# exec_writeback_unit

exec_writeback_unit/zoom.png
Region (1, 53) to (51, 103) um. Cells in gray, sequential cells in the stronger gray; small squares are vias.
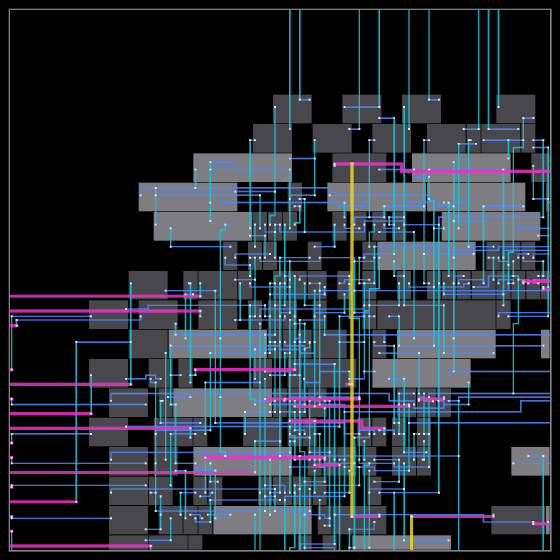

$ cat config.mk
export PLATFORM = sky130hd
export DESIGN_NAME = exec_writeback_unit
export DESIGN_NICKNAME = d
export VERILOG_FILES = /design/src/rtl/exec_writeback_unit_pkg.sv /design/src/rtl/exec_writeback_unit_wb_timeout_counter.sv /design/src/rtl/exec_writeback_unit.sv
export SDC_FILE = /design/constraint.sdc
export NUM_CORES = 1
export LEC_CHECK = 0
export ABC_AREA = 1
export CORE_MARGIN = 8
export CORE_UTILIZATION = 45
export DETAILED_ROUTE_END_ITERATION = 10
export HOLD_SLACK_MARGIN = 0.05
export PLACE_DENSITY = 0.8
export SLEW_MARGIN = 0
export SYNTH_ARGS = -nofsm -noshare
export SYNTH_HDL_FRONTEND = slang
export SYNTH_SLANG_ARGS = --single-unit
export TNS_END_PERCENT = 50
$ cat constraint.sdc
create_clock -name clk -period 4.8 [get_ports clk]
set_clock_uncertainty 0.2 [all_clocks]
set_input_delay 0.48 -clock clk [delete_from_list [all_inputs] [get_ports clk]]
set_output_delay 0.48 -clock clk [all_outputs]
set_load 0.03 [all_outputs]
$ cat src/rtl/exec_writeback_unit_pkg.sv
// exec_writeback_unit_pkg: op encodings, flag indices, FSM states and width defaults
package exec_writeback_unit_pkg;
  localparam int DATA_W_DEF = 16;
  localparam int REG_AW_DEF = 3;
  localparam logic [2:0] OP_ADD = 3'b000;
  localparam logic [2:0] OP_INV = 3'b001;
  localparam logic [2:0] OP_LOAD = 3'b010;
  localparam logic [2:0] OP_STORE = 3'b011;
  localparam logic [2:0] OP_NOP = 3'b100;
  localparam int FLG_C = 0;
  localparam int FLG_Z = 1;
  localparam int FLG_N = 2;
  localparam int FLG_V = 3;
  typedef enum logic [1:0] {IDLE, WB, MEM} state_e;
endpackage

$ cat src/rtl/exec_writeback_unit_wb_timeout_counter.sv
// wb_timeout_counter: counts cycles without ack; expired pulses on the cycle the count reaches MEM_TIMEOUT
// Ports: clk, rst_n (async active-low), clr (synchronous restart), en (count this cycle), expired (comb)
module wb_timeout_counter #(
  parameter int MEM_TIMEOUT = 15
) (
  input  logic clk,
  input  logic rst_n,
  input  logic clr,
  input  logic en,
  output logic expired
);
  logic [7:0] cnt;
  assign expired = en && (cnt == 8'(MEM_TIMEOUT - 1));
  always_ff @(posedge clk or negedge rst_n)
    if (!rst_n) cnt <= '0;
    else cnt <= clr ? '0 : en ? cnt + 8'd1 : cnt;
endmodule

$ cat src/rtl/exec_writeback_unit.sv
// exec_writeback_unit: consumes executed ops; ALU ops write back and latch CCR, load/store drive a timed memory handshake
// Ports: ex_* execute handshake in, wb_* register-file write out, mem_* memory request/ack, ccr, sticky mem_err.
// Optional macro WB_BYPASS_EN adds byp_valid/byp_addr/byp_data/byp_ccr forwarding outputs.
module exec_writeback_unit
  import exec_writeback_unit_pkg::*;
#(
  parameter int DATA_W = DATA_W_DEF,
  parameter int REG_AW = REG_AW_DEF,
  parameter int MEM_TIMEOUT = 15
) (
  input  logic              clk,
  input  logic              rst_n,
  input  logic              ex_valid,
  output logic              ex_ready,
  input  logic [2:0]        ex_op,
  input  logic [DATA_W-1:0] ex_result,
  input  logic [3:0]        ex_flags,
  input  logic [DATA_W-1:0] ex_src,
  input  logic [REG_AW-1:0] ex_rd,
  output logic              wb_en,
  output logic [REG_AW-1:0] wb_addr,
  output logic [DATA_W-1:0] wb_data,
  output logic              mem_req,
  output logic              mem_we,
  output logic [DATA_W-1:0] mem_addr,
  output logic [DATA_W-1:0] mem_wdata,
  input  logic              mem_ack,
  input  logic [DATA_W-1:0] mem_rdata,
  output logic [3:0]        ccr,
  output logic              mem_err
`ifdef WB_BYPASS_EN
  ,
  output logic              byp_valid,
  output logic [REG_AW-1:0] byp_addr,
  output logic [DATA_W-1:0] byp_data,
  output logic [3:0]        byp_ccr
`endif
);
  state_e state, state_nx;
  logic [REG_AW-1:0] ld_rd;
  logic accept, is_alu, is_mem, expired;
  assign ex_ready = rst_n && (state == IDLE);
  assign accept = ex_valid && ex_ready;
  assign is_alu = (ex_op == OP_ADD) || (ex_op == OP_INV);
  assign is_mem = (ex_op == OP_LOAD) || (ex_op == OP_STORE);
  assign wb_en = (state == WB);
`ifdef WB_BYPASS_EN
  assign byp_valid = wb_en;
  assign byp_addr = wb_addr;
  assign byp_data = wb_data;
  assign byp_ccr = ccr;
`endif
  wb_timeout_counter #(.MEM_TIMEOUT(MEM_TIMEOUT)) u_tmo (
    .clk(clk),
    .rst_n(rst_n),
    .clr(state != MEM),
    .en(state == MEM && !mem_ack),
    .expired(expired)
  );
  always_comb begin
    state_nx = state;
    if (state == IDLE) state_nx = !accept ? IDLE : is_alu ? WB : is_mem ? MEM : IDLE;
    else if (state == WB) state_nx = IDLE;
    else if (state == MEM) state_nx = mem_ack ? (mem_we ? IDLE : WB) : expired ? IDLE : MEM;
  end
  always_ff @(posedge clk or negedge rst_n)
    if (!rst_n) begin
      state <= IDLE;
      wb_addr <= '0;
      wb_data <= '0;
      ld_rd <= '0;
      mem_req <= 1'b0;
      mem_we <= 1'b0;
      mem_addr <= '0;
      mem_wdata <= '0;
      ccr <= '0;
      mem_err <= 1'b0;
    end else begin
      state <= state_nx;
      if (accept) begin
        mem_err <= 1'b0;
        if (is_alu) begin
          ccr <= ex_flags;
          wb_addr <= ex_rd;
          wb_data <= ex_result;
        end
        if (is_mem) begin
          mem_addr <= ex_result;
          mem_we <= (ex_op == OP_STORE);
          mem_req <= 1'b1;
          ld_rd <= ex_rd;
        end
        if (ex_op == OP_STORE) mem_wdata <= ex_src;
      end
      if (state == MEM) begin
        if (mem_ack) begin
          mem_req <= 1'b0;
          if (!mem_we) begin
            wb_data <= mem_rdata;
            wb_addr <= ld_rd;
          end
        end else if (expired) begin
          mem_req <= 1'b0;
          mem_err <= 1'b1;
        end
      end
    end
endmodule

# seven_seg_capture

$ cat src/rtl/seven_seg_capture.sv
// Receive side of the multiplexed seven-segment scan bus: deglitches scanner dwells and rebuilds the 8x12-bit register bank.
// Optional saturating error counter enabled by defining SEVEN_SEG_CAPTURE_ERRCNT_EN.
module seven_seg_capture #(
  parameter int STABLE_CYCLES = 16
) (
  input  logic        clk,
  input  logic        rst_n,
  input  logic [4:0]  digit_in,
  input  logic [4:0]  display_in,
  output logic [95:0] regs_out,
  output logic [7:0]  reg_update,
  output logic        frame_done,
  output logic        err,
  output logic [7:0]  err_count
);

  localparam logic [7:0] STAB_MAX = 8'(STABLE_CYCLES);

  logic [9:0]  s1, s2, s3;
  logic [7:0]  stab_cnt;
  logic        cap_q;
  logic [9:0]  cap_word;
  logic [11:0] shadow, shadow_nxt;
  logic [2:0]  shadow_idx;
  logic [2:0]  slot_mask, base_mask, mask_nxt;
  logic [7:0]  frame_mask, frame_hit;
  logic        do_commit, do_err;

  logic [2:0] cap_reg;
  logic [1:0] cap_slot;
  logic [4:0] cap_val;
  assign cap_reg  = cap_word[9:7];
  assign cap_slot = cap_word[6:5];
  assign cap_val  = cap_word[4:0];

  // Capture fires on the cycle the counter reaches STAB_MAX, then it saturates until s2 moves.
  always_ff @(posedge clk or negedge rst_n) begin
    if (!rst_n) begin
      s1       <= '0;
      s2       <= '0;
      s3       <= '0;
      stab_cnt <= '0;
      cap_q    <= 1'b0;
      cap_word <= '0;
    end else begin
      s1       <= {digit_in, display_in};
      s2       <= s1;
      s3       <= s2;
      if (s2 != s3)
        stab_cnt <= 8'd1;
      else if (stab_cnt != STAB_MAX)
        stab_cnt <= stab_cnt + 8'd1;
      cap_q    <= (s2 == s3) && (stab_cnt == STAB_MAX - 8'd1);
      cap_word <= s3;
    end
  end

  // Switching to a new register discards whatever slots were gathered for the old one.
  always_comb begin
    base_mask  = (cap_reg == shadow_idx) ? slot_mask : 3'b000;
    mask_nxt   = base_mask;
    shadow_nxt = shadow;
    do_commit  = 1'b0;
    do_err     = 1'b0;
    if (cap_slot == 2'd3) begin
      mask_nxt = 3'b000;
      if (cap_val == 5'h1f && base_mask == 3'b111)
        do_commit = 1'b1;
      else
        do_err = 1'b1;
    end else if (cap_val[4]) begin
      mask_nxt = 3'b000;
      do_err   = 1'b1;
    end else begin
      case (cap_slot)
        2'd0:    begin shadow_nxt[3:0]  = cap_val[3:0]; mask_nxt[0] = 1'b1; end
        2'd1:    begin shadow_nxt[7:4]  = cap_val[3:0]; mask_nxt[1] = 1'b1; end
        default: begin shadow_nxt[11:8] = cap_val[3:0]; mask_nxt[2] = 1'b1; end
      endcase
    end
  end

  assign frame_hit = frame_mask | (8'd1 << cap_reg);

  always_ff @(posedge clk or negedge rst_n) begin
    if (!rst_n) begin
      shadow     <= '0;
      shadow_idx <= '0;
      slot_mask  <= '0;
      frame_mask <= '0;
      regs_out   <= '0;
      reg_update <= '0;
      frame_done <= 1'b0;
      err        <= 1'b0;
    end else begin
      reg_update <= '0;
      frame_done <= 1'b0;
      err        <= 1'b0;
      if (cap_q) begin
        shadow     <= shadow_nxt;
        shadow_idx <= cap_reg;
        slot_mask  <= mask_nxt;
        err        <= do_err;
        if (do_commit) begin
          for (int n = 0; n < 8; n++)
            if (cap_reg == 3'(n)) regs_out[n*12 +: 12] <= shadow;
          reg_update <= 8'd1 << cap_reg;
          if (frame_hit == 8'hff) begin
            frame_done <= 1'b1;
            frame_mask <= '0;
          end else begin
            frame_mask <= frame_hit;
          end
        end
      end
    end
  end

`ifdef SEVEN_SEG_CAPTURE_ERRCNT_EN
  always_ff @(posedge clk or negedge rst_n) begin
    if (!rst_n)
      err_count <= '0;
    else if (cap_q && do_err && err_count != 8'hff)
      err_count <= err_count + 8'd1;
  end
`else
  assign err_count = 8'h00;
`endif

endmodule
$ cat config.mk
export PLATFORM = sky130hd
export DESIGN_NAME = seven_seg_capture
export DESIGN_NICKNAME = d
export VERILOG_FILES = /design/src/rtl/seven_seg_capture.sv
export SDC_FILE = /design/constraint.sdc
export NUM_CORES = 1
export LEC_CHECK = 0
export ABC_AREA = 0
export CAP_MARGIN = 20
export CORE_ASPECT_RATIO = 1.75
export CORE_MARGIN = 1
export CORE_UTILIZATION = 30
export CTS_BUF_LIST = sky130_fd_sc_hd__clkbuf_16
export DETAILED_ROUTE_END_ITERATION = 8
export GPL_ROUTABILITY_DRIVEN = 0
export GPL_TIMING_DRIVEN = 0
export SKIP_LAST_GASP = 1
export SYNTH_ARGS = -nofsm -noshare
export SYNTH_HDL_FRONTEND = slang
export SYNTH_SLANG_ARGS = --single-unit
$ cat constraint.sdc
create_clock -name clk -period 4.05 [get_ports clk]
set_input_delay 0.405 -clock clk [delete_from_list [all_inputs] [get_ports clk]]
set_output_delay 0.405 -clock clk [all_outputs]
set_load 0.02 [all_outputs]
# drive_mode_ctrl

$ cat src/rtl/car_pkg.sv
// -----------------------------------------------------------------------------
// car_pkg
// Shared encodings for the car controller:
//   - driving-mode codes (mode_sel / global_state)
//   - motion codes sent to the motor driver
//   - semi-auto FSM state codes
//   - mode-controller FSM state type
// Helper functions:
//   - mode_valid  : 1 for the three real modes, 0 for the reserved 11 code
//   - select_move : picks the motion code belonging to a given mode
// -----------------------------------------------------------------------------
package car_pkg;

    // Width shared by the press, debounce and settle counters.
    localparam int CNT_W = 11;

    // Driving modes
    localparam logic [1:0] MODE_MANUAL  = 2'b00;
    localparam logic [1:0] MODE_SEMI    = 2'b01;
    localparam logic [1:0] MODE_AUTO    = 2'b10;
    localparam logic [1:0] MODE_INVALID = 2'b11;

    // Motion codes
    localparam logic [3:0] MV_FWD   = 4'b0001;
    localparam logic [3:0] MV_STOP  = 4'b0000;
    localparam logic [3:0] MV_LEFT  = 4'b0100;
    localparam logic [3:0] MV_RIGHT = 4'b1000;

    // Semi-auto FSM states
    localparam logic [1:0] SEMI_FWD  = 2'b00;
    localparam logic [1:0] SEMI_WAIT = 2'b01;
    localparam logic [1:0] SEMI_TURN = 2'b10;
    localparam logic [1:0] SEMI_COOL = 2'b11;

    // Mode-controller FSM states
    typedef enum logic [1:0] {
        OFF    = 2'b00,
        RUN    = 2'b01,
        SWITCH = 2'b10
    } ctrl_state_t;

    function automatic logic mode_valid(input logic [1:0] mode);
        return (mode != MODE_INVALID);
    endfunction

    function automatic logic [3:0] select_move(
        input logic [1:0] mode,
        input logic [3:0] manual_mv,
        input logic [3:0] semi_mv,
        input logic [3:0] auto_mv
    );
        logic [3:0] mv;
        case (mode)
            MODE_MANUAL: mv = manual_mv;
            MODE_SEMI:   mv = semi_mv;
            MODE_AUTO:   mv = auto_mv;
            default:     mv = MV_STOP;
        endcase
        return mv;
    endfunction

endpackage

$ cat src/rtl/ms_tick.sv
// -----------------------------------------------------------------------------
// ms_tick
// Free-running prescaler producing a single-cycle pulse every MS_DIV cycles.
// Ports:
//   sys_clk : system clock
//   rst     : synchronous active-high reset (clears the prescaler)
//   tick    : registered 1-cycle pulse, once per MS_DIV cycles
// -----------------------------------------------------------------------------
module ms_tick #(
    parameter int MS_DIV = 100000
) (
    input  logic sys_clk,
    input  logic rst,
    output logic tick
);

    // Keep at least one bit so a divide-by-one build still elaborates.
    localparam int CW = (MS_DIV > 1) ? $clog2(MS_DIV) : 1;
    localparam logic [CW-1:0] DIV_LAST = CW'(MS_DIV - 1);

    logic [CW-1:0] div_cnt_reg;

    always_ff @(posedge sys_clk) begin
        if (rst) begin
            div_cnt_reg <= '0;
            tick        <= 1'b0;
        end else if (div_cnt_reg == DIV_LAST) begin
            div_cnt_reg <= '0;
            tick        <= 1'b1;
        end else begin
            div_cnt_reg <= div_cnt_reg + 1'b1;
            tick        <= 1'b0;
        end
    end

endmodule

$ cat src/rtl/drive_mode_ctrl.sv
// -----------------------------------------------------------------------------
// drive_mode_ctrl
// Top-level mode controller: long-press power toggle, debounced mode
// selection, semi-auto state register and motion-code arbitration with a
// forced stop-and-settle interval on every mode change.
// Parameters:
//   MS_DIV    : sys_clk cycles per 1 ms tick
//   PWR_MS    : button hold time (ticks) that toggles power
//   DEB_MS    : ticks mode_sel must be stable before acceptance
//   SETTLE_MS : stop interval (ticks) on a mode change
// Ports:
//   sys_clk, rst          : clock, synchronous active-high reset
//   power_btn, mode_sel   : raw asynchronous button / mode switches
//   manual_move, semi_move, auto_move : per-mode motion codes
//   semi_next_state       : next state from the semi-auto FSM
//   power                 : vehicle powered
//   global_state          : committed mode
//   semi_state            : registered semi-auto state
//   moving_state          : motion code to the motors
//   mode_changing         : high while settling into a new mode
// -----------------------------------------------------------------------------
module drive_mode_ctrl
    import car_pkg::*;
#(
    parameter int MS_DIV    = 100000,
    parameter int PWR_MS    = 1000,
    parameter int DEB_MS    = 20,
    parameter int SETTLE_MS = 200
) (
    input  logic       sys_clk,
    input  logic       rst,
    input  logic       power_btn,
    input  logic [1:0] mode_sel,
    input  logic [3:0] manual_move,
    input  logic [1:0] semi_next_state,
    input  logic [3:0] semi_move,
    input  logic [3:0] auto_move,
    output logic       power,
    output logic [1:0] global_state,
    output logic [1:0] semi_state,
    output logic [3:0] moving_state,
    output logic       mode_changing
);

    localparam logic [CNT_W-1:0] PWR_LIM    = CNT_W'(PWR_MS);
    localparam logic [CNT_W-1:0] DEB_LIM    = CNT_W'(DEB_MS);
    localparam logic [CNT_W-1:0] SETTLE_LIM = CNT_W'(SETTLE_MS);

    // ------------------------------------------------------------------
    // 2-flop synchronisers: bit 2 = power_btn, bits 1:0 = mode_sel
    // ------------------------------------------------------------------
    logic [2:0] async_in;
    logic [2:0] sync_out;

    assign async_in = {power_btn, mode_sel};

    genvar gi;
    generate
        for (gi = 0; gi < 3; gi++) begin : g_sync
            logic meta_reg;
            logic sync_reg;

            always_ff @(posedge sys_clk) begin
                if (rst) begin
                    meta_reg <= 1'b0;
                    sync_reg <= 1'b0;
                end else begin
                    meta_reg <= async_in[gi];
                    sync_reg <= meta_reg;
                end
            end

            assign sync_out[gi] = sync_reg;
        end
    endgenerate

    logic       btn_sync;
    logic [1:0] mode_sync;

    assign btn_sync  = sync_out[2];
    assign mode_sync = sync_out[1:0];

    // ------------------------------------------------------------------
    // 1 ms tick
    // ------------------------------------------------------------------
    logic tick;

    ms_tick #(
        .MS_DIV (MS_DIV)
    ) u_ms_tick (
        .sys_clk (sys_clk),
        .rst     (rst),
        .tick    (tick)
    );

    // ------------------------------------------------------------------
    // Press counter and power toggle
    // ------------------------------------------------------------------
    logic [CNT_W-1:0] press_cnt_reg;
    logic             toggle;

    always_ff @(posedge sys_clk) begin
        if (rst || !btn_sync) begin
            press_cnt_reg <= '0;
        end else if (tick && (press_cnt_reg < PWR_LIM)) begin
            press_cnt_reg <= press_cnt_reg + 1'b1;
        end
    end

    // Fires only on the tick that carries the count onto PWR_LIM; once
    // saturated the counter must be cleared by a release to fire again.
    assign toggle = btn_sync && tick && (press_cnt_reg == (PWR_LIM - 1'b1));

    // ------------------------------------------------------------------
    // Mode-select debounce
    // ------------------------------------------------------------------
    logic [1:0]       deb_val_reg;
    logic [CNT_W-1:0] deb_cnt_reg;
    logic [1:0]       mode_req_reg;

    always_ff @(posedge sys_clk) begin
        if (rst) begin
            deb_val_reg  <= MODE_MANUAL;
            deb_cnt_reg  <= '0;
            mode_req_reg <= MODE_MANUAL;
        end else if (mode_sync != deb_val_reg) begin
            // Any movement of the switches restarts the stability window.
            deb_val_reg <= mode_sync;
            deb_cnt_reg <= '0;
        end else if (tick && (deb_cnt_reg < DEB_LIM)) begin
            deb_cnt_reg <= deb_cnt_reg + 1'b1;
            if ((deb_cnt_reg + 1'b1) == DEB_LIM) begin
                mode_req_reg <= deb_val_reg;
            end
        end
    end

    // ------------------------------------------------------------------
    // Mode FSM with registered outputs
    // ------------------------------------------------------------------
    ctrl_state_t      state_reg;
    logic [1:0]       target_reg;
    logic [CNT_W-1:0] settle_cnt_reg;

    logic             req_valid;
    logic [1:0]       start_mode;
    logic [3:0]       start_move;
    logic [3:0]       run_move;
    logic [3:0]       target_move;
    logic             semi_tracking;

    assign req_valid     = mode_valid(mode_req_reg);
    // Powering up on the reserved code falls back to manual.
    assign start_mode    = req_valid ? mode_req_reg : MODE_MANUAL;
    assign start_move    = select_move(start_mode, manual_move, semi_move, auto_move);
    assign run_move      = select_move(global_state, manual_move, semi_move, auto_move);
    assign target_move   = select_move(target_reg, manual_move, semi_move, auto_move);
    assign semi_tracking = (state_reg == RUN) &&
                           ((global_state == MODE_SEMI) || (global_state == MODE_AUTO));

    always_ff @(posedge sys_clk) begin
        if (rst) begin
            state_reg      <= OFF;
            power          <= 1'b0;
            global_state   <= MODE_MANUAL;
            target_reg     <= MODE_MANUAL;
            settle_cnt_reg <= '0;
            mode_changing  <= 1'b0;
            moving_state   <= MV_STOP;
            semi_state     <= SEMI_WAIT;
        end else begin
            // Semi-auto state register: the external FSM's next state is fed
            // back only while one of the autonomous modes is actually running.
            semi_state <= semi_tracking ? semi_next_state : SEMI_WAIT;

            case (state_reg)
                OFF: begin
                    power         <= 1'b0;
                    global_state  <= MODE_MANUAL;
                    mode_changing <= 1'b0;
                    moving_state  <= MV_STOP;
                    if (toggle) begin
                        state_reg    <= RUN;
                        power        <= 1'b1;
                        global_state <= start_mode;
                        moving_state <= start_move;
                    end
                end

                RUN: begin
                    if (toggle) begin
                        state_reg     <= OFF;
                        power         <= 1'b0;
                        global_state  <= MODE_MANUAL;
                        mode_changing <= 1'b0;
                        moving_state  <= MV_STOP;
                    end else if (req_valid && (mode_req_reg != global_state)) begin
                        state_reg      <= SWITCH;
                        target_reg     <= mode_req_reg;
                        settle_cnt_reg <= '0;
                        mode_changing  <= 1'b1;
                        moving_state   <= MV_STOP;
                    end else begin
                        moving_state <= run_move;
                    end
                end

                SWITCH: begin
                    if (toggle) begin
                        state_reg     <= OFF;
                        power         <= 1'b0;
                        global_state  <= MODE_MANUAL;
                        mode_changing <= 1'b0;
                        moving_state  <= MV_STOP;
                    end else if (mode_req_reg == global_state) begin
                        // Request withdrawn: resume the old mode, nothing committed.
                        state_reg     <= RUN;
                        mode_changing <= 1'b0;
                        moving_state  <= run_move;
                    end else if (req_valid && (mode_req_reg != target_reg)) begin
                        target_reg     <= mode_req_reg;
                        settle_cnt_reg <= '0;
                        moving_state   <= MV_STOP;
                    end else if (tick && (settle_cnt_reg < SETTLE_LIM)) begin
                        settle_cnt_reg <= settle_cnt_reg + 1'b1;
                        if ((settle_cnt_reg + 1'b1) == SETTLE_LIM) begin
                            state_reg     <= RUN;
                            global_state  <= target_reg;
                            mode_changing <= 1'b0;
                            moving_state  <= target_move;
                        end else begin
                            moving_state <= MV_STOP;
                        end
                    end else begin
                        moving_state <= MV_STOP;
                    end
                end

                default: begin
                    state_reg     <= OFF;
                    power         <= 1'b0;
                    global_state  <= MODE_MANUAL;
                    mode_changing <= 1'b0;
                    moving_state  <= MV_STOP;
                end
            endcase
        end
    end

endmodule

$ cat config.mk
export PLATFORM = sky130hd
export DESIGN_NAME = drive_mode_ctrl
export DESIGN_NICKNAME = d
export VERILOG_FILES = /design/src/rtl/car_pkg.sv /design/src/rtl/ms_tick.sv /design/src/rtl/drive_mode_ctrl.sv
export SDC_FILE = /design/constraint.sdc
export NUM_CORES = 1
export LEC_CHECK = 0
export CAP_MARGIN = 15
export CELL_PAD_IN_SITES_DETAIL_PLACEMENT = 0
export CELL_PAD_IN_SITES_GLOBAL_PLACEMENT = 1
export CORE_UTILIZATION = 48
export CTS_CLUSTER_SIZE = 24
export DETAILED_ROUTE_END_ITERATION = 10
export PLACE_DENSITY = 0.86
export REMOVE_ABC_BUFFERS = 1
export SYNTH_ARGS = -nofsm -noshare
export SYNTH_HDL_FRONTEND = slang
export SYNTH_HIERARCHICAL = 1
export SYNTH_SLANG_ARGS = --single-unit
$ cat constraint.sdc
create_clock -name sys_clk -period 6 [get_ports sys_clk]
set_clock_uncertainty 0.1 [all_clocks]
set_input_delay 0.6 -clock sys_clk [delete_from_list [all_inputs] [get_ports sys_clk]]
set_output_delay 0.6 -clock sys_clk [all_outputs]
set_load 0.02 [all_outputs]
# adc_spi_capture

### src/rtl/adc_spi_capture.sv
//------------------------------------------------------------------------------
// adc_spi_capture : frames one serial-ADC conversion per sample strobe, shifts
//                   FRAME_BITS MSB-first on SCLK rises, emits the DATA_BITS LSBs
// Revision        : 1.0 - initial release
//------------------------------------------------------------------------------
`default_nettype none

module adc_spi_capture #(
   parameter int FRAME_BITS  = 16,
   parameter int DATA_BITS   = 12,
   parameter int QUIET_EDGES = 1
) (
   input  logic                 clk_clk,
   input  logic                 reset_n,
   input  logic                 sclk_in,
   input  logic                 sample_start,
   input  logic                 adc_sdata,
   input  logic                 ovr_clr,
   output logic                 adc_cs_n,
   output logic [DATA_BITS-1:0] sample_data,
   output logic                 sample_valid,
   output logic                 frame_err,
   output logic                 overrun,
   output logic                 busy
);

   localparam int CNT_W = $clog2(FRAME_BITS + 1);
   localparam int QW    = (QUIET_EDGES > 1) ? $clog2(QUIET_EDGES) : 1;

   typedef enum logic [2:0] {
      S_IDLE  = 3'd0,
      S_ARM   = 3'd1,
      S_SHIFT = 3'd2,
      S_DONE  = 3'd3,
      S_QUIET = 3'd4
   } state_t;

   state_t                 state_q, state_d;
   logic                   sclk_dly_q;
   logic                   cs_n_q, cs_n_d;
   logic [FRAME_BITS-1:0]  sreg_q, sreg_d;
   logic [CNT_W-1:0]       bit_cnt_q, bit_cnt_d;
   logic [QW-1:0]          q_cnt_q, q_cnt_d;
   logic [DATA_BITS-1:0]   data_q, data_d;
   logic                   err_q, err_d;
   logic                   valid_q, valid_d;
   logic                   ovr_q, ovr_d;
   logic                   sclk_rise, sclk_fall;
   logic                   lead_err;

   assign sclk_rise = sclk_in & ~sclk_dly_q;
   assign sclk_fall = ~sclk_in & sclk_dly_q;

   // Discard bits only exist when the frame is wider than the sample
   generate
      if (DATA_BITS < FRAME_BITS) begin : g_lead_err
         assign lead_err = |sreg_q[FRAME_BITS-1:DATA_BITS];
      end else begin : g_no_lead_err
         assign lead_err = 1'b0;
      end
   endgenerate

   always_comb begin
      state_d   = state_q;
      cs_n_d    = cs_n_q;
      sreg_d    = sreg_q;
      bit_cnt_d = bit_cnt_q;
      q_cnt_d   = q_cnt_q;
      data_d    = data_q;
      err_d     = err_q;
      valid_d   = 1'b0;
      ovr_d     = ovr_clr ? 1'b0 : ovr_q;
      if (sample_start && (state_q != S_IDLE)) begin
         ovr_d = 1'b1;
      end

      case (state_q)
         S_IDLE: begin
            if (sample_start) state_d = S_ARM;
         end
         S_ARM: begin
            if (sclk_fall) begin
               cs_n_d    = 1'b0;
               bit_cnt_d = '0;
               sreg_d    = '0;
               state_d   = S_SHIFT;
            end
         end
         S_SHIFT: begin
            if (sclk_rise) begin
               sreg_d    = {sreg_q[FRAME_BITS-2:0], adc_sdata};
               bit_cnt_d = bit_cnt_q + CNT_W'(1);
               if (bit_cnt_q == CNT_W'(FRAME_BITS - 1)) state_d = S_DONE;
            end
         end
         S_DONE: begin
            data_d  = sreg_q[DATA_BITS-1:0];
            err_d   = lead_err;
            valid_d = 1'b1;
            cs_n_d  = 1'b1;
            q_cnt_d = '0;
            state_d = S_QUIET;
         end
         S_QUIET: begin
            if (sclk_fall) begin
               if (q_cnt_q == QW'(QUIET_EDGES - 1)) state_d = S_IDLE;
               else                                 q_cnt_d = q_cnt_q + QW'(1);
            end
         end
         default: state_d = S_IDLE;
      endcase
   end

   always_ff @(posedge clk_clk or negedge reset_n) begin
      if (!reset_n) begin
         state_q    <= S_IDLE;
         sclk_dly_q <= 1'b0;
         cs_n_q     <= 1'b1;
         sreg_q     <= '0;
         bit_cnt_q  <= '0;
         q_cnt_q    <= '0;
         data_q     <= '0;
         err_q      <= 1'b0;
         valid_q    <= 1'b0;
         ovr_q      <= 1'b0;
      end else begin
         state_q    <= state_d;
         sclk_dly_q <= sclk_in;
         cs_n_q     <= cs_n_d;
         sreg_q     <= sreg_d;
         bit_cnt_q  <= bit_cnt_d;
         q_cnt_q    <= q_cnt_d;
         data_q     <= data_d;
         err_q      <= err_d;
         valid_q    <= valid_d;
         ovr_q      <= ovr_d;
      end
   end

   assign adc_cs_n     = cs_n_q;
   assign sample_data  = data_q;
   assign sample_valid = valid_q;
   assign frame_err    = err_q;
   assign overrun      = ovr_q;
   assign busy         = (state_q != S_IDLE);

endmodule

`default_nettype wire

### config.mk
export PLATFORM = sky130hd
export DESIGN_NAME = adc_spi_capture
export DESIGN_NICKNAME = d
export VERILOG_FILES = /design/src/rtl/adc_spi_capture.sv
export SDC_FILE = /design/constraint.sdc
export NUM_CORES = 1
export LEC_CHECK = 0
export CAP_MARGIN = 20
export CORE_MARGIN = 4
export CORE_UTILIZATION = 50
export DETAILED_ROUTE_END_ITERATION = 12
export PLACE_DENSITY = 0.74
export SLEW_MARGIN = 0
export SYNTH_ARGS = -nofsm -noshare
export SYNTH_HDL_FRONTEND = slang
export SYNTH_SLANG_ARGS = --single-unit
### constraint.sdc
create_clock -name clk_clk -period 3 [get_ports clk_clk]
set_input_delay 0.45 -clock clk_clk [delete_from_list [all_inputs] [get_ports clk_clk]]
set_output_delay 0.45 -clock clk_clk [all_outputs]
set_load 0.005 [all_outputs]
seven_seg_capture/gate_families.png
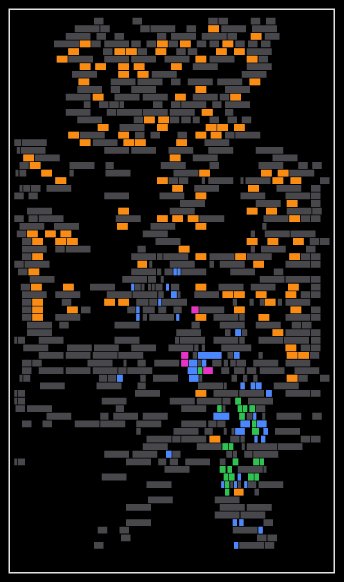
NOR gates: drawn in blue, cells 38. multiplexers: drawn in orange, cells 112. AND-OR and OR-AND gates: drawn in magenta, cells 4. inverting AOI/OAI gates: drawn in green, cells 22.

==> reports/results.tsv, seven_seg_capture <==
stage	metric	value	unit
logic_synthesis	AO/OA Area Share	2.30	%
logic_synthesis	most frequent cell after synthesis	dfrtp_1	
layout	register containing the most flip-flops in the final layout	regs_out	
drt	met2 WL	8390	um
pwr	power consumed by sequential cells	0.00184	W
cts	buffer count from post-CTS setup fixing	0	
layout	clock-cell share of area	6.25	%
logic_synthesis	main flop type	dfrtp_1	
pwr	net switching fraction of the power	21.5	%
logic_synthesis	most used standard cells in the synthesized netlist	181 x dfrtp_1, 110 x mux2_2, 16 x xor2_1	
global_route	global-route layer with the greatest usage	met2	
floorplanning	DIE HEIGHT	201	um
layout	leading registers by flop count	regs_out (96), shadow (12)	
status	result of the run	finished clean	
drt	Routed wire per std cell	17.1	um
place	Cells after DPL	872	
layout	number of multi-input combinational cells in the layout	247	
setup_path	top cell family by delay on the critical path	simple AND/OR/NAND/NOR gates	
seven_seg_capture: final timing paths:
path	endpoint	from	slack [ns]	cells after the start
max in group asynchronous	s1[3]	rst_n	2.60	3
hold reg to reg	s2[3]	s1[3]	0.35	0
setup / recovery	regs_out[54]	cap_word[2]	1.75	6
min in group asynchronous	regs_out[27]	rst_n	0.53	2
hold / removal	s2[3]	s1[3]	0.35	0
setup reg to reg	regs_out[54]	cap_word[2]	1.75	6
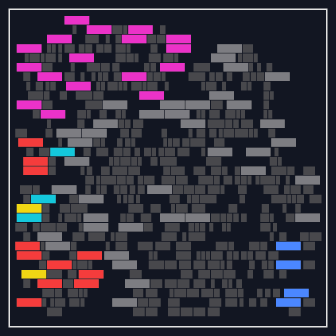
drive_mode_ctrl/registers.png
Other sequential cells in the stronger gray, the rest of the logic in the fainter gray.
u_ms_tick/div_cnt_reg: drawn in magenta, flops 17. g_sync.meta_reg: drawn in cyan, flops 3. g_sync.sync_reg: drawn in yellow, flops 2. moving_state: drawn in blue, flops 4, where south-east. deb_cnt_reg: drawn in red, flops 11.

==> reports/results.tsv, drive_mode_ctrl <==
stage	metric	value	unit
floorplanning	starting density of the core	49.6	%
status	result of the run	finished clean	
pwr	Comb. pwr	0.0000379	W
place	Cells after DPL	552	
cts	latest clock arrival within the worst-skew pair	0.34	ns
pwr	highest-power group	sequential cells	
hold_path	number of cells traversed by the worst hold path	2	
cts	buffer count from post-CTS setup fixing	0	
run	stage-log warning count	36	
global_route	number of global-route vias before repair	2832	
sta	final worst path period share	45.8	%
layout	fraction of final layout cells sized beyond drive strength 1	6.65	%
global_route	maximum number of pins on one net before global-route repair	33	
setup_path	Crit Reg-Reg Endpoint	state_reg[1]	
global_route	wire length of the first global-routing pass	13300	um
[drive_mode_ctrl: cell families after synthesis]
family	synth area share [%]
compound gates	14.0
xor+xnor	6.86
fa+ha+maj	5.88
buf+inv	4.57
flops	39.2
mux	3.13
simple gates	26.3
[drive_mode_ctrl: metal layers]
layer  track usage [%]  up-vias
met3              4.77       12
met5                 0        -
met4              6.08        0
met1              28.4     1487
met2              29.4       82
li1                  -     1624
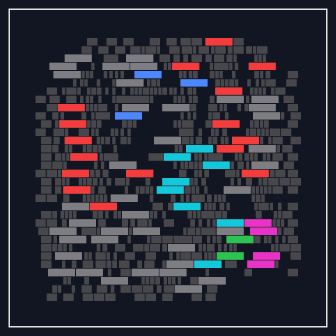
exec_writeback_unit/registers.png
Other sequential cells in the stronger gray, the rest of the logic in the fainter gray.
u_tmo.cnt: drawn in cyan, flops 8, where center. wb_data: drawn in red, flops 16. wb_addr: drawn in blue, flops 3. state: drawn in green, flops 2. ccr: drawn in magenta, flops 4, where south-east.
Another 38 sequential cells are not colored.

## Picture notes: exec_writeback_unit/zoom.png
met3: drawn in magenta. met1: drawn in blue. met4: drawn in yellow. met2: drawn in cyan.
Sequential cells in the window: 15. Netlist names of flops here include mem_addr (7), wb_data (4), ld_rd (2). 129 logic cells have their middle in the window. Most frequent: nand2_1 (59), clkdlybuf4s50_1 (25), dfrtp_1 (15).

==> reports/results.tsv, exec_writeback_unit <==
stage	metric	value	unit
layout	antenna diode instance count	0	
floorplanning	Rows	32	
pwr	Net Sw Power	0.00129	W
logic_synthesis	area of the mapped netlist	3510	um^2
status	result of the run	finished clean	
pwr	Peak VDD IR	0.388	mV
layout	core utilization of the finished layout	64.8	%
setup_path	buffer and inverter count on the worst path	5	
pwr	Leak Pwr	2.50	nW
drt	number of nets with antenna violations after routing	0	
logic_synthesis	top cell type's share of synthesized area	50.6	%
place	worst setup slack after placement	1.78	ns
cts	clock slew seen by the registers of the worst setup and hold paths	0.07	ns
setup_path	FF-to-FF setup slack	2.22	ns
setup_path	capturing element of the worst setup path	ex_ready	
run	count of max-cap constraint violations	0	
drt	remaining design rule violation count	0	
## exec_writeback_unit: area by class of cell
| cell class | instances | area [um^2] | area share (%) |
|---|---|---|---|
| clock inverter | 7 | 72.6 | 1.47 |
| sequential | 71 | 1780 | 35.9 |
| tap | 102 | 128 | 2.58 |
| clock buffer | 9 | 124 | 2.50 |
| multi-input combinational | 335 | 1470 | 29.6 |
| inverter | 37 | 144 | 2.90 |
| timing repair buffer | 125 | 1240 | 25.1 |
## exec_writeback_unit: kinds of logic after synthesis
kind of cell / share of synthesized area (%)
compound gates: 4.21
fa+ha+maj: 0.713
buf+inv: 7.52
flops: 50.6
simple gates: 36.9
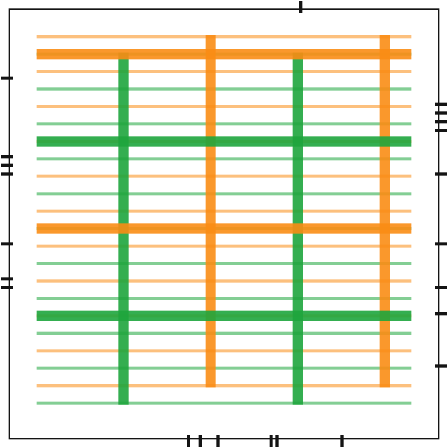
adc_spi_capture/pdn.png
Pins as bars on the die edge.
VDD: drawn in orange. VSS: drawn in green.
22 met1 rails follow the rows. 23 signal pins sit on the boundary. 4 straps on met5.
Peak VDD IR: 0.388 mV
total core area: 3340 um^2
horizontal die dimension: 66.7 um
DIE HEIGHT: 66.7 um

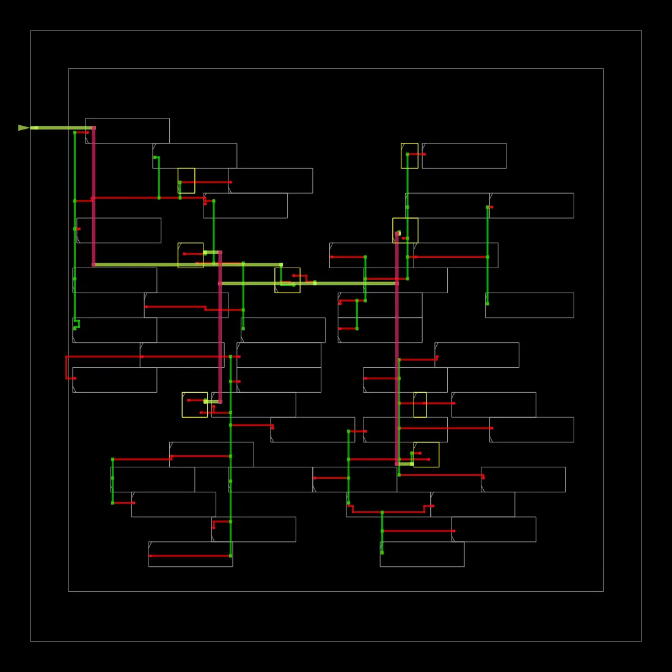
adc_spi_capture/final_clocks.png
P_clk: 0.000258 W
latest clock arrival within the worst-skew pair: 0.34 ns
Num CTS Buffers: 5

==> reports/results.tsv, adc_spi_capture <==
stage	metric	value	unit
drt	topmost layer with routed signal wires	met4	
logic_synthesis	synthesis area per yosys	1720	um^2
drt	met1 wire length	1340	um
layout	clock-cell share of area	2.60	%
drt	Vias/cell	5.46	
layout	multi-input logic area	606	um^2
logic_synthesis	Mapped Avg Cell Area	13.9	um^2
sta	final-report max-slew violation count	0	
pwr	clock share of power	21.5	%
layout	register containing the most flip-flops in the final layout	sreg_q	
global_route	GRT Resource Usage Total	14.8	%
floorplanning	number of well taps	46	
layout	cell class with the largest area share	registers	
pwr	Leak Pwr	0.974	nW
status	result of the run	finished clean	
setup_path	delay of the slowest cell on the worst path	0.52	ns
setup_path	FF-to-FF setup slack	1.35	ns
## adc_spi_capture: routing by layer
metal / up-vias / GRT usage [%]
li1: 490 / -
met1: 532 / 18.0
met2: 23 / 24.1
met3: 8 / 3.88
met4: 0 / 7.61
met5: - / 0
## adc_spi_capture: per-stage QoR
step	util [%]	instance area, um^2
5_1_grt	59.2	1980
3_5_place_dp	57.7	1920
4_1_cts	59.2	1980
6_report	59.2	1980
3_3_place_gp	57.7	1920
2_1_floorplan	-	1720

# seq_slice_adder

<file path="src/rtl/seq_slice_adder.sv">
// -----------------------------------------------------------------------------
// seq_slice_adder
//   Multi-cycle unsigned add/subtract for mantissa datapaths. A WIDTH-bit
//   operation is split into NSLICE = WIDTH/SLICE chunks, one chunk per clock,
//   with a carry register between chunks, so the carry chain is SLICE bits.
//
// Ports
//   clk        in   rising-edge clock
//   rst_n      in   synchronous reset, active low
//   in_valid   in   operands valid
//   in_ready   out  unit accepts operands this cycle (combinational)
//   a, b       in   WIDTH-bit unsigned operands
//   sub        in   0: s = a + b, 1: s = a - b (sampled with operands)
//   out_valid  out  result valid (registered)
//   out_ready  in   consumer takes the result
//   s          out  WIDTH-bit result modulo 2^WIDTH (registered)
//   cout       out  add: carry out; sub: 1 = no borrow (a >= b) (registered)
// -----------------------------------------------------------------------------
module seq_slice_adder #(
    parameter int WIDTH = 24,
    parameter int SLICE = 8
) (
    input  logic             clk,
    input  logic             rst_n,
    input  logic             in_valid,
    output logic             in_ready,
    input  logic [WIDTH-1:0] a,
    input  logic [WIDTH-1:0] b,
    input  logic             sub,
    output logic             out_valid,
    input  logic             out_ready,
    output logic [WIDTH-1:0] s,
    output logic             cout
);

    localparam int NSLICE = WIDTH / SLICE;
    localparam int KW     = (NSLICE > 1) ? $clog2(NSLICE) : 1;
    localparam logic [KW-1:0] K_LAST = KW'(NSLICE - 1);

    // Refuse to elaborate when the operand does not split evenly into slices.
    generate
        if ((SLICE < 1) || ((WIDTH % SLICE) != 0)) begin : g_bad_slice
            $error("seq_slice_adder: WIDTH must be an integer multiple of SLICE");
        end
    endgenerate

    typedef enum logic [1:0] {
        ST_IDLE = 2'd0,
        ST_RUN  = 2'd1,
        ST_DONE = 2'd2
    } state_t;

    state_t           state_r;
    logic [KW-1:0]    k_r;
    logic             carry_r;
    // Operand registers shift right one slice per RUN cycle, so the active
    // slice is always in the low SLICE bits.
    logic [WIDTH-1:0] a_r;
    logic [WIDTH-1:0] b_r;
    logic [WIDTH-1:0] s_r;
    logic             cout_r;
    logic             out_valid_r;

    logic             accept_s;
    logic [SLICE:0]   slice_sum_s;

    assign in_ready  = (state_r == ST_IDLE) | ((state_r == ST_DONE) & out_ready);
    assign accept_s  = in_valid & in_ready;
    assign s         = s_r;
    assign cout      = cout_r;
    assign out_valid = out_valid_r;

    // One slice of the addition: low slice of each operand plus the carry.
    always_comb begin
        slice_sum_s = {1'b0, a_r[SLICE-1:0]} + {1'b0, b_r[SLICE-1:0]}
                    + {{SLICE{1'b0}}, carry_r};
    end

    // Control FSM with operand, carry and result registers.
    always_ff @(posedge clk) begin
        if (!rst_n) begin
            state_r     <= ST_IDLE;
            k_r         <= {KW{1'b0}};
            carry_r     <= 1'b0;
            a_r         <= {WIDTH{1'b0}};
            b_r         <= {WIDTH{1'b0}};
            s_r         <= {WIDTH{1'b0}};
            cout_r      <= 1'b0;
            out_valid_r <= 1'b0;
        end else begin
            case (state_r)
                ST_IDLE: begin
                    if (accept_s) begin
                        a_r     <= a;
                        // Subtraction is a + ~b + 1; the +1 enters as carry-in.
                        b_r     <= sub ? ~b : b;
                        carry_r <= sub;
                        k_r     <= {KW{1'b0}};
                        state_r <= ST_RUN;
                    end else begin
                        state_r <= ST_IDLE;
                    end
                end

                ST_RUN: begin
                    for (int j = 0; j < NSLICE; j++) begin
                        if (k_r == KW'(j)) begin
                            s_r[j*SLICE +: SLICE] <= slice_sum_s[SLICE-1:0];
                        end
                    end
                    carry_r <= slice_sum_s[SLICE];
                    a_r     <= a_r >> SLICE;
                    b_r     <= b_r >> SLICE;
                    k_r     <= k_r + KW'(1);
                    if (k_r == K_LAST) begin
                        cout_r      <= slice_sum_s[SLICE];
                        out_valid_r <= 1'b1;
                        state_r     <= ST_DONE;
                    end else begin
                        state_r <= ST_RUN;
                    end
                end

                ST_DONE: begin
                    if (accept_s) begin
                        // Back-to-back: result consumed and next operands
                        // captured on the same edge.
                        a_r         <= a;
                        b_r         <= sub ? ~b : b;
                        carry_r     <= sub;
                        k_r         <= {KW{1'b0}};
                        out_valid_r <= 1'b0;
                        state_r     <= ST_RUN;
                    end else if (out_ready) begin
                        out_valid_r <= 1'b0;
                        state_r     <= ST_IDLE;
                    end else begin
                        state_r <= ST_DONE;
                    end
                end

                default: begin
                    state_r     <= ST_IDLE;
                    out_valid_r <= 1'b0;
                end
            endcase
        end
    end

endmodule

</file>
<file path="config.mk">
export PLATFORM = sky130hd
export DESIGN_NAME = seq_slice_adder
export DESIGN_NICKNAME = d
export VERILOG_FILES = /design/src/rtl/seq_slice_adder.sv
export SDC_FILE = /design/constraint.sdc
export NUM_CORES = 1
export LEC_CHECK = 0
export ABC_AREA = 1
export CAP_MARGIN = 0
export CELL_PAD_IN_SITES_DETAIL_PLACEMENT = 0
export CELL_PAD_IN_SITES_GLOBAL_PLACEMENT = 2
export CORE_UTILIZATION = 29
export CTS_BUF_LIST = sky130_fd_sc_hd__clkbuf_2 sky130_fd_sc_hd__clkbuf_4 sky130_fd_sc_hd__clkbuf_8
export DETAILED_ROUTE_END_ITERATION = 8
export GPL_ROUTABILITY_DRIVEN = 0
export PLACE_DENSITY_LB_ADDON = 0.15
export SLEW_MARGIN = 25
export SYNTH_ARGS = -nofsm -noshare
export SYNTH_HDL_FRONTEND = slang
export SYNTH_SLANG_ARGS = --single-unit
</file>
<file path="constraint.sdc">
create_clock -name clk -period 2 [get_ports clk]
set_clock_uncertainty 0.1 [all_clocks]
set_input_delay 0.2 -clock clk [delete_from_list [all_inputs] [get_ports clk]]
set_output_delay 0.2 -clock clk [all_outputs]
set_load 0.05 [all_outputs]
</file>
# fifo_rd_stream

==> config.mk <==
export PLATFORM = sky130hd
export DESIGN_NAME = fifo_rd_stream
export DESIGN_NICKNAME = d
export VERILOG_FILES = /design/src/rtl/fifo_rd_stream_pkg.sv /design/src/rtl/fifo_rd_stream_skid_buf.sv /design/src/rtl/fifo_rd_stream.sv
export SDC_FILE = /design/constraint.sdc
export NUM_CORES = 1
export LEC_CHECK = 0
export CORE_MARGIN = 2
export CORE_UTILIZATION = 40
export DETAILED_ROUTE_END_ITERATION = 8
export GPL_TIMING_DRIVEN = 0
export PLACE_DENSITY = 0.75
export SETUP_SLACK_MARGIN = 0.2
export SYNTH_ARGS = -nofsm -noshare
export SYNTH_HDL_FRONTEND = slang
export SYNTH_HIERARCHICAL = 1
export SYNTH_SLANG_ARGS = --single-unit
export TNS_END_PERCENT = 100
==> constraint.sdc <==
create_clock -name rd_clk -period 2.6 [get_ports rd_clk]
set_input_delay 0.52 -clock rd_clk [delete_from_list [all_inputs] [get_ports rd_clk]]
set_output_delay 0.52 -clock rd_clk [all_outputs]
set_load 0.03 [all_outputs]
==> src/rtl/fifo_rd_stream_pkg.sv <==
// Shared types and elaboration helpers for the fifo_rd_stream read-side drain engine.
package fifo_rd_stream_pkg;

  // Status encoding, derived from occupancy and the in-flight flag
  typedef enum logic [1:0] {
    ST_IDLE   = 2'd0,
    ST_STREAM = 2'd1,
    ST_FULL   = 2'd2
  } stream_status_e;

  localparam int unsigned STAT_W = 16;

  function automatic bit buf_depth_legal(input int unsigned depth);
    return (depth == 2) || (depth == 4);
  endfunction

  function automatic int unsigned occ_width(input int unsigned depth);
    return $clog2(depth) + 1;
  endfunction

endpackage

==> src/rtl/fifo_rd_stream_skid_buf.sv <==
// Register-file FIFO that absorbs the RAM read latency and holds words while the consumer stalls.
module fifo_rd_stream_skid_buf
  import fifo_rd_stream_pkg::*;
#(
  parameter int unsigned DATA_WIDTH = 4,
  parameter int unsigned BUF_DEPTH  = 2
) (
  input  logic                         clk,
  input  logic                         rst_n,
  input  logic                         push,
  input  logic [DATA_WIDTH-1:0]        push_data,
  input  logic                         pop,
  output logic [DATA_WIDTH-1:0]        head,
  output logic [$clog2(BUF_DEPTH):0]   occ
);

  localparam int unsigned PTR_W = $clog2(BUF_DEPTH);
  localparam int unsigned OCC_W = occ_width(BUF_DEPTH);

  logic [DATA_WIDTH-1:0] mem_q [BUF_DEPTH];
  logic [DATA_WIDTH-1:0] mem_d [BUF_DEPTH];
  logic [PTR_W-1:0]      wr_ptr_q, wr_ptr_d;
  logic [PTR_W-1:0]      rd_ptr_q, rd_ptr_d;
  logic [OCC_W-1:0]      occ_q, occ_d;
  logic                  do_push_c, do_pop_c;

  // Pointers wrap naturally because the depth is a power of two
  always_comb begin
    do_pop_c  = pop && (occ_q != '0);
    do_push_c = push && ((occ_q != OCC_W'(BUF_DEPTH)) || do_pop_c);
    mem_d     = mem_q;
    if (do_push_c) begin
      mem_d[wr_ptr_q] = push_data;
    end
    wr_ptr_d = wr_ptr_q + PTR_W'(do_push_c);
    rd_ptr_d = rd_ptr_q + PTR_W'(do_pop_c);
    occ_d    = occ_q + OCC_W'(do_push_c) - OCC_W'(do_pop_c);
  end

  always_ff @(posedge clk) begin
    if (!rst_n) begin
      for (int i = 0; i < int'(BUF_DEPTH); i++) begin
        mem_q[i] <= '0;
      end
      wr_ptr_q <= '0;
      rd_ptr_q <= '0;
      occ_q    <= '0;
    end else begin
      mem_q    <= mem_d;
      wr_ptr_q <= wr_ptr_d;
      rd_ptr_q <= rd_ptr_d;
      occ_q    <= occ_d;
    end
  end

  assign head = mem_q[rd_ptr_q];
  assign occ  = occ_q;

endmodule

==> src/rtl/fifo_rd_stream.sv <==
// Read-side drain engine: issues FIFO reads, captures the delayed data and presents a valid/ready stream.
// Optional beat/stall statistics are compiled in when FIFO_RD_STREAM_STAT_EN is defined.
module fifo_rd_stream
  import fifo_rd_stream_pkg::*;
#(
  parameter int unsigned DATA_WIDTH = 4,
  parameter int unsigned BUF_DEPTH  = 2
) (
  input  logic                         rd_clk,
  input  logic                         rd_rst_n,
  input  logic                         fifo_empty,
  input  logic [DATA_WIDTH-1:0]        fifo_rd_data,
  output logic                         fifo_rd_en,
  input  logic                         halt,
  output logic                         m_valid,
  output logic [DATA_WIDTH-1:0]        m_data,
  input  logic                         m_ready,
  output logic [$clog2(BUF_DEPTH):0]   buf_occ
`ifdef FIFO_RD_STREAM_STAT_EN
  ,
  output logic [STAT_W-1:0]            beat_cnt,
  output logic [STAT_W-1:0]            stall_cnt
`endif
);

  localparam int unsigned OCC_W = occ_width(BUF_DEPTH);
  localparam int unsigned SUM_W = OCC_W + 1;

  if (!buf_depth_legal(BUF_DEPTH)) begin : g_bad_depth
    $error("fifo_rd_stream: BUF_DEPTH must be 2 or 4");
  end

  logic             init_q, init_d;
  logic             inflight_q, inflight_d;
  logic             pop_c;
  logic [SUM_W-1:0] committed_c;
  logic [OCC_W-1:0] occ;

  // init masks the post-reset fifo_empty value for one cycle
  always_comb begin
    init_d     = 1'b0;
    inflight_d = fifo_rd_en;
  end

  always_ff @(posedge rd_clk) begin
    if (!rd_rst_n) begin
      init_q     <= 1'b1;
      inflight_q <= 1'b0;
    end else begin
      init_q     <= init_d;
      inflight_q <= inflight_d;
    end
  end

  // Issue only if the word will have a slot once this cycle's capture and pop settle
  always_comb begin
    pop_c       = m_valid && m_ready;
    committed_c = SUM_W'(occ) + SUM_W'(inflight_q) - SUM_W'(pop_c);
    fifo_rd_en  = !init_q && !halt && !fifo_empty && (committed_c < SUM_W'(BUF_DEPTH));
  end

  fifo_rd_stream_skid_buf #(
    .DATA_WIDTH (DATA_WIDTH),
    .BUF_DEPTH  (BUF_DEPTH)
  ) u_skid_buf (
    .clk       (rd_clk),
    .rst_n     (rd_rst_n),
    .push      (inflight_q),
    .push_data (fifo_rd_data),
    .pop       (pop_c),
    .head      (m_data),
    .occ       (occ)
  );

  assign m_valid = (occ != '0);
  assign buf_occ = occ;

`ifdef FIFO_RD_STREAM_STAT_EN
  logic [STAT_W-1:0] beat_cnt_q, beat_cnt_d;
  logic [STAT_W-1:0] stall_cnt_q, stall_cnt_d;

  // Beats wrap; stall cycles saturate
  always_comb begin
    beat_cnt_d  = beat_cnt_q + STAT_W'(pop_c);
    stall_cnt_d = stall_cnt_q;
    if (m_valid && !m_ready && (stall_cnt_q != '1)) begin
      stall_cnt_d = stall_cnt_q + STAT_W'(1);
    end
  end

  always_ff @(posedge rd_clk) begin
    if (!rd_rst_n) begin
      beat_cnt_q  <= '0;
      stall_cnt_q <= '0;
    end else begin
      beat_cnt_q  <= beat_cnt_d;
      stall_cnt_q <= stall_cnt_d;
    end
  end

  assign beat_cnt  = beat_cnt_q;
  assign stall_cnt = stall_cnt_q;
`endif

endmodule

# burst_arbiter

### src/rtl/burst_arbiter_pkg.sv
// rtl/burst_arbiter_pkg.sv - shared types and helpers for burst_arbiter
package burst_arbiter_pkg;

  typedef enum logic {
    IDLE  = 1'b0,
    GRANT = 1'b1
  } state_t;

  // Burst counter must be able to hold the value max_burst itself.
  function automatic int cnt_width(input int max_burst);
    return $clog2(max_burst + 1);
  endfunction

  // "last" resets to the top index so the first search starts at source 0.
  function automatic int last_reset(input int width);
    return width - 1;
  endfunction

endpackage

### src/rtl/burst_arbiter_rr_select.sv
// rtl/burst_arbiter_rr_select.sv - rotating-priority encoder, search starts after pointer
module burst_arbiter_rr_select
  import burst_arbiter_pkg::*;
#(
  parameter int WIDTH = 6,
  parameter int IDX_W = 3
) (
  input  logic [WIDTH-1:0] req,
  input  logic [IDX_W-1:0] pointer,
  output logic [IDX_W-1:0] idx,
  output logic             valid
);

  // Scan pointer+1, pointer+2, ... modulo WIDTH; first set request wins.
  always_comb begin : search
    int pos;
    pos   = 0;
    idx   = '0;
    valid = 1'b0;
    for (int k = 1; k <= WIDTH; k++) begin
      pos = (int'(pointer) + k) % WIDTH;
      if (!valid && req[IDX_W'(pos)]) begin
        valid = 1'b1;
        idx   = IDX_W'(pos);
      end
    end
  end

endmodule

### src/rtl/burst_arbiter.sv
// rtl/burst_arbiter.sv - burst round-robin merge of source FIFOs; hold feature under BURST_ARBITER_HOLD_EN
module burst_arbiter
  import burst_arbiter_pkg::*;
#(
  parameter int WIDTH      = 6,
  parameter int DATA_WIDTH = 32,
  parameter int MAX_BURST  = 16
) (
  input  logic                        BUS_CLK,
  input  logic                        BUS_RST_N,
  input  logic [WIDTH-1:0]            WRITE_REQ,
  input  logic [WIDTH-1:0]            HOLD_REQ,
  input  logic [WIDTH*DATA_WIDTH-1:0] DATA_IN,
  input  logic                        READY_OUT,
  output logic [WIDTH-1:0]            READ_GRANT,
  output logic                        WRITE_OUT,
  output logic [DATA_WIDTH-1:0]       DATA_OUT,
  output logic                        BUSY
);

  localparam int IDX_W = (WIDTH > 1) ? $clog2(WIDTH) : 1;
  localparam int CNT_W = cnt_width(MAX_BURST);
  localparam logic [IDX_W-1:0] LAST_RST = IDX_W'(last_reset(WIDTH));
  localparam logic [CNT_W-1:0] CNT_MAX  = CNT_W'(MAX_BURST);

  state_t           state, state_nxt;
  logic [IDX_W-1:0] sel, sel_nxt;
  logic [IDX_W-1:0] last, last_nxt;
  logic [CNT_W-1:0] cnt, cnt_nxt;

  logic [WIDTH-1:0] arb_req;
  logic [IDX_W-1:0] arb_ptr;
  logic [IDX_W-1:0] pick_idx;
  logic             pick_valid;
  logic             hold_sel;
  logic             pop;

  logic [DATA_WIDTH-1:0] slice [WIDTH];

  for (genvar g = 0; g < WIDTH; g++) begin : g_slice
    assign slice[g] = DATA_IN[g*DATA_WIDTH +: DATA_WIDTH];
  end

`ifdef BURST_ARBITER_HOLD_EN
  // A requesting holder preempts round-robin: searching from the top index
  // makes the encoder return the lowest such holder.
  logic [WIDTH-1:0] hold_mask;
  assign hold_mask = WRITE_REQ & HOLD_REQ;
  assign arb_req   = (|hold_mask) ? hold_mask : WRITE_REQ;
  assign arb_ptr   = (|hold_mask) ? LAST_RST : last;
  assign hold_sel  = HOLD_REQ[sel];
`else
  logic unused_hold;
  assign unused_hold = ^HOLD_REQ;
  assign arb_req     = WRITE_REQ;
  assign arb_ptr     = last;
  assign hold_sel    = 1'b0;
`endif

  burst_arbiter_rr_select #(
    .WIDTH (WIDTH),
    .IDX_W (IDX_W)
  ) u_rr_select (
    .req     (arb_req),
    .pointer (arb_ptr),
    .idx     (pick_idx),
    .valid   (pick_valid)
  );

  // Pop the granted source only while it has data and the sink accepts.
  always_comb begin
    READ_GRANT = '0;
    if ((state == GRANT) && BUS_RST_N) begin
      READ_GRANT[sel] = WRITE_REQ[sel] & READY_OUT;
    end
  end

  assign pop  = |READ_GRANT;
  assign BUSY = (state == GRANT);

  // Next-state: select in IDLE, count pops and decide burst end in GRANT.
  always_comb begin
    state_nxt = state;
    sel_nxt   = sel;
    last_nxt  = last;
    cnt_nxt   = cnt;
    case (state)
      IDLE: begin
        if (pick_valid) begin
          state_nxt = GRANT;
          sel_nxt   = pick_idx;
          last_nxt  = pick_idx;
          cnt_nxt   = '0;
        end
      end
      GRANT: begin
        if (pop && (cnt != CNT_MAX)) begin
          cnt_nxt = cnt + CNT_W'(1);
        end
        // Leaving on the limit uses the post-pop count so no extra pop follows.
        if (!hold_sel && ((cnt_nxt == CNT_MAX) || !WRITE_REQ[sel])) begin
          state_nxt = IDLE;
        end
      end
      default: state_nxt = IDLE;
    endcase
  end

  // Arbitration state registers.
  always_ff @(posedge BUS_CLK or negedge BUS_RST_N) begin
    if (!BUS_RST_N) begin
      state <= IDLE;
      sel   <= '0;
      last  <= LAST_RST;
      cnt   <= '0;
    end else begin
      state <= state_nxt;
      sel   <= sel_nxt;
      last  <= last_nxt;
      cnt   <= cnt_nxt;
    end
  end

  // Output word is captured on the same edge that pops the source.
  always_ff @(posedge BUS_CLK or negedge BUS_RST_N) begin
    if (!BUS_RST_N) begin
      WRITE_OUT <= 1'b0;
      DATA_OUT  <= '0;
    end else begin
      WRITE_OUT <= pop;
      if (pop) begin
        DATA_OUT <= slice[sel];
      end
    end
  end

endmodule

### config.mk
export PLATFORM = sky130hd
export DESIGN_NAME = burst_arbiter
export DESIGN_NICKNAME = d
export VERILOG_FILES = /design/src/rtl/burst_arbiter_pkg.sv /design/src/rtl/burst_arbiter_rr_select.sv /design/src/rtl/burst_arbiter.sv
export SDC_FILE = /design/constraint.sdc
export NUM_CORES = 1
export LEC_CHECK = 0
export ABC_AREA = 1
export ABC_CLOCK_PERIOD_IN_PS = 3800
export CORE_ASPECT_RATIO = 0.6
export CORE_UTILIZATION = 40
export DETAILED_ROUTE_END_ITERATION = 10
export GPL_TIMING_DRIVEN = 0
export PLACE_DENSITY = 0.91
export SLEW_MARGIN = 20
export SYNTH_ARGS = -nofsm -noshare
export SYNTH_HDL_FRONTEND = slang
export SYNTH_HIERARCHICAL = 1
export SYNTH_SLANG_ARGS = --single-unit
### constraint.sdc
create_clock -name BUS_CLK -period 3.8 [get_ports BUS_CLK]
set_input_delay 1.14 -clock BUS_CLK [delete_from_list [all_inputs] [get_ports BUS_CLK]]
set_output_delay 1.14 -clock BUS_CLK [all_outputs]
set_load 0.005 [all_outputs]
burst_arbiter/pdn.png
Pins as bars on the die edge.
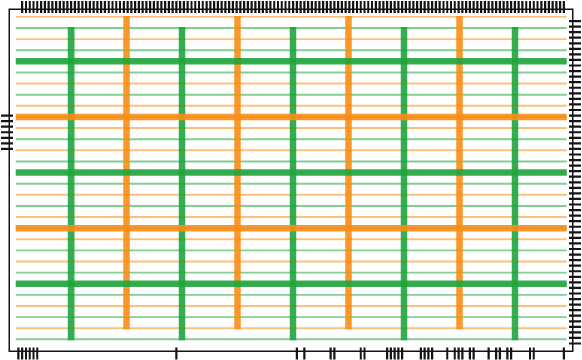
VDD: drawn in orange. VSS: drawn in green.
5 straps on met5. 247 signal pins sit on the boundary. The core has 29 rows.

==> reports/results.tsv, burst_arbiter <==
stage	metric	value	unit
sta	worst setup slack after layout	0.0912	ns
logic_synthesis	most used standard cells in the synthesized netlist	85 x nand2_1, 65 x a221oi_1, 57 x nor2_1	
global_route	met3 track demand over resource in global routing	9.65	%
drt	number of DRC violations after detailed-routing iteration 0	772	
logic_synthesis	ranking of synthesized cells by area	dfrtp_1 24%, a221oi_1 13%, nand2_1 7.2%	
setup_path	FF-to-FF setup slack	0.24	ns
sta	clock skew after layout	0.00688	ns
logic_synthesis	net count after synthesis	798	
cts	hold buffer count at cts	0	
layout	Post-Layout Inst Area	7220	um^2
logic_synthesis	Post-Synthesis Cells	575	
place	area after detailed placement	7000	um^2
global_route	global-route layer with the greatest usage	met2	
run	count of max-cap constraint violations	0	
setup_path	category of the most critical setup path	in -> out	
setup_path	chain of cells forming the critical path	clkdlybuf4s50_1 -> inv_1 -> nand2_1 -> nand3_1 -> nand3_2 -> nand2_2 -> nor3_2 -> dlygate4sd2_1	
sta	Final Hold Slack	0.504	ns
hold_path	worst min-delay path category	reg -> reg	
logic_synthesis	unique cell type count in the Yosys netlist	39	
cts	Num CTS Buffers	5	
status	result of the run	finished clean	
place	worst setup slack after placement	-0.346	ns
logic_synthesis	Mapped Avg Cell Area	7.66	um^2
drt	topmost layer with routed signal wires	met4	
setup_path	critical path endpoint category	output pin	
logic_synthesis	main flop type	dfrtp_1	
cts	post-CTS sizing	15	
-- burst_arbiter: cell type report --
cell class / count / share of cell area [%]
multi-input cells: 437 / 40.8
repair buffers: 244 / 33.7
flip-flops and latches: 44 / 15.3
inverters: 54 / 2.91
plain buffers: 39 / 2.77
well taps: 139 / 2.41
clock buffers: 8 / 2.03
-- burst_arbiter: where the power goes --
group          internal [W]  switching (W)
clock              0.000263       0.000190
sequential         0.000705       0.000167
combinational       0.00194        0.00277
total               0.00291        0.00312
-- burst_arbiter: critical path: cells and delay by family --
family,cells,cell delay (ns)
buf+inv,3,0.85
simple gates,5,0.57
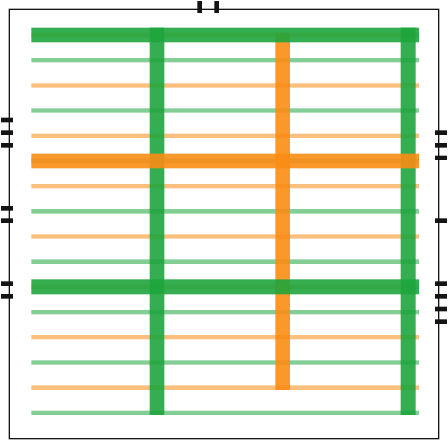
fifo_rd_stream/pdn.png
Pins as bars on the die edge.
VSS: drawn in green. VDD: drawn in orange.
3 straps on met4. 16 met1 rails follow the rows.
horizontal die dimension: 46.2 um
total core area: 1710 um^2
DIE HEIGHT: 46.2 um
Peak VDD IR: 0.314 mV

==> reports/results.tsv, fifo_rd_stream <==
stage	metric	value	unit
pwr	pwr dens	428	nW/um^2
pwr	part of the total power dissipated in combinational logic	13.1	%
sta	final hold violations	0	
status	result of the run	finished with violations	
setup_path	type of origin of the critical path	register	
logic_synthesis	synthesis-stage register bit count	14	
status	violated checks	setup timing	
drt	sum of met3 wire segment lengths after detailed routing	101	um
layout	non-clock buffer share of cell area	20.2	%
logic_synthesis	cell accounting for the most synthesized area	dfxtp_1	
sta	final worst path period share	117	%
sta	Final Hold Slack	0.518	ns
layout	number of nets in the final layout	105	
pwr	internal power contribution	0.000334	W
sta	worst setup slack after layout	-0.435	ns
sta	final setup violation count	1	
## fifo_rd_stream: critical path: cells and delay by family, from the launching register on
family	cells	cell delay, ns
buffers and inverters	1	0.13
DFF	1	0.35
adders and majority gates	2	0.67
and+or+nand+nor	5	1.10
## fifo_rd_stream: state kept, by name, indices dropped and copies added (netlist names)
register	flops
u_skid_buf/mem_q	8
u_skid_buf/occ	2
u_skid_buf/wr_ptr_q	1
init_q	1
u_skid_buf/rd_ptr_q	1
inflight_q	1
## fifo_rd_stream: timing repair
action	4_1_cts	5_1_grt
endpoints found under the setup margin	1	2
resized	8	0
pin swaps	3	3
setup buffers	4	0
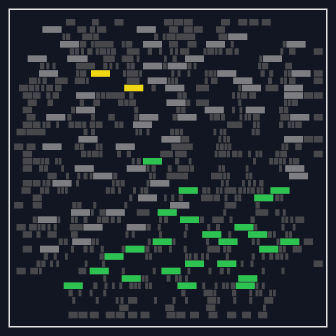
seq_slice_adder/registers.png
Other sequential cells in the stronger gray, the rest of the logic in the fainter gray.
a_r: drawn in green, flops 24. k_r: drawn in yellow, flops 2.
core utilization of the finished layout: 39.1%
flop share of the area: 31.6%
power consumed by sequential cells: 0.00178 W
register area: 1580 um^2

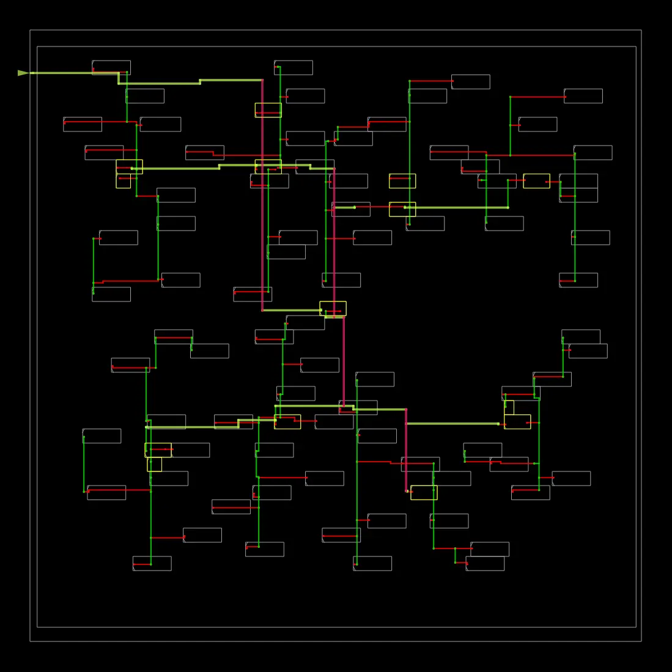
seq_slice_adder/final_clocks.png
number of clock buffers in the layout: 13
Num CTS Buffers: 9
latest clock arrival within the worst-skew pair: 0.36 ns
layout sequential cell count: 79
total clock sinks: 79

==> reports/results.tsv, seq_slice_adder <==
stage	metric	value	unit
cts	clock slew seen by the registers of the worst setup and hold paths	0.07	ns
layout	number of logic inverters in the finished layout	41	
global_route	number of antenna violations at the first check in global routing	0	
setup_path	critical path endpoint category	register	
place	number of input and output port buffers inserted	79	
drt	number of DRC violations after detailed-routing iteration 0	148	
setup_path	worst setup path start	carry_r	
layout	fraction of final layout cells sized beyond drive strength 1	7.44	%
place	DP Wirelength	6890	um
layout	final standard cell count with taps included and fillers excluded	790	
pwr	Leak Pwr	2.19	nW
drt	number of iterations in the first detailed-routing pass	4	
logic_synthesis	most used standard cells in the synthesized netlist	157 x nand2_1, 79 x dfxtp_1, 57 x a21oi_1	
global_route	wire length of the first global-routing pass	16700	um
logic_synthesis	cell accounting for the most synthesized area	dfxtp_1	
logic_synthesis	top cell type's share of synthesized area	40.9	%
logic_synthesis	proportion of synthesized flip-flops having asynchronous set or reset	0	%
sta	setup repair after global routing missed its margin	false	
cts	post-CTS sizing	1	
status	result of the run	finished clean	
[seq_slice_adder: report_power, final]
group	leakage, nW	internal [W]	switching [W]
clock	0.0922	0.000531	0.000545
combinational	1.45	0.000396	0.000583
sequential	0.650	0.00171	0.0000783
[seq_slice_adder: critical path: cells and delay by family, from the launching register on]
family / cells / cell delay (ns)
DFF: 1 / 0.33
adders and majority gates: 2 / 0.81
and+or+nand+nor: 4 / 0.31
xor gates and xnor gates: 1 / 0.17
buffers and inverters: 1 / 0.03

==> gallery <==
Selected gate families.
picture 1
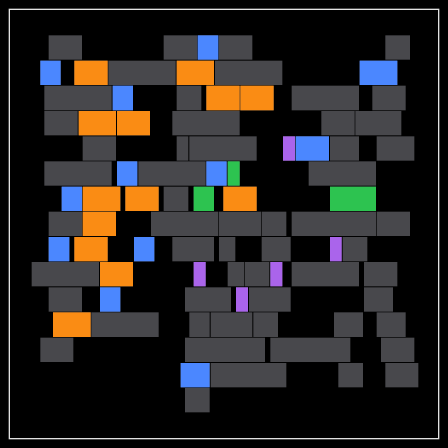
picture 2
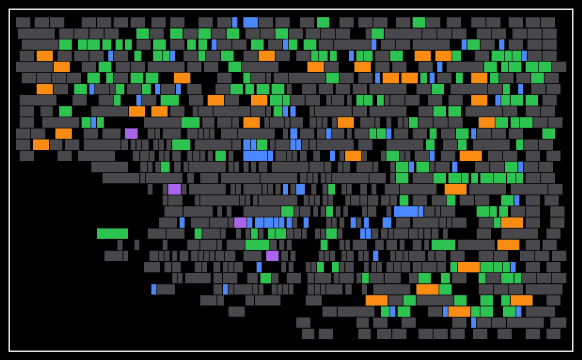
picture 3
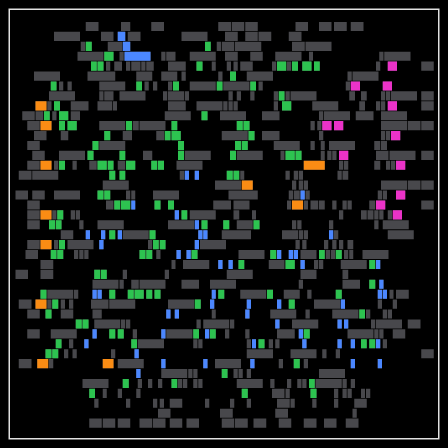
seq_slice_adder: picture 3
burst_arbiter: picture 2
fifo_rd_stream: picture 1
Of these, most cells: picture 2
Of these, fewest cells: picture 1

Key to picture 2:
XOR/XNOR gates: drawn in purple, cells 4. multiplexers: drawn in orange, cells 32, where widely spread. NOR gates: drawn in blue, cells 65. inverting AOI/OAI gates: drawn in green, cells 150, where widely spread.


# ccsds_iq_axis_packer

ccsds_iq_axis_packer/registers.png
Other sequential cells in the stronger gray, the rest of the logic in the fainter gray.
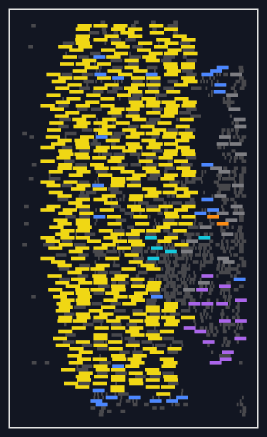

<file path="src/rtl/ccsds_iq_axis_packer.sv">
// CCSDS I/Q sample packer: packs I/Q pairs into 32-bit beats,
// buffers them in a FIFO and emits AXI-Stream packets.
module ccsds_iq_axis_packer #(
  parameter int SAMPLE_WIDTH = 13,
  parameter int FIFO_DEPTH   = 16,
  parameter int PKT_LEN      = 256,
  parameter bit TAG_EN       = 1'b1
) (
  input  logic                          M_AXIS_ACLK,
  input  logic                          M_AXIS_ARESETN,
  input  logic [SAMPLE_WIDTH-1:0]       i_data_i,
  input  logic [SAMPLE_WIDTH-1:0]       q_data_i,
  input  logic                          valid_i,
  input  logic                          enable_i,
  input  logic                          flush_i,
  output logic                          M_AXIS_TVALID,
  output logic [31:0]                   M_AXIS_TDATA,
  output logic [3:0]                    M_AXIS_TSTRB,
  output logic                          M_AXIS_TLAST,
  input  logic                          M_AXIS_TREADY,
  output logic                          overflow_o,
  output logic [15:0]                   drop_count_o,
  output logic [$clog2(FIFO_DEPTH):0]   fill_level_o
);

  localparam int AW  = $clog2(FIFO_DEPTH);
  localparam int PAD = 14 - SAMPLE_WIDTH;
  localparam logic [15:0] LAST_IDX = 16'(PKT_LEN - 1);

  logic [1:0]      r_rst_sync;
  logic [AW:0]     r_wr_ptr;
  logic [AW:0]     r_rd_ptr;
  logic [31:0]     r_mem [FIFO_DEPTH];
  logic            r_tvalid;
  logic [31:0]     r_tdata;
  logic            r_tlast;
  logic [15:0]     r_beat_idx;
  logic            r_flush_pend;
  logic            r_overflow;
  logic [15:0]     r_drop_cnt;

  logic            w_en;
  logic [15:0]     w_i_tag;
  logic [15:0]     w_q_tag;
  logic [15:0]     w_i_sx;
  logic [15:0]     w_q_sx;
  logic [31:0]     w_beat;
  logic [AW:0]     w_fill;
  logic            w_empty;
  logic            w_full;
  logic            w_req;
  logic            w_wr;
  logic            w_drop;
  logic            w_hs;
  logic            w_ld;
  logic            w_flush_ok;
  logic            w_pend;
  logic            w_left_empty;
  logic            w_last;

  // Release is synchronised so the first edges after reset do nothing.
  always_ff @(posedge M_AXIS_ACLK or negedge M_AXIS_ARESETN) begin
    if (!M_AXIS_ARESETN) r_rst_sync <= '0;
    else                 r_rst_sync <= {r_rst_sync[0], 1'b1};
  end

  assign w_en = r_rst_sync[1];

  assign w_i_tag = 16'({2'b10, i_data_i}) << PAD;
  assign w_q_tag = 16'({2'b01, q_data_i}) << PAD;
  assign w_i_sx  = 16'($signed(i_data_i));
  assign w_q_sx  = 16'($signed(q_data_i));
  assign w_beat  = TAG_EN ? {w_i_tag, w_q_tag}
                          : {w_i_sx, w_q_sx};

  assign w_fill  = r_wr_ptr - r_rd_ptr;
  assign w_empty = (r_wr_ptr == r_rd_ptr);
  assign w_full  = (r_wr_ptr[AW] != r_rd_ptr[AW]) &&
                   (r_wr_ptr[AW-1:0] == r_rd_ptr[AW-1:0]);

  assign w_req  = valid_i && enable_i && w_en;
  assign w_wr   = w_req && !w_full;
  assign w_drop = w_req && w_full;

  assign w_hs = r_tvalid && M_AXIS_TREADY;
  assign w_ld = w_en && !w_empty &&
                (!r_tvalid || M_AXIS_TREADY);

  // A flush seen this cycle already applies to a beat loaded now.
  assign w_flush_ok   = flush_i && w_en && (!w_empty || r_tvalid);
  assign w_pend       = r_flush_pend || w_flush_ok;
  assign w_left_empty = (w_fill == {{AW{1'b0}}, 1'b1}) && !w_wr;
  assign w_last       = (r_beat_idx == LAST_IDX) ||
                        (w_pend && w_left_empty);

  always_ff @(posedge M_AXIS_ACLK) begin
    if (w_wr) r_mem[r_wr_ptr[AW-1:0]] <= w_beat;
  end

  always_ff @(posedge M_AXIS_ACLK or negedge M_AXIS_ARESETN) begin
    if (!M_AXIS_ARESETN) begin
      r_wr_ptr     <= '0;
      r_rd_ptr     <= '0;
      r_tvalid     <= 1'b0;
      r_tdata      <= '0;
      r_tlast      <= 1'b0;
      r_beat_idx   <= '0;
      r_flush_pend <= 1'b0;
      r_overflow   <= 1'b0;
      r_drop_cnt   <= '0;
    end else begin
      if (w_wr) r_wr_ptr <= r_wr_ptr + 1'b1;
      if (w_ld) begin
        r_rd_ptr   <= r_rd_ptr + 1'b1;
        r_tvalid   <= 1'b1;
        r_tdata    <= r_mem[r_rd_ptr[AW-1:0]];
        r_tlast    <= w_last;
        r_beat_idx <= w_last ? 16'd0 : r_beat_idx + 16'd1;
      end else if (w_hs) begin
        r_tvalid <= 1'b0;
        r_tlast  <= 1'b0;
      end
      if (w_ld && w_last)  r_flush_pend <= 1'b0;
      else if (w_flush_ok) r_flush_pend <= 1'b1;
      if (w_drop) begin
        r_overflow <= 1'b1;
        if (r_drop_cnt != 16'hFFFF)
          r_drop_cnt <= r_drop_cnt + 16'd1;
      end
    end
  end

  assign M_AXIS_TVALID = r_tvalid;
  assign M_AXIS_TDATA  = r_tdata;
  assign M_AXIS_TSTRB  = {4{r_tvalid}};
  assign M_AXIS_TLAST  = r_tlast;
  assign overflow_o    = r_overflow;
  assign drop_count_o  = r_drop_cnt;
  assign fill_level_o  = w_fill;

endmodule

</file>
<file path="config.mk">
export PLATFORM = sky130hd
export DESIGN_NAME = ccsds_iq_axis_packer
export DESIGN_NICKNAME = d
export VERILOG_FILES = /design/src/rtl/ccsds_iq_axis_packer.sv
export SDC_FILE = /design/constraint.sdc
export NUM_CORES = 1
export LEC_CHECK = 0
export CAP_MARGIN = 20
export CELL_PAD_IN_SITES_DETAIL_PLACEMENT = 1
export CELL_PAD_IN_SITES_GLOBAL_PLACEMENT = 1
export CORE_ASPECT_RATIO = 1.75
export CORE_MARGIN = 8
export CORE_UTILIZATION = 35
export DETAILED_ROUTE_END_ITERATION = 6
export GPL_TIMING_DRIVEN = 0
export PLACE_DENSITY = 0.61
export SLEW_MARGIN = 5
export SYNTH_ARGS = -nofsm -noshare
export SYNTH_HDL_FRONTEND = slang
export SYNTH_SLANG_ARGS = --single-unit
export TNS_END_PERCENT = 20
</file>
<file path="constraint.sdc">
create_clock -name M_AXIS_ACLK -period 9.06 [get_ports M_AXIS_ACLK]
set_input_delay 1.359 -clock M_AXIS_ACLK [delete_from_list [all_inputs] [get_ports M_AXIS_ACLK]]
set_output_delay 1.359 -clock M_AXIS_ACLK [all_outputs]
set_load 0.01 [all_outputs]
</file>
# icache_fa_mt

**config.mk**
```make
export PLATFORM = sky130hd
export DESIGN_NAME = icache_fa_mt
export DESIGN_NICKNAME = d
export VERILOG_FILES = /design/src/rtl/icache_fa_mt.sv
export SDC_FILE = /design/constraint.sdc
export NUM_CORES = 1
export LEC_CHECK = 0
export CAP_MARGIN = 20
export CELL_PAD_IN_SITES_DETAIL_PLACEMENT = 0
export CELL_PAD_IN_SITES_GLOBAL_PLACEMENT = 1
export CORE_ASPECT_RATIO = 1.25
export CORE_MARGIN = 4
export CORE_UTILIZATION = 45
export CTS_BUF_LIST = sky130_fd_sc_hd__clkbuf_8
export CTS_CLUSTER_SIZE = 24
export DETAILED_ROUTE_END_ITERATION = 7
export GPL_TIMING_DRIVEN = 0
export PLACE_DENSITY_LB_ADDON = 0.1
export SYNTH_ARGS = -nofsm -noshare
export SYNTH_HDL_FRONTEND = slang
export SYNTH_SLANG_ARGS = --single-unit
```
**constraint.sdc**
```tcl
create_clock -name clock -period 12.1 [get_ports clock]
set_input_delay 1.815 -clock clock [delete_from_list [all_inputs] [get_ports clock]]
set_output_delay 1.815 -clock clock [all_outputs]
set_load 0.02 [all_outputs]
```
**src/rtl/icache_fa_mt.sv**
```systemverilog
// Fully-associative, physically-tagged instruction cache for the multithreaded fetch stage.
// A hit returns the line in the request cycle. A miss blocks only the requesting thread until its refill returns.
module icache_fa_mt #(
    parameter int unsigned THR_PER_CORE   = 4,
    parameter int unsigned THR_ID_WIDTH   = 2,
    parameter int unsigned PHY_ADDR_WIDTH = 20,
    parameter int unsigned LINE_WIDTH     = 128,
    parameter int unsigned NUM_LINES      = 4
) (
    input  logic                      clock,
    input  logic                      reset,
    input  logic                      mt_mode,
    input  logic                      req_valid,
    input  logic [PHY_ADDR_WIDTH-1:0] req_addr,
    input  logic [THR_ID_WIDTH-1:0]   req_thread_id,
    output logic [THR_PER_CORE-1:0]   icache_ready,
    output logic                      rsp_valid,
    output logic [LINE_WIDTH-1:0]     rsp_data,
    output logic                      xcpt_bus_error,
    output logic                      req_valid_miss,
    output logic [PHY_ADDR_WIDTH-1:0] req_miss_addr,
    output logic [THR_ID_WIDTH-1:0]   req_miss_thread_id,
    input  logic                      rsp_valid_miss,
    input  logic [THR_ID_WIDTH-1:0]   rsp_thread_id,
    input  logic [LINE_WIDTH-1:0]     rsp_data_miss,
    input  logic                      rsp_bus_error
);

    localparam int unsigned OFF_W = 4;
    localparam int unsigned TAG_W = PHY_ADDR_WIDTH - OFF_W;
    localparam int unsigned IDX_W = (NUM_LINES > 1) ? $clog2(NUM_LINES) : 1;

    logic [NUM_LINES-1:0]      valid_q, valid_d;
    logic [TAG_W-1:0]          tag_q  [NUM_LINES];
    logic [LINE_WIDTH-1:0]     data_q [NUM_LINES];
    logic [IDX_W-1:0]          victim_q, victim_d;
    logic [THR_PER_CORE-1:0]   pending_q, pending_d;
    logic [TAG_W-1:0]          pend_tag_q [THR_PER_CORE];
    logic                      miss_valid_q;
    logic [PHY_ADDR_WIDTH-1:0] miss_addr_q;
    logic [THR_ID_WIDTH-1:0]   miss_tid_q;
    logic                      xcpt_q;

    logic [TAG_W-1:0]          req_tag_c;
    logic                      accept_c, hit_c, miss_c;
    logic [LINE_WIDTH-1:0]     hit_data_c;
    logic                      fill_c, fill_ok_c;
    logic [TAG_W-1:0]          fill_tag_c;
    logic                      match_found_c, inval_found_c, use_victim_c;
    logic [IDX_W-1:0]          match_idx_c, inval_idx_c, fill_idx_c;
    logic                      unused_c;

    // mt_mode and the line offset do not affect lookup or refill
    assign unused_c  = ^{mt_mode, req_addr[OFF_W-1:0]};
    assign req_tag_c = req_addr[PHY_ADDR_WIDTH-1:OFF_W];
    assign accept_c  = req_valid && !pending_q[req_thread_id];

    // Tag lookup against every valid entry, using pre-fill contents
    always_comb begin
        hit_c      = 1'b0;
        hit_data_c = '0;
        for (int unsigned i = 0; i < NUM_LINES; i++) begin
            if (valid_q[i] && (tag_q[i] == req_tag_c)) begin
                hit_c      = 1'b1;
                hit_data_c = data_q[i];
            end
        end
    end

    assign miss_c    = accept_c && !hit_c;
    assign rsp_valid = accept_c && hit_c;
    assign rsp_data  = hit_data_c;

    assign fill_c     = rsp_valid_miss && pending_q[rsp_thread_id];
    assign fill_ok_c  = fill_c && !rsp_bus_error;
    assign fill_tag_c = pend_tag_q[rsp_thread_id];

    // Install slot: existing copy of the tag, else lowest invalid entry, else victim
    always_comb begin
        match_found_c = 1'b0;
        match_idx_c   = '0;
        inval_found_c = 1'b0;
        inval_idx_c   = '0;
        for (int unsigned i = 0; i < NUM_LINES; i++) begin
            if (!match_found_c && valid_q[i] && (tag_q[i] == fill_tag_c)) begin
                match_found_c = 1'b1;
                match_idx_c   = IDX_W'(i);
            end
            if (!inval_found_c && !valid_q[i]) begin
                inval_found_c = 1'b1;
                inval_idx_c   = IDX_W'(i);
            end
        end
        use_victim_c = !match_found_c && !inval_found_c;
        if (match_found_c) begin
            fill_idx_c = match_idx_c;
        end else if (inval_found_c) begin
            fill_idx_c = inval_idx_c;
        end else begin
            fill_idx_c = victim_q;
        end
    end

    always_comb begin
        valid_d   = valid_q;
        victim_d  = victim_q;
        pending_d = pending_q;
        if (fill_ok_c) begin
            valid_d[fill_idx_c] = 1'b1;
            if (use_victim_c) begin
                victim_d = victim_q + IDX_W'(1);
            end
        end
        if (fill_c) begin
            pending_d[rsp_thread_id] = 1'b0;
        end
        if (miss_c) begin
            pending_d[req_thread_id] = 1'b1;
        end
    end

    always_ff @(posedge clock) begin
        if (reset) begin
            valid_q      <= '0;
            victim_q     <= '0;
            pending_q    <= '0;
            miss_valid_q <= 1'b0;
            miss_addr_q  <= '0;
            miss_tid_q   <= '0;
            xcpt_q       <= 1'b0;
        end else begin
            valid_q      <= valid_d;
            victim_q     <= victim_d;
            pending_q    <= pending_d;
            miss_valid_q <= miss_c;
            xcpt_q       <= fill_c && rsp_bus_error;
            if (miss_c) begin
                miss_addr_q <= {req_tag_c, OFF_W'(0)};
                miss_tid_q  <= req_thread_id;
            end
        end
    end

    // Payload storage is qualified by valid/pending bits, so it needs no reset
    always_ff @(posedge clock) begin
        if (fill_ok_c) begin
            tag_q[fill_idx_c]  <= fill_tag_c;
            data_q[fill_idx_c] <= rsp_data_miss;
        end
        if (miss_c) begin
            pend_tag_q[req_thread_id] <= req_tag_c;
        end
    end

    assign icache_ready       = ~pending_q;
    assign req_valid_miss     = miss_valid_q;
    assign req_miss_addr      = miss_addr_q;
    assign req_miss_thread_id = miss_tid_q;
    assign xcpt_bus_error     = xcpt_q;

endmodule

```
# fft_out_stream_buf

$ cat config.mk
export PLATFORM = sky130hd
export DESIGN_NAME = fft_out_stream_buf
export DESIGN_NICKNAME = d
export VERILOG_FILES = /design/src/rtl/fft_out_pkg.sv /design/src/rtl/fft_scale_shift.sv /design/src/rtl/fft_out_stream_buf.sv
export SDC_FILE = /design/constraint.sdc
export NUM_CORES = 2
export LEC_CHECK = 0
export CAP_MARGIN = 20
export CORE_MARGIN = 2
export CORE_UTILIZATION = 30
export CTS_CLUSTER_SIZE = 8
export DETAILED_ROUTE_END_ITERATION = 10
export PLACE_DENSITY = 0.48
export SKIP_CTS_REPAIR_TIMING = 1
export SYNTH_ARGS = -nofsm -noshare
export SYNTH_HDL_FRONTEND = slang
export SYNTH_SLANG_ARGS = --single-unit
$ cat constraint.sdc
create_clock -name clk -period 3.4 [get_ports clk]
set_clock_uncertainty 0.1 [all_clocks]
set_input_delay 0.51 -clock clk [delete_from_list [all_inputs] [get_ports clk]]
set_output_delay 0.51 -clock clk [all_outputs]
set_load 0.03 [all_outputs]
$ cat src/rtl/fft_out_pkg.sv
// Shared types and helpers for the FFT output stream buffer.
// Build option: FFT_OUT_ROUND_EN selects rounding instead of truncation (see fft_scale_shift).
package fft_out_pkg;

  typedef enum logic [0:0] {
    IDLE   = 1'b0,
    STREAM = 1'b1
  } state_e;

  // Source bin for output slot j: natural order, or k -> (n-k) mod n (bin 0 stays put).
  function automatic int unsigned src_index(input int unsigned j, input logic reorder_en,
                                            input int unsigned n);
    if (reorder_en) begin
      return (n - j) % n;
    end else begin
      return j;
    end
  endfunction

endpackage

$ cat src/rtl/fft_scale_shift.sv
// Scales one W-bit two's-complement part by 2^-SHIFT.
// Default build truncates toward zero; with FFT_OUT_ROUND_EN defined it rounds half away
// from zero and saturates positive overflow. Purely combinational.
module fft_scale_shift #(
  parameter int W     = 16,
  parameter int SHIFT = 4
) (
  input  logic signed [W-1:0] part,
  output logic signed [W-1:0] scaled
);

  logic          neg_s;
  logic [W-1:0]  neg_part_s;
  logic [W-1:0]  mag_s;

  assign neg_s      = part[W-1];
  assign neg_part_s = -part;
  // Magnitude as unsigned W bits; -2^(W-1) maps to 2^(W-1) with no overflow.
  assign mag_s      = neg_s ? neg_part_s : part;

`ifdef FFT_OUT_ROUND_EN
  localparam logic [W:0] HALF_LP = (W+1)'((2 ** SHIFT) / 2);
  localparam logic [W:0] MAX_LP  = (W+1)'((2 ** (W-1)) - 1);

  logic [W:0] sum_s;
  logic [W:0] rnd_s;

  // Round magnitude half away from zero, then restore sign with positive saturation.
  always_comb begin
    sum_s = {1'b0, mag_s} + HALF_LP;
    rnd_s = sum_s >> SHIFT;
    if (!neg_s && (rnd_s > MAX_LP)) begin
      scaled = MAX_LP[W-1:0];
    end else if (neg_s) begin
      scaled = -rnd_s[W-1:0];
    end else begin
      scaled = rnd_s[W-1:0];
    end
  end
`else
  logic [W-1:0] shifted_s;

  // Shift the magnitude, then restore sign: truncation toward zero.
  always_comb begin
    shifted_s = mag_s >> SHIFT;
    if (neg_s) begin
      scaled = -shifted_s;
    end else begin
      scaled = shifted_s;
    end
  end
`endif

endmodule

$ cat src/rtl/fft_out_stream_buf.sv
// FFT output stage: captures a full frame of N complex bins, scales every part, optionally
// reorders k -> (N-k) mod N, and streams one bin per beat over valid/ready.
// Build option: FFT_OUT_ROUND_EN (rounding scale, handled in fft_scale_shift).
module fft_out_stream_buf
  import fft_out_pkg::*;
#(
  parameter int N     = 16,
  parameter int W     = 16,
  parameter int SHIFT = 4,
  parameter int IDXW  = $clog2(N)
) (
  input  logic              clk,
  input  logic              rst_n,
  input  logic              in_valid,
  output logic              in_ready,
  input  logic [N*W-1:0]    in_re,
  input  logic [N*W-1:0]    in_im,
  input  logic              reorder_en,
  output logic              out_valid,
  input  logic              out_ready,
  output logic [W-1:0]      out_re,
  output logic [W-1:0]      out_im,
  output logic [IDXW-1:0]   out_idx,
  output logic              out_last
);

  state_e              state_r;
  state_e              state_nx_s;
  logic signed [W-1:0] sc_re_s  [N];
  logic signed [W-1:0] sc_im_s  [N];
  logic signed [W-1:0] cap_re_s [N];
  logic signed [W-1:0] cap_im_s [N];
  logic signed [W-1:0] mem_re_r [N];
  logic signed [W-1:0] mem_im_r [N];
  logic [IDXW-1:0]     src_s;
  logic [IDXW-1:0]     nxt_idx_s;
  logic                xfer_s;
  logic                cap_s;

  // Scale every incoming part before capture.
  for (genvar k = 0; k < N; k++) begin : g_scale
    fft_scale_shift #(.W(W), .SHIFT(SHIFT)) u_re (.part(in_re[k*W +: W]), .scaled(sc_re_s[k]));
    fft_scale_shift #(.W(W), .SHIFT(SHIFT)) u_im (.part(in_im[k*W +: W]), .scaled(sc_im_s[k]));
  end

  assign xfer_s    = out_valid && out_ready;
  assign in_ready  = (state_r == IDLE) || (xfer_s && out_last);
  assign cap_s     = in_valid && in_ready;
  assign nxt_idx_s = out_idx + {{(IDXW-1){1'b0}}, 1'b1};

  // Place scaled bins into output order according to the reorder mode.
  always_comb begin
    src_s = '0;
    for (int unsigned j = 0; j < N; j++) begin
      src_s       = IDXW'(src_index(j, reorder_en, N));
      cap_re_s[j] = sc_re_s[src_s];
      cap_im_s[j] = sc_im_s[src_s];
    end
  end

  // Next-state: a capture always (re)starts streaming; the last transfer alone ends it.
  always_comb begin
    state_nx_s = state_r;
    case (state_r)
      IDLE: begin
        if (cap_s) begin
          state_nx_s = STREAM;
        end else begin
          state_nx_s = IDLE;
        end
      end
      STREAM: begin
        if (cap_s) begin
          state_nx_s = STREAM;
        end else if (xfer_s && out_last) begin
          state_nx_s = IDLE;
        end else begin
          state_nx_s = STREAM;
        end
      end
      default: state_nx_s = IDLE;
    endcase
  end

  // State, frame storage and registered beat outputs (loaded from storage at the next index).
  always_ff @(posedge clk or negedge rst_n) begin
    if (!rst_n) begin
      state_r   <= IDLE;
      out_valid <= 1'b0;
      out_idx   <= '0;
      out_re    <= '0;
      out_im    <= '0;
      out_last  <= 1'b0;
      for (int i = 0; i < N; i++) begin
        mem_re_r[i] <= '0;
        mem_im_r[i] <= '0;
      end
    end else begin
      state_r   <= state_nx_s;
      out_valid <= (state_nx_s == STREAM);
      if (cap_s) begin
        mem_re_r <= cap_re_s;
        mem_im_r <= cap_im_s;
        out_idx  <= '0;
        out_re   <= cap_re_s[0];
        out_im   <= cap_im_s[0];
        out_last <= 1'b0;
      end else if (xfer_s && out_last) begin
        out_idx  <= '0;
        out_last <= 1'b0;
      end else if (xfer_s) begin
        out_idx  <= nxt_idx_s;
        out_re   <= mem_re_r[nxt_idx_s];
        out_im   <= mem_im_r[nxt_idx_s];
        out_last <= (nxt_idx_s == IDXW'(N - 1));
      end
    end
  end

endmodule
icache_fa_mt/registers.png
Other sequential cells in the stronger gray, the rest of the logic in the fainter gray.
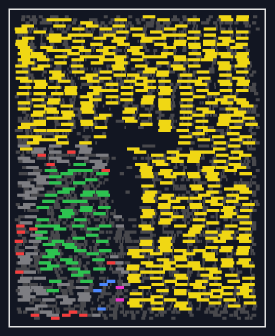
req_miss_addr: drawn in red, flops 16. req_miss_thread_id: drawn in magenta, flops 2. tag_q: drawn in green, flops 64. data_q: drawn in yellow, flops 512, where widely spread. pending_q: drawn in blue, flops 4.
flop share of the area: 60.1%
register area: 19800 um^2
power consumed by sequential cells: 0.00257 W
core utilization of the finished layout: 56.5%

==> reports/results.tsv, icache_fa_mt <==
stage	metric	value	unit
status	result of the run	finished clean	
logic_synthesis	unique cell type count in the Yosys netlist	39	
logic_synthesis	top cell type's share of synthesized area	72.5	%
place	number of input and output port buffers inserted	302	
pwr	net switching fraction of the power	21.5	%
cts	master cell of the clock root buffer	clkbuf_8	
setup_path	r2r startpoint	pend_tag_q[0][4]	
place	gpl congestion	0.852	
logic_synthesis	Post-Synthesis Cells	1891	
hold_path	Hold Path End	req_miss_thread_id[0]	
logic_synthesis	Mapped Avg Cell Area	14.0	um^2
layout	number of multi-input combinational cells in the layout	1072	
pwr	highest-power group	sequential cells	
sta	Final Hold Slack	0.472	ns
place	worst setup slack after placement	2.52	ns
drt	sum of routed wire length over all layers	69700	um
setup_path	worst setup path start	req_addr[19]	
layout	number of nets in the final layout	2489	
setup_path	top cell family by delay on the critical path	buffers and inverters	
layout	fillers	4849	
hold_path	source of the worst hold timing path	req_miss_thread_id[0]	
setup_path	capturing element of the worst setup path	rsp_data[44]	
layout	final standard cell count with taps included and fillers excluded	3170	
[icache_fa_mt: kinds of logic after synthesis]
group                     after synthesis  synth area share [%]
xor gates and xnor gates              132                  4.42
DFF                                   670                  74.8
and+or+nand+nor                       495                  8.30
muxes                                  38                  2.29
other                                   1                0.0142
buffers and inverters                 152                  2.38
AOI/OAI and AO/OA                     403                  7.78
[icache_fa_mt: metal layers]
metal  GRT usage [%]  vias to the layer above  wire length, um
li1                -                     7866                -
met4            6.11                       14             1320
met2            37.1                      493            35600
met3            4.88                       94             4460
met1            28.2                     8314            28200
met5               0                        -               83
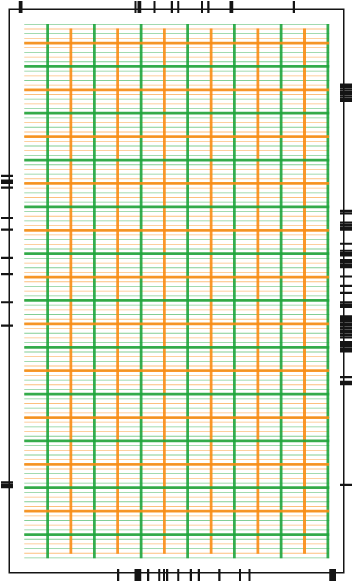
ccsds_iq_axis_packer/pdn.png
Pins as bars on the die edge.
VSS: drawn in green. VDD: drawn in orange.
22 straps on met5. 115 met1 rails follow the rows. The core has 114 rows.
total core area: 54900 um^2
DIE HEIGHT: 327 um
horizontal die dimension: 193 um
Peak VDD IR: 0.133 mV

Notes on ccsds_iq_axis_packer/registers.png above:
r_rst_sync: drawn in orange, flops 2. M_AXIS_TDATA: drawn in blue, flops 27. r_mem: drawn in yellow, flops 416. r_beat_idx: drawn in purple, flops 16, where south-east. r_rd_ptr: drawn in cyan, flops 5, where center.
Another 25 sequential cells are not colored.
power consumed by sequential cells: 0.00269 W
core utilization of the finished layout: 41.8%
register area: 14400 um^2
flop share of the area: 62.7%

==> reports/results.tsv, ccsds_iq_axis_packer <==
stage	metric	value	unit
status	result of the run	finished clean	
layout	Layout area overhead	18.9	%
place	Cells after DPL	1770	
drt	remaining design rule violation count	0	
pwr	total power after layout	0.00654	W
place	gpl congestion	0.736	
place	DP Wirelength	31200	um
sta	final hold violations	0	
global_route	GRT Resource Usage Total	15.0	%
layout	most numerous logic cells after layout	416 x edfxtp_1, 130 x mux4_2, 102 x nand2_1	
drt	sum of met3 wire segment lengths after detailed routing	1920	um
layout	multi-input logic area	4690	um^2
global_route	number of global-route vias before repair	10707	
logic_synthesis	most frequent cell after synthesis	edfxtp_1	
setup_path	highest net fanout along the worst path	10	
## ccsds_iq_axis_packer: power by group
part / internal [W] / switching, W / total (W)
sequential: 0.00260 / 0.0000931 / 0.00269
combinational: 0.000978 / 0.00103 / 0.00201
clock: 0.00100 / 0.000832 / 0.00183
## ccsds_iq_axis_packer: area by class of cell
type,instances,share of cell area [%]
multi-input combinational,410,20.5
buffer,53,1.38
timing repair buffer,112,5.46
clock buffer,56,5.23
inverter,8,0.131
tap,696,3.80
antenna,2,0.0218
clock inverter,25,0.851
sequential,491,62.7
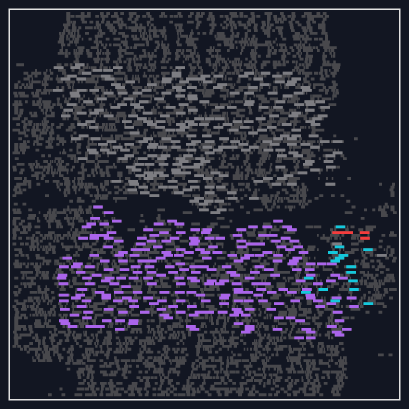
fft_out_stream_buf/registers.png
Other sequential cells in the stronger gray, the rest of the logic in the fainter gray.
out_im: drawn in cyan, flops 16. out_idx: drawn in red, flops 4, where east. mem_im_r: drawn in purple, flops 256.
register area: 13800 um^2
core utilization of the finished layout: 40.0%
flop share of the area: 25.5%

==> reports/results.tsv, fft_out_stream_buf <==
stage	metric	value	unit
status	result of the run	finished clean	
sta	min Tclk post-route	3.22	ns
logic_synthesis	Post-Synthesis Cells	4630	
sta	final setup violation count	0	
logic_synthesis	top cell type's share of synthesized area	33.9	%
layout	most common logic cell in the routed design	nand2_1	
sta	Worst Tran Pin Value	0.896	ns
setup_path	capturing element of the worst setup path	mem_im_r[8]	
setup_path	worst setup path start	in_im[19]	
floorplanning	Chip Footprint	138000	um^2
sta	setup repair after global routing missed its margin	false	
layout	leading registers by flop count	mem_im_r (256), mem_re_r (256)	
floorplanning	I/O Pins	556	
hold_path	Hold Path End	mem_im_r[103]	
layout	Layout area overhead	32.9	%
setup_path	Crit Reg-Reg Endpoint	out_im[8]	
pwr	Seq pwr share	35.2	%
[fft_out_stream_buf: power groups by stage]
stage               clock network (W)  logic (W)  registers [W]
detailed placement                  0     0.0152         0.0122
global placement                    0     0.0151         0.0122
global route                  0.00755     0.0166         0.0125
floorplan                           0    0.00911         0.0112
CTS                           0.00728     0.0153         0.0122
finish                        0.00715     0.0154         0.0122
[fft_out_stream_buf: routing by layer]
layer / up-vias / global-route usage [%] / routed length, um
met5: - / 0 / 113
met4: 22 / 4.02 / 2730
met3: 165 / 4.60 / 11600
met2: 1245 / 36.3 / 74600
met1: 19792 / 34.4 / 77800
li1: 18982 / - / -

# eth_gmii_tx_flat

eth_gmii_tx_flat/zoom.png
Region (2, 55) to (52, 105) um. Cells in gray, sequential cells in the stronger gray; small squares are vias.
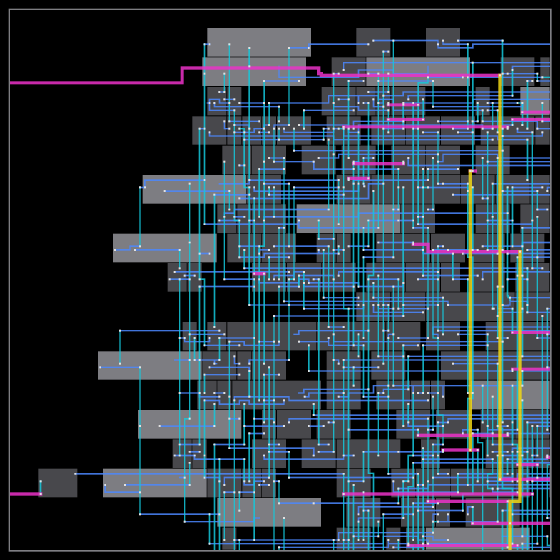

<file path="src/rtl/eth_gmii_tx_if.sv">
// eth_gmii_tx_if: AXI-Stream byte input plus GMII transmit and status outputs of eth_gmii_tx.
interface eth_gmii_tx_if;
    logic [7:0] axis_tdata_in;
    logic       axis_tvalid_in;
    logic       axis_tlast_in;
    logic       axis_tready_out;
    logic [7:0] gmii_txd;
    logic       gmii_tx_en;
    logic       gmii_tx_er;
    logic       tx_busy;
    logic       frame_sent;
    logic       tx_underflow;
    modport slave (
        input  axis_tdata_in, axis_tvalid_in, axis_tlast_in,
        output axis_tready_out, gmii_txd, gmii_tx_en, gmii_tx_er, tx_busy, frame_sent, tx_underflow
    );
    modport master (
        output axis_tdata_in, axis_tvalid_in, axis_tlast_in,
        input  axis_tready_out, gmii_txd, gmii_tx_en, gmii_tx_er, tx_busy, frame_sent, tx_underflow
    );
endinterface

</file>
<file path="src/rtl/eth_gmii_tx.sv">
// eth_gmii_tx: byte-wide Ethernet framer adding preamble/SFD, padding, CRC-32 FCS and inter-frame gap.
module eth_gmii_tx #(
    parameter int IFG_CYCLES = 12,
    parameter int MIN_FRAME  = 60,
    parameter int MAX_FRAME  = 1514,
    parameter bit ENABLE_PAD = 1'b1
) (
    input logic          clk_8,
    input logic          reset_8_n,
    eth_gmii_tx_if.slave bus
);
    typedef enum logic [2:0] {IDLE, PRE, DATA, PAD, FCS, IFG, DRAIN} state_t;
    localparam logic [15:0] MIN_L = 16'(MIN_FRAME);
    localparam logic [15:0] MAX_L = 16'(MAX_FRAME);
    localparam logic [15:0] IFG_L = 16'(IFG_CYCLES);

    state_t      state_q, state_d;
    logic [15:0] cnt_q, cnt_d, cnt_inc;
    logic [31:0] crc_q, crc_d;
    logic [7:0]  txd_q, txd_d;
    logic        en_q, en_d, er_q, er_d, sent_q, sent_d, uf_q, uf_d;
    logic        short_frame;

    function automatic logic [31:0] crc_step(input logic [31:0] c, input logic [7:0] d);
        logic [31:0] r;
        r = c ^ {24'd0, d};
        for (int i = 0; i < 8; i++) r = r[0] ? (r >> 1) ^ 32'hEDB88320 : r >> 1;
        return r;
    endfunction

    assign cnt_inc     = cnt_q + 16'd1;
    assign short_frame = ENABLE_PAD && cnt_inc < MIN_L;

    // cnt_q is reused: preamble index, byte count, FCS index, then IFG count
    always_comb begin
        state_d = state_q;
        cnt_d   = cnt_q;
        crc_d   = crc_q;
        txd_d   = 8'h00;
        en_d    = 1'b0;
        er_d    = 1'b0;
        sent_d  = 1'b0;
        uf_d    = 1'b0;
        case (state_q)
            IDLE: begin
                crc_d = '1;
                cnt_d = '0;
                if (bus.axis_tvalid_in) begin
                    state_d = PRE;
                    txd_d   = 8'h55;
                    en_d    = 1'b1;
                end
            end
            PRE: begin
                en_d    = 1'b1;
                txd_d   = cnt_q == 16'd6 ? 8'hD5 : 8'h55;
                cnt_d   = cnt_q == 16'd6 ? 16'd0 : cnt_inc;
                state_d = cnt_q == 16'd6 ? DATA : PRE;
            end
            DATA: begin
                en_d = 1'b1;
                if (!bus.axis_tvalid_in || (!bus.axis_tlast_in && cnt_inc == MAX_L)) begin
                    er_d    = 1'b1;
                    uf_d    = 1'b1;
                    state_d = DRAIN;
                end else begin
                    txd_d = bus.axis_tdata_in;
                    crc_d = crc_step(crc_q, bus.axis_tdata_in);
                    cnt_d = cnt_inc;
                    if (bus.axis_tlast_in) begin
                        state_d = short_frame ? PAD : FCS;
                        cnt_d   = short_frame ? cnt_inc : 16'd0;
                    end
                end
            end
            PAD: begin
                en_d    = 1'b1;
                crc_d   = crc_step(crc_q, 8'h00);
                cnt_d   = cnt_inc == MIN_L ? 16'd0 : cnt_inc;
                state_d = cnt_inc == MIN_L ? FCS : PAD;
            end
            FCS: begin
                en_d    = 1'b1;
                txd_d   = ~crc_q[{cnt_q[1:0], 3'b000} +: 8];
                sent_d  = cnt_q == 16'd3;
                cnt_d   = cnt_q == 16'd3 ? 16'd0 : cnt_inc;
                state_d = cnt_q == 16'd3 ? IFG : FCS;
            end
            IFG: begin
                cnt_d   = cnt_q == IFG_L ? 16'd0 : cnt_inc;
                state_d = cnt_q == IFG_L ? IDLE : IFG;
            end
            DRAIN: begin
                if (bus.axis_tvalid_in && bus.axis_tlast_in) begin
                    state_d = IFG;
                    cnt_d   = '0;
                end
            end
            default: state_d = IDLE;
        endcase
    end

    always_ff @(posedge clk_8 or negedge reset_8_n) begin
        if (!reset_8_n) begin
            state_q <= IDLE;
            cnt_q   <= '0;
            crc_q   <= '1;
            txd_q   <= '0;
            en_q    <= 1'b0;
            er_q    <= 1'b0;
            sent_q  <= 1'b0;
            uf_q    <= 1'b0;
        end else begin
            state_q <= state_d;
            cnt_q   <= cnt_d;
            crc_q   <= crc_d;
            txd_q   <= txd_d;
            en_q    <= en_d;
            er_q    <= er_d;
            sent_q  <= sent_d;
            uf_q    <= uf_d;
        end
    end

    assign bus.axis_tready_out = state_q == DATA || state_q == DRAIN;
    assign bus.tx_busy         = state_q != IDLE;
    assign bus.gmii_txd        = txd_q;
    assign bus.gmii_tx_en      = en_q;
    assign bus.gmii_tx_er      = er_q;
    assign bus.frame_sent      = sent_q;
    assign bus.tx_underflow    = uf_q;
endmodule

</file>
<file path="src/flat_wrapper.sv">
// flat-port wrapper written by rule: the top's interface ports become plain ports
module eth_gmii_tx_flat 
#(
    parameter int IFG_CYCLES = 12,
    parameter int MIN_FRAME  = 60,
    parameter int MAX_FRAME  = 1514,
    parameter bit ENABLE_PAD = 1'b1
)
  (clk_8, reset_8_n, bus_axis_tdata_in, bus_axis_tvalid_in, bus_axis_tlast_in, bus_axis_tready_out, bus_gmii_txd, bus_gmii_tx_en, bus_gmii_tx_er, bus_tx_busy, bus_frame_sent, bus_tx_underflow);
  eth_gmii_tx_if bus_i ();
  input logic clk_8;
  input logic reset_8_n;
  input wire logic [$bits(bus_i.axis_tdata_in)-1:0] bus_axis_tdata_in;
  input wire logic [$bits(bus_i.axis_tvalid_in)-1:0] bus_axis_tvalid_in;
  input wire logic [$bits(bus_i.axis_tlast_in)-1:0] bus_axis_tlast_in;
  output wire logic [$bits(bus_i.axis_tready_out)-1:0] bus_axis_tready_out;
  output wire logic [$bits(bus_i.gmii_txd)-1:0] bus_gmii_txd;
  output wire logic [$bits(bus_i.gmii_tx_en)-1:0] bus_gmii_tx_en;
  output wire logic [$bits(bus_i.gmii_tx_er)-1:0] bus_gmii_tx_er;
  output wire logic [$bits(bus_i.tx_busy)-1:0] bus_tx_busy;
  output wire logic [$bits(bus_i.frame_sent)-1:0] bus_frame_sent;
  output wire logic [$bits(bus_i.tx_underflow)-1:0] bus_tx_underflow;
  assign bus_i.axis_tdata_in = bus_axis_tdata_in;
  assign bus_i.axis_tvalid_in = bus_axis_tvalid_in;
  assign bus_i.axis_tlast_in = bus_axis_tlast_in;
  assign bus_axis_tready_out = bus_i.axis_tready_out;
  assign bus_gmii_txd = bus_i.gmii_txd;
  assign bus_gmii_tx_en = bus_i.gmii_tx_en;
  assign bus_gmii_tx_er = bus_i.gmii_tx_er;
  assign bus_tx_busy = bus_i.tx_busy;
  assign bus_frame_sent = bus_i.frame_sent;
  assign bus_tx_underflow = bus_i.tx_underflow;
  eth_gmii_tx #(.IFG_CYCLES(IFG_CYCLES), .MIN_FRAME(MIN_FRAME), .MAX_FRAME(MAX_FRAME), .ENABLE_PAD(ENABLE_PAD)) u_core (.clk_8(clk_8), .reset_8_n(reset_8_n), .bus(bus_i));
endmodule
</file>
<file path="config.mk">
export PLATFORM = sky130hd
export DESIGN_NAME = eth_gmii_tx_flat
export DESIGN_NICKNAME = d
export VERILOG_FILES = /design/src/rtl/eth_gmii_tx_if.sv /design/src/rtl/eth_gmii_tx.sv /design/src/flat_wrapper.sv
export SDC_FILE = /design/constraint.sdc
export NUM_CORES = 1
export LEC_CHECK = 0
export ABC_AREA = 0
export CAP_MARGIN = 20
export CORE_MARGIN = 2
export CORE_UTILIZATION = 50
export CTS_CLUSTER_DIAMETER = 120
export DETAILED_ROUTE_END_ITERATION = 6
export GPL_TIMING_DRIVEN = 1
export PLACE_DENSITY = 0.73
export RECOVER_POWER = 50
export SLEW_MARGIN = 20
export SYNTH_ARGS = -nofsm -noshare
export SYNTH_HDL_FRONTEND = slang
export SYNTH_SLANG_ARGS = --single-unit
</file>
<file path="constraint.sdc">
create_clock -name clk_8 -period 3.9 [get_ports clk_8]
set_input_delay 0.585 -clock clk_8 [delete_from_list [all_inputs] [get_ports clk_8]]
set_output_delay 0.585 -clock clk_8 [all_outputs]
set_load 0.01 [all_outputs]
</file>
# uart_rx_port

===== src/rtl/uart_rx_port.sv =====
// uart_rx_port: memory-mapped UART receiver holding the last byte for the CPU.
// Ports: clk, rst (async high), rx (serial in), uart_read_end (CPU read strobe),
//   uart_data {24'b0,byte}, int_sig (accept pulse), rx_valid, overrun, frame_err.
// Optional macro UART_RX_PARITY_EN selects 8E1 frames; undefined gives 8N1.
`timescale 1ns/1ps
module uart_rx_port #(
  parameter int CLKS_PER_BIT = 434
) (
  input  logic        clk,
  input  logic        rst,
  input  logic        rx,
  input  logic        uart_read_end,
  output logic [31:0] uart_data,
  output logic        int_sig,
  output logic        rx_valid,
  output logic        overrun,
  output logic        frame_err
);

  localparam int CW = $clog2(CLKS_PER_BIT);
  // The IDLE detection edge is the first cycle of the half bit, so the
  // start sample lands CLKS_PER_BIT/2 cycles after rxs falls.
  localparam logic [CW-1:0] HALF_LD = CW'(CLKS_PER_BIT / 2 - 2);
  localparam logic [CW-1:0] FULL_LD = CW'(CLKS_PER_BIT - 1);

`ifdef UART_RX_PARITY_EN
  typedef enum logic [2:0] {
    IDLE, START, DATA, PARITY, STOP, WAIT_IDLE
  } state_t;
`else
  typedef enum logic [2:0] {
    IDLE, START, DATA, STOP, WAIT_IDLE
  } state_t;
`endif

  state_t          state;
  logic            rx_meta;
  logic            rxs;
  logic [CW-1:0]   cnt;
  logic [2:0]      bit_idx;
  logic [7:0]      shreg;
  logic [7:0]      rx_byte;
  logic            acc;
`ifdef UART_RX_PARITY_EN
  logic            par_err;
`endif

  assign uart_data = {24'b0, rx_byte};

  always_ff @(posedge clk or posedge rst) begin
    if (rst) begin
      rx_meta <= 1'b1;
      rxs     <= 1'b1;
    end else begin
      rx_meta <= rx;
      rxs     <= rx_meta;
    end
  end

  always_ff @(posedge clk or posedge rst) begin
    if (rst) begin
      state     <= IDLE;
      cnt       <= '0;
      bit_idx   <= '0;
      shreg     <= '0;
      rx_byte   <= '0;
      acc       <= 1'b0;
      int_sig   <= 1'b0;
      rx_valid  <= 1'b0;
      overrun   <= 1'b0;
      frame_err <= 1'b0;
`ifdef UART_RX_PARITY_EN
      par_err   <= 1'b0;
`endif
    end else begin
      int_sig <= 1'b0;
      acc     <= 1'b0;

      if (uart_read_end) begin
        rx_valid  <= 1'b0;
        overrun   <= 1'b0;
        frame_err <= 1'b0;
      end

      // Accept is applied after the read release so it wins a same-cycle read.
      if (acc) begin
        rx_byte   <= shreg;
        rx_valid  <= 1'b1;
        int_sig   <= 1'b1;
        frame_err <= 1'b0;
        if (rx_valid && !uart_read_end)
          overrun <= 1'b1;
      end

      unique case (state)
        IDLE: begin
          if (!rxs) begin
            cnt   <= HALF_LD;
            state <= START;
          end
        end
        START: begin
          if (cnt != '0) begin
            cnt <= cnt - 1'b1;
          end else if (rxs) begin
            state <= IDLE;
          end else begin
            cnt     <= FULL_LD;
            bit_idx <= '0;
            state   <= DATA;
          end
        end
        DATA: begin
          if (cnt != '0) begin
            cnt <= cnt - 1'b1;
          end else begin
            shreg   <= {rxs, shreg[7:1]};
            cnt     <= FULL_LD;
            bit_idx <= bit_idx + 1'b1;
            if (bit_idx == 3'd7) begin
`ifdef UART_RX_PARITY_EN
              state <= PARITY;
`else
              state <= STOP;
`endif
            end
          end
        end
`ifdef UART_RX_PARITY_EN
        PARITY: begin
          if (cnt != '0) begin
            cnt <= cnt - 1'b1;
          end else begin
            par_err <= rxs ^ (^shreg);
            cnt     <= FULL_LD;
            state   <= STOP;
          end
        end
`endif
        STOP: begin
          if (cnt != '0) begin
            cnt <= cnt - 1'b1;
`ifdef UART_RX_PARITY_EN
          end else if (rxs && !par_err) begin
`else
          end else if (rxs) begin
`endif
            acc   <= 1'b1;
            state <= IDLE;
          end else begin
            frame_err <= 1'b1;
            state     <= WAIT_IDLE;
          end
        end
        WAIT_IDLE: begin
          if (rxs)
            state <= IDLE;
        end
        default: state <= IDLE;
      endcase
    end
  end

endmodule


===== config.mk =====
export PLATFORM = sky130hd
export DESIGN_NAME = uart_rx_port
export DESIGN_NICKNAME = d
export VERILOG_FILES = /design/src/rtl/uart_rx_port.sv
export SDC_FILE = /design/constraint.sdc
export NUM_CORES = 1
export LEC_CHECK = 0
export CORE_UTILIZATION = 45
export CTS_BUF_LIST = sky130_fd_sc_hd__clkbuf_4 sky130_fd_sc_hd__clkbuf_8 sky130_fd_sc_hd__clkbuf_16
export DETAILED_ROUTE_END_ITERATION = 6
export PLACE_DENSITY_LB_ADDON = 0.25
export SLEW_MARGIN = 40
export SYNTH_ARGS = -nofsm -noshare
export SYNTH_HDL_FRONTEND = slang
export SYNTH_SLANG_ARGS = --single-unit

===== constraint.sdc =====
create_clock -name clk -period 3.4 [get_ports clk]
set_input_delay 0.51 -clock clk [delete_from_list [all_inputs] [get_ports clk]]
set_output_delay 0.51 -clock clk [all_outputs]
set_load 0.01 [all_outputs]

# uart_rx_fifo

**config.mk**
```make
export PLATFORM = sky130hd
export DESIGN_NAME = uart_rx_fifo
export DESIGN_NICKNAME = d
export VERILOG_FILES = /design/src/rtl/uart_rx_fifo.sv
export SDC_FILE = /design/constraint.sdc
export NUM_CORES = 1
export LEC_CHECK = 0
export ABC_AREA = 1
export CAP_MARGIN = 20
export CORE_ASPECT_RATIO = 1.75
export CORE_UTILIZATION = 45
export DETAILED_ROUTE_END_ITERATION = 10
export PLACE_DENSITY = 0.67
export SYNTH_ARGS = -nofsm -noshare
export SYNTH_HDL_FRONTEND = slang
export SYNTH_SLANG_ARGS = --single-unit
```
**constraint.sdc**
```tcl
create_clock -name clk -period 6.9 [get_ports clk]
set_input_delay 1.38 -clock clk [delete_from_list [all_inputs] [get_ports clk]]
set_output_delay 1.38 -clock clk [all_outputs]
set_load 0.005 [all_outputs]
```
**src/rtl/uart_rx_fifo.sv**
```systemverilog
`default_nettype none
// +-----------------------------------------------------------------------+
// | uart_rx_fifo: 8N1 UART receiver with mid-bit sampling and byte FIFO.   |
// | Revision: 1.0                                                          |
// +-----------------------------------------------------------------------+
module uart_rx_fifo #(
  parameter int CLOCK_FREQ  = 100000000,
  parameter int BIT_RATE    = 115200,
  parameter int BUFFER_SIZE = 16
) (
  input  logic       clk,
  input  logic       reset,
  input  logic       rx,
  input  logic       rd_en,
  output logic [7:0] rd_data,
  output logic       fifo_empty,
  output logic       fifo_full,
  output logic       frame_error,
  output logic       overrun_error
);

  localparam int C_CLKS_PER_BIT = CLOCK_FREQ / BIT_RATE;
  localparam int C_CNT_W        = (C_CLKS_PER_BIT > 1) ? $clog2(C_CLKS_PER_BIT) : 1;
  localparam int C_PTR_W        = $clog2(BUFFER_SIZE);

  localparam logic [C_CNT_W-1:0] C_HALF_M1 = C_CNT_W'(C_CLKS_PER_BIT / 2 - 1);
  localparam logic [C_CNT_W-1:0] C_BIT_M1  = C_CNT_W'(C_CLKS_PER_BIT - 1);
  localparam logic [C_CNT_W-1:0] C_CNT_ONE = C_CNT_W'(1);
  localparam logic [C_PTR_W-1:0] C_PTR_ONE = C_PTR_W'(1);
  localparam logic [C_PTR_W:0]   C_OCC_ONE = (C_PTR_W + 1)'(1);
  localparam logic [C_PTR_W:0]   C_OCC_MAX = (C_PTR_W + 1)'(BUFFER_SIZE);

  localparam logic [1:0] S_IDLE  = 2'd0;
  localparam logic [1:0] S_START = 2'd1;
  localparam logic [1:0] S_DATA  = 2'd2;
  localparam logic [1:0] S_STOP  = 2'd3;

  logic [1:0]         r_sync;
  logic [1:0]         r_state;
  logic [1:0]         w_state_next;
  logic [C_CNT_W-1:0] r_baud_cnt;
  logic [2:0]         r_bit_cnt;
  logic [7:0]         r_shift;
  logic               r_stop_valid;
  logic               r_stop_bit;
  logic [7:0]         r_mem [BUFFER_SIZE];
  logic [C_PTR_W-1:0] r_wr_ptr;
  logic [C_PTR_W-1:0] r_rd_ptr;
  logic [C_PTR_W:0]   r_count;
  logic [7:0]         r_rd_data;
  logic               r_frame_error;
  logic               r_overrun_error;

  logic w_rx_s;
  logic w_half_tick;
  logic w_bit_tick;
  logic w_cnt_clear;
  logic w_shift_en;
  logic w_stop_sample;
  logic w_pop;
  logic w_push_req;
  logic w_push;

  assign w_rx_s      = r_sync[1];
  assign w_half_tick = (r_baud_cnt == C_HALF_M1);
  assign w_bit_tick  = (r_baud_cnt == C_BIT_M1);

  always_ff @(posedge clk or posedge reset) begin
    if (reset) r_sync <= 2'b11;
    else       r_sync <= {r_sync[0], rx};
  end

  always_ff @(posedge clk or posedge reset) begin
    if (reset) r_state <= S_IDLE;
    else       r_state <= w_state_next;
  end

  always_comb begin
    w_state_next = r_state;
    unique case (r_state)
      S_IDLE:  if (!w_rx_s) w_state_next = S_START;
      S_START: if (w_half_tick) w_state_next = w_rx_s ? S_IDLE : S_DATA;
      S_DATA:  if (w_bit_tick && (r_bit_cnt == 3'd7)) w_state_next = S_STOP;
      S_STOP:  if (w_bit_tick) w_state_next = S_IDLE;
      default: w_state_next = S_IDLE;
    endcase
  end

  always_comb begin
    w_cnt_clear   = 1'b0;
    w_shift_en    = 1'b0;
    w_stop_sample = 1'b0;
    unique case (r_state)
      S_IDLE:  w_cnt_clear = 1'b1;
      S_START: w_cnt_clear = w_half_tick;
      S_DATA: begin
        w_cnt_clear = w_bit_tick;
        w_shift_en  = w_bit_tick;
      end
      S_STOP: begin
        w_cnt_clear   = w_bit_tick;
        w_stop_sample = w_bit_tick;
      end
      default: w_cnt_clear = 1'b1;
    endcase
  end

  // Stop result is registered so the FIFO push and error flags land one cycle after the stop sample.
  always_ff @(posedge clk or posedge reset) begin
    if (reset) begin
      r_baud_cnt   <= '0;
      r_bit_cnt    <= '0;
      r_shift      <= '0;
      r_stop_valid <= 1'b0;
      r_stop_bit   <= 1'b0;
    end else begin
      r_baud_cnt   <= w_cnt_clear ? '0 : r_baud_cnt + C_CNT_ONE;
      if (r_state == S_IDLE) r_bit_cnt <= '0;
      else if (w_shift_en)   r_bit_cnt <= r_bit_cnt + 3'd1;
      if (w_shift_en) r_shift <= {w_rx_s, r_shift[7:1]};
      r_stop_valid <= w_stop_sample;
      if (w_stop_sample) r_stop_bit <= w_rx_s;
    end
  end

  assign w_pop      = rd_en && (r_count != '0);
  assign w_push_req = r_stop_valid && r_stop_bit;
  // A pop in the same cycle frees the slot, so a full FIFO still accepts the byte.
  assign w_push     = w_push_req && ((r_count != C_OCC_MAX) || w_pop);

  always_ff @(posedge clk) begin
    if (w_push) r_mem[r_wr_ptr] <= r_shift;
  end

  always_ff @(posedge clk or posedge reset) begin
    if (reset) begin
      r_wr_ptr        <= '0;
      r_rd_ptr        <= '0;
      r_count         <= '0;
      r_rd_data       <= '0;
      r_frame_error   <= 1'b0;
      r_overrun_error <= 1'b0;
    end else begin
      if (w_push) r_wr_ptr <= r_wr_ptr + C_PTR_ONE;
      if (w_pop) begin
        r_rd_ptr  <= r_rd_ptr + C_PTR_ONE;
        r_rd_data <= r_mem[r_rd_ptr];
      end
      unique case ({w_push, w_pop})
        2'b10:   r_count <= r_count + C_OCC_ONE;
        2'b01:   r_count <= r_count - C_OCC_ONE;
        default: r_count <= r_count;
      endcase
      r_frame_error   <= r_stop_valid && !r_stop_bit;
      r_overrun_error <= w_push_req && !w_push;
    end
  end

  assign rd_data       = r_rd_data;
  assign fifo_empty    = (r_count == '0);
  assign fifo_full     = (r_count == C_OCC_MAX);
  assign frame_error   = r_frame_error;
  assign overrun_error = r_overrun_error;

endmodule
`default_nettype wire

```
eth_gmii_tx_flat/final_clocks.png
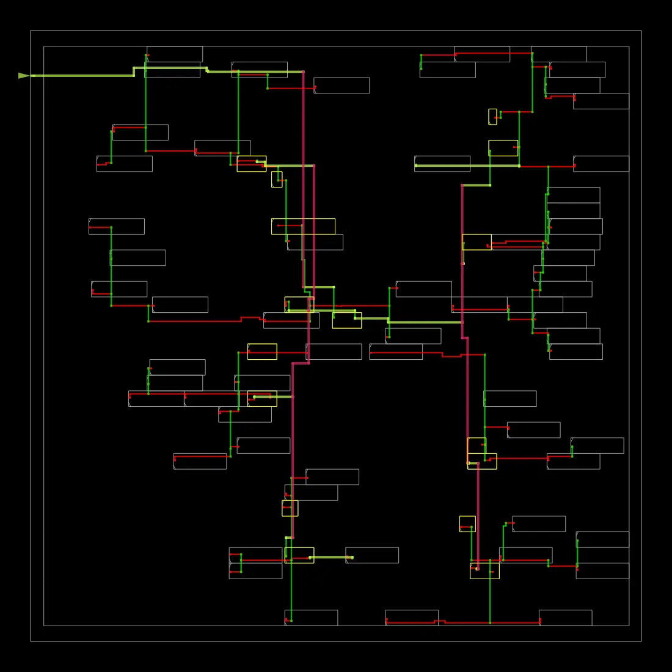
layout sequential cell count: 62
total clock sinks: 62

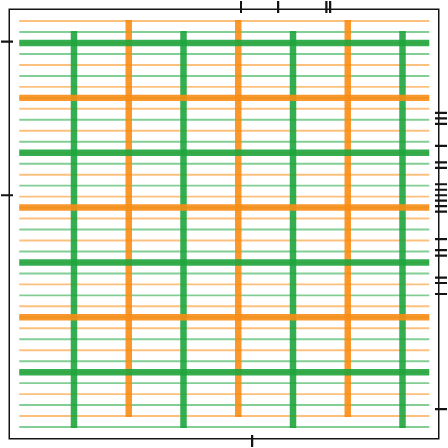
eth_gmii_tx_flat/pdn.png
Pins as bars on the die edge.
VSS: drawn in green. VDD: drawn in orange.
26 signal pins sit on the boundary. 38 met1 rails follow the rows. The core has 37 rows. 7 straps on met4. 7 straps on met5.
horizontal die dimension: 106 um
total core area: 10200 um^2
DIE HEIGHT: 106 um

## Picture notes: eth_gmii_tx_flat/zoom.png
met3: drawn in magenta. met2: drawn in cyan. met4: drawn in yellow. met1: drawn in blue.
131 logic cells have their middle in the window. Most frequent: xnor2_1 (46), nand2_1 (15), dfstp_2 (12). Netlist names of flops here include u_core.crc_q (12). Sequential cells in the window: 12.

==> reports/results.tsv, eth_gmii_tx_flat <==
stage	metric	value	unit
drt	remaining design rule violation count	0	
global_route	maximum number of pins on one net before global-route repair	45	
cts	latest clock arrival within the worst-skew pair	0.37	ns
setup_path	category of the most critical setup path	reg -> reg	
logic_synthesis	cell accounting for the most synthesized area	xnor2_1	
run	count of max-cap constraint violations	2	
drt	topmost layer with routed signal wires	met4	
sta	Total Neg Setup Slack	0	ns
logic_synthesis	ranking of synthesized cells by area	xnor2_1 17%, dfstp_2 16%, dfrtp_1 14%	
global_route	global-route met1 utilization	36.6	%
layout	Largest register FFs	32	
status	result of the run	finished with violations	
sta	clock skew after layout	0.0132	ns
setup_path	critical path endpoint category	register	
cts	buffer count from post-CTS setup fixing	0	
layout	final standard cell count with taps included and fillers excluded	722	
sta	final-report max-slew violation count	65	
status	violated checks	capacitance limit, slew limit	
sta	Fmax achieved	318	MHz
global_route	global-route layer with the greatest usage	met2	
eth_gmii_tx_flat: layout make-up:
class	instances	area [um^2]
clock buffers	11	141
clock inverters	5	58.8
fillers	914	4530
inverters	14	55.1
multi-input cells	458	3350
flip-flops and latches	62	1590
well taps	136	170
repair buffers	36	335
eth_gmii_tx_flat: worst max-delay path, stage by stage, from the launching register on:
cell and delay [ns]:
dfrtp_1 0.36, ha_1 0.31, nand3_1 0.25, nor2_1 0.37, nand3_1 0.15, o21ai_0 0.51
a31oi_2 0.31, nor2_1 0.50, o221ai_1 0.22
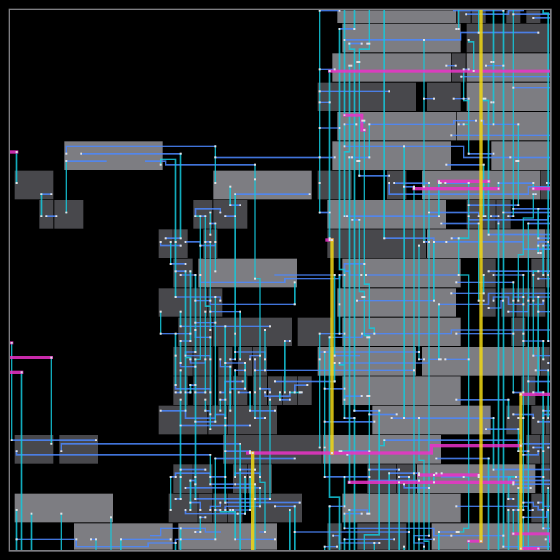
uart_rx_fifo/zoom.png
Region (1, 109) to (51, 159) um. Cells in gray, sequential cells in the stronger gray; small squares are vias.
met3: drawn in magenta. met2: drawn in cyan. met1: drawn in blue. met4: drawn in yellow.
Most frequent: nand2_1 (29), edfxtp_1 (20). Netlist names of flops here include r_mem (20), r_count (5), r_baud_cnt (2). Sequential cells in the window: 27. 100 logic cells have their middle in the window.

==> reports/results.tsv, uart_rx_fifo <==
stage	metric	value	unit
status	result of the run	finished clean	
drt	number of iterations in the first detailed-routing pass	5	
sta	final hold violations	0	
layout	number of nets in the final layout	834	
setup_path	highest net fanout along the worst path	18	
logic_synthesis	count of flip-flops with a built-in enable after synthesis	128	
sta	final-report max-slew violation count	0	
logic_synthesis	cell accounting for the most synthesized area	edfxtp_1	
floorplanning	Chip Footprint	18300	um^2
floorplanning	I/O Pins	16	
hold_path	Hold Path End	r_sync[1]	
layout	fraction of final layout cells sized beyond drive strength 1	7.36	%
setup_path	required time reported for the critical path endpoint	7.22	ns
sta	setup repair after global routing missed its margin	false	
logic_synthesis	area of the mapped netlist	7990	um^2
logic_synthesis	most frequent cell after synthesis	nand2_1	
layout	final standard cell count with taps included and fillers excluded	1060	
logic_synthesis	unique cell type count in the Yosys netlist	30	
global_route	global-route layer with the greatest usage	met2	
floorplanning	DIE HEIGHT	178	um
sta	worst setup slack after layout	3.27	ns
place	Cells after DPL	1024	
==> uart_rx_fifo: per-layer routing <==
layer	part of all wire, %	vias to the layer above
met4	5.0	0
met3	3.2	54
met1	37	2480
met2	55	133
li1	-	2596
met5	0	-
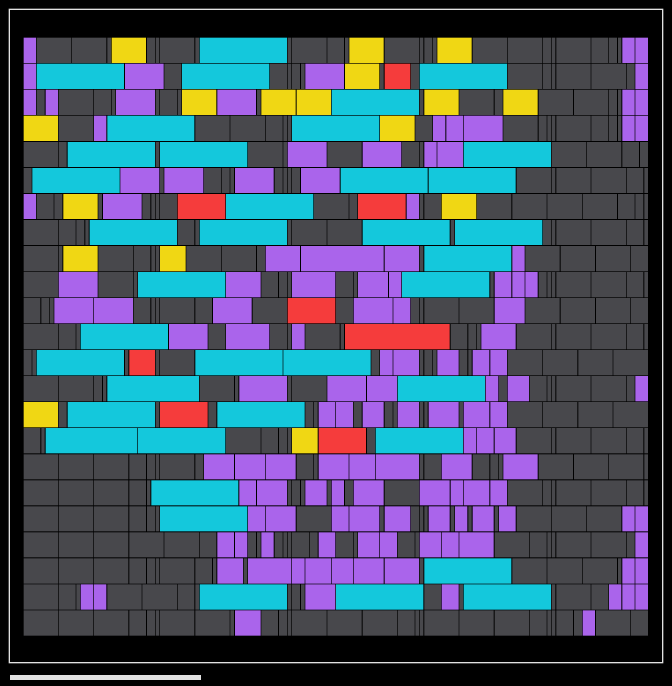
uart_rx_port/cell_classes.png
Bar = 20 um. Fill, decap, tap and diode cells in gray.
flip-flops: drawn in cyan, cells 38. other buffers and delay cells: drawn in yellow, cells 17. clock drivers and dummy loads: drawn in red, cells 8. all other logic: drawn in purple, cells 129.

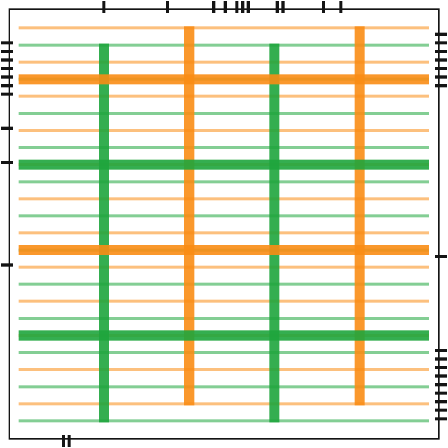
uart_rx_port/pdn.png
Pins as bars on the die edge.
VDD: drawn in orange. VSS: drawn in green.
The core has 23 rows. 4 straps on met4.
horizontal die dimension: 68.1 um
DIE HEIGHT: 68.1 um
total core area: 4090 um^2

==> reports/results.tsv, uart_rx_port <==
stage	metric	value	unit
status	result of the run	finished clean	
floorplanning	Rows	23	
setup_path	type of origin of the critical path	register	
global_route	sum of overflow across all layers after global routing	0	
global_route	global-route layer with the greatest usage	met2	
place	number of input and output port buffers inserted	15	
place	worst setup slack after placement	0.648	ns
setup_path	critical path endpoint category	register	
logic_synthesis	most frequent cell after synthesis	dfrtp_1	
cts	clock slew seen by the registers of the worst setup and hold paths	0.07	ns
setup_path	chain of cells forming the critical path	inv_1 -> ha_1 -> or4b_4 -> or3_4 -> nor4b_4 -> mux2_2	
logic_synthesis	Post-Synthesis Cells	173	
setup_path	Critical Path AT	2.91	ns
sta	final hold violations	0	
-- uart_rx_port: worst paths after layout --
kind,from,endpoint,slack (ns),cells after the start
setup / recovery,cnt[0],shreg[7],0.65,6
hold / removal,rx_meta,rxs,0.36,0
setup reg to reg,cnt[0],shreg[7],0.65,6
hold reg to reg,rx_meta,rxs,0.36,0
max in group asynchronous,rst,rx_meta,2.06,3
min in group asynchronous,rst,rx_byte[3],0.57,2

# hazard_stall_ctrl

hazard_stall_ctrl/pdn.png
Pins as bars on the die edge.
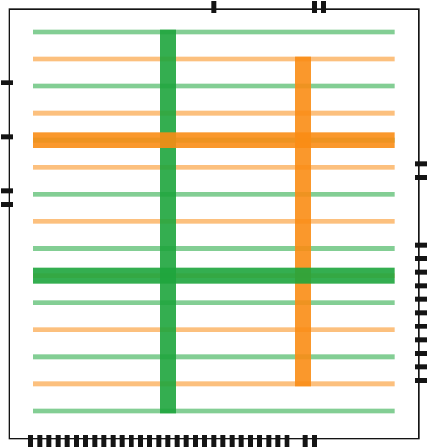

[config.mk]
export PLATFORM = sky130hd
export DESIGN_NAME = hazard_stall_ctrl
export DESIGN_NICKNAME = d
export VERILOG_FILES = /design/src/rtl/hazard_stall_ctrl.sv
export SDC_FILE = /design/constraint.sdc
export NUM_CORES = 1
export LEC_CHECK = 0
export CAP_MARGIN = 20
export CORE_AREA = 2 2 39 41
export CTS_CLUSTER_SIZE = 8
export DETAILED_ROUTE_END_ITERATION = 8
export DIE_AREA = 0 0 41 43
export DONT_BUFFER_PORTS = 1
export SETUP_SLACK_MARGIN = 0.1
export SLEW_MARGIN = 30
export SYNTH_ARGS = -nofsm -noshare
export SYNTH_HDL_FRONTEND = slang
export SYNTH_SLANG_ARGS = --single-unit
[constraint.sdc]
create_clock -name clk -period 2.7 [get_ports clk]
set_input_delay 0.405 -clock clk [delete_from_list [all_inputs] [get_ports clk]]
set_output_delay 0.405 -clock clk [all_outputs]
set_load 0.02 [all_outputs]
[src/rtl/hazard_stall_ctrl.sv]
// -----------------------------------------------------------------------------
// hazard_stall_ctrl
//   Load-use hazard and halt controller sitting between the ID and EX stages.
//   A load in EX whose destination matches a source of the instruction in ID
//   freezes PC and IF/ID and pushes bubbles into EX for STALL_CYCLES cycles.
//   A HALT opcode in ID latches a sticky halt that only reset clears.
//   Detected load-use hazards are tallied in a saturating counter.
//
// Ports
//   clk            in   rising-edge clock
//   rst            in   asynchronous, active-high reset
//   id_valid       in   instruction_ID holds a real instruction
//   ex_valid       in   instruction_EX holds a real (non-bubble) instruction
//   instruction_ID in   [IW-1:0] instruction in ID
//   instruction_EX in   [IW-1:0] instruction in EX
//   halt           out  sticky processor halt
//   pc_enable      out  PC update enable
//   if_id_enable   out  IF/ID pipeline-register enable
//   bubble_ex      out  force NOP into ID/EX this cycle
//   stall_active   out  high while a stall cycle is in progress
//   hazard_count   out  [CW-1:0] saturating count of load-use hazards
//   state_dbg      out  [1:0] current FSM state (0=RUN, 1=STALL, 2=HALTED)
//
// Handshake: there is no valid/ready pair here; id_valid/ex_valid are
// qualifiers only. When a valid is low the matching instruction bus is
// don't-care and is masked before any decode reaches an output.
// -----------------------------------------------------------------------------
module hazard_stall_ctrl #(
  parameter int          IW           = 16,
  parameter int          RW           = 4,
  parameter logic [3:0]  OP_LOAD      = 4'hB,
  parameter logic [3:0]  OP_HALT      = 4'hF,
  parameter int          STALL_CYCLES = 1,
  parameter bit          IGNORE_R0    = 1'b1,
  parameter int          CW           = 8
) (
  input  logic          clk,
  input  logic          rst,
  input  logic          id_valid,
  input  logic          ex_valid,
  input  logic [IW-1:0] instruction_ID,
  input  logic [IW-1:0] instruction_EX,
  output logic          halt,
  output logic          pc_enable,
  output logic          if_id_enable,
  output logic          bubble_ex,
  output logic          stall_active,
  output logic [CW-1:0] hazard_count,
  output logic [1:0]    state_dbg
);

  typedef enum logic [1:0] {
    RUN    = 2'd0,
    STALL  = 2'd1,
    HALTED = 2'd2
  } state_t;

  state_t        state_q, state_d;
  logic [3:0]    cnt_q, cnt_d;
  logic [CW-1:0] hazard_count_q;
  logic          count_inc;

  // Field decode
  logic [3:0]    id_op, ex_op;
  logic [RW-1:0] id_rs1, id_rs2, ex_rd;
  logic          unused_bits;

  assign id_op  = instruction_ID[IW-1 -: 4];
  assign id_rs1 = instruction_ID[IW-5 -: RW];
  assign id_rs2 = instruction_ID[IW-5-RW -: RW];
  assign ex_op  = instruction_EX[IW-1 -: 4];
  assign ex_rd  = instruction_EX[IW-5 -: RW];

  assign unused_bits = ^{instruction_ID[IW-5-2*RW:0], instruction_EX[IW-5-RW:0]};

  // The valid qualifiers are the leftmost AND operands so that a low valid
  // forces a clean 0 even when the instruction bus is X.
  logic id_is_halt;
  logic hit;

  assign id_is_halt = id_valid & (id_op == OP_HALT);
  assign hit = ex_valid & id_valid & (ex_op == OP_LOAD)
             & ((ex_rd == id_rs1) | (ex_rd == id_rs2))
             & ~(IGNORE_R0 & (ex_rd == '0));

  always_comb begin
    state_d      = state_q;
    cnt_d        = cnt_q;
    count_inc    = 1'b0;
    halt         = 1'b0;
    pc_enable    = 1'b1;
    if_id_enable = 1'b1;
    bubble_ex    = 1'b0;
    stall_active = 1'b0;

    case (state_q)
      RUN: begin
        if (id_is_halt) begin
          // Halt wins over a simultaneous hit and is not counted as a hazard.
          pc_enable    = 1'b0;
          if_id_enable = 1'b0;
          state_d      = HALTED;
        end else if (hit) begin
          // The hit cycle itself is the first bubble.
          pc_enable    = 1'b0;
          if_id_enable = 1'b0;
          bubble_ex    = 1'b1;
          stall_active = 1'b1;
          count_inc    = 1'b1;
          if (STALL_CYCLES > 1) begin
            state_d = STALL;
            cnt_d   = 4'(STALL_CYCLES - 1);
          end
        end
      end
      STALL: begin
        pc_enable    = 1'b0;
        if_id_enable = 1'b0;
        bubble_ex    = 1'b1;
        stall_active = 1'b1;
        if (cnt_q <= 4'd1) begin
          state_d = RUN;
          cnt_d   = 4'd0;
        end else begin
          cnt_d = cnt_q - 4'd1;
        end
      end
      HALTED: begin
        halt         = 1'b1;
        pc_enable    = 1'b0;
        if_id_enable = 1'b0;
        bubble_ex    = 1'b1;
      end
      default: begin
        state_d = RUN;
        cnt_d   = 4'd0;
      end
    endcase

    // While reset is held the pipeline is released, independent of decode.
    if (rst) begin
      halt         = 1'b0;
      pc_enable    = 1'b1;
      if_id_enable = 1'b1;
      bubble_ex    = 1'b0;
      stall_active = 1'b0;
      count_inc    = 1'b0;
    end
  end

  always_ff @(posedge clk or posedge rst) begin
    if (rst) begin
      state_q        <= RUN;
      cnt_q          <= 4'd0;
      hazard_count_q <= '0;
    end else begin
      state_q <= state_d;
      cnt_q   <= cnt_d;
      if (count_inc && (hazard_count_q != {CW{1'b1}})) begin
        hazard_count_q <= hazard_count_q + CW'(1);
      end
    end
  end

  assign hazard_count = hazard_count_q;
  assign state_dbg    = state_q;

endmodule
# seq_multiplier

**src/rtl/mult_pkg.sv**
```systemverilog
// Shared definitions for the shift-and-add multiplier: state encoding and sizing.
package mult_pkg;

  localparam int unsigned WIDTH     = 8;
  localparam int unsigned ITER_LAST = WIDTH - 1;

  typedef enum logic [1:0] {
    IDLE = 2'd0,
    RUN  = 2'd1,
    DONE = 2'd2
  } state_t;

endpackage : mult_pkg

```
**src/rtl/Adder.sv**
```systemverilog
// Unsigned ripple adder with carry-in and carry-out; computes each partial sum.
module Adder #(
  parameter int unsigned WIDTH = 8
) (
  input  logic [WIDTH-1:0] iData_a,
  input  logic [WIDTH-1:0] iData_b,
  input  logic             iC,
  output logic [WIDTH-1:0] oData,
  output logic             oData_C
);

  assign {oData_C, oData} = {1'b0, iData_a} + {1'b0, iData_b} + (WIDTH + 1)'(iC);

endmodule : Adder

```
**src/rtl/seq_multiplier.sv**
```systemverilog
// Sequential WIDTHxWIDTH unsigned multiplier: one shift-and-add step per cycle,
// start/busy/done handshake, result held in a register separate from the working product.
module seq_multiplier
  import mult_pkg::*;
#(
  parameter int unsigned WIDTH = mult_pkg::WIDTH
) (
  input  logic               iClk,
  input  logic               iRst,
  input  logic               iStart,
  input  logic [WIDTH-1:0]   iData_a,
  input  logic [WIDTH-1:0]   iData_b,
  output logic               oBusy,
  output logic               oDone,
  output logic [2*WIDTH-1:0] oData
);

  localparam int unsigned     PROD_W = 2 * WIDTH;
  localparam int unsigned     CNT_W  = $clog2(WIDTH);
  localparam logic [CNT_W-1:0] LAST  = CNT_W'(WIDTH - 1);

  state_t              r_state;
  logic [WIDTH-1:0]    r_mcand;
  logic [PROD_W-1:0]   r_prod;
  logic [CNT_W-1:0]    r_cnt;
  logic [PROD_W-1:0]   r_data;

  logic [WIDTH-1:0]    w_sum;
  logic                w_carry;
  logic [PROD_W-1:0]   w_next;

  Adder #(
    .WIDTH (WIDTH)
  ) u_adder (
    .iData_a (r_prod[PROD_W-1:WIDTH]),
    .iData_b (r_mcand),
    .iC      (1'b0),
    .oData   (w_sum),
    .oData_C (w_carry)
  );

  // Add the multiplicand into the upper half only when the current multiplier bit is set.
  assign w_next = r_prod[0] ? {w_carry, w_sum, r_prod[WIDTH-1:1]}
                            : {1'b0, r_prod[PROD_W-1:WIDTH], r_prod[WIDTH-1:1]};

  always_ff @(posedge iClk) begin
    if (iRst) begin
      r_state <= IDLE;
      r_mcand <= '0;
      r_prod  <= '0;
      r_cnt   <= '0;
      r_data  <= '0;
    end else begin
      case (r_state)
        IDLE, DONE: begin
          if (iStart) begin
            r_mcand <= iData_a;
            r_prod  <= {{WIDTH{1'b0}}, iData_b};
            r_cnt   <= '0;
            r_state <= RUN;
          end else begin
            r_state <= IDLE;
          end
        end
        RUN: begin
          r_prod <= w_next;
          r_cnt  <= r_cnt + CNT_W'(1);
          if (r_cnt == LAST) begin
            r_data  <= w_next;
            r_state <= DONE;
          end
        end
        default: r_state <= IDLE;
      endcase
    end
  end

  assign oBusy = (r_state == RUN);
  assign oDone = (r_state == DONE);
  assign oData = r_data;

endmodule : seq_multiplier
```
**config.mk**
```make
export PLATFORM = sky130hd
export DESIGN_NAME = seq_multiplier
export DESIGN_NICKNAME = d
export VERILOG_FILES = /design/src/rtl/mult_pkg.sv /design/src/rtl/Adder.sv /design/src/rtl/seq_multiplier.sv
export SDC_FILE = /design/constraint.sdc
export NUM_CORES = 1
export LEC_CHECK = 0
export ABC_AREA = 1
export CAP_MARGIN = 30
export CORE_MARGIN = 2
export CORE_UTILIZATION = 45
export DETAILED_ROUTE_END_ITERATION = 12
export PLACE_DENSITY = 0.73
export SYNTH_ARGS = -nofsm -noshare
export SYNTH_HDL_FRONTEND = slang
export SYNTH_HIERARCHICAL = 1
export SYNTH_SLANG_ARGS = --single-unit
```
**constraint.sdc**
```tcl
create_clock -name iClk -period 2.6 [get_ports iClk]
set_input_delay 0.52 -clock iClk [delete_from_list [all_inputs] [get_ports iClk]]
set_output_delay 0.52 -clock iClk [all_outputs]
set_load 0.02 [all_outputs]
```
# servo_ramp_ctrl

File: src/rtl/servo_ramp_ctrl.sv
// Servo position ramp controller: round-robin target requests from A/B, pos slewed by at most STEP per frame.
// Optional SERVO_SWEEP_EN adds sweep_en for a continuous 0<->POS_MAX sweep when no request is granted.
module servo_ramp_ctrl #(
   parameter int FRAME_CYCLES = 2000000,
   parameter int STEP         = 10,
   parameter int POS_MAX      = 1000
) (
   input  logic       clk,
   input  logic       rst_n,
`ifdef SERVO_SWEEP_EN
   input  logic       sweep_en,
`endif
   input  logic       a_valid,
   input  logic [9:0] a_pos,
   output logic       a_ready,
   input  logic       b_valid,
   input  logic [9:0] b_pos,
   output logic       b_ready,
   output logic [9:0] pos,
   output logic       frame_tick,
   output logic       busy
);

   localparam int              CW       = (FRAME_CYCLES > 1) ? $clog2(FRAME_CYCLES) : 1;
   localparam logic [CW-1:0]   CNT_LAST = CW'(FRAME_CYCLES - 1);
   localparam logic [9:0]      PMAX     = 10'(POS_MAX);
   localparam logic [10:0]     STEP_W   = 11'(STEP);

   typedef enum logic [1:0] {IDLE, RAMP_UP, RAMP_DOWN} state_t;

   logic [CW-1:0] cnt_q, cnt_d;
   logic          rr_q;
   logic [9:0]    pos_q, pos_d;
   logic [9:0]    tgt_q, tgt_d;
   state_t        state_q, state_d;
   logic          grant_a, grant_b;
   logic [9:0]    req_pos, req_clamped;
   logic [10:0]   diff, step_amt;

   // rr_q set means B is favoured when both request
   assign grant_a    = rst_n & a_valid & (~b_valid | ~rr_q);
   assign grant_b    = rst_n & b_valid & (~a_valid | rr_q);
   assign a_ready    = grant_a;
   assign b_ready    = grant_b;
   assign frame_tick = (cnt_q == CNT_LAST);
   assign pos        = pos_q;
   assign busy       = (pos_q != tgt_q);

   assign req_pos     = grant_a ? a_pos : b_pos;
   assign req_clamped = (req_pos > PMAX) ? PMAX : req_pos;

   always_comb begin
      cnt_d = frame_tick ? '0 : cnt_q + CW'(1);

      // 11-bit difference keeps the subtraction from wrapping in either direction
      diff = (state_q == RAMP_DOWN) ? ({1'b0, pos_q} - {1'b0, tgt_q})
                                    : ({1'b0, tgt_q} - {1'b0, pos_q});
      step_amt = (diff > STEP_W) ? STEP_W : diff;

      pos_d = pos_q;
      if (frame_tick) begin
         case (state_q)
            RAMP_UP:   pos_d = pos_q + step_amt[9:0];
            RAMP_DOWN: pos_d = pos_q - step_amt[9:0];
            default:   pos_d = pos_q;
         endcase
      end

      tgt_d = tgt_q;
      if (grant_a | grant_b)
         tgt_d = req_clamped;
`ifdef SERVO_SWEEP_EN
      else if (sweep_en && state_q == IDLE)
         tgt_d = (pos_q == 10'd0) ? PMAX : 10'd0;
`endif

      if (pos_d == tgt_d)     state_d = IDLE;
      else if (pos_d < tgt_d) state_d = RAMP_UP;
      else                    state_d = RAMP_DOWN;
   end

   always_ff @(posedge clk or negedge rst_n) begin
      if (!rst_n) begin
         cnt_q   <= '0;
         rr_q    <= 1'b0;
         pos_q   <= 10'd0;
         tgt_q   <= 10'd0;
         state_q <= IDLE;
      end else begin
         cnt_q   <= cnt_d;
         pos_q   <= pos_d;
         tgt_q   <= tgt_d;
         state_q <= state_d;
         if (grant_a)      rr_q <= 1'b1;
         else if (grant_b) rr_q <= 1'b0;
      end
   end

endmodule

File: config.mk
export PLATFORM = sky130hd
export DESIGN_NAME = servo_ramp_ctrl
export DESIGN_NICKNAME = d
export VERILOG_FILES = /design/src/rtl/servo_ramp_ctrl.sv
export SDC_FILE = /design/constraint.sdc
export NUM_CORES = 1
export LEC_CHECK = 0
export ABC_CLOCK_PERIOD_IN_PS = 8450
export CORE_ASPECT_RATIO = 1.5
export CORE_MARGIN = 2
export CORE_UTILIZATION = 25
export DETAILED_ROUTE_END_ITERATION = 8
export HOLD_SLACK_MARGIN = 0.03
export PLACE_DENSITY = 0.5
export SYNTH_ARGS = -nofsm -noshare
export SYNTH_HDL_FRONTEND = slang
export SYNTH_SLANG_ARGS = --single-unit
File: constraint.sdc
create_clock -name clk -period 8.45 [get_ports clk]
set_clock_uncertainty 0.15 [all_clocks]
set_input_delay 1.69 -clock clk [delete_from_list [all_inputs] [get_ports clk]]
set_output_delay 1.69 -clock clk [all_outputs]
set_load 0.05 [all_outputs]
# struc_adder

$ cat config.mk
export PLATFORM = sky130hd
export DESIGN_NAME = struc_adder
export DESIGN_NICKNAME = d
export VERILOG_FILES = /design/src/rtl/struc_adder_full_adder.sv /design/src/rtl/struc_adder.sv
export SDC_FILE = /design/constraint.sdc
export NUM_CORES = 1
export LEC_CHECK = 0
export CORE_AREA = 2 2 39 41
export DETAILED_ROUTE_END_ITERATION = 10
export DIE_AREA = 0 0 41 43
export PLACE_DENSITY_LB_ADDON = 0.1
export SLEW_MARGIN = 10
export SYNTH_ARGS = -nofsm -noshare
export SYNTH_HDL_FRONTEND = slang
export SYNTH_SLANG_ARGS = --single-unit
$ cat constraint.sdc
create_clock -name clk_i -period 1.8 [get_ports clk_i]
set_input_delay 0.36 -clock clk_i [delete_from_list [all_inputs] [get_ports clk_i]]
set_output_delay 0.36 -clock clk_i [all_outputs]
set_load 0.01 [all_outputs]
$ cat src/rtl/struc_adder_full_adder.sv
// full_adder: single-bit full-adder cell expressed with gate-level operators
module full_adder (
    input  logic a,
    input  logic b,
    input  logic cin,
    output logic s,
    output logic cout
);
    assign s    = a ^ b ^ cin;
    assign cout = (a & b) | (cin & (a ^ b));
endmodule

$ cat src/rtl/struc_adder.sv
// struc_adder: SIZE-bit ripple-carry adder of full_adder cells with registered sum and carry-out
module struc_adder #(
    parameter int SIZE = 4
) (
    input  logic            clk_i,
    input  logic            rst_i,
    input  logic [SIZE-1:0] dinx_i,
    input  logic [SIZE-1:0] diny_i,
    output logic [SIZE-1:0] sum_o,
    output logic            cout_o
);
    logic [SIZE:0]   c;
    logic [SIZE-1:0] s;
    logic [SIZE-1:0] sum_d, sum_q;
    logic            cout_d, cout_q;
    assign c[0] = 1'b0;
    for (genvar i = 0; i < SIZE; i++) begin : g_fa
        full_adder u_fa (
            .a   (dinx_i[i]),
            .b   (diny_i[i]),
            .cin (c[i]),
            .s   (s[i]),
            .cout(c[i+1])
        );
    end
    always_comb begin
        sum_d  = s;
        cout_d = c[SIZE];
    end
    always_ff @(posedge clk_i) begin
        if (rst_i) begin
            sum_q  <= '0;
            cout_q <= 1'b0;
        end else begin
            sum_q  <= sum_d;
            cout_q <= cout_d;
        end
    end
    assign sum_o  = sum_q;
    assign cout_o = cout_q;
endmodule

servo_ramp_ctrl/zoom.png
Region (1, 90) to (51, 140) um. Cells in gray, sequential cells in the stronger gray; small squares are vias.
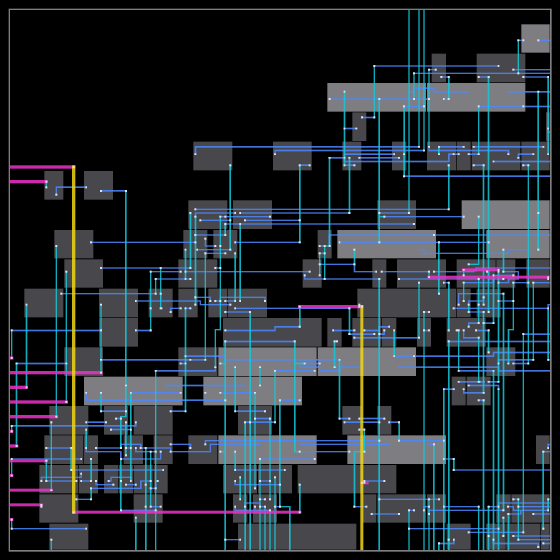
met2: drawn in cyan. met4: drawn in yellow. met1: drawn in blue. met3: drawn in magenta.
Sequential cells in the window: 11. Most frequent: clkdlybuf4s50_1 (15), dfrtp_1 (11), nand2_1 (9). 93 logic cells have their middle in the window. Netlist names of flops here include tgt_q (5), cnt_q (3), state_q (2).

==> reports/results.tsv, servo_ramp_ctrl <==
stage	metric	value	unit
layout	most common logic cell in the routed design	inv_1	
cts	clock slew seen by the registers of the worst setup and hold paths	0.06	ns
pwr	Comb. pwr	0.000146	W
status	result of the run	finished clean	
global_route	number of antenna violations at the first check in global routing	0	
global_route	sum of overflow across all layers after global routing	0	
logic_synthesis	ranking of synthesized cells by area	dfrtp_1 29%, ha_1 14%, inv_1 4.7%	
layout	number of nets in the final layout	536	
pwr	power consumed by sequential cells	0.000227	W
floorplanning	I/O Pins	38	
logic_synthesis	XOR/XNOR Fraction of Synth Area	7.26	%
pwr	Net Sw Power	0.000171	W
pwr	part of the total power dissipated in combinational logic	24.7	%
pwr	internal power contribution	0.000419	W
setup_path	Worst path most repeated cell	ha_1	
global_route	GRT Resource Usage Total	12.3	%
pwr	total power after layout	0.000590	W
sta	final worst path period share	81.3	%
logic_synthesis	net count after synthesis	505	
logic_synthesis	area of the mapped netlist	3740	um^2
sta	final-report max-slew violation count	0	
cts	TritonCTS clock tree	yes	
logic_synthesis	largest non-sequential cell family by area	simple AND/OR/NAND/NOR gates	
setup_path	top cell family by delay on the critical path	AND-OR/OR-AND gates	
cts	buffer count from post-CTS setup fixing	0	
==> servo_ramp_ctrl: layout make-up <==
type / count / area share [%]
clock buffers: 6 / 2.88
clock inverters: 2 / 0.784
inverters: 47 / 3.95
multi-input cells: 329 / 53.6
flip-flops and latches: 44 / 24.6
well taps: 196 / 5.49
repair buffers: 40 / 8.68
==> servo_ramp_ctrl: per-layer routing <==
layer  wire, um  track usage, %  up-vias  share of wire, %
li1           -               -     1605                 -
met1       4090            14.3     1478                42
met2       5180            23.7       65                53
met3        224           0.933       11               2.3
met4        204            4.18        0               2.1
met5          0               0        -                 0
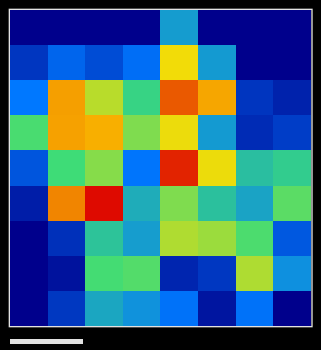
hazard_stall_ctrl/density.png
Bar = 10 um. The die is cut into 8 by 9 equal tiles; dark blue is low, red is high, 0 to 100% covered.
The fullest tile reaches 99%. 18% of the tiles are nearly empty. 11% of the tiles are over 75% full. The emptiest ninth of the die: north-east. The mean over all tiles is 35%.

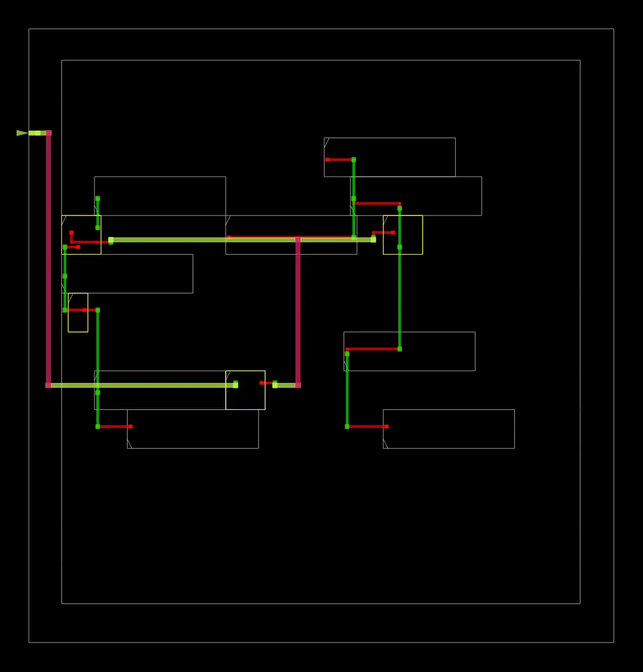
hazard_stall_ctrl/final_clocks.png
P_clk: 0.000102 W
layout sequential cell count: 9

About hazard_stall_ctrl/pdn.png:
VSS: drawn in green. VDD: drawn in orange.
2 straps on met5. 2 straps on met4. The core has 14 rows.
horizontal die dimension: 41 um
Peak VDD IR: 0.300 mV
DIE HEIGHT: 43 um

==> reports/results.tsv, hazard_stall_ctrl <==
stage	metric	value	unit
status	result of the run	finished clean	
setup_path	r2r startpoint	hazard_count[0]	
logic_synthesis	main flop type	dfrtp_1	
cts	master cell of the clock root buffer	clkbuf_4	
drt	number of DRC violations after detailed-routing iteration 0	6	
global_route	number of global-route vias before repair	455	
logic_synthesis	ranking of synthesized cells by area	dfrtp_1 38%, xor2_1 22%, nor3_1 4.2%	
place	DP Wirelength	952	um
floorplanning	total core area	1380	um^2
logic_synthesis	adder-cell area share of the yosys netlist	2.12	%
drt	number of iterations in the first detailed-routing pass	2	
logic_synthesis	proportion of synthesized flip-flops having asynchronous set or reset	100	%
logic_synthesis	area fraction in mux cells	1.91	%
sta	final-report max-slew violation count	0	
cts	clock slew seen by the registers of the worst setup and hold paths	0.06	ns
logic_synthesis	Post-Synthesis Cells	62	
setup_path	buffer and inverter count on the worst path	0	
logic_synthesis	fraction of the yosys area taken by sequential cells	38.1	%
logic_synthesis	synth warn	0	
sta	setup repair after global routing missed its margin	false	
hold_path	worst min-delay path category	in -> async	
drt	Vias/cell	5.78	
place	Cells after DPL	77	
hazard_stall_ctrl: final cells by class:
class / instances / area (um^2)
Fill cell: 150 / 754
Multi-Input combinational cell: 49 / 343
Sequential cell: 9 / 225
Clock buffer: 4 / 26.3
Tap cell: 16 / 20.0
Timing Repair Buffer: 1 / 7.51
Inverter: 2 / 7.51
hazard_stall_ctrl: layer usage:
layer | up-vias | share of wire (%) | track usage (%)
met2 | 22 | 51 | 26.9
met1 | 221 | 37 | 19.7
met3 | 4 | 9.9 | 8.90
met5 | - | 0 | 0
met4 | 0 | 2.2 | 10.0
li1 | 221 | - | -
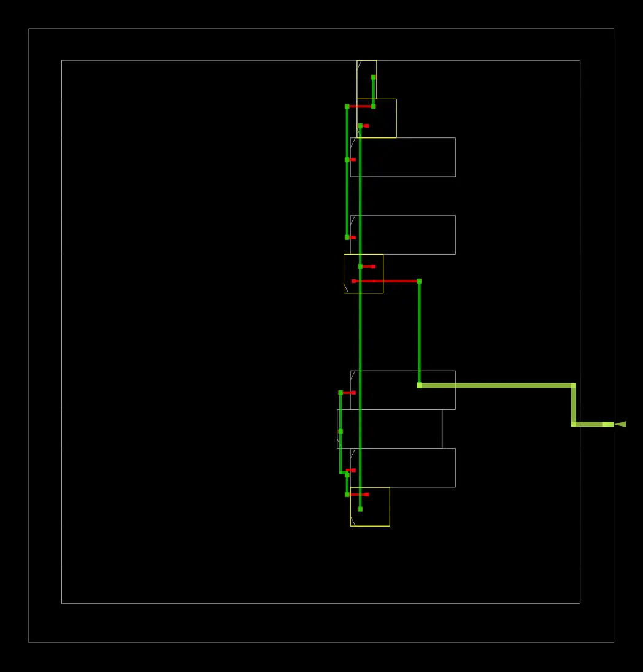
struc_adder/final_clocks.png
Num CTS Buffers: 3
layout sequential cell count: 5
number of clock buffers in the layout: 4
P_clk: 0.000125 W

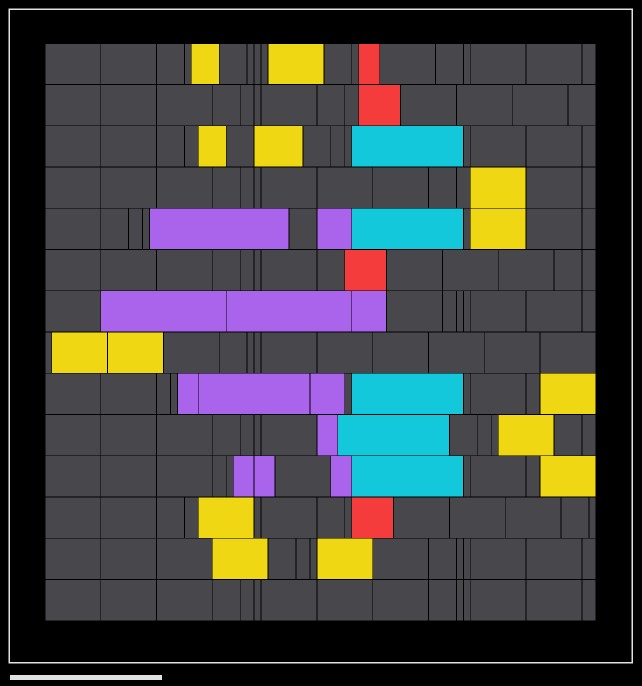
struc_adder/cell_classes.png
Bar = 10 um. Fill, decap, tap and diode cells in gray.
clock drivers and dummy loads: drawn in red, cells 4. all other logic: drawn in purple, cells 12. other buffers and delay cells: drawn in yellow, cells 14. flip-flops: drawn in cyan, cells 5.

==> reports/results.tsv, struc_adder <==
stage	metric	value	unit
status	result of the run	finished clean	
global_route	maximum number of pins on one net before global-route repair	6	
cts	post-CTS sizing	6	
logic_synthesis	Post-Synthesis Cells	17	
pwr	pwr dens	799	nW/um^2
logic_synthesis	proportion of synthesized flip-flops having asynchronous set or reset	0	%
sta	setup repair after global routing missed its margin	false	
global_route	sum of overflow across all layers after global routing	0	
floorplanning	number of well taps	16	
setup_path	Worst path most repeated cell	fa_2	
logic_synthesis	most used standard cells in the synthesized netlist	5 x dfxtp_1, 3 x fa_1, 3 x inv_1, 3 x nor2b_1, 2 x nor2_1	
drt	total via count after detailed routing	159	
setup_path	slowest stage cell on the critical path	fa_1	
pwr	Seq pwr share	38.9	%
pwr	Net Sw Power	0.0000697	W
global_route	global-route met1 utilization	5.23	%
logic_synthesis	count of flip-flops with a built-in enable after synthesis	0	
struc_adder: path summary, 6_finish.rpt:
check / start / to / slack [ns] / cells past startpoint
max: dinx_i[0] / sum_o[3] / 0.07 / 7
min: diny_i[0] / sum_o[0] / 0.48 / 3
struc_adder: power groups by stage:
stage / combinational, W / sequential (W) / clock (W)
6_report: 0.0000721 / 0.000125 / 0.000125
5_1_grt: 0.0000833 / 0.000126 / 0.000133
4_1_cts: 0.0000748 / 0.000125 / 0.000131
3_5_place_dp: 0.0000779 / 0.000127 / 0
3_3_place_gp: 0.0000758 / 0.000127 / 0
2_1_floorplan: 0.0000209 / 0.000133 / 0
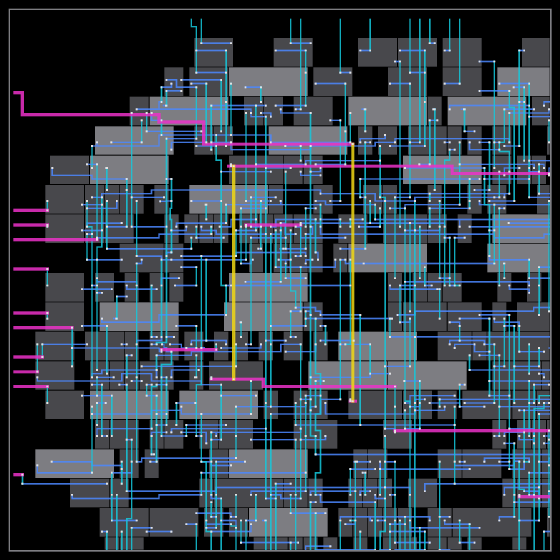
seq_multiplier/zoom.png
Region (0, 26) to (50, 76) um. Cells in gray, sequential cells in the stronger gray; small squares are vias.
met1: drawn in blue. met3: drawn in magenta. met4: drawn in yellow. met2: drawn in cyan.
Netlist names of flops here include r_prod (10), oData (8), r_mcand (3). Sequential cells in the window: 24. 186 logic cells have their middle in the window. Most frequent: nand2_1 (35), dfxtp_1 (24), clkdlybuf4s50_1 (22).

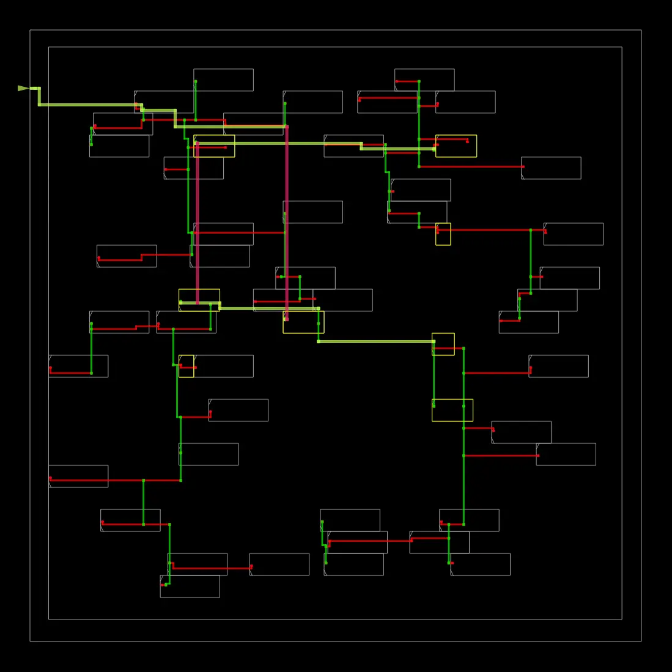
seq_multiplier/final_clocks.png
clock skew after layout: 0.00580 ns
Num CTS Buffers: 5
number of clock buffers in the layout: 5
total clock sinks: 45

==> reports/results.tsv, seq_multiplier <==
stage	metric	value	unit
drt	number of iterations in the first detailed-routing pass	4	
sta	Final Hold Slack	0.462	ns
layout	number of logic inverters in the finished layout	28	
layout	final standard cell count with taps included and fillers excluded	417	
layout	cell class with the largest area share	logic gates	
setup_path	delay of the slowest cell on the worst path	0.60	ns
hold_path	worst min-delay path category	reg -> reg	
pwr	Comb. pwr	0.000214	W
pwr	net switching fraction of the power	28.5	%
status	result of the run	finished clean	
layout	layout sequential cell count	45	
drt	met2 WL	2330	um
global_route	global-route met1 utilization	25.5	%
global_route	met3 track demand over resource in global routing	4.50	%
layout	number of signal-net buffers in the layout	40	
seq_multiplier: state kept, by name, indices dropped and copies added (netlist names):
signal,flops
r_prod,16
r_state,2
r_cnt,3
r_mcand,8
oData,16
seq_multiplier: metrics by stage:
| stage | power, W | setup WS (ns) |
|---|---|---|
| 2_1_floorplan | 0.000909 | 0.675 |
| 3_3_place_gp | 0.000964 | 0.612 |
| 3_5_place_dp | 0.000970 | 0.593 |
| 4_1_cts | 0.00139 | 0.545 |
| 5_1_grt | 0.00146 | 0.405 |
| 6_report | 0.00138 | 0.552 |

==> layout pictures side by side <==
Selected gate families.
image #1
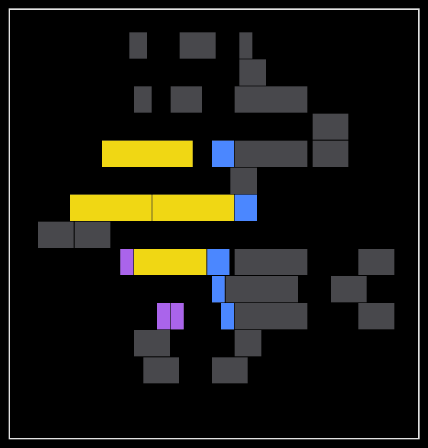
image #2
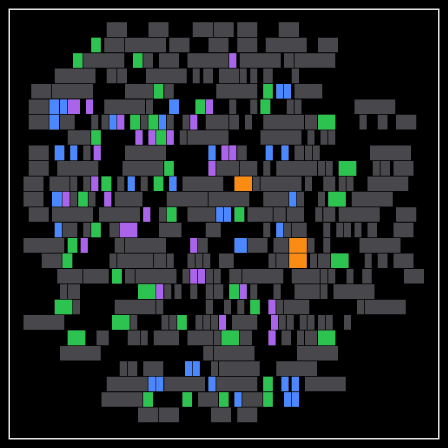
image #3
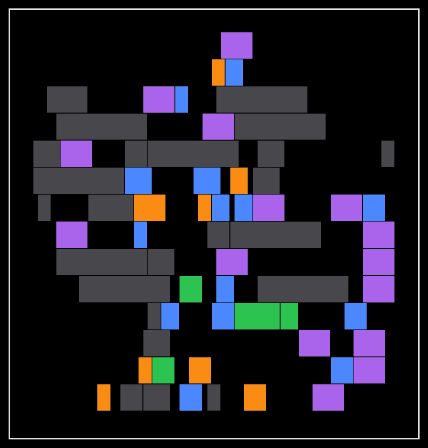
image #4
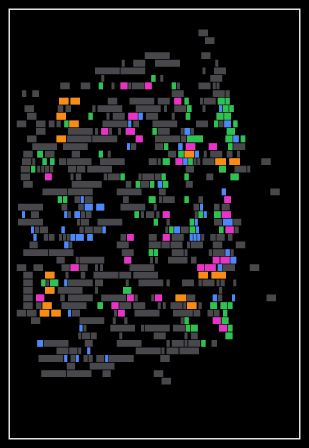
- hazard_stall_ctrl = image #3
- struc_adder = image #1
- servo_ramp_ctrl = image #4
- seq_multiplier = image #2
The one with the most cells is image #4.
The one with the fewest cells is image #1.

Key to image #2:
NOR gates: drawn in blue, cells 32. inverters: drawn in purple, cells 28. XOR/XNOR gates: drawn in orange, cells 3. inverting AOI/OAI gates: drawn in green, cells 39.


# pill_counter

pill_counter/final_clocks.png
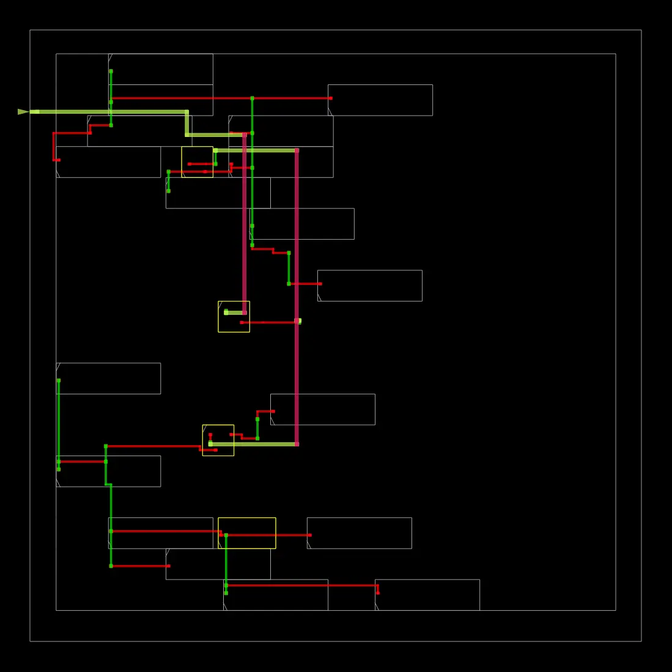

$ cat src/rtl/pill_pkg.sv
// Shared types and BCD helpers for the pill counter and the downstream bottle counter.

package pill_pkg;

  typedef logic [3:0] bcd_t;

  typedef enum logic [1:0] {
    StIdle,
    StFill,
    StFull,
    StSwap
  } state_e;

  localparam bcd_t BCD_MAX = 4'd9;

  function automatic bcd_t bcd_clamp(bcd_t d);
    return (d > BCD_MAX) ? BCD_MAX : d;
  endfunction

  // Two-digit BCD increment on {tens, units}; 99 wraps to 00.
  function automatic logic [7:0] bcd_inc(logic [7:0] v);
    bcd_t l;
    bcd_t h;
    l = v[3:0];
    h = v[7:4];
    if (l >= BCD_MAX) begin
      l = 4'd0;
      h = (h >= BCD_MAX) ? 4'd0 : h + 4'd1;
    end else begin
      l = l + 4'd1;
    end
    return {h, l};
  endfunction

endpackage

$ cat src/rtl/pill_edge_detect.sv
// Synchroniser, optional debouncer and rising-edge pulse for the drop sensor.
// Define DEBOUNCE_EN to insert the DEB_CYCLES stability filter after the synchroniser.

module pill_edge_detect #(
  parameter int unsigned SYNC_STAGES = 2,
  parameter int unsigned DEB_CYCLES  = 4
) (
  input  logic clk,
  input  logic rst_n,
  input  logic pill,
  output logic pill_event
);

  logic [SYNC_STAGES-1:0] sync_q;
  logic                   pill_sync;
  logic                   level;
  logic                   prev_q;

  always_ff @(posedge clk or negedge rst_n) begin
    if (!rst_n) begin
      sync_q <= '0;
    end else begin
      sync_q <= {sync_q[SYNC_STAGES-2:0], pill};
    end
  end

  assign pill_sync = sync_q[SYNC_STAGES-1];

`ifdef DEBOUNCE_EN
  localparam int unsigned DW = (DEB_CYCLES > 1) ? $clog2(DEB_CYCLES) : 1;
  localparam logic [DW-1:0] DEB_LAST = DW'(DEB_CYCLES - 1);

  logic [DW-1:0] deb_cnt_q;
  logic          stable_q;

  // A new level is taken only after DEB_CYCLES consecutive samples disagree with the old one.
  always_ff @(posedge clk or negedge rst_n) begin
    if (!rst_n) begin
      deb_cnt_q <= '0;
      stable_q  <= 1'b0;
    end else if (pill_sync == stable_q) begin
      deb_cnt_q <= '0;
    end else if (deb_cnt_q == DEB_LAST) begin
      deb_cnt_q <= '0;
      stable_q  <= pill_sync;
    end else begin
      deb_cnt_q <= deb_cnt_q + 1'b1;
    end
  end

  assign level = stable_q;
`else
  logic unused_deb_cycles;
  assign unused_deb_cycles = ^DEB_CYCLES;
  assign level = pill_sync;
`endif

  always_ff @(posedge clk or negedge rst_n) begin
    if (!rst_n) begin
      prev_q <= 1'b0;
    end else begin
      prev_q <= level;
    end
  end

  assign pill_event = level & ~prev_q;

endmodule

$ cat src/rtl/pill_counter.sv
// Per-bottle pill counter: BCD count, full pulse and timed bottle changeover.
// Build option DEBOUNCE_EN enables the pill input debouncer in pill_edge_detect.

module pill_counter
  import pill_pkg::*;
#(
  parameter int unsigned SYNC_STAGES = 2,
  parameter int unsigned SWAP_CYCLES = 8,
  parameter int unsigned DEB_CYCLES  = 4
) (
  input  logic       CLK,
  input  logic       RST_n,
  input  logic       EN_work,
  input  logic       EN_set,
  input  logic       set,
  input  logic       isWork,
  input  logic       pill,
  input  logic [3:0] maxL,
  input  logic [3:0] maxH,
  output logic [3:0] nowL,
  output logic [3:0] nowH,
  output logic       bottle_full,
  output logic       swap_busy
);

  localparam int unsigned TW = (SWAP_CYCLES > 1) ? $clog2(SWAP_CYCLES) : 1;
  localparam logic [TW-1:0] TIMER_LAST = TW'(SWAP_CYCLES - 1);

  logic          clr;
  logic          run;
  logic          pill_event;
  logic [7:0]    cap;
  logic          cap_zero;
  logic [7:0]    cnt_q, cnt_d, cnt_inc;
  logic [TW-1:0] timer_q, timer_d;
  logic          full_q, full_d;
  logic          busy_q, busy_d;
  state_e        state_q, state_d;

  pill_edge_detect #(
    .SYNC_STAGES (SYNC_STAGES),
    .DEB_CYCLES  (DEB_CYCLES)
  ) u_edge (
    .clk        (CLK),
    .rst_n      (RST_n),
    .pill       (pill),
    .pill_event (pill_event)
  );

  assign clr      = EN_work & EN_set & set;
  assign run      = EN_work & isWork & ~EN_set & ~set;
  assign cap      = {bcd_clamp(maxH), bcd_clamp(maxL)};
  assign cap_zero = (cap == 8'h00);
  assign cnt_inc  = bcd_inc(cnt_q);

  always_comb begin
    state_d = state_q;
    cnt_d   = cnt_q;
    timer_d = timer_q;
    full_d  = 1'b0;
    busy_d  = 1'b0;
    if (clr) begin
      state_d = StIdle;
      cnt_d   = 8'h00;
      timer_d = '0;
    end else begin
      unique case (state_q)
        StIdle: begin
          cnt_d = 8'h00;
          if (run && !cap_zero) state_d = StFill;
        end
        StFill: begin
          // Equality only: a count already past a lowered cap runs on and wraps silently.
          if (run && pill_event) begin
            cnt_d = cnt_inc;
            if (cnt_inc == cap && !cap_zero) begin
              state_d = StFull;
              full_d  = 1'b1;
            end
          end
        end
        StFull: begin
          state_d = StSwap;
          cnt_d   = 8'h00;
          timer_d = '0;
          busy_d  = 1'b1;
        end
        StSwap: begin
          busy_d = 1'b1;
          if (run) begin
            if (timer_q == TIMER_LAST) begin
              state_d = StFill;
              timer_d = '0;
              busy_d  = 1'b0;
            end else begin
              timer_d = timer_q + 1'b1;
            end
          end
        end
        default: state_d = StIdle;
      endcase
    end
  end

  always_ff @(posedge CLK or negedge RST_n) begin
    if (!RST_n) begin
      state_q <= StIdle;
      cnt_q   <= 8'h00;
      timer_q <= '0;
      full_q  <= 1'b0;
      busy_q  <= 1'b0;
    end else begin
      state_q <= state_d;
      cnt_q   <= cnt_d;
      timer_q <= timer_d;
      full_q  <= full_d;
      busy_q  <= busy_d;
    end
  end

  assign nowL        = cnt_q[3:0];
  assign nowH        = cnt_q[7:4];
  assign bottle_full = full_q;
  assign swap_busy   = busy_q;

endmodule
$ cat config.mk
export PLATFORM = sky130hd
export DESIGN_NAME = pill_counter
export DESIGN_NICKNAME = d
export VERILOG_FILES = /design/src/rtl/pill_pkg.sv /design/src/rtl/pill_edge_detect.sv /design/src/rtl/pill_counter.sv
export SDC_FILE = /design/constraint.sdc
export NUM_CORES = 1
export LEC_CHECK = 0
export ABC_CLOCK_PERIOD_IN_PS = 5440
export CAP_MARGIN = 20
export CORE_MARGIN = 2
export CORE_UTILIZATION = 56
export CTS_CLUSTER_SIZE = 30
export DETAILED_ROUTE_END_ITERATION = 10
export PLACE_DENSITY = 0.87
export SETUP_SLACK_MARGIN = 0.15
export SYNTH_ARGS = -nofsm -noshare
export SYNTH_HDL_FRONTEND = slang
export SYNTH_SLANG_ARGS = --single-unit
export TNS_END_PERCENT = 100
$ cat constraint.sdc
create_clock -name CLK -period 5.44 [get_ports CLK]
set_clock_uncertainty 0.05 [all_clocks]
set_input_delay 1.088 -clock CLK [delete_from_list [all_inputs] [get_ports CLK]]
set_output_delay 1.088 -clock CLK [all_outputs]
set_load 0.005 [all_outputs]
# mux_scan

--- config.mk ---
export PLATFORM = sky130hd
export DESIGN_NAME = mux_scan
export DESIGN_NICKNAME = d
export VERILOG_FILES = /design/src/rtl/mux_scan.sv
export SDC_FILE = /design/constraint.sdc
export NUM_CORES = 1
export LEC_CHECK = 0
export CAP_MARGIN = 20
export CORE_MARGIN = 2
export CORE_UTILIZATION = 43
export CTS_CLUSTER_SIZE = 30
export DETAILED_ROUTE_END_ITERATION = 8
export PLACE_DENSITY = 0.74
export REMOVE_ABC_BUFFERS = 1
export SYNTH_ARGS = -nofsm -noshare
export SYNTH_HDL_FRONTEND = slang
export SYNTH_SLANG_ARGS = --single-unit
--- constraint.sdc ---
create_clock -name clk -period 1.6 [get_ports clk]
set_input_delay 0.24 -clock clk [delete_from_list [all_inputs] [get_ports clk]]
set_output_delay 0.24 -clock clk [all_outputs]
set_load 0.02 [all_outputs]
--- src/rtl/mux_scan.sv ---
// Registered N-channel mux with manual select and auto-scan dwell modes.
// Optional per-channel scan/select mask is enabled by defining CH_MASK_EN.
module mux_scan #(
    parameter int N     = 8,
    parameter int W     = 1,
    parameter int DWELL = 4,
    parameter int SW    = $clog2(N)
) (
    input  logic            clk,
    input  logic            rst,
    input  logic            en,
    input  logic            mode,
    input  logic [SW-1:0]   sel,
    input  logic [N*W-1:0]  din,
`ifdef CH_MASK_EN
    input  logic [N-1:0]    ch_mask,
`endif
    output logic [W-1:0]    dout,
    output logic [SW-1:0]   ch,
    output logic            valid,
    output logic            wrap
);

    localparam int DW = (DWELL > 1) ? $clog2(DWELL) : 1;
    localparam logic [DW-1:0] DLAST = DW'(DWELL - 1);

    typedef enum logic {StIdle, StScan} state_t;

    state_t          state;
    logic [SW-1:0]   ptr;
    logic [DW-1:0]   dcnt;
    logic            wrap_pend;
    logic [N-1:0]    mask;

`ifdef CH_MASK_EN
    assign mask = ch_mask;
`else
    assign mask = '1;
`endif

    function automatic logic [W-1:0] pick(input logic [SW-1:0] idx, input logic [N*W-1:0] d);
        logic [W-1:0] r;
        r = '0;
        for (int k = 0; k < N; k++) begin
            if (idx == SW'(k)) r = d[k*W +: W];
        end
        return r;
    endfunction

    // Next enabled channel strictly above cur, wrapping through 0; cur itself if it is the only one.
    function automatic logic [SW-1:0] next_en(input logic [SW-1:0] cur, input logic [N-1:0] m);
        logic [SW-1:0] r;
        logic          found;
        int            idx;
        r     = cur;
        found = 1'b0;
        for (int i = 1; i <= N; i++) begin
            idx = (int'(cur) + i) % N;
            if (!found && m[SW'(idx)]) begin
                r     = SW'(idx);
                found = 1'b1;
            end
        end
        return r;
    endfunction

    logic [SW-1:0] first_ch;
    logic [SW-1:0] first_nxt;
    logic [SW-1:0] ptr_nxt;
    logic          sel_ok;

    always_comb begin
        first_ch = '0;
        for (int k = N - 1; k >= 0; k--) begin
            if (mask[k]) first_ch = SW'(k);
        end
        sel_ok = 1'b0;
        for (int k = 0; k < N; k++) begin
            if (sel == SW'(k)) sel_ok = mask[k];
        end
        first_nxt = next_en(first_ch, mask);
        ptr_nxt   = next_en(ptr, mask);
    end

    always_ff @(posedge clk or posedge rst) begin
        if (rst) begin
            state     <= StIdle;
            ptr       <= '0;
            dcnt      <= '0;
            wrap_pend <= 1'b0;
            dout      <= '0;
            ch        <= '0;
            valid     <= 1'b0;
            wrap      <= 1'b0;
        end else begin
            wrap <= 1'b0;
            if (!(en && mode)) begin
                state     <= StIdle;
                ptr       <= '0;
                dcnt      <= '0;
                wrap_pend <= 1'b0;
                if (en && sel_ok) begin
                    dout  <= pick(sel, din);
                    ch    <= sel;
                    valid <= 1'b1;
                end else begin
                    valid <= 1'b0;
                end
            end else if (!(|mask)) begin
                valid <= 1'b0;
            end else if (state == StIdle) begin
                state <= StScan;
                dout  <= pick(first_ch, din);
                ch    <= first_ch;
                valid <= 1'b1;
                if (DWELL == 1) begin
                    ptr       <= first_nxt;
                    dcnt      <= '0;
                    wrap_pend <= (first_nxt <= first_ch);
                end else begin
                    ptr       <= first_ch;
                    dcnt      <= DW'(1);
                    wrap_pend <= 1'b0;
                end
            end else begin
                dout  <= pick(ptr, din);
                ch    <= ptr;
                valid <= 1'b1;
                // Pointer advance is seen on ch one edge later, so wrap is delayed by a flag.
                wrap  <= wrap_pend;
                if (dcnt == DLAST) begin
                    ptr       <= ptr_nxt;
                    dcnt      <= '0;
                    wrap_pend <= (ptr_nxt <= ptr);
                end else begin
                    dcnt      <= dcnt + 1'b1;
                    wrap_pend <= 1'b0;
                end
            end
        end
    end

endmodule

# tone_period_meter

[src/rtl/tone_period_meter.sv]
// tone_period_meter: measures the half-period of a square-wave input, reported in tone-generator compare encoding
module tone_period_meter #(
    parameter int               WIDTH   = 22,
    parameter logic [WIDTH-1:0] MAX_CNT = WIDTH'(22'h3F_FFFF),
    parameter int               TOL     = 1,
    parameter int               LOCK_N  = 3
) (
    input  logic             clk_i,
    input  logic             rst_n_i,
    input  logic             en_i,
    input  logic             tone_i,
    output logic [WIDTH-1:0] cmp_o,
    output logic             valid_o,
    output logic             locked_o,
    output logic             lost_o
);
    localparam int               SW     = $clog2(LOCK_N + 1);
    localparam logic [SW-1:0]    LOCK_V = SW'(LOCK_N);
    localparam logic [WIDTH:0]   TOL_V  = (WIDTH + 1)'(TOL);

    typedef enum logic [1:0] {IDLE, ARM, MEASURE} state_t;

    state_t           state_q, state_d;
    logic             sync1_q, sync_q, hist_q, edge_w;
    logic [WIDTH-1:0] cnt_q, cnt_d, cmp_d;
    logic [SW-1:0]    stab_q, stab_d, stab_inc, stab_new;
    logic             valid_d, locked_d, lost_d;
    logic [WIDTH:0]   diff;

    assign edge_w = sync_q ^ hist_q;
    assign diff   = (cnt_q >= cmp_o) ? {1'b0, cnt_q} - {1'b0, cmp_o} : {1'b0, cmp_o} - {1'b0, cnt_q};

    // Synchronizer and history flop run regardless of enable so re-enabling never sees a stale edge
    always_ff @(posedge clk_i or negedge rst_n_i) begin
        if (!rst_n_i) {sync1_q, sync_q, hist_q} <= 3'b000;
        else          {sync1_q, sync_q, hist_q} <= {tone_i, sync1_q, sync_q};
    end

    // Next-state, counter and output decode; an edge always beats a coincident timeout
    always_comb begin
        state_d  = state_q;
        cnt_d    = cnt_q;
        cmp_d    = cmp_o;
        stab_d   = stab_q;
        locked_d = locked_o;
        valid_d  = 1'b0;
        lost_d   = 1'b0;
        stab_inc = (stab_q >= LOCK_V) ? LOCK_V : stab_q + SW'(1);
        stab_new = (diff <= TOL_V) ? stab_inc : SW'(1);
        if (!en_i) begin
            state_d  = IDLE;
            cnt_d    = '0;
            stab_d   = '0;
            locked_d = 1'b0;
        end else begin
            case (state_q)
                IDLE: begin
                    cnt_d   = '0;
                    state_d = edge_w ? ARM : IDLE;
                end
                ARM, MEASURE: begin
                    if (edge_w) begin
                        cnt_d    = '0;
                        cmp_d    = cnt_q;
                        valid_d  = 1'b1;
                        stab_d   = (state_q == ARM) ? SW'(1) : stab_new;
                        locked_d = (stab_d == LOCK_V);
                        state_d  = MEASURE;
                    end else if (cnt_q == MAX_CNT) begin
                        cnt_d    = '0;
                        stab_d   = '0;
                        locked_d = 1'b0;
                        lost_d   = 1'b1;
                        state_d  = IDLE;
                    end else begin
                        cnt_d = cnt_q + WIDTH'(1);
                    end
                end
                default: state_d = IDLE;
            endcase
        end
    end

    // State, counter and registered outputs
    always_ff @(posedge clk_i or negedge rst_n_i) begin
        if (!rst_n_i) begin
            state_q  <= IDLE;
            cnt_q    <= '0;
            stab_q   <= '0;
            cmp_o    <= '0;
            valid_o  <= 1'b0;
            locked_o <= 1'b0;
            lost_o   <= 1'b0;
        end else begin
            state_q  <= state_d;
            cnt_q    <= cnt_d;
            stab_q   <= stab_d;
            cmp_o    <= cmp_d;
            valid_o  <= valid_d;
            locked_o <= locked_d;
            lost_o   <= lost_d;
        end
    end
endmodule

[config.mk]
export PLATFORM = sky130hd
export DESIGN_NAME = tone_period_meter
export DESIGN_NICKNAME = d
export VERILOG_FILES = /design/src/rtl/tone_period_meter.sv
export SDC_FILE = /design/constraint.sdc
export NUM_CORES = 1
export LEC_CHECK = 0
export ABC_AREA = 1
export CAP_MARGIN = 10
export CORE_AREA = 5 5 149 80
export CTS_CLUSTER_SIZE = 24
export DETAILED_ROUTE_END_ITERATION = 7
export DIE_AREA = 0 0 154 85
export GPL_ROUTABILITY_DRIVEN = 0
export HOLD_SLACK_MARGIN = 0.02
export PLACE_DENSITY_LB_ADDON = 0.2
export SYNTH_ARGS = -nofsm -noshare
export SYNTH_HDL_FRONTEND = slang
export SYNTH_SLANG_ARGS = --single-unit
[constraint.sdc]
create_clock -name clk_i -period 5.7 [get_ports clk_i]
set_clock_uncertainty 0.15 [all_clocks]
set_input_delay 1.14 -clock clk_i [delete_from_list [all_inputs] [get_ports clk_i]]
set_output_delay 1.14 -clock clk_i [all_outputs]
set_load 0.02 [all_outputs]
# youssefland_click_decoder_flat

===== src/rtl/youssefland_click_decoder_pkg.sv =====
// ============================================================================
// Module      : youssefland_click_decoder_pkg
// Description : Shared state encodings and the ms-to-cycles conversion helper.
// Revision    : 1.0
// ============================================================================
`default_nettype none

package youssefland_click_decoder_pkg;

    localparam logic [1:0] S_IDLE   = 2'd0;
    localparam logic [1:0] S_GATHER = 2'd1;
    localparam logic [1:0] S_EMIT   = 2'd2;

    // Divide before multiplying so large clock rates do not overflow 32 bits.
    function automatic int ms_to_cycles(input int clk_frequency, input int window_ms);
        return clk_frequency / 1000 * window_ms;
    endfunction

endpackage

`default_nettype wire


===== src/rtl/youssefland_click_decoder_if.sv =====
// ============================================================================
// Module      : youssefland_click_decoder_if
// Description : Click-count result handshake toward the application FSM.
// Revision    : 1.0
// ============================================================================
`default_nettype none

interface youssefland_click_decoder_if #(
    parameter int CNT_W = 3
);
    logic             click_valid;
    logic [CNT_W-1:0] click_count;
    logic             click_ready;

    modport master (output click_valid, output click_count, input click_ready);
    modport slave  (input click_valid, input click_count, output click_ready);
endinterface

`default_nettype wire


===== src/rtl/youssefland_window_timer.sv =====
// ============================================================================
// Module      : youssefland_window_timer
// Description : Restartable up-counter flagging the last cycle of the window.
// Revision    : 1.0
// ============================================================================
`default_nettype none

module youssefland_window_timer #(
    parameter int WINDOW_CYCLES = 8
) (
    input  wire logic clk,
    input  wire logic rst,
    input  wire logic clear,
    input  wire logic enable,
    output logic      terminal
);
    localparam int TMR_W = (WINDOW_CYCLES > 1) ? $clog2(WINDOW_CYCLES) : 1;
    localparam logic [TMR_W-1:0] C_LAST = TMR_W'(WINDOW_CYCLES - 1);

    logic [TMR_W-1:0] r_timer;

    always_ff @(posedge clk) begin
        if (rst || clear) begin
            r_timer <= '0;
        end else if (enable) begin
            r_timer <= r_timer + 1'b1;
        end
    end

    assign terminal = (r_timer == C_LAST);

endmodule

`default_nettype wire


===== src/rtl/youssefland_click_decoder.sv =====
// ============================================================================
// Module      : youssefland_click_decoder
// Description : Groups press pulses separated by less than a quiet window into
//               one burst and reports the saturated click count.
// Revision    : 1.0
// ============================================================================
`default_nettype none

module youssefland_click_decoder
    import youssefland_click_decoder_pkg::*;
#(
    parameter int CLK_FREQUENCY = 10_000_000,
    parameter int WINDOW_MS     = 250,
    parameter int MAX_CLICKS    = 7
) (
    input  wire logic clk,
    input  wire logic reset,
    input  wire logic press,
    output logic      dropped,
    output logic      busy,
    youssefland_click_decoder_if.master click
);
    localparam int WINDOW_CYCLES = ms_to_cycles(CLK_FREQUENCY, WINDOW_MS);
    localparam int CNT_W         = $clog2(MAX_CLICKS + 1);
    localparam logic [CNT_W-1:0] C_MAX = CNT_W'(MAX_CLICKS);
    localparam logic [CNT_W-1:0] C_ONE = CNT_W'(1);

    generate
        if (WINDOW_CYCLES < 2 || MAX_CLICKS < 1) begin : g_param_check
            $error("youssefland_click_decoder: WINDOW_CYCLES must be >= 2 and MAX_CLICKS >= 1");
        end
    endgenerate

    logic [1:0]       r_state;
    logic [CNT_W-1:0] r_count;
    logic             w_expired;
    logic             w_tmr_clear;
    logic             w_tmr_enable;

    // Timer sits at zero outside GATHER so each burst starts from a clean window.
    assign w_tmr_enable = (r_state == S_GATHER);
    assign w_tmr_clear  = (r_state != S_GATHER) || press || w_expired;

    youssefland_window_timer #(
        .WINDOW_CYCLES (WINDOW_CYCLES)
    ) u_window_timer (
        .clk      (clk),
        .rst      (reset),
        .clear    (w_tmr_clear),
        .enable   (w_tmr_enable),
        .terminal (w_expired)
    );

    always_ff @(posedge clk) begin
        if (reset) begin
            r_state           <= S_IDLE;
            r_count           <= '0;
            click.click_valid <= 1'b0;
            click.click_count <= '0;
            dropped           <= 1'b0;
            busy              <= 1'b0;
        end else begin
            dropped <= 1'b0;
            case (r_state)
                S_IDLE: begin
                    if (press) begin
                        r_state <= S_GATHER;
                        r_count <= C_ONE;
                        busy    <= 1'b1;
                    end
                end
                S_GATHER: begin
                    // A press on the expiry cycle extends the burst.
                    if (press) begin
                        if (r_count != C_MAX) begin
                            r_count <= r_count + 1'b1;
                        end
                    end else if (w_expired) begin
                        r_state           <= S_EMIT;
                        click.click_valid <= 1'b1;
                        click.click_count <= r_count;
                    end
                end
                S_EMIT: begin
                    if (click.click_ready) begin
                        click.click_valid <= 1'b0;
                        if (press) begin
                            r_state <= S_GATHER;
                            r_count <= C_ONE;
                        end else begin
                            r_state <= S_IDLE;
                            busy    <= 1'b0;
                        end
                    end else if (press) begin
                        dropped <= 1'b1;
                    end
                end
                default: begin
                    r_state           <= S_IDLE;
                    click.click_valid <= 1'b0;
                    busy              <= 1'b0;
                end
            endcase
        end
    end

endmodule

`default_nettype wire


===== src/flat_wrapper.sv =====
// flat-port wrapper written by rule: the top's interface ports become plain ports
module youssefland_click_decoder_flat import youssefland_click_decoder_pkg::*;
#(
    parameter int CLK_FREQUENCY = 10_000_000,
    parameter int WINDOW_MS     = 250,
    parameter int MAX_CLICKS    = 7
)
  (clk, reset, press, dropped, busy, click_click_valid, click_click_count, click_click_ready);
  youssefland_click_decoder_if #(.CNT_W(2)) click_i ();
  input  wire logic clk;
  input  wire logic reset;
  input  wire logic press;
  output logic dropped;
  output logic busy;
  output wire logic [$bits(click_i.click_valid)-1:0] click_click_valid;
  output wire logic [$bits(click_i.click_count)-1:0] click_click_count;
  input wire logic [$bits(click_i.click_ready)-1:0] click_click_ready;
  assign click_click_valid = click_i.click_valid;
  assign click_click_count = click_i.click_count;
  assign click_i.click_ready = click_click_ready;
  youssefland_click_decoder #(.CLK_FREQUENCY(CLK_FREQUENCY), .WINDOW_MS(WINDOW_MS), .MAX_CLICKS(MAX_CLICKS)) u_core (.clk(clk), .reset(reset), .press(press), .dropped(dropped), .busy(busy), .click(click_i));
endmodule

===== config.mk =====
export PLATFORM = sky130hd
export DESIGN_NAME = youssefland_click_decoder_flat
export DESIGN_NICKNAME = d
export VERILOG_FILES = /design/src/rtl/youssefland_click_decoder_pkg.sv /design/src/rtl/youssefland_click_decoder_if.sv /design/src/rtl/youssefland_window_timer.sv /design/src/rtl/youssefland_click_decoder.sv /design/src/flat_wrapper.sv
export SDC_FILE = /design/constraint.sdc
export NUM_CORES = 1
export LEC_CHECK = 0
export CORE_MARGIN = 1
export CORE_UTILIZATION = 58
export CTS_BUF_LIST = sky130_fd_sc_hd__clkbuf_16
export DETAILED_ROUTE_END_ITERATION = 6
export PLACE_DENSITY = 0.78
export SKIP_LAST_GASP = 1
export SLEW_MARGIN = 20
export SYNTH_ARGS = -nofsm -noshare
export SYNTH_HDL_FRONTEND = slang
export SYNTH_SLANG_ARGS = --single-unit

===== constraint.sdc =====
create_clock -name clk -period 2.4 [get_ports clk]
set_input_delay 0.24 -clock clk [delete_from_list [all_inputs] [get_ports clk]]
set_output_delay 0.24 -clock clk [all_outputs]
set_load 0.005 [all_outputs]

# frame_transmitter

**src/rtl/frame_transmitter.sv**
```systemverilog
// Transmit-side framer for the 16-bit transceiver link.
// Packs a valid/ready sample stream into fixed-length frames:
// start word, time stamp, payload words, end word.
// Idle K-words are sent whenever no frame is running or the link is down.
module frame_transmitter #(
  parameter int unsigned FRAME_LEN  = 128,
  parameter logic [15:0] START_WORD = 16'hDEAD,
  parameter logic [15:0] END_WORD   = 16'hBEEF,
  parameter logic [15:0] IDLE_WORD  = 16'hFF00,
  parameter logic [1:0]  IDLE_DATAK = 2'b01,
  parameter logic [15:0] FILL_WORD  = 16'h0000
) (
  input  logic        tx_std_clkout,
  input  logic        rst,
  input  logic        tx_link_ready,
  input  logic        enable,
  input  logic [15:0] sample_data,
  input  logic        sample_valid,
  output logic        sample_ready,
  output logic [15:0] tx_parallel_data,
  output logic [1:0]  tx_datak,
  output logic        frame_active,
  output logic        frame_done,
  output logic [15:0] frame_count,
  output logic [15:0] underrun_count
);

  // Number of payload words between the time stamp and the end word.
  localparam logic [9:0] PAY_LEN = 10'(FRAME_LEN - 3);

  // The state names the kind of word currently on the output. EOF means the
  // last payload word is out and the end word goes next; the end word itself
  // is emitted while already back in IDLE so a new frame can follow at once.
  typedef enum logic [2:0] {
    IDLE,
    SOF,
    TS,
    PAYLOAD,
    EOF
  } state_t;

  state_t      r_state;
  logic [9:0]  r_payCnt;
  logic [15:0] r_txData;
  logic [1:0]  r_txDatak;
  logic        r_frameActive;
  logic        r_frameDone;
  logic [15:0] r_frameCount;
  logic [15:0] r_underrunCount;

  state_t      w_nextState;
  logic [9:0]  w_nextPayCnt;
  logic [15:0] w_nextTxData;
  logic [1:0]  w_nextTxDatak;
  logic        w_nextFrameActive;
  logic        w_nextFrameDone;
  logic [15:0] w_nextFrameCount;
  logic [15:0] w_nextUnderrunCount;
  logic        w_sampleReady;

  // Samples are taken only in the cycles whose next output is a payload word,
  // and never while the link is down.
  assign w_sampleReady = tx_link_ready && ((r_state == TS) || (r_state == PAYLOAD));

  assign sample_ready     = w_sampleReady;
  assign tx_parallel_data = r_txData;
  assign tx_datak         = r_txDatak;
  assign frame_active     = r_frameActive;
  assign frame_done       = r_frameDone;
  assign frame_count      = r_frameCount;
  assign underrun_count   = r_underrunCount;

  // Next-state and next-output decode; anything not explicitly a frame word
  // falls back to the idle K-word.
  always_comb begin
    w_nextState         = r_state;
    w_nextPayCnt        = r_payCnt;
    w_nextTxData        = IDLE_WORD;
    w_nextTxDatak       = IDLE_DATAK;
    w_nextFrameActive   = 1'b0;
    w_nextFrameDone     = 1'b0;
    w_nextFrameCount    = r_frameCount;
    w_nextUnderrunCount = r_underrunCount;
    unique case (r_state)
      IDLE: begin
        if (enable && tx_link_ready && sample_valid) begin
          w_nextState       = SOF;
          w_nextTxData      = START_WORD;
          w_nextTxDatak     = 2'b00;
          w_nextFrameActive = 1'b1;
        end
      end
      SOF: begin
        if (tx_link_ready) begin
          w_nextState       = TS;
          w_nextTxData      = r_frameCount;
          w_nextTxDatak     = 2'b00;
          w_nextFrameActive = 1'b1;
          w_nextFrameCount  = r_frameCount + 16'd1;
        end else begin
          w_nextState = IDLE;
        end
      end
      TS, PAYLOAD: begin
        if (tx_link_ready) begin
          w_nextPayCnt      = (r_state == TS) ? 10'd1 : (r_payCnt + 10'd1);
          w_nextTxDatak     = 2'b00;
          w_nextFrameActive = 1'b1;
          if (sample_valid) begin
            w_nextTxData = sample_data;
          end else begin
            w_nextTxData = FILL_WORD;
            if (r_underrunCount != 16'hFFFF) begin
              w_nextUnderrunCount = r_underrunCount + 16'd1;
            end
          end
          w_nextState = (w_nextPayCnt == PAY_LEN) ? EOF : PAYLOAD;
        end else begin
          w_nextState = IDLE;
        end
      end
      EOF: begin
        w_nextState = IDLE;
        if (tx_link_ready) begin
          w_nextTxData      = END_WORD;
          w_nextTxDatak     = 2'b00;
          w_nextFrameActive = 1'b1;
          w_nextFrameDone   = 1'b1;
        end
      end
      default: begin
        w_nextState = IDLE;
      end
    endcase
  end

  // State and output registers; reset abandons any frame in progress.
  always_ff @(posedge tx_std_clkout) begin
    if (rst) begin
      r_state         <= IDLE;
      r_payCnt        <= 10'd0;
      r_txData        <= IDLE_WORD;
      r_txDatak       <= IDLE_DATAK;
      r_frameActive   <= 1'b0;
      r_frameDone     <= 1'b0;
      r_frameCount    <= 16'd0;
      r_underrunCount <= 16'd0;
    end else begin
      r_state         <= w_nextState;
      r_payCnt        <= w_nextPayCnt;
      r_txData        <= w_nextTxData;
      r_txDatak       <= w_nextTxDatak;
      r_frameActive   <= w_nextFrameActive;
      r_frameDone     <= w_nextFrameDone;
      r_frameCount    <= w_nextFrameCount;
      r_underrunCount <= w_nextUnderrunCount;
    end
  end

endmodule

```
**config.mk**
```make
export PLATFORM = sky130hd
export DESIGN_NAME = frame_transmitter
export DESIGN_NICKNAME = d
export VERILOG_FILES = /design/src/rtl/frame_transmitter.sv
export SDC_FILE = /design/constraint.sdc
export NUM_CORES = 1
export LEC_CHECK = 0
export CAP_MARGIN = 20
export CORE_UTILIZATION = 53
export DETAILED_ROUTE_END_ITERATION = 6
export GPL_TIMING_DRIVEN = 1
export PLACE_DENSITY = 0.95
export SLEW_MARGIN = 20
export SYNTH_ARGS = -nofsm -noshare
export SYNTH_HDL_FRONTEND = slang
export SYNTH_SLANG_ARGS = --single-unit
```
**constraint.sdc**
```tcl
create_clock -name tx_std_clkout -period 6.24 [get_ports tx_std_clkout]
set_clock_uncertainty 0.15 [all_clocks]
set_input_delay 1.56 -clock tx_std_clkout [delete_from_list [all_inputs] [get_ports tx_std_clkout]]
set_output_delay 1.56 -clock tx_std_clkout [all_outputs]
set_load 0.05 [all_outputs]
```

## Gallery

Where the registers sit.
Other sequential cells in the stronger gray, the rest of the logic in the fainter gray.
(a)
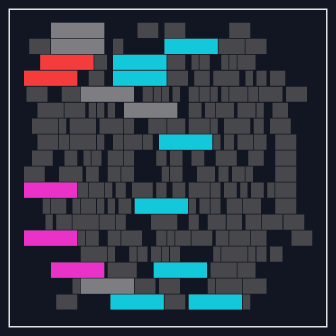
(b)
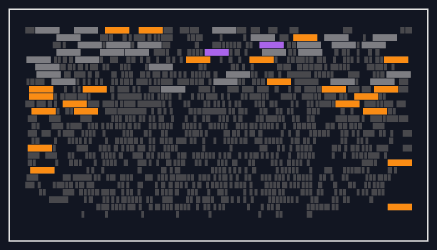
(c)
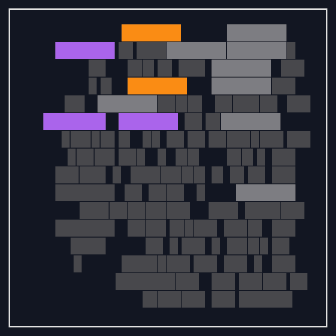
(d)
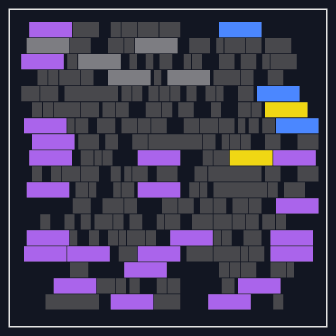
(e)
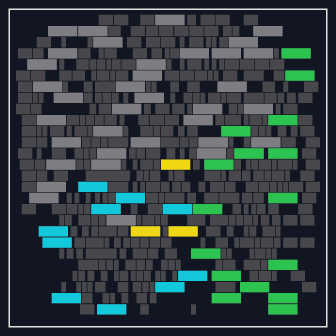
Of these, most cells: (b)
Of these, fewest cells: (c)
(a): pill_counter
(c): mux_scan
(b): tone_period_meter
(e): frame_transmitter
(d): youssefland_click_decoder_flat

tone_period_meter/final_clocks.png
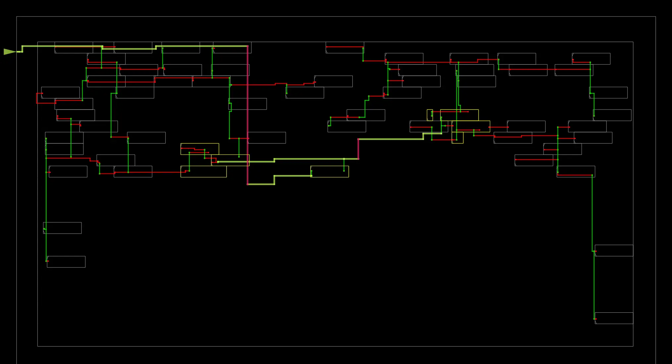
layout sequential cell count: 54
number of clock buffers in the layout: 6
P_clk: 0.000352 W
Num CTS Buffers: 5

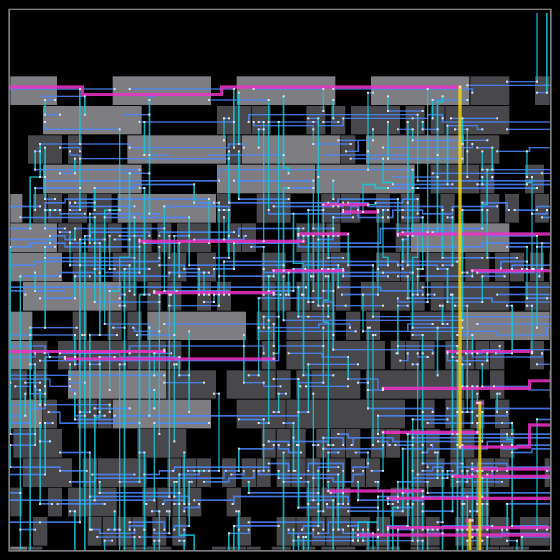
tone_period_meter/zoom.png
Region (14, 35) to (64, 85) um. Cells in gray, sequential cells in the stronger gray; small squares are vias.
met1: drawn in blue. met4: drawn in yellow. met2: drawn in cyan. met3: drawn in magenta.
Sequential cells in the window: 18. 204 logic cells have their middle in the window. Most frequent: nand2_1 (58), inv_1 (46), ha_1 (19). Netlist names of flops here include cnt_q (9), cmp_o (5), state_q (2).

==> reports/results.tsv, tone_period_meter <==
stage	metric	value	unit
setup_path	required time reported for the critical path endpoint	5.74	ns
layout	multi-input logic area	3500	um^2
sta	worst setup slack after layout	2.30	ns
pwr	highest-power group	combinational logic	
layout	core utilization of the finished layout	58.4	%
layout	flop share of the area	21.9	%
logic_synthesis	unique cell type count in the Yosys netlist	35	
floorplanning	DIE HEIGHT	85	um
pwr	Seq pwr share	25.8	%
drt	topmost layer with routed signal wires	met4	
sta	Worst Tran Pin Value	0.711	ns
pwr	power consumed by sequential cells	0.000406	W
layout	Layout area overhead	10.0	%
logic_synthesis	main flop type	dfrtp_1	
sta	worst relative slew slack	52.5	%
sta	Fmax achieved	294	MHz
floorplanning	Chip Footprint	13100	um^2
layout	combinational fraction of the cell area	56.9	%
place	number of input and output port buffers inserted	28	
layout	number of signal-net buffers in the layout	30	
drt	Vias/cell	5.26	
logic_synthesis	Mapped Avg Cell Area	6.01	um^2
drt	Routed wire per std cell	15.2	um
logic_synthesis	count of flip-flops with a built-in enable after synthesis	0	
logic_synthesis	top cell type's share of synthesized area	24.1	%
status	result of the run	finished clean	
cts	buffer count from post-CTS setup fixing	0	
logic_synthesis	area fraction in mux cells	0	%
[tone_period_meter: cell usage in the layout, fill, tap and decap left out, types with 2 or more instances in the layout]
cell type and n:
nor2_1 74, o22ai_1 2, fa_1 2, nor3_1 16, nand2_2 12, clkbuf_16 5
xor2_1 14, nor2_2 7, ha_1 48, xnor2_1 3, nor3_2 2, inv_1 171
clkinv_1 2, nand4_1 14, a221oi_1 3, nor2_4 3, inv_2 4, dfrtp_1 54
a21oi_2 3, nand2_1 343, nand3_1 50, a21boi_0 2, buf_4 2, nor4_1 4
o21bai_1 2, clkdlybuf4s50_1 27, a21oi_1 41, o21ai_0 39
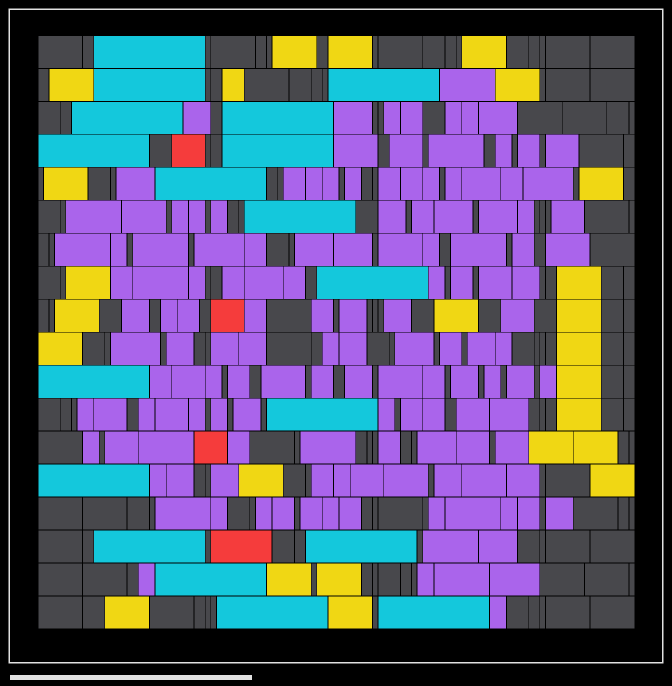
pill_counter/cell_classes.png
Bar = 20 um. Fill, decap, tap and diode cells in gray.
flip-flops: drawn in cyan, cells 18. clock drivers and dummy loads: drawn in red, cells 4. all other logic: drawn in purple, cells 140. other buffers and delay cells: drawn in yellow, cells 25.

Notes on pill_counter/final_clocks.png above:
layout sequential cell count: 18
number of clock buffers in the layout: 4

==> reports/results.tsv, pill_counter <==
stage	metric	value	unit
cts	total clock sinks	18	
pwr	part of the total power dissipated in combinational logic	37.2	%
setup_path	cell count along the critical path	8	
status	result of the run	finished clean	
layout	Layout area overhead	21.9	%
setup_path	category of the most critical setup path	in -> reg	
drt	Vias/cell	6.21	
cts	post-CTS sizing	0	
logic_synthesis	fraction of the yosys area taken by sequential cells	32.5	%
logic_synthesis	area of the mapped netlist	1390	um^2
pwr	clock share of power	21.8	%
floorplanning	starting density of the core	57.6	%
logic_synthesis	most frequent cell after synthesis	dfrtp_1	
logic_synthesis	ranking of synthesized cells by area	dfrtp_1 32%, ha_1 11%, o21ai_0 5.0%	
logic_synthesis	net count after synthesis	189	
logic_synthesis	synth warn	0	
sta	final setup violation count	0	
pwr	total power after layout	0.000381	W
setup_path	critical path endpoint category	register	
layout	number of multi-input combinational cells in the layout	128	
setup_path	chain of cells forming the critical path	clkdlybuf4s50_1 -> nor4bb_1 -> clkbuf_2 -> a21bo_2 -> a21oi_1 -> a21oi_1 -> a2111oi_0 -> o221ai_1	
run	stage-log warning count	33	
layout	final standard cell count with taps included and fillers excluded	217	
global_route	number of global-route vias before repair	1245	
floorplanning	number of well taps	30	
cts	latest clock arrival within the worst-skew pair	0.30	ns
setup_path	Reg2Reg Depth	7	
layout	most numerous logic cells after layout	24 x clkdlybuf4s50_1, 18 x dfrtp_1, 15 x nor2_1	
pill_counter: metal layers:
layer | global-route usage, % | share of wire [%]
met1 | 30.1 | 42
met2 | 45.1 | 49
met3 | 5.00 | 6.4
met4 | 9.83 | 1.7
met5 | 0 | 0
pill_counter: cells by family after synthesis:
kind of cell             count (synthesis)  synth area share (%)
AND/OR/NAND/NOR                         66                  27.1
buffers and inverters                   16                  4.33
adder cells (fa/ha/maj)                 12                  10.8
AND-OR/OR-AND                           48                  23.7
flip-flops                              18                  32.5
multiplexers                             2                  1.62
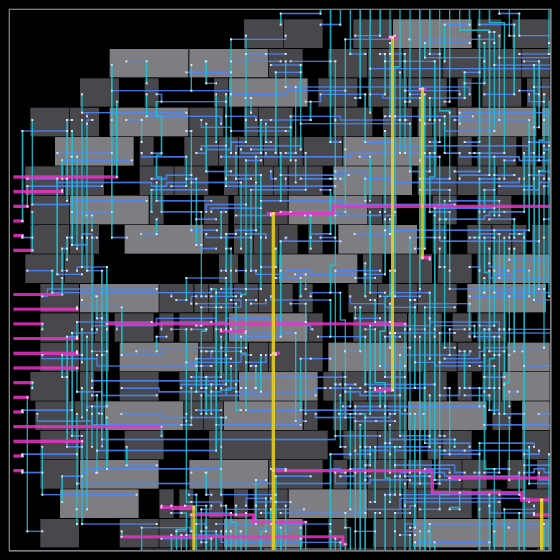
frame_transmitter/zoom.png
Region (0, 27) to (50, 77) um. Cells in gray, sequential cells in the stronger gray; small squares are vias.
met4: drawn in yellow. met2: drawn in cyan. met1: drawn in blue. met3: drawn in magenta.
Most frequent: clkdlybuf4s50_1 (40), dfxtp_1 (33), nand2_1 (24). Sequential cells in the window: 33. Netlist names of flops here include frame_count (15), tx_parallel_data (11), r_payCnt (4). 207 logic cells have their middle in the window.

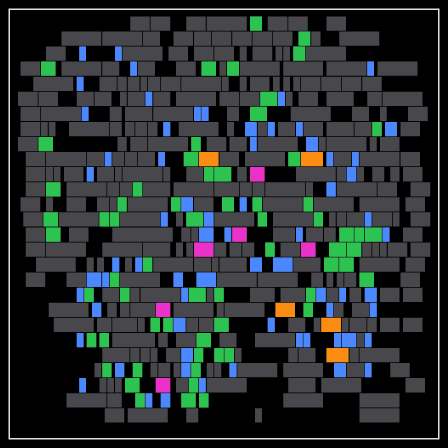
frame_transmitter/gate_families.png
inverting AOI/OAI gates: drawn in green, cells 63. multiplexers: drawn in orange, cells 5. AND-OR and OR-AND gates: drawn in magenta, cells 6, where center. NOR gates: drawn in blue, cells 67, where widely spread.
final standard cell count with taps included and fillers excluded: 505
combinational fraction of the cell area: 41.1%
most common logic cell in the routed design: clkdlybuf4s50_1

==> reports/results.tsv, frame_transmitter <==
stage	metric	value	unit
setup_path	critical path endpoint category	output pin	
hold_path	source of the worst hold timing path	r_payCnt[9]	
place	number of input and output port buffers inserted	72	
logic_synthesis	ranking of synthesized cells by area	dfxtp_1 43%, nand2_1 6.1%, nor2_1 5.5%	
setup_path	slowest stage cell on the critical path	clkdlybuf4s50_1	
setup_path	r2r startpoint	r_payCnt[0]	
layout	fillers	423	
logic_synthesis	area of the mapped netlist	3000	um^2
drt	number of iterations in the first detailed-routing pass	5	
cts	buffer count from post-CTS setup fixing	0	
setup_path	worst setup path start	tx_link_ready	
logic_synthesis	adder-cell area share of the yosys netlist	1.25	%
cts	post-CTS sizing	0	
pwr	pwr dens	207	nW/um^2
logic_synthesis	unique cell type count in the Yosys netlist	51	
logic_synthesis	Simple-Gate Area Share	29.3	%
setup_path	type of origin of the critical path	input port	
setup_path	buffer and inverter count on the worst path	3	
status	result of the run	finished clean	
layout	antenna diode instance count	0	
logic_synthesis	main flop type	dfxtp_1	
place	Cells after DPL	490	
layout	Post-Layout Inst Area	3920	um^2
cts	TritonCTS clock tree	yes	
sta	Final Hold Slack	0.335	ns
logic_synthesis	synthesis area per yosys	3000	um^2
drt	met2 WL	3660	um
floorplanning	number of well taps	72	
frame_transmitter: sequential cells by signal, indices dropped and copies added (netlist names):
| name | cells |
|---|---|
| tx_datak | 1 |
| r_payCnt | 10 |
| frame_done | 1 |
| frame_active | 1 |
| underrun_count | 16 |
| tx_parallel_data | 16 |
| r_state | 3 |
| frame_count | 16 |
frame_transmitter: report_power, final:
part | internal, W | switching (W) | leakage (nW)
Combinational | 0.0000225 | 0.0000348 | 0.763
Clock | 0.000180 | 0.000157 | 0.0948
Sequential | 0.000412 | 0.00000337 | 0.517
Total | 0.000615 | 0.000195 | 1.37
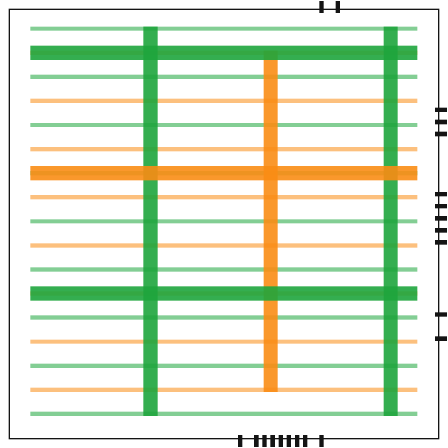
mux_scan/pdn.png
Pins as bars on the die edge.
VSS: drawn in green. VDD: drawn in orange.
17 met1 rails follow the rows. 3 straps on met5. 21 signal pins sit on the boundary.
horizontal die dimension: 48.4 um
DIE HEIGHT: 48.4 um
Peak VDD IR: 0.451 mV
total core area: 1900 um^2

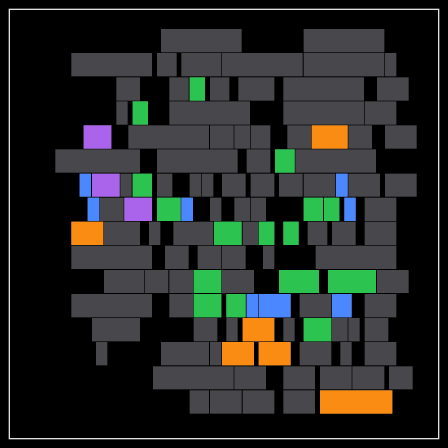
mux_scan/gate_families.png
inverting AOI/OAI gates: drawn in green, cells 16. multiplexers: drawn in orange, cells 6. XOR/XNOR gates: drawn in purple, cells 3. NOR gates: drawn in blue, cells 8.
final standard cell count with taps included and fillers excluded: 149
combinational fraction of the cell area: 41.7%
most common logic cell in the routed design: clkdlybuf4s50_1

==> reports/results.tsv, mux_scan <==
stage	metric	value	unit
status	result of the run	finished clean	
cts	TritonCTS clock tree	yes	
place	worst setup slack after placement	-0.101	ns
global_route	global-route layer with the greatest usage	met2	
drt	met1 wire length	801	um
logic_synthesis	Mapped Avg Cell Area	9.72	um^2
layout	flop share of the area	26.0	%
cts	buffers from clock root to sink, at most	2	
hold_path	worst min-delay path category	in -> async	
pwr	pwr dens	550	nW/um^2
layout	register area	327	um^2
sta	worst setup slack after layout	0.0715	ns
layout	number of logic inverters in the finished layout	8	
cts	buffer count from post-CTS setup fixing	0	
setup_path	Crit Reg-Reg Endpoint	dout	
==> mux_scan: kinds of logic (layout without fill, tap and decap cells) <==
logic type	Yosys count	after routing	synth area share, %
and+or+nand+nor	28	28	17.3
AOI/OAI and AO/OA	17	17	14.9
DFF	13	13	38.5
buffers and inverters	12	47	5.62
adders and majority gates	8	8	11.8
muxes	6	6	8.73
xor gates and xnor gates	3	3	3.11
==> mux_scan: state kept, by name, indices dropped and copies added (netlist names) <==
signal     cells
ptr            3
dout           1
wrap           1
wrap_pend      1
state          1
dcnt           2
valid          1
ch             3
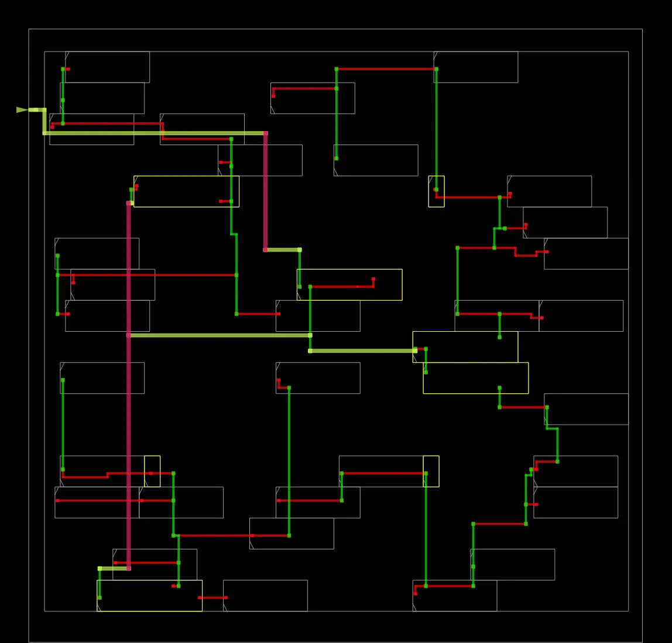
youssefland_click_decoder_flat/final_clocks.png
Num CTS Buffers: 5
latest clock arrival within the worst-skew pair: 0.27 ns
number of clock buffers in the layout: 5

==> reports/results.tsv, youssefland_click_decoder_flat <==
stage	metric	value	unit
status	result of the run	finished clean	
floorplanning	I/O Pins	9	
drt	number of nets with antenna violations after routing	0	
run	count of max-cap constraint violations	0	
place	number of input and output port buffers inserted	8	
place	Cells after DPL	209	
logic_synthesis	area fraction in mux cells	0.647	%
logic_synthesis	XOR/XNOR Fraction of Synth Area	6.79	%
layout	multi-input logic area	837	um^2
setup_path	top cell family by delay on the critical path	simple AND/OR/NAND/NOR gates	
logic_synthesis	most frequent cell after synthesis	dfxtp_1	
logic_synthesis	Mapped Avg Cell Area	8.90	um^2
cts	buffers from clock root to sink, at most	2	
global_route	number of antenna violations at the first check in global routing	0	
global_route	sum of overflow across all layers after global routing	0	
place	area after detailed placement	1670	um^2
-- youssefland_click_decoder_flat: flip-flops by register name (all words and copies together), names as in the netlist --
register and cells:
u_core.busy 1, u_core.click.click_valid 1, u_core.dropped 1, u_core.u_window_timer.r_timer 22, u_core.click.click_count 2, u_core.r_count 3, u_core.r_state 2
-- youssefland_click_decoder_flat: power breakdown --
part / internal (W) / switching, W
clock: 0.000372 / 0.000207
combinational: 0.0000255 / 0.0000391
sequential: 0.000539 / 0.00000538

# muldiv_ctrl

muldiv_ctrl/gate_families.png
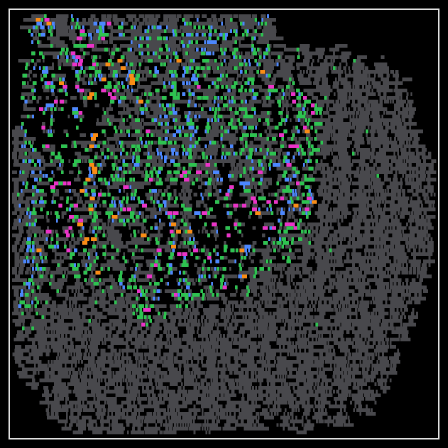

`src/rtl/muldiv_ctrl_pkg.sv`:
```
`default_nettype none
// ============================================================================
// Module      : muldiv_ctrl_pkg
// Description : Shared state encodings, latency defaults, op codes and helpers
//               for the HI/LO multiply/divide sequencer.
// Revision    : 1.0 - initial release
// ============================================================================
package muldiv_ctrl_pkg;

    typedef enum logic [1:0] {
        MD_IDLE = 2'd0,
        MD_MUL  = 2'd1,
        MD_DIV  = 2'd2,
        MD_DONE = 2'd3
    } md_state_t;

    localparam int MD_MUL_LAT  = 2;
    localparam int MD_DIV_ITER = 32;

    localparam logic [5:0] INSN_ADD   = 6'h20;
    localparam logic [5:0] INSN_MTHI  = 6'h11;
    localparam logic [5:0] INSN_MTLO  = 6'h13;
    localparam logic [5:0] INSN_MULT  = 6'h18;
    localparam logic [5:0] INSN_MULTU = 6'h19;
    localparam logic [5:0] INSN_DIV   = 6'h1A;
    localparam logic [5:0] INSN_DIVU  = 6'h1B;

    // Two's-complement magnitude; 32'h80000000 maps to itself, which is the
    // correct unsigned magnitude.
    function automatic logic [31:0] abs32(input logic [31:0] v);
        return v[31] ? (~v + 32'd1) : v;
    endfunction

endpackage : muldiv_ctrl_pkg
`default_nettype wire

```
`src/rtl/muldiv_div_step.sv`:
```
`default_nettype none
// ============================================================================
// Module      : muldiv_div_step
// Description : One combinational restoring-division iteration.
// Revision    : 1.0 - initial release
// ============================================================================
module muldiv_div_step (
    input  logic [31:0] i_rem,
    input  logic [31:0] i_quo,
    input  logic [31:0] i_divisor,
    output logic [31:0] o_rem,
    output logic [31:0] o_quo
);

    logic [32:0] w_shifted;
    logic [32:0] w_trial;

    // Partial remainder is always below the divisor, so 33 bits hold the shift.
    assign w_shifted = {i_rem, i_quo[31]};
    assign w_trial   = w_shifted - {1'b0, i_divisor};

    always_comb begin
        if (!w_trial[32]) begin
            o_rem = w_trial[31:0];
            o_quo = {i_quo[30:0], 1'b1};
        end else begin
            o_rem = w_shifted[31:0];
            o_quo = {i_quo[30:0], 1'b0};
        end
    end

endmodule : muldiv_div_step
`default_nettype wire

```
`src/rtl/muldiv_ctrl.sv`:
```
`default_nettype none
// ============================================================================
// Module      : muldiv_ctrl
// Description : EX-stage sequencer for MULT/MULTU/DIV/DIVU/MTHI/MTLO; owns the
//               architectural HI/LO registers and stalls EX while iterating.
// Revision    : 1.0 - initial release
// ============================================================================
module muldiv_ctrl
    import muldiv_ctrl_pkg::*;
#(
    parameter int MUL_LAT  = MD_MUL_LAT,
    parameter int DIV_ITER = MD_DIV_ITER
) (
    input  logic        clk,
    input  logic        reset,
    input  logic        flush,
    input  logic        ex_valid_in,
    input  logic [5:0]  op,
    input  logic [31:0] scr0_data,
    input  logic [31:0] scr1_data,
    input  logic        wb_allin,
    output logic        ex_valid_ns,
    output logic        ex_allin,
    output logic [31:0] hi,
    output logic [31:0] lo,
    output logic        busy
);

    md_state_t   r_state;
    md_state_t   w_state_nx;
    logic [5:0]  r_cnt;
    logic [31:0] r_a_mag;
    logic [31:0] r_b_mag;
    logic        r_res_neg;
    logic        r_rem_neg;
    logic [31:0] r_rem;
    logic [31:0] r_quo;
    logic [31:0] r_res_hi;
    logic [31:0] r_res_lo;
    logic [31:0] r_hi;
    logic [31:0] r_lo;

    logic        w_is_mul;
    logic        w_is_div;
    logic        w_is_md;
    logic        w_is_signed;
    logic [63:0] w_prod;
    logic [63:0] w_prod_fix;
    logic [31:0] w_rem_nx;
    logic [31:0] w_quo_nx;
    logic [31:0] w_rem_fix;
    logic [31:0] w_quo_fix;

    assign w_is_mul    = (op == INSN_MULT) || (op == INSN_MULTU);
    assign w_is_div    = (op == INSN_DIV)  || (op == INSN_DIVU);
    assign w_is_md     = w_is_mul || w_is_div;
    assign w_is_signed = (op == INSN_MULT) || (op == INSN_DIV);

    assign w_prod     = {32'd0, r_a_mag} * {32'd0, r_b_mag};
    assign w_prod_fix = r_res_neg ? (~w_prod + 64'd1) : w_prod;

    muldiv_div_step u_div_step (
        .i_rem     (r_rem),
        .i_quo     (r_quo),
        .i_divisor (r_b_mag),
        .o_rem     (w_rem_nx),
        .o_quo     (w_quo_nx)
    );

    assign w_quo_fix = r_res_neg ? (~w_quo_nx + 32'd1) : w_quo_nx;
    assign w_rem_fix = r_rem_neg ? (~w_rem_nx + 32'd1) : w_rem_nx;

    always_ff @(posedge clk or posedge reset) begin
        if (reset) begin
            r_state <= MD_IDLE;
        end else begin
            r_state <= w_state_nx;
        end
    end

    always_comb begin
        w_state_nx  = r_state;
        ex_valid_ns = 1'b0;
        ex_allin    = 1'b0;
        case (r_state)
            MD_IDLE: begin
                if (ex_valid_in && w_is_md) begin
                    if (!w_is_div)
                        w_state_nx = MD_MUL;
                    else if (scr1_data == 32'd0)
                        w_state_nx = MD_DONE;
                    else
                        w_state_nx = MD_DIV;
                end else begin
                    ex_valid_ns = ex_valid_in;
                    ex_allin    = wb_allin;
                end
            end
            MD_MUL, MD_DIV: begin
                if (r_cnt == 6'd0)
                    w_state_nx = MD_DONE;
            end
            MD_DONE: begin
                ex_valid_ns = 1'b1;
                ex_allin    = wb_allin;
                if (wb_allin)
                    w_state_nx = MD_IDLE;
            end
            default: w_state_nx = MD_IDLE;
        endcase
        // Abort wins over everything, including a pending commit.
        if (flush) begin
            w_state_nx  = MD_IDLE;
            ex_valid_ns = 1'b0;
            ex_allin    = 1'b1;
        end
    end

    always_ff @(posedge clk or posedge reset) begin
        if (reset) begin
            r_cnt     <= 6'd0;
            r_a_mag   <= 32'd0;
            r_b_mag   <= 32'd0;
            r_res_neg <= 1'b0;
            r_rem_neg <= 1'b0;
            r_rem     <= 32'd0;
            r_quo     <= 32'd0;
            r_res_hi  <= 32'd0;
            r_res_lo  <= 32'd0;
            r_hi      <= 32'd0;
            r_lo      <= 32'd0;
        end else if (!flush) begin
            case (r_state)
                MD_IDLE: begin
                    if (ex_valid_in && w_is_md) begin
                        r_a_mag   <= w_is_signed ? abs32(scr0_data) : scr0_data;
                        r_b_mag   <= w_is_signed ? abs32(scr1_data) : scr1_data;
                        r_res_neg <= w_is_signed && (scr0_data[31] ^ scr1_data[31]);
                        r_rem_neg <= w_is_signed && scr0_data[31];
                        if (w_is_mul) begin
                            r_cnt <= 6'(MUL_LAT - 1);
                        end else if (scr1_data == 32'd0) begin
                            r_res_lo <= 32'hFFFF_FFFF;
                            r_res_hi <= scr0_data;
                        end else begin
                            r_cnt <= 6'(DIV_ITER - 1);
                            r_rem <= 32'd0;
                            r_quo <= w_is_signed ? abs32(scr0_data) : scr0_data;
                        end
                    end else if (ex_valid_in && wb_allin) begin
                        if (op == INSN_MTHI) r_hi <= scr0_data;
                        if (op == INSN_MTLO) r_lo <= scr0_data;
                    end
                end
                MD_MUL: begin
                    {r_res_hi, r_res_lo} <= w_prod_fix;
                    if (r_cnt != 6'd0) r_cnt <= r_cnt - 6'd1;
                end
                MD_DIV: begin
                    r_rem <= w_rem_nx;
                    r_quo <= w_quo_nx;
                    if (r_cnt != 6'd0) begin
                        r_cnt <= r_cnt - 6'd1;
                    end else begin
                        r_res_lo <= w_quo_fix;
                        r_res_hi <= w_rem_fix;
                    end
                end
                MD_DONE: begin
                    if (wb_allin) begin
                        r_hi <= r_res_hi;
                        r_lo <= r_res_lo;
                    end
                end
                default: ;
            endcase
        end
    end

    assign hi   = r_hi;
    assign lo   = r_lo;
    assign busy = (r_state != MD_IDLE);

endmodule : muldiv_ctrl
`default_nettype wire

```
`config.mk`:
```
export PLATFORM = sky130hd
export DESIGN_NAME = muldiv_ctrl
export DESIGN_NICKNAME = d
export VERILOG_FILES = /design/src/rtl/muldiv_ctrl_pkg.sv /design/src/rtl/muldiv_div_step.sv /design/src/rtl/muldiv_ctrl.sv
export SDC_FILE = /design/constraint.sdc
export NUM_CORES = 2
export LEC_CHECK = 0
export CORE_UTILIZATION = 55
export DETAILED_ROUTE_END_ITERATION = 16
export PLACE_DENSITY = 0.75
export REMOVE_ABC_BUFFERS = 1
export SYNTH_ARGS = -nofsm -noshare
export SYNTH_HDL_FRONTEND = slang
export SYNTH_SLANG_ARGS = --single-unit
```
`constraint.sdc`:
```
create_clock -name clk -period 9.44 [get_ports clk]
set_clock_uncertainty 0.15 [all_clocks]
set_input_delay 1.888 -clock clk [delete_from_list [all_inputs] [get_ports clk]]
set_output_delay 1.888 -clock clk [all_outputs]
set_load 0.005 [all_outputs]
```
# input_skew_buffer

$ cat config.mk
export PLATFORM = sky130hd
export DESIGN_NAME = input_skew_buffer
export DESIGN_NICKNAME = d
export VERILOG_FILES = /design/src/rtl/input_skew_buffer_pkg.sv /design/src/rtl/input_skew_buffer_skew_lane.sv /design/src/rtl/input_skew_buffer.sv
export SDC_FILE = /design/constraint.sdc
export NUM_CORES = 1
export LEC_CHECK = 0
export ABC_AREA = 1
export CELL_PAD_IN_SITES_DETAIL_PLACEMENT = 0
export CELL_PAD_IN_SITES_GLOBAL_PLACEMENT = 2
export CORE_MARGIN = 4
export CORE_UTILIZATION = 34
export DETAILED_ROUTE_END_ITERATION = 7
export PLACE_DENSITY = 0.89
export SLEW_MARGIN = 20
export SYNTH_ARGS = -nofsm -noshare
export SYNTH_HDL_FRONTEND = slang
export SYNTH_SLANG_ARGS = --single-unit
$ cat constraint.sdc
create_clock -name i_clk -period 8.05 [get_ports i_clk]
set_input_delay 1.61 -clock i_clk [delete_from_list [all_inputs] [get_ports i_clk]]
set_output_delay 1.61 -clock i_clk [all_outputs]
set_load 0.05 [all_outputs]
$ cat src/rtl/input_skew_buffer_pkg.sv
// Shared accelerator constants: router geometry, skew-buffer defaults and FSM state encoding.
package input_skew_buffer_pkg;

  localparam int ROUTER_LANES = 4;
  localparam int ROUTER_WIDTH = 8;

  // The skew buffer feeds one systolic row per router lane.
  localparam int DEF_ROW_COUNT  = ROUTER_LANES;
  localparam int DEF_DATA_WIDTH = ROUTER_WIDTH;

  typedef enum logic [1:0] {
    IDLE  = 2'd0,
    FILL  = 2'd1,
    DRAIN = 2'd2
  } skew_state_e;

endpackage

$ cat src/rtl/input_skew_buffer_skew_lane.sv
// One skew lane: a DEPTH-stage shift register carrying data plus a valid tag.
module skew_lane #(
  parameter int DEPTH      = 1,
  parameter int DATA_WIDTH = 8
) (
  input  logic                  clk,
  input  logic                  rst,
  input  logic                  shift_en,
  input  logic                  clear,
  input  logic [DATA_WIDTH-1:0] in_data,
  input  logic                  in_valid,
  output logic [DATA_WIDTH-1:0] out_data,
  output logic                  out_valid
);

  logic [DATA_WIDTH-1:0] data_q  [DEPTH];
  logic                  valid_q [DEPTH];

  // Clear beats shift so a clear never lets a stage capture new data.
  always_ff @(posedge clk or posedge rst) begin
    if (rst) begin
      for (int i = 0; i < DEPTH; i++) begin
        data_q[i]  <= '0;
        valid_q[i] <= 1'b0;
      end
    end else if (clear) begin
      for (int i = 0; i < DEPTH; i++) begin
        data_q[i]  <= '0;
        valid_q[i] <= 1'b0;
      end
    end else if (shift_en) begin
      data_q[0]  <= in_data;
      valid_q[0] <= in_valid;
      for (int i = 1; i < DEPTH; i++) begin
        data_q[i]  <= data_q[i-1];
        valid_q[i] <= valid_q[i-1];
      end
    end
  end

  assign out_data  = data_q[DEPTH-1];
  assign out_valid = valid_q[DEPTH-1];

endmodule

$ cat src/rtl/input_skew_buffer.sv
// Skews router lane vectors into a systolic array: row r is delayed by r advances.
//
//   state | meaning
//   IDLE  | waiting for i_en; stages hold zero
//   FILL  | requesting and accepting beats from the router
//   DRAIN | shifting bubbles until the deepest lane has emptied
module input_skew_buffer
  import input_skew_buffer_pkg::*;
#(
  parameter int ROW_COUNT  = DEF_ROW_COUNT,
  parameter int DATA_WIDTH = DEF_DATA_WIDTH
) (
  input  logic                                 i_clk,
  input  logic                                 i_rst,
  input  logic                                 i_en,
  input  logic                                 i_reg_clear,
  input  logic [ROW_COUNT-1:0][DATA_WIDTH-1:0] i_data,
  input  logic                                 i_data_valid,
  input  logic                                 i_last,
  output logic                                 o_data_req,
  input  logic                                 i_array_ready,
  output logic [ROW_COUNT-1:0][DATA_WIDTH-1:0] o_data,
  output logic [ROW_COUNT-1:0]                 o_valid,
  output logic                                 o_done
);

  localparam int CNT_W = $clog2(ROW_COUNT + 1);
  localparam logic [CNT_W-1:0] DRAIN_LAST = CNT_W'(ROW_COUNT - 1);

  skew_state_e      state;
  logic [CNT_W-1:0] drain_cnt;
  logic             advance;
  logic             accept;

  assign advance    = i_array_ready & ((state == FILL) | (state == DRAIN));
  assign o_data_req = (state == FILL) & i_array_ready;
  assign accept     = o_data_req & i_data_valid;

  for (genvar r = 0; r < ROW_COUNT; r++) begin : g_lane
    skew_lane #(
      .DEPTH      (r + 1),
      .DATA_WIDTH (DATA_WIDTH)
    ) u_lane (
      .clk       (i_clk),
      .rst       (i_rst),
      .shift_en  (advance),
      .clear     (i_reg_clear),
      .in_data   (accept ? i_data[r] : '0),
      .in_valid  (accept),
      .out_data  (o_data[r]),
      .out_valid (o_valid[r])
    );
  end

  // ROW_COUNT bubbles after the last beat flush the deepest lane (depth ROW_COUNT).
  always_ff @(posedge i_clk or posedge i_rst) begin
    if (i_rst) begin
      state     <= IDLE;
      drain_cnt <= '0;
      o_done    <= 1'b0;
    end else if (i_reg_clear) begin
      state     <= IDLE;
      drain_cnt <= '0;
      o_done    <= 1'b0;
    end else begin
      o_done <= 1'b0;
      case (state)
        IDLE: begin
          if (i_en) state <= FILL;
        end
        FILL: begin
          if (accept && i_last) begin
            state     <= DRAIN;
            drain_cnt <= '0;
          end
        end
        DRAIN: begin
          if (advance) begin
            if (drain_cnt == DRAIN_LAST) begin
              state     <= IDLE;
              drain_cnt <= '0;
              o_done    <= 1'b1;
            end else begin
              drain_cnt <= drain_cnt + 1'b1;
            end
          end
        end
        default: begin
          state     <= IDLE;
          drain_cnt <= '0;
        end
      endcase
    end
  end

endmodule

# mem_stage

==> config.mk <==
export PLATFORM = sky130hd
export DESIGN_NAME = mem_stage
export DESIGN_NICKNAME = d
export VERILOG_FILES = /design/src/rtl/mem_stage_pkg.sv /design/src/rtl/mem_bus_if.sv /design/src/rtl/mem_stage.sv
export SDC_FILE = /design/constraint.sdc
export NUM_CORES = 1
export LEC_CHECK = 0
export ABC_AREA = 1
export CORE_MARGIN = 2
export CORE_UTILIZATION = 40
export DETAILED_ROUTE_END_ITERATION = 8
export HOLD_SLACK_MARGIN = 0.06
export PLACE_DENSITY = 0.76
export SLEW_MARGIN = 15
export SYNTH_ARGS = -nofsm -noshare
export SYNTH_HDL_FRONTEND = slang
export SYNTH_SLANG_ARGS = --single-unit
==> constraint.sdc <==
create_clock -name clk -period 5.7 [get_ports clk]
set_clock_uncertainty 0.05 [all_clocks]
set_input_delay 0.855 -clock clk [delete_from_list [all_inputs] [get_ports clk]]
set_output_delay 0.855 -clock clk [all_outputs]
set_load 0.03 [all_outputs]
==> src/rtl/mem_stage_pkg.sv <==
// mem_stage_pkg: shared definitions for the MEM pipeline stage.
//   - word / word-address widths
//   - memory operation codes carried on ex_mem_op
//   - ISA exception codes carried on ex_exp_code / mem_exp_code
//   - bus FSM state encoding used by mem_bus_if
package mem_stage_pkg;

    localparam int WORD_W = 32;
    localparam int ADDR_W = 30;

    localparam logic [1:0] MEM_OP_NOP = 2'd0;
    localparam logic [1:0] MEM_OP_LDW = 2'd1;
    localparam logic [1:0] MEM_OP_STW = 2'd2;

    localparam logic [2:0] ISA_EXP_NO_EXP     = 3'd0;
    localparam logic [2:0] ISA_EXP_EXT_INT    = 3'd1;
    localparam logic [2:0] ISA_EXP_UNDEF      = 3'd2;
    localparam logic [2:0] ISA_EXP_OVERFLOW   = 3'd3;
    localparam logic [2:0] ISA_EXP_MISS_ALIGN = 3'd4;
    localparam logic [2:0] ISA_EXP_TRAP       = 3'd5;
    localparam logic [2:0] ISA_EXP_PRV_VIO    = 3'd6;
    localparam logic [2:0] ISA_EXP_BUS_ERR    = 3'd7;

    typedef enum logic [1:0] {
        ST_IDLE   = 2'd0,
        ST_REQ    = 2'd1,
        ST_ACCESS = 2'd2,
        ST_WAIT   = 2'd3
    } bus_state_e;

endpackage

==> src/rtl/mem_bus_if.sv <==
// mem_bus_if: bus master for the MEM stage.
//   Holds the IDLE/REQ/ACCESS/WAIT FSM, the read buffer, the busy
//   request and all registered bus outputs. Flops update on the falling
//   edge of clk; reset is asynchronous, active-high.
// Optional feature (macro MEM_STAGE_BUS_TIMEOUT_EN): ACCESS gives up
//   after TIMEOUT_CYC cycles without ready and reports bus_err.
// Ports:
//   clk, reset           clock / async reset
//   stall, flush         global pipeline controls
//   start                aligned, valid load/store present in EX/MEM
//   is_load, addr,
//   wr_data              access description, sampled at grant
//   busy                 combinational stall request
//   in_wait              FSM in WAIT (load data comes from rd_buf)
//   bus_err              access ended by timeout (always 0 without macro)
//   rd_buf               captured read data
//   bus_*                req/grant/strobe/ready bus master interface
module mem_bus_if
    import mem_stage_pkg::*;
#(
    parameter int TIMEOUT_CYC = 16,
    parameter int TO_W        = 5
) (
    input  logic              clk,
    input  logic              reset,
    input  logic              stall,
    input  logic              flush,
    input  logic              start,
    input  logic              is_load,
    input  logic [ADDR_W-1:0] addr,
    input  logic [WORD_W-1:0] wr_data,
    output logic              busy,
    output logic              in_wait,
    output logic              bus_err,
    output logic [WORD_W-1:0] rd_buf,
    output logic              bus_req_,
    input  logic              bus_grnt_,
    output logic              bus_as_,
    output logic              bus_rw,
    output logic [ADDR_W-1:0] bus_addr,
    output logic [WORD_W-1:0] bus_wr_data,
    input  logic              bus_rdy_,
    input  logic [WORD_W-1:0] bus_rd_data
);

    bus_state_e state_reg, state_next;
    logic       rdy_now;
    logic       to_hit;
    logic       exit_access;

    assign rdy_now = (state_reg == ST_ACCESS) && !bus_rdy_;
    assign in_wait = (state_reg == ST_WAIT);

`ifdef MEM_STAGE_BUS_TIMEOUT_EN
    logic [TO_W-1:0] to_cnt_reg;
    logic            err_reg;

    // Fires in the TIMEOUT_CYC-th ACCESS cycle still lacking ready.
    assign to_hit  = (state_reg == ST_ACCESS) && bus_rdy_ &&
                     (to_cnt_reg == TO_W'(TIMEOUT_CYC - 1));
    // Error must survive a WAIT so the MEM/WB register still sees it.
    assign bus_err = to_hit || (in_wait && err_reg);

    always_ff @(negedge clk or posedge reset) begin
        if (reset) begin
            to_cnt_reg <= '0;
            err_reg    <= 1'b0;
        end else begin
            if (state_reg != ST_ACCESS)
                to_cnt_reg <= '0;
            else if (bus_rdy_)
                to_cnt_reg <= to_cnt_reg + 1'b1;
            if (to_hit)
                err_reg <= 1'b1;
            else if (!in_wait)
                err_reg <= 1'b0;
        end
    end
`else
    localparam int unused_to_cfg = TIMEOUT_CYC + TO_W;
    assign to_hit  = 1'b0;
    assign bus_err = 1'b0;
`endif

    // Timeout leaves ACCESS through the same path as a normal ready.
    assign exit_access = rdy_now || to_hit;

    always_comb begin
        state_next = state_reg;
        busy       = 1'b0;
        case (state_reg)
            ST_IDLE: begin
                if (start) begin
                    busy       = 1'b1;
                    state_next = ST_REQ;
                end
            end
            ST_REQ: begin
                busy = 1'b1;
                if (flush)
                    state_next = ST_IDLE;
                else if (!bus_grnt_)
                    state_next = ST_ACCESS;
            end
            ST_ACCESS: begin
                if (exit_access)
                    state_next = stall ? ST_WAIT : ST_IDLE;
                else
                    busy = 1'b1;
            end
            ST_WAIT: begin
                if (!stall)
                    state_next = ST_IDLE;
            end
            default: state_next = ST_IDLE;
        endcase
    end

    always_ff @(negedge clk or posedge reset) begin
        if (reset) begin
            state_reg   <= ST_IDLE;
            bus_req_    <= 1'b1;
            bus_as_     <= 1'b1;
            bus_rw      <= 1'b1;
            bus_addr    <= '0;
            bus_wr_data <= '0;
            rd_buf      <= '0;
        end else begin
            state_reg <= state_next;
            // Strobe is a single-cycle pulse: low only in the edge after grant.
            bus_as_   <= 1'b1;
            case (state_reg)
                ST_IDLE: begin
                    if (start)
                        bus_req_ <= 1'b0;
                end
                ST_REQ: begin
                    if (flush) begin
                        bus_req_ <= 1'b1;
                    end else if (!bus_grnt_) begin
                        bus_as_     <= 1'b0;
                        bus_addr    <= addr;
                        bus_rw      <= is_load;
                        bus_wr_data <= wr_data;
                    end
                end
                ST_ACCESS: begin
                    if (exit_access)
                        bus_req_ <= 1'b1;
                    if (rdy_now)
                        rd_buf <= bus_rd_data;
                end
                default: ;
            endcase
        end
    end

endmodule

==> src/rtl/mem_stage.sv <==
// mem_stage: MEM pipeline stage (consumer of EX/MEM, producer of MEM/WB).
//   Checks word alignment, runs load/store through mem_bus_if, selects
//   load data and registers the MEM/WB bundle. Flops update on the falling
//   edge of clk; reset is asynchronous, active-high.
// Optional feature macro: MEM_STAGE_BUS_TIMEOUT_EN (bus timeout -> BUS_ERR).
// Ports:
//   clk, reset, stall, flush   clock, async reset, pipeline controls
//   busy                       combinational stall request to controller
//   ex_*                       EX/MEM register contents
//   bus_*                      bus master interface (active-low _ signals)
//   mem_*                      MEM/WB register outputs
module mem_stage
    import mem_stage_pkg::*;
#(
    parameter int TIMEOUT_CYC = 16,
    parameter int TO_W        = 5
) (
    input  logic              clk,
    input  logic              reset,
    input  logic              stall,
    input  logic              flush,
    output logic              busy,
    input  logic [ADDR_W-1:0] ex_pc,
    input  logic              ex_en,
    input  logic              ex_br_flag,
    input  logic [1:0]        ex_mem_op,
    input  logic [WORD_W-1:0] ex_mem_wr_data,
    input  logic [1:0]        ex_ctrl_op,
    input  logic [4:0]        ex_dst_addr,
    input  logic              ex_gpr_we_,
    input  logic [2:0]        ex_exp_code,
    input  logic [WORD_W-1:0] ex_out,
    output logic              bus_req_,
    input  logic              bus_grnt_,
    output logic              bus_as_,
    output logic              bus_rw,
    output logic [ADDR_W-1:0] bus_addr,
    output logic [WORD_W-1:0] bus_wr_data,
    input  logic              bus_rdy_,
    input  logic [WORD_W-1:0] bus_rd_data,
    output logic [ADDR_W-1:0] mem_pc,
    output logic              mem_en,
    output logic              mem_br_flag,
    output logic [1:0]        mem_ctrl_op,
    output logic [4:0]        mem_dst_addr,
    output logic              mem_gpr_we_,
    output logic [2:0]        mem_exp_code,
    output logic [WORD_W-1:0] mem_out
);

    logic              is_load;
    logic              access;
    logic              miss_align;
    logic              in_wait;
    logic              bus_err;
    logic [WORD_W-1:0] rd_buf;
    logic [WORD_W-1:0] load_data;
    logic [WORD_W-1:0] wb_out;

    assign is_load    = (ex_mem_op == MEM_OP_LDW);
    assign access     = ex_en && (is_load || ex_mem_op == MEM_OP_STW) &&
                        (ex_exp_code == ISA_EXP_NO_EXP) && !flush;
    assign miss_align = access && (ex_out[1:0] != 2'b00);

    mem_bus_if #(
        .TIMEOUT_CYC (TIMEOUT_CYC),
        .TO_W        (TO_W)
    ) u_bus_if (
        .clk         (clk),
        .reset       (reset),
        .stall       (stall),
        .flush       (flush),
        .start       (access && !miss_align),
        .is_load     (is_load),
        .addr        (ex_out[WORD_W-1:2]),
        .wr_data     (ex_mem_wr_data),
        .busy        (busy),
        .in_wait     (in_wait),
        .bus_err     (bus_err),
        .rd_buf      (rd_buf),
        .bus_req_    (bus_req_),
        .bus_grnt_   (bus_grnt_),
        .bus_as_     (bus_as_),
        .bus_rw      (bus_rw),
        .bus_addr    (bus_addr),
        .bus_wr_data (bus_wr_data),
        .bus_rdy_    (bus_rdy_),
        .bus_rd_data (bus_rd_data)
    );

    // Live bus data in the ready cycle, the buffered copy once in WAIT.
    assign load_data = in_wait ? rd_buf : bus_rd_data;
    // A timed-out load has no data; report the faulting address instead.
    assign wb_out    = (is_load && !bus_err) ? load_data : ex_out;

    always_ff @(negedge clk or posedge reset) begin
        if (reset) begin
            mem_pc       <= '0;
            mem_en       <= 1'b0;
            mem_br_flag  <= 1'b0;
            mem_ctrl_op  <= '0;
            mem_dst_addr <= '0;
            mem_gpr_we_  <= 1'b1;
            mem_exp_code <= ISA_EXP_NO_EXP;
            mem_out      <= '0;
        end else if (!stall) begin
            if (flush) begin
                mem_pc       <= '0;
                mem_en       <= 1'b0;
                mem_br_flag  <= 1'b0;
                mem_ctrl_op  <= '0;
                mem_dst_addr <= '0;
                mem_gpr_we_  <= 1'b1;
                mem_exp_code <= ISA_EXP_NO_EXP;
                mem_out      <= '0;
            end else if (miss_align) begin
                mem_pc       <= ex_pc;
                mem_en       <= ex_en;
                mem_br_flag  <= ex_br_flag;
                mem_ctrl_op  <= '0;
                mem_dst_addr <= '0;
                mem_gpr_we_  <= 1'b1;
                mem_exp_code <= ISA_EXP_MISS_ALIGN;
                mem_out      <= '0;
            end else begin
                mem_pc       <= ex_pc;
                mem_en       <= ex_en;
                mem_br_flag  <= ex_br_flag;
                mem_ctrl_op  <= ex_ctrl_op;
                mem_dst_addr <= ex_dst_addr;
                mem_gpr_we_  <= ex_gpr_we_ | bus_err;
                mem_exp_code <= bus_err ? ISA_EXP_BUS_ERR : ex_exp_code;
                mem_out      <= wb_out;
            end
        end
    end

endmodule

input_skew_buffer/pdn.png
Pins as bars on the die edge.
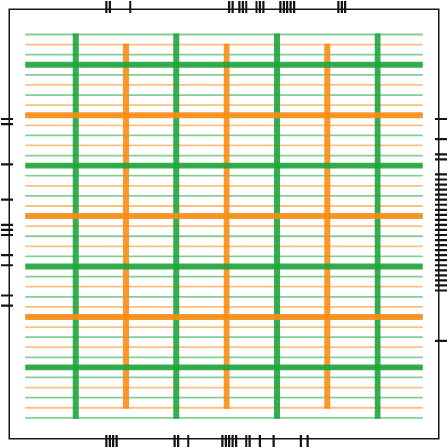
VDD: drawn in orange. VSS: drawn in green.
77 signal pins sit on the boundary. 7 straps on met4. 7 straps on met5. 39 met1 rails follow the rows.
total core area: 11100 um^2
horizontal die dimension: 115 um
DIE HEIGHT: 115 um

==> reports/results.tsv, input_skew_buffer <==
stage	metric	value	unit
layout	Layout area overhead	22.7	%
sta	min Tclk post-route	4.67	ns
setup_path	Reg2Reg Depth	7	
logic_synthesis	area of the mapped netlist	3920	um^2
sta	Total Neg Setup Slack	0	ns
logic_synthesis	top cell type's share of synthesized area	57.4	%
hold_path	source of the worst hold timing path	drain_cnt[2]	
status	result of the run	finished clean	
layout	number of logic inverters in the finished layout	94	
layout	register area	2250	um^2
sta	Fmax achieved	214	MHz
setup_path	r2r startpoint	state[0]	
setup_path	capturing element of the worst setup path	o_data_req	
cts	total clock sinks	90	
setup_path	required time reported for the critical path endpoint	6.44	ns
logic_synthesis	net count after synthesis	441	
logic_synthesis	synth warn	0	
[input_skew_buffer: sequential cells by signal, summed over array words and instances (netlist names)]
signal,count
drain_cnt,3
g_lane.u_lane.data_q,48
g_lane.u_lane.out_data,32
g_lane.u_lane.out_valid,3
g_lane.u_lane.valid_q,1
o_done,1
state,2
[input_skew_buffer: through the flow]
step	cell area [um^2]	util, %
2_1_floorplan	3920	-
3_3_place_gp	4520	40.8
3_5_place_dp	4520	40.8
4_1_cts	4810	43.4
5_1_grt	4810	43.4
6_report	4810	43.4
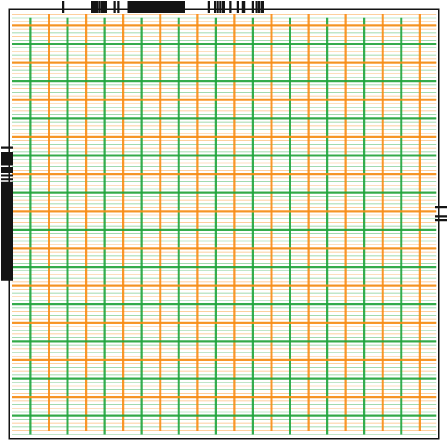
muldiv_ctrl/pdn.png
Pins as bars on the die edge.
VDD: drawn in orange. VSS: drawn in green.
142 signal pins sit on the boundary. 114 met1 rails follow the rows. 22 straps on met5.
horizontal die dimension: 313 um
DIE HEIGHT: 313 um
total core area: 95400 um^2

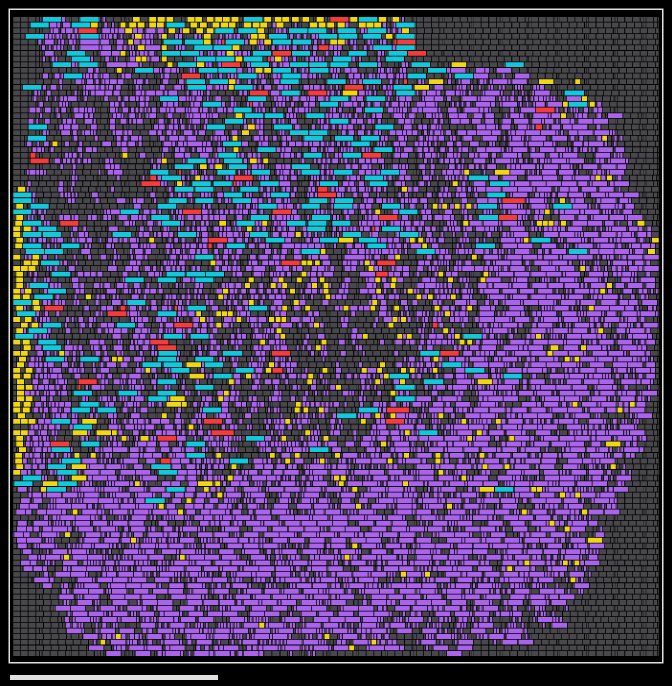
muldiv_ctrl/cell_classes.png
Bar = 100 um. Fill, decap, tap and diode cells in gray.
clock drivers and dummy loads: drawn in red, cells 60. flip-flops: drawn in cyan, cells 266. all other logic: drawn in purple, cells 5638. other buffers and delay cells: drawn in yellow, cells 414.

About muldiv_ctrl/gate_families.png:
multiplexers: drawn in orange, cells 43. inverting AOI/OAI gates: drawn in green, cells 945. NOR gates: drawn in blue, cells 472. AND-OR and OR-AND gates: drawn in magenta, cells 102.

==> reports/results.tsv, muldiv_ctrl <==
stage	metric	value	unit
status	result of the run	finished clean	
setup_path	delay of the slowest cell on the worst path	0.91	ns
drt	Routed wire per std cell	22.3	um
setup_path	critical path endpoint category	register	
logic_synthesis	area of the mapped netlist	53300	um^2
setup_path	FF-to-FF setup slack	0.27	ns
sta	min Tclk post-route	9.17	ns
drt	sum of routed wire length over all layers	171000	um
cts	number of H-tree levels	2	
drt	topmost layer with routed signal wires	met5	
hold_path	worst min-delay path category	reg -> reg	
sta	Final Hold Slack	0.329	ns
place	worst setup slack after placement	0.00546	ns
layout	fraction of final layout cells sized beyond drive strength 1	6.91	%
sta	Fmax achieved	109	MHz
setup_path	buffer and inverter count on the worst path	5	
cts	buffer count from post-CTS setup fixing	0	
global_route	number of global-route vias before repair	47247	
logic_synthesis	largest non-sequential cell family by area	adder cells	
-- muldiv_ctrl: layout make-up --
cell class	instances	area, um^2	area share, %
flip-flops and latches	266	6680	11.4
repair buffers	414	3740	6.41
clock buffers	49	990	1.69
clock inverters	11	156	0.268
multi-input cells	4706	41700	71.4
well taps	1265	1580	2.71
diodes	6	15.0	0.0257
inverters	932	3510	6.00
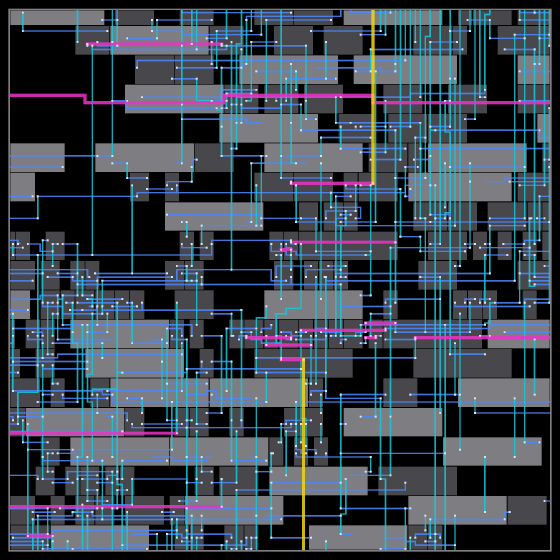
mem_stage/zoom.png
Region (11, 82) to (61, 132) um. Cells in gray, sequential cells in the stronger gray; small squares are vias.
met4: drawn in yellow. met2: drawn in cyan. met3: drawn in magenta. met1: drawn in blue.
163 logic cells have their middle in the window. Netlist names of flops here include mem_out (8), mem_pc (7), u_bus_if.rd_buf (7). Most frequent: nand2_1 (42), clkdlybuf4s50_1 (33), dfrtn_1 (28). Sequential cells in the window: 30.

==> reports/results.tsv, mem_stage <==
stage	metric	value	unit
global_route	met2 usage	35.1	%
drt	topmost layer with routed signal wires	met4	
sta	setup repair after global routing missed its margin	false	
place	worst setup slack after placement	0.243	ns
hold_path	source of the worst hold timing path	mem_out[26]	
status	result of the run	finished clean	
logic_synthesis	area of the mapped netlist	7670	um^2
setup_path	buffer and inverter count on the worst path	2	
logic_synthesis	main flop type	dfrtn_1	
drt	met1 wire length	9420	um
sta	worst relative slew slack	58.7	%
drt	sum of routed wire length over all layers	21300	um
floorplanning	total core area	18800	um^2
setup_path	slowest stage cell on the critical path	dlygate4sd2_1	
setup_path	cell count along the critical path	5	
setup_path	Reg2Reg Depth	7	
## mem_stage: kinds of logic (layout without fill, tap and decap cells)
family,count (synthesis),count (layout)
flops,174,174
buf+inv,127,418
compound gates,162,162
mux,32,32
fa+ha+maj,6,6
simple gates,291,291
## mem_stage: final cells by class
type	instances	area (um^2)	area share, %
Timing Repair Buffer	306	3130	27.6
Sequential cell	174	4360	38.4
Multi-Input combinational cell	491	2690	23.7
Clock buffer	19	433	3.82
Clock inverter	17	145	1.28
Tap cell	234	293	2.58
Inverter	76	289	2.55

==> layout pictures side by side <==
Clock routing.
Plate I
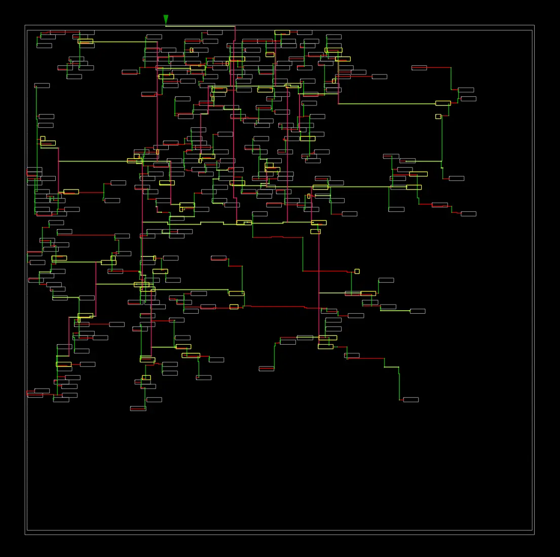
Plate II
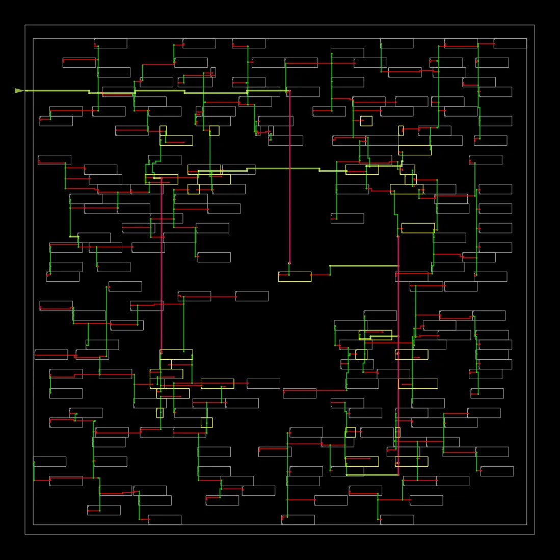
Plate III
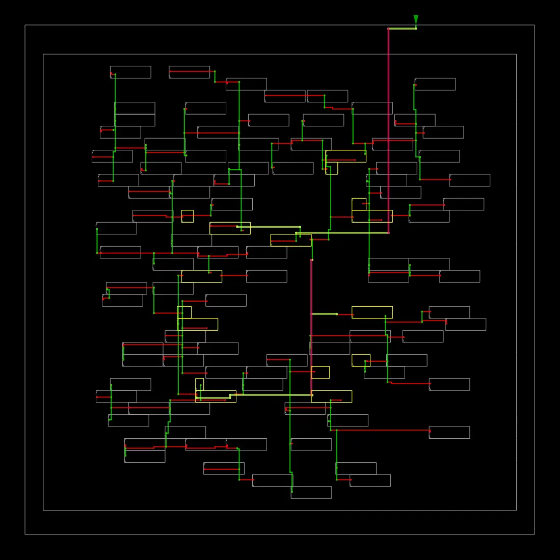
- fewest clock buffers: Plate III
Plate I is muldiv_ctrl.
Plate II is mem_stage.
Plate III is input_skew_buffer.


# lea_serial_arx

### src/rtl/lea_serial_arx.sv
// lea_serial_arx: bit-serial add-rotate-xor word step for a LEA-style round.
// Computes Z = ROL((X^RK_A) + (Y^RK_B), ROT) one bit per clock, LSB first,
// with the carry out of bit 31 reported on COUT.
// Optional feature macro: LEA_ROT_EN (defined -> rotate the sum left by ROT;
// undefined -> Z is the plain sum and ROT has no effect).
module lea_serial_arx #(
  parameter int ROT = 9
) (
  input  logic        CLK,
  input  logic        RST,
  input  logic        START,
  input  logic [31:0] X,
  input  logic [31:0] Y,
  input  logic [31:0] RK_A,
  input  logic [31:0] RK_B,
  output logic        BUSY,
  output logic        DONE,
  output logic [31:0] Z,
  output logic        COUT
);

  localparam logic [1:0] IDLE = 2'd0;
  localparam logic [1:0] RUN  = 2'd1;
  localparam logic [1:0] FIN  = 2'd2;

`ifdef LEA_ROT_EN
  localparam int ROT_EFF = ROT % 32;
`else
  // Rotation disabled in this build: the amount collapses to zero.
  localparam int ROT_EFF = ROT * 0;
`endif

  logic [1:0]  state;
  logic [31:0] a_sr;
  logic [31:0] b_sr;
  logic [31:0] res_sr;
  logic        carry;
  logic [4:0]  cnt;

  logic        sum_bit;
  logic        carry_next;
  logic [31:0] sum_word;
  logic [31:0] z_next;

  // One full-adder slice plus the final (optionally rotated) result word.
  always_comb begin
    sum_bit    = a_sr[0] ^ b_sr[0] ^ carry;
    carry_next = (a_sr[0] & b_sr[0]) | ((a_sr[0] ^ b_sr[0]) & carry);
    // Sum word as it will look once this cycle's bit is shifted in at bit 31.
    sum_word   = {sum_bit, res_sr[31:1]};
    // With ROT_EFF = 0 the right shift is by 32 and contributes nothing.
    z_next     = (sum_word << ROT_EFF) | (sum_word >> (32 - ROT_EFF));
  end

  // Control FSM and serial datapath; reset clears everything immediately.
  always_ff @(posedge CLK or posedge RST) begin
    if (RST) begin
      state  <= IDLE;
      a_sr   <= '0;
      b_sr   <= '0;
      res_sr <= '0;
      carry  <= 1'b0;
      cnt    <= '0;
      Z      <= '0;
      COUT   <= 1'b0;
    end else begin
      case (state)
        IDLE: begin
          if (START) begin
            a_sr  <= X ^ RK_A;
            b_sr  <= Y ^ RK_B;
            carry <= 1'b0;
            cnt   <= '0;
            state <= RUN;
          end
        end
        RUN: begin
          a_sr   <= a_sr >> 1;
          b_sr   <= b_sr >> 1;
          res_sr <= sum_word;
          carry  <= carry_next;
          // Counter wraps 31 -> 0 on the last bit, ready for the next word.
          cnt    <= cnt + 5'd1;
          if (cnt == 5'd31) begin
            Z     <= z_next;
            COUT  <= carry_next;
            state <= FIN;
          end
        end
        FIN: begin
          state <= IDLE;
        end
        default: begin
          state <= IDLE;
        end
      endcase
    end
  end

  assign BUSY = (state != IDLE);
  assign DONE = (state == FIN);

endmodule

### config.mk
export PLATFORM = sky130hd
export DESIGN_NAME = lea_serial_arx
export DESIGN_NICKNAME = d
export VERILOG_FILES = /design/src/rtl/lea_serial_arx.sv
export SDC_FILE = /design/constraint.sdc
export NUM_CORES = 1
export LEC_CHECK = 0
export CAP_MARGIN = 30
export CORE_AREA = 2 2 114 138
export DETAILED_ROUTE_END_ITERATION = 12
export DIE_AREA = 0 0 116 140
export GPL_ROUTABILITY_DRIVEN = 0
export HOLD_SLACK_MARGIN = 0.12
export MAX_ROUTING_LAYER = met4
export PLACE_DENSITY = 0.74
export SETUP_SLACK_MARGIN = 0.3
export SYNTH_ARGS = -nofsm -noshare
export SYNTH_HDL_FRONTEND = slang
export SYNTH_SLANG_ARGS = --single-unit
### constraint.sdc
create_clock -name CLK -period 5 [get_ports CLK]
set_clock_uncertainty 0.15 [all_clocks]
set_input_delay 1 -clock CLK [delete_from_list [all_inputs] [get_ports CLK]]
set_output_delay 1 -clock CLK [all_outputs]
set_load 0.005 [all_outputs]
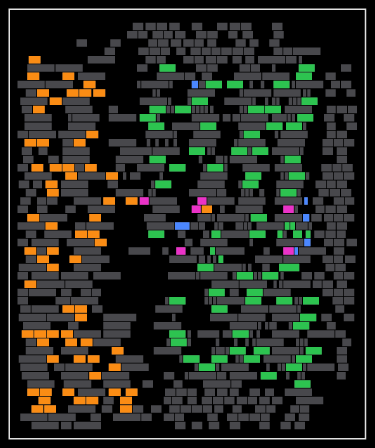
lea_serial_arx/gate_families.png
AND-OR and OR-AND gates: drawn in magenta, cells 6, where center. NOR gates: drawn in blue, cells 6, where east. multiplexers: drawn in orange, cells 65, where a column on the left. inverting AOI/OAI gates: drawn in green, cells 69.

==> reports/results.tsv <==
stage	metric	value	unit
layout	number of clock buffers in the layout	20	
sta	Final Hold Slack	0.337	ns
setup_path	slowest stage cell on the critical path	dfrtp_4	
layout	most common logic cell in the routed design	clkdlybuf4s50_1	
setup_path	top cell family by delay on the critical path	flip-flops	
layout	layout sequential cell count	136	
place	number of input and output port buffers inserted	165	
cts	total clock sinks	136	
drt	number of iterations in the first detailed-routing pass	4	
setup_path	Crit Reg-Reg Endpoint	a_sr[8]	
logic_synthesis	adder-cell area share of the yosys netlist	0.689	%
logic_synthesis	area of the mapped netlist	6540	um^2
layout	clock-cell share of area	6.46	%
setup_path	chain of cells forming the critical path	nor2b_1 -> clkdlybuf4s50_1	
setup_path	category of the most critical setup path	reg -> out	
status	result of the run	finished clean	
sta	setup repair after global routing missed its margin	false	
layout	number of signal-net buffers in the layout	173	
global_route	number of global-route vias before repair	4995	
global_route	met3 track demand over resource in global routing	6.27	%
global_route	global-route layer with the greatest usage	met2	
place	Cells after DPL	862	
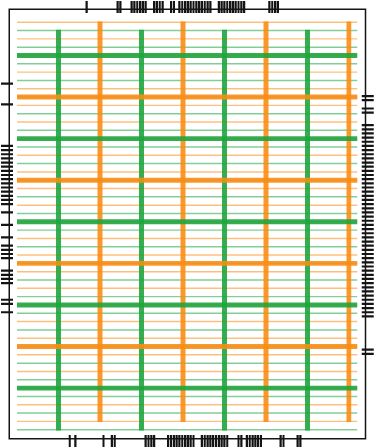
lea_serial_arx/pdn.png
Pins as bars on the die edge.
VDD: drawn in orange. VSS: drawn in green.
8 straps on met4. 9 straps on met5. The core has 49 rows.
total core area: 14800 um^2
horizontal die dimension: 116 um
DIE HEIGHT: 140 um
Peak VDD IR: 0.306 mV

==> power by group through the flow <==
stage / logic (W) / clock network (W) / registers (W)
finish: 0.00108 / 0.00121 / 0.00171
global route: 0.00119 / 0.00128 / 0.00176
CTS: 0.00110 / 0.00123 / 0.00171
detailed placement: 0.00110 / 0 / 0.00172
global placement: 0.00105 / 0 / 0.00170
floorplan: 0.000790 / 0 / 0.00164
==> worst min-delay path: stages, from the launching register on <==
cell	delay, ns
dfrtp_1	0.34
nand2_1	0.06
o221ai_2	0.05


## Gallery

Floorplan with the power grid.
Pins as bars on the die edge.
panel A
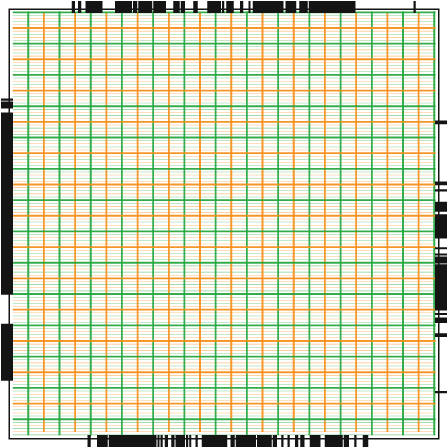
panel B
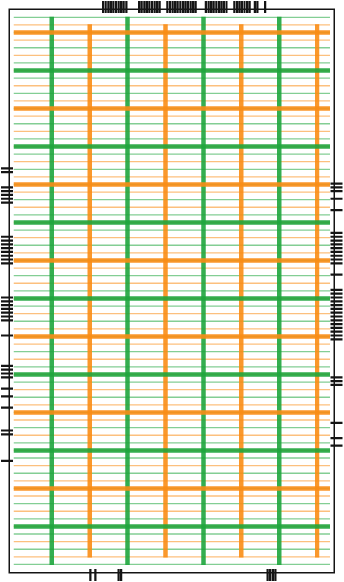
panel C
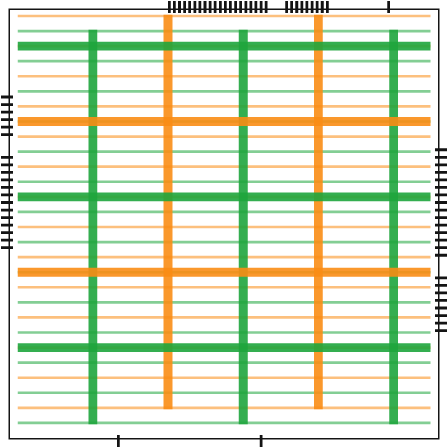
panel D
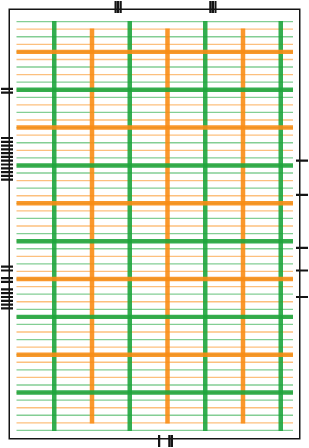
panel E
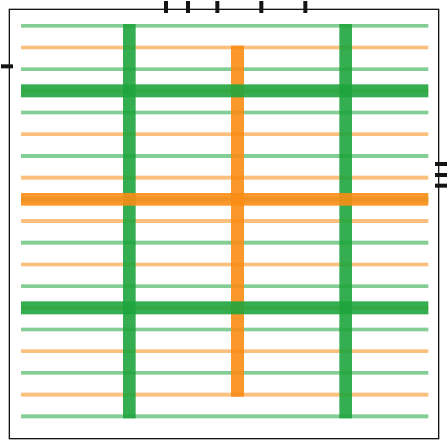
panel F
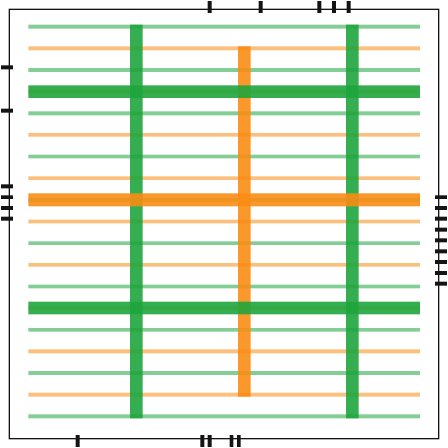
| picture | from |
|---|---|
| panel C | frame_transmitter |
| panel A | fft_out_stream_buf |
| panel B | seven_seg_capture |
| panel F | pill_counter |
| panel D | servo_ramp_ctrl |
| panel E | youssefland_click_decoder_flat |
- largest die: panel A
- most pins: panel A

Key to panel B:
VDD: drawn in orange. VSS: drawn in green.
8 straps on met4. The core has 72 rows. 126 signal pins sit on the boundary. 73 met1 rails follow the rows. 14 straps on met5.


==> notes/layouts.md <==
Pictures saved along the way, in no particular order.

Selected gate families.
shot_01.png
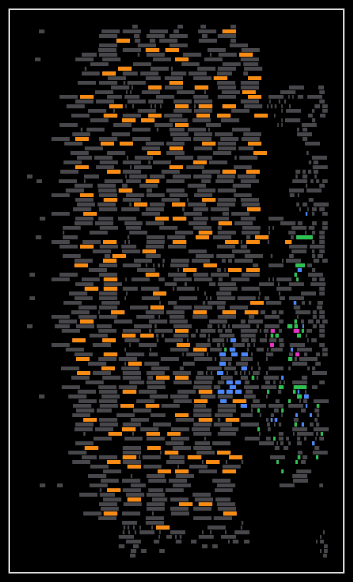
shot_02.png
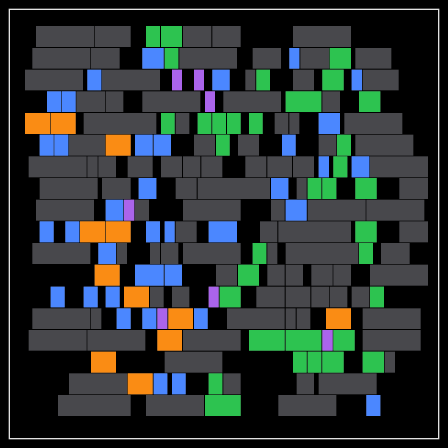
shot_03.png
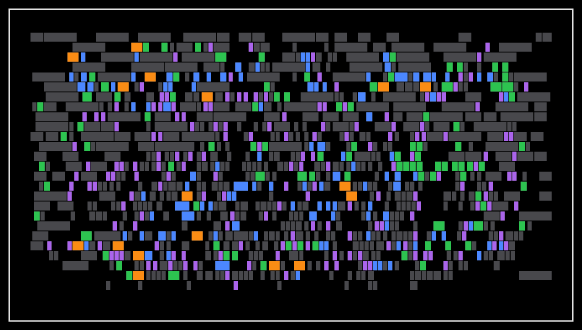
shot_04.png
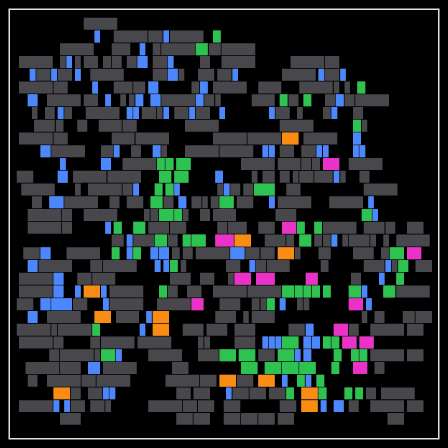
shot_05.png
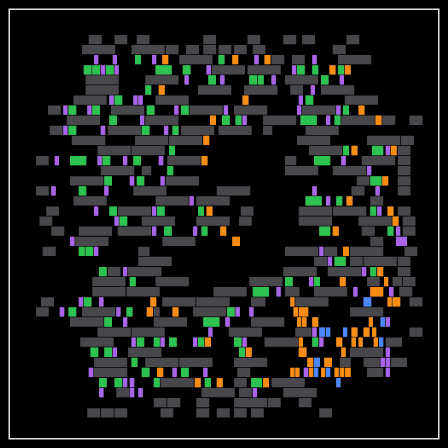
shot_06.png
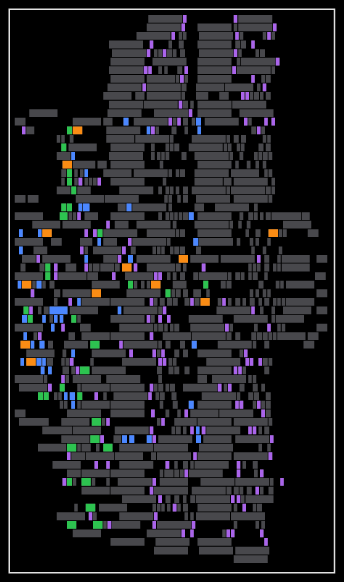
The one with the fewest cells is shot_02.png.
input_skew_buffer: shot_05.png
tone_period_meter: shot_03.png
youssefland_click_decoder_flat: shot_02.png
uart_rx_fifo: shot_06.png
ccsds_iq_axis_packer: shot_01.png
drive_mode_ctrl: shot_04.png

Key to shot_02.png:
NOR gates: drawn in blue, cells 36. inverting AOI/OAI gates: drawn in green, cells 34. inverters: drawn in purple, cells 7. XOR/XNOR gates: drawn in orange, cells 12.

No activity file was given, so power comes from the tool's default toggle rates.
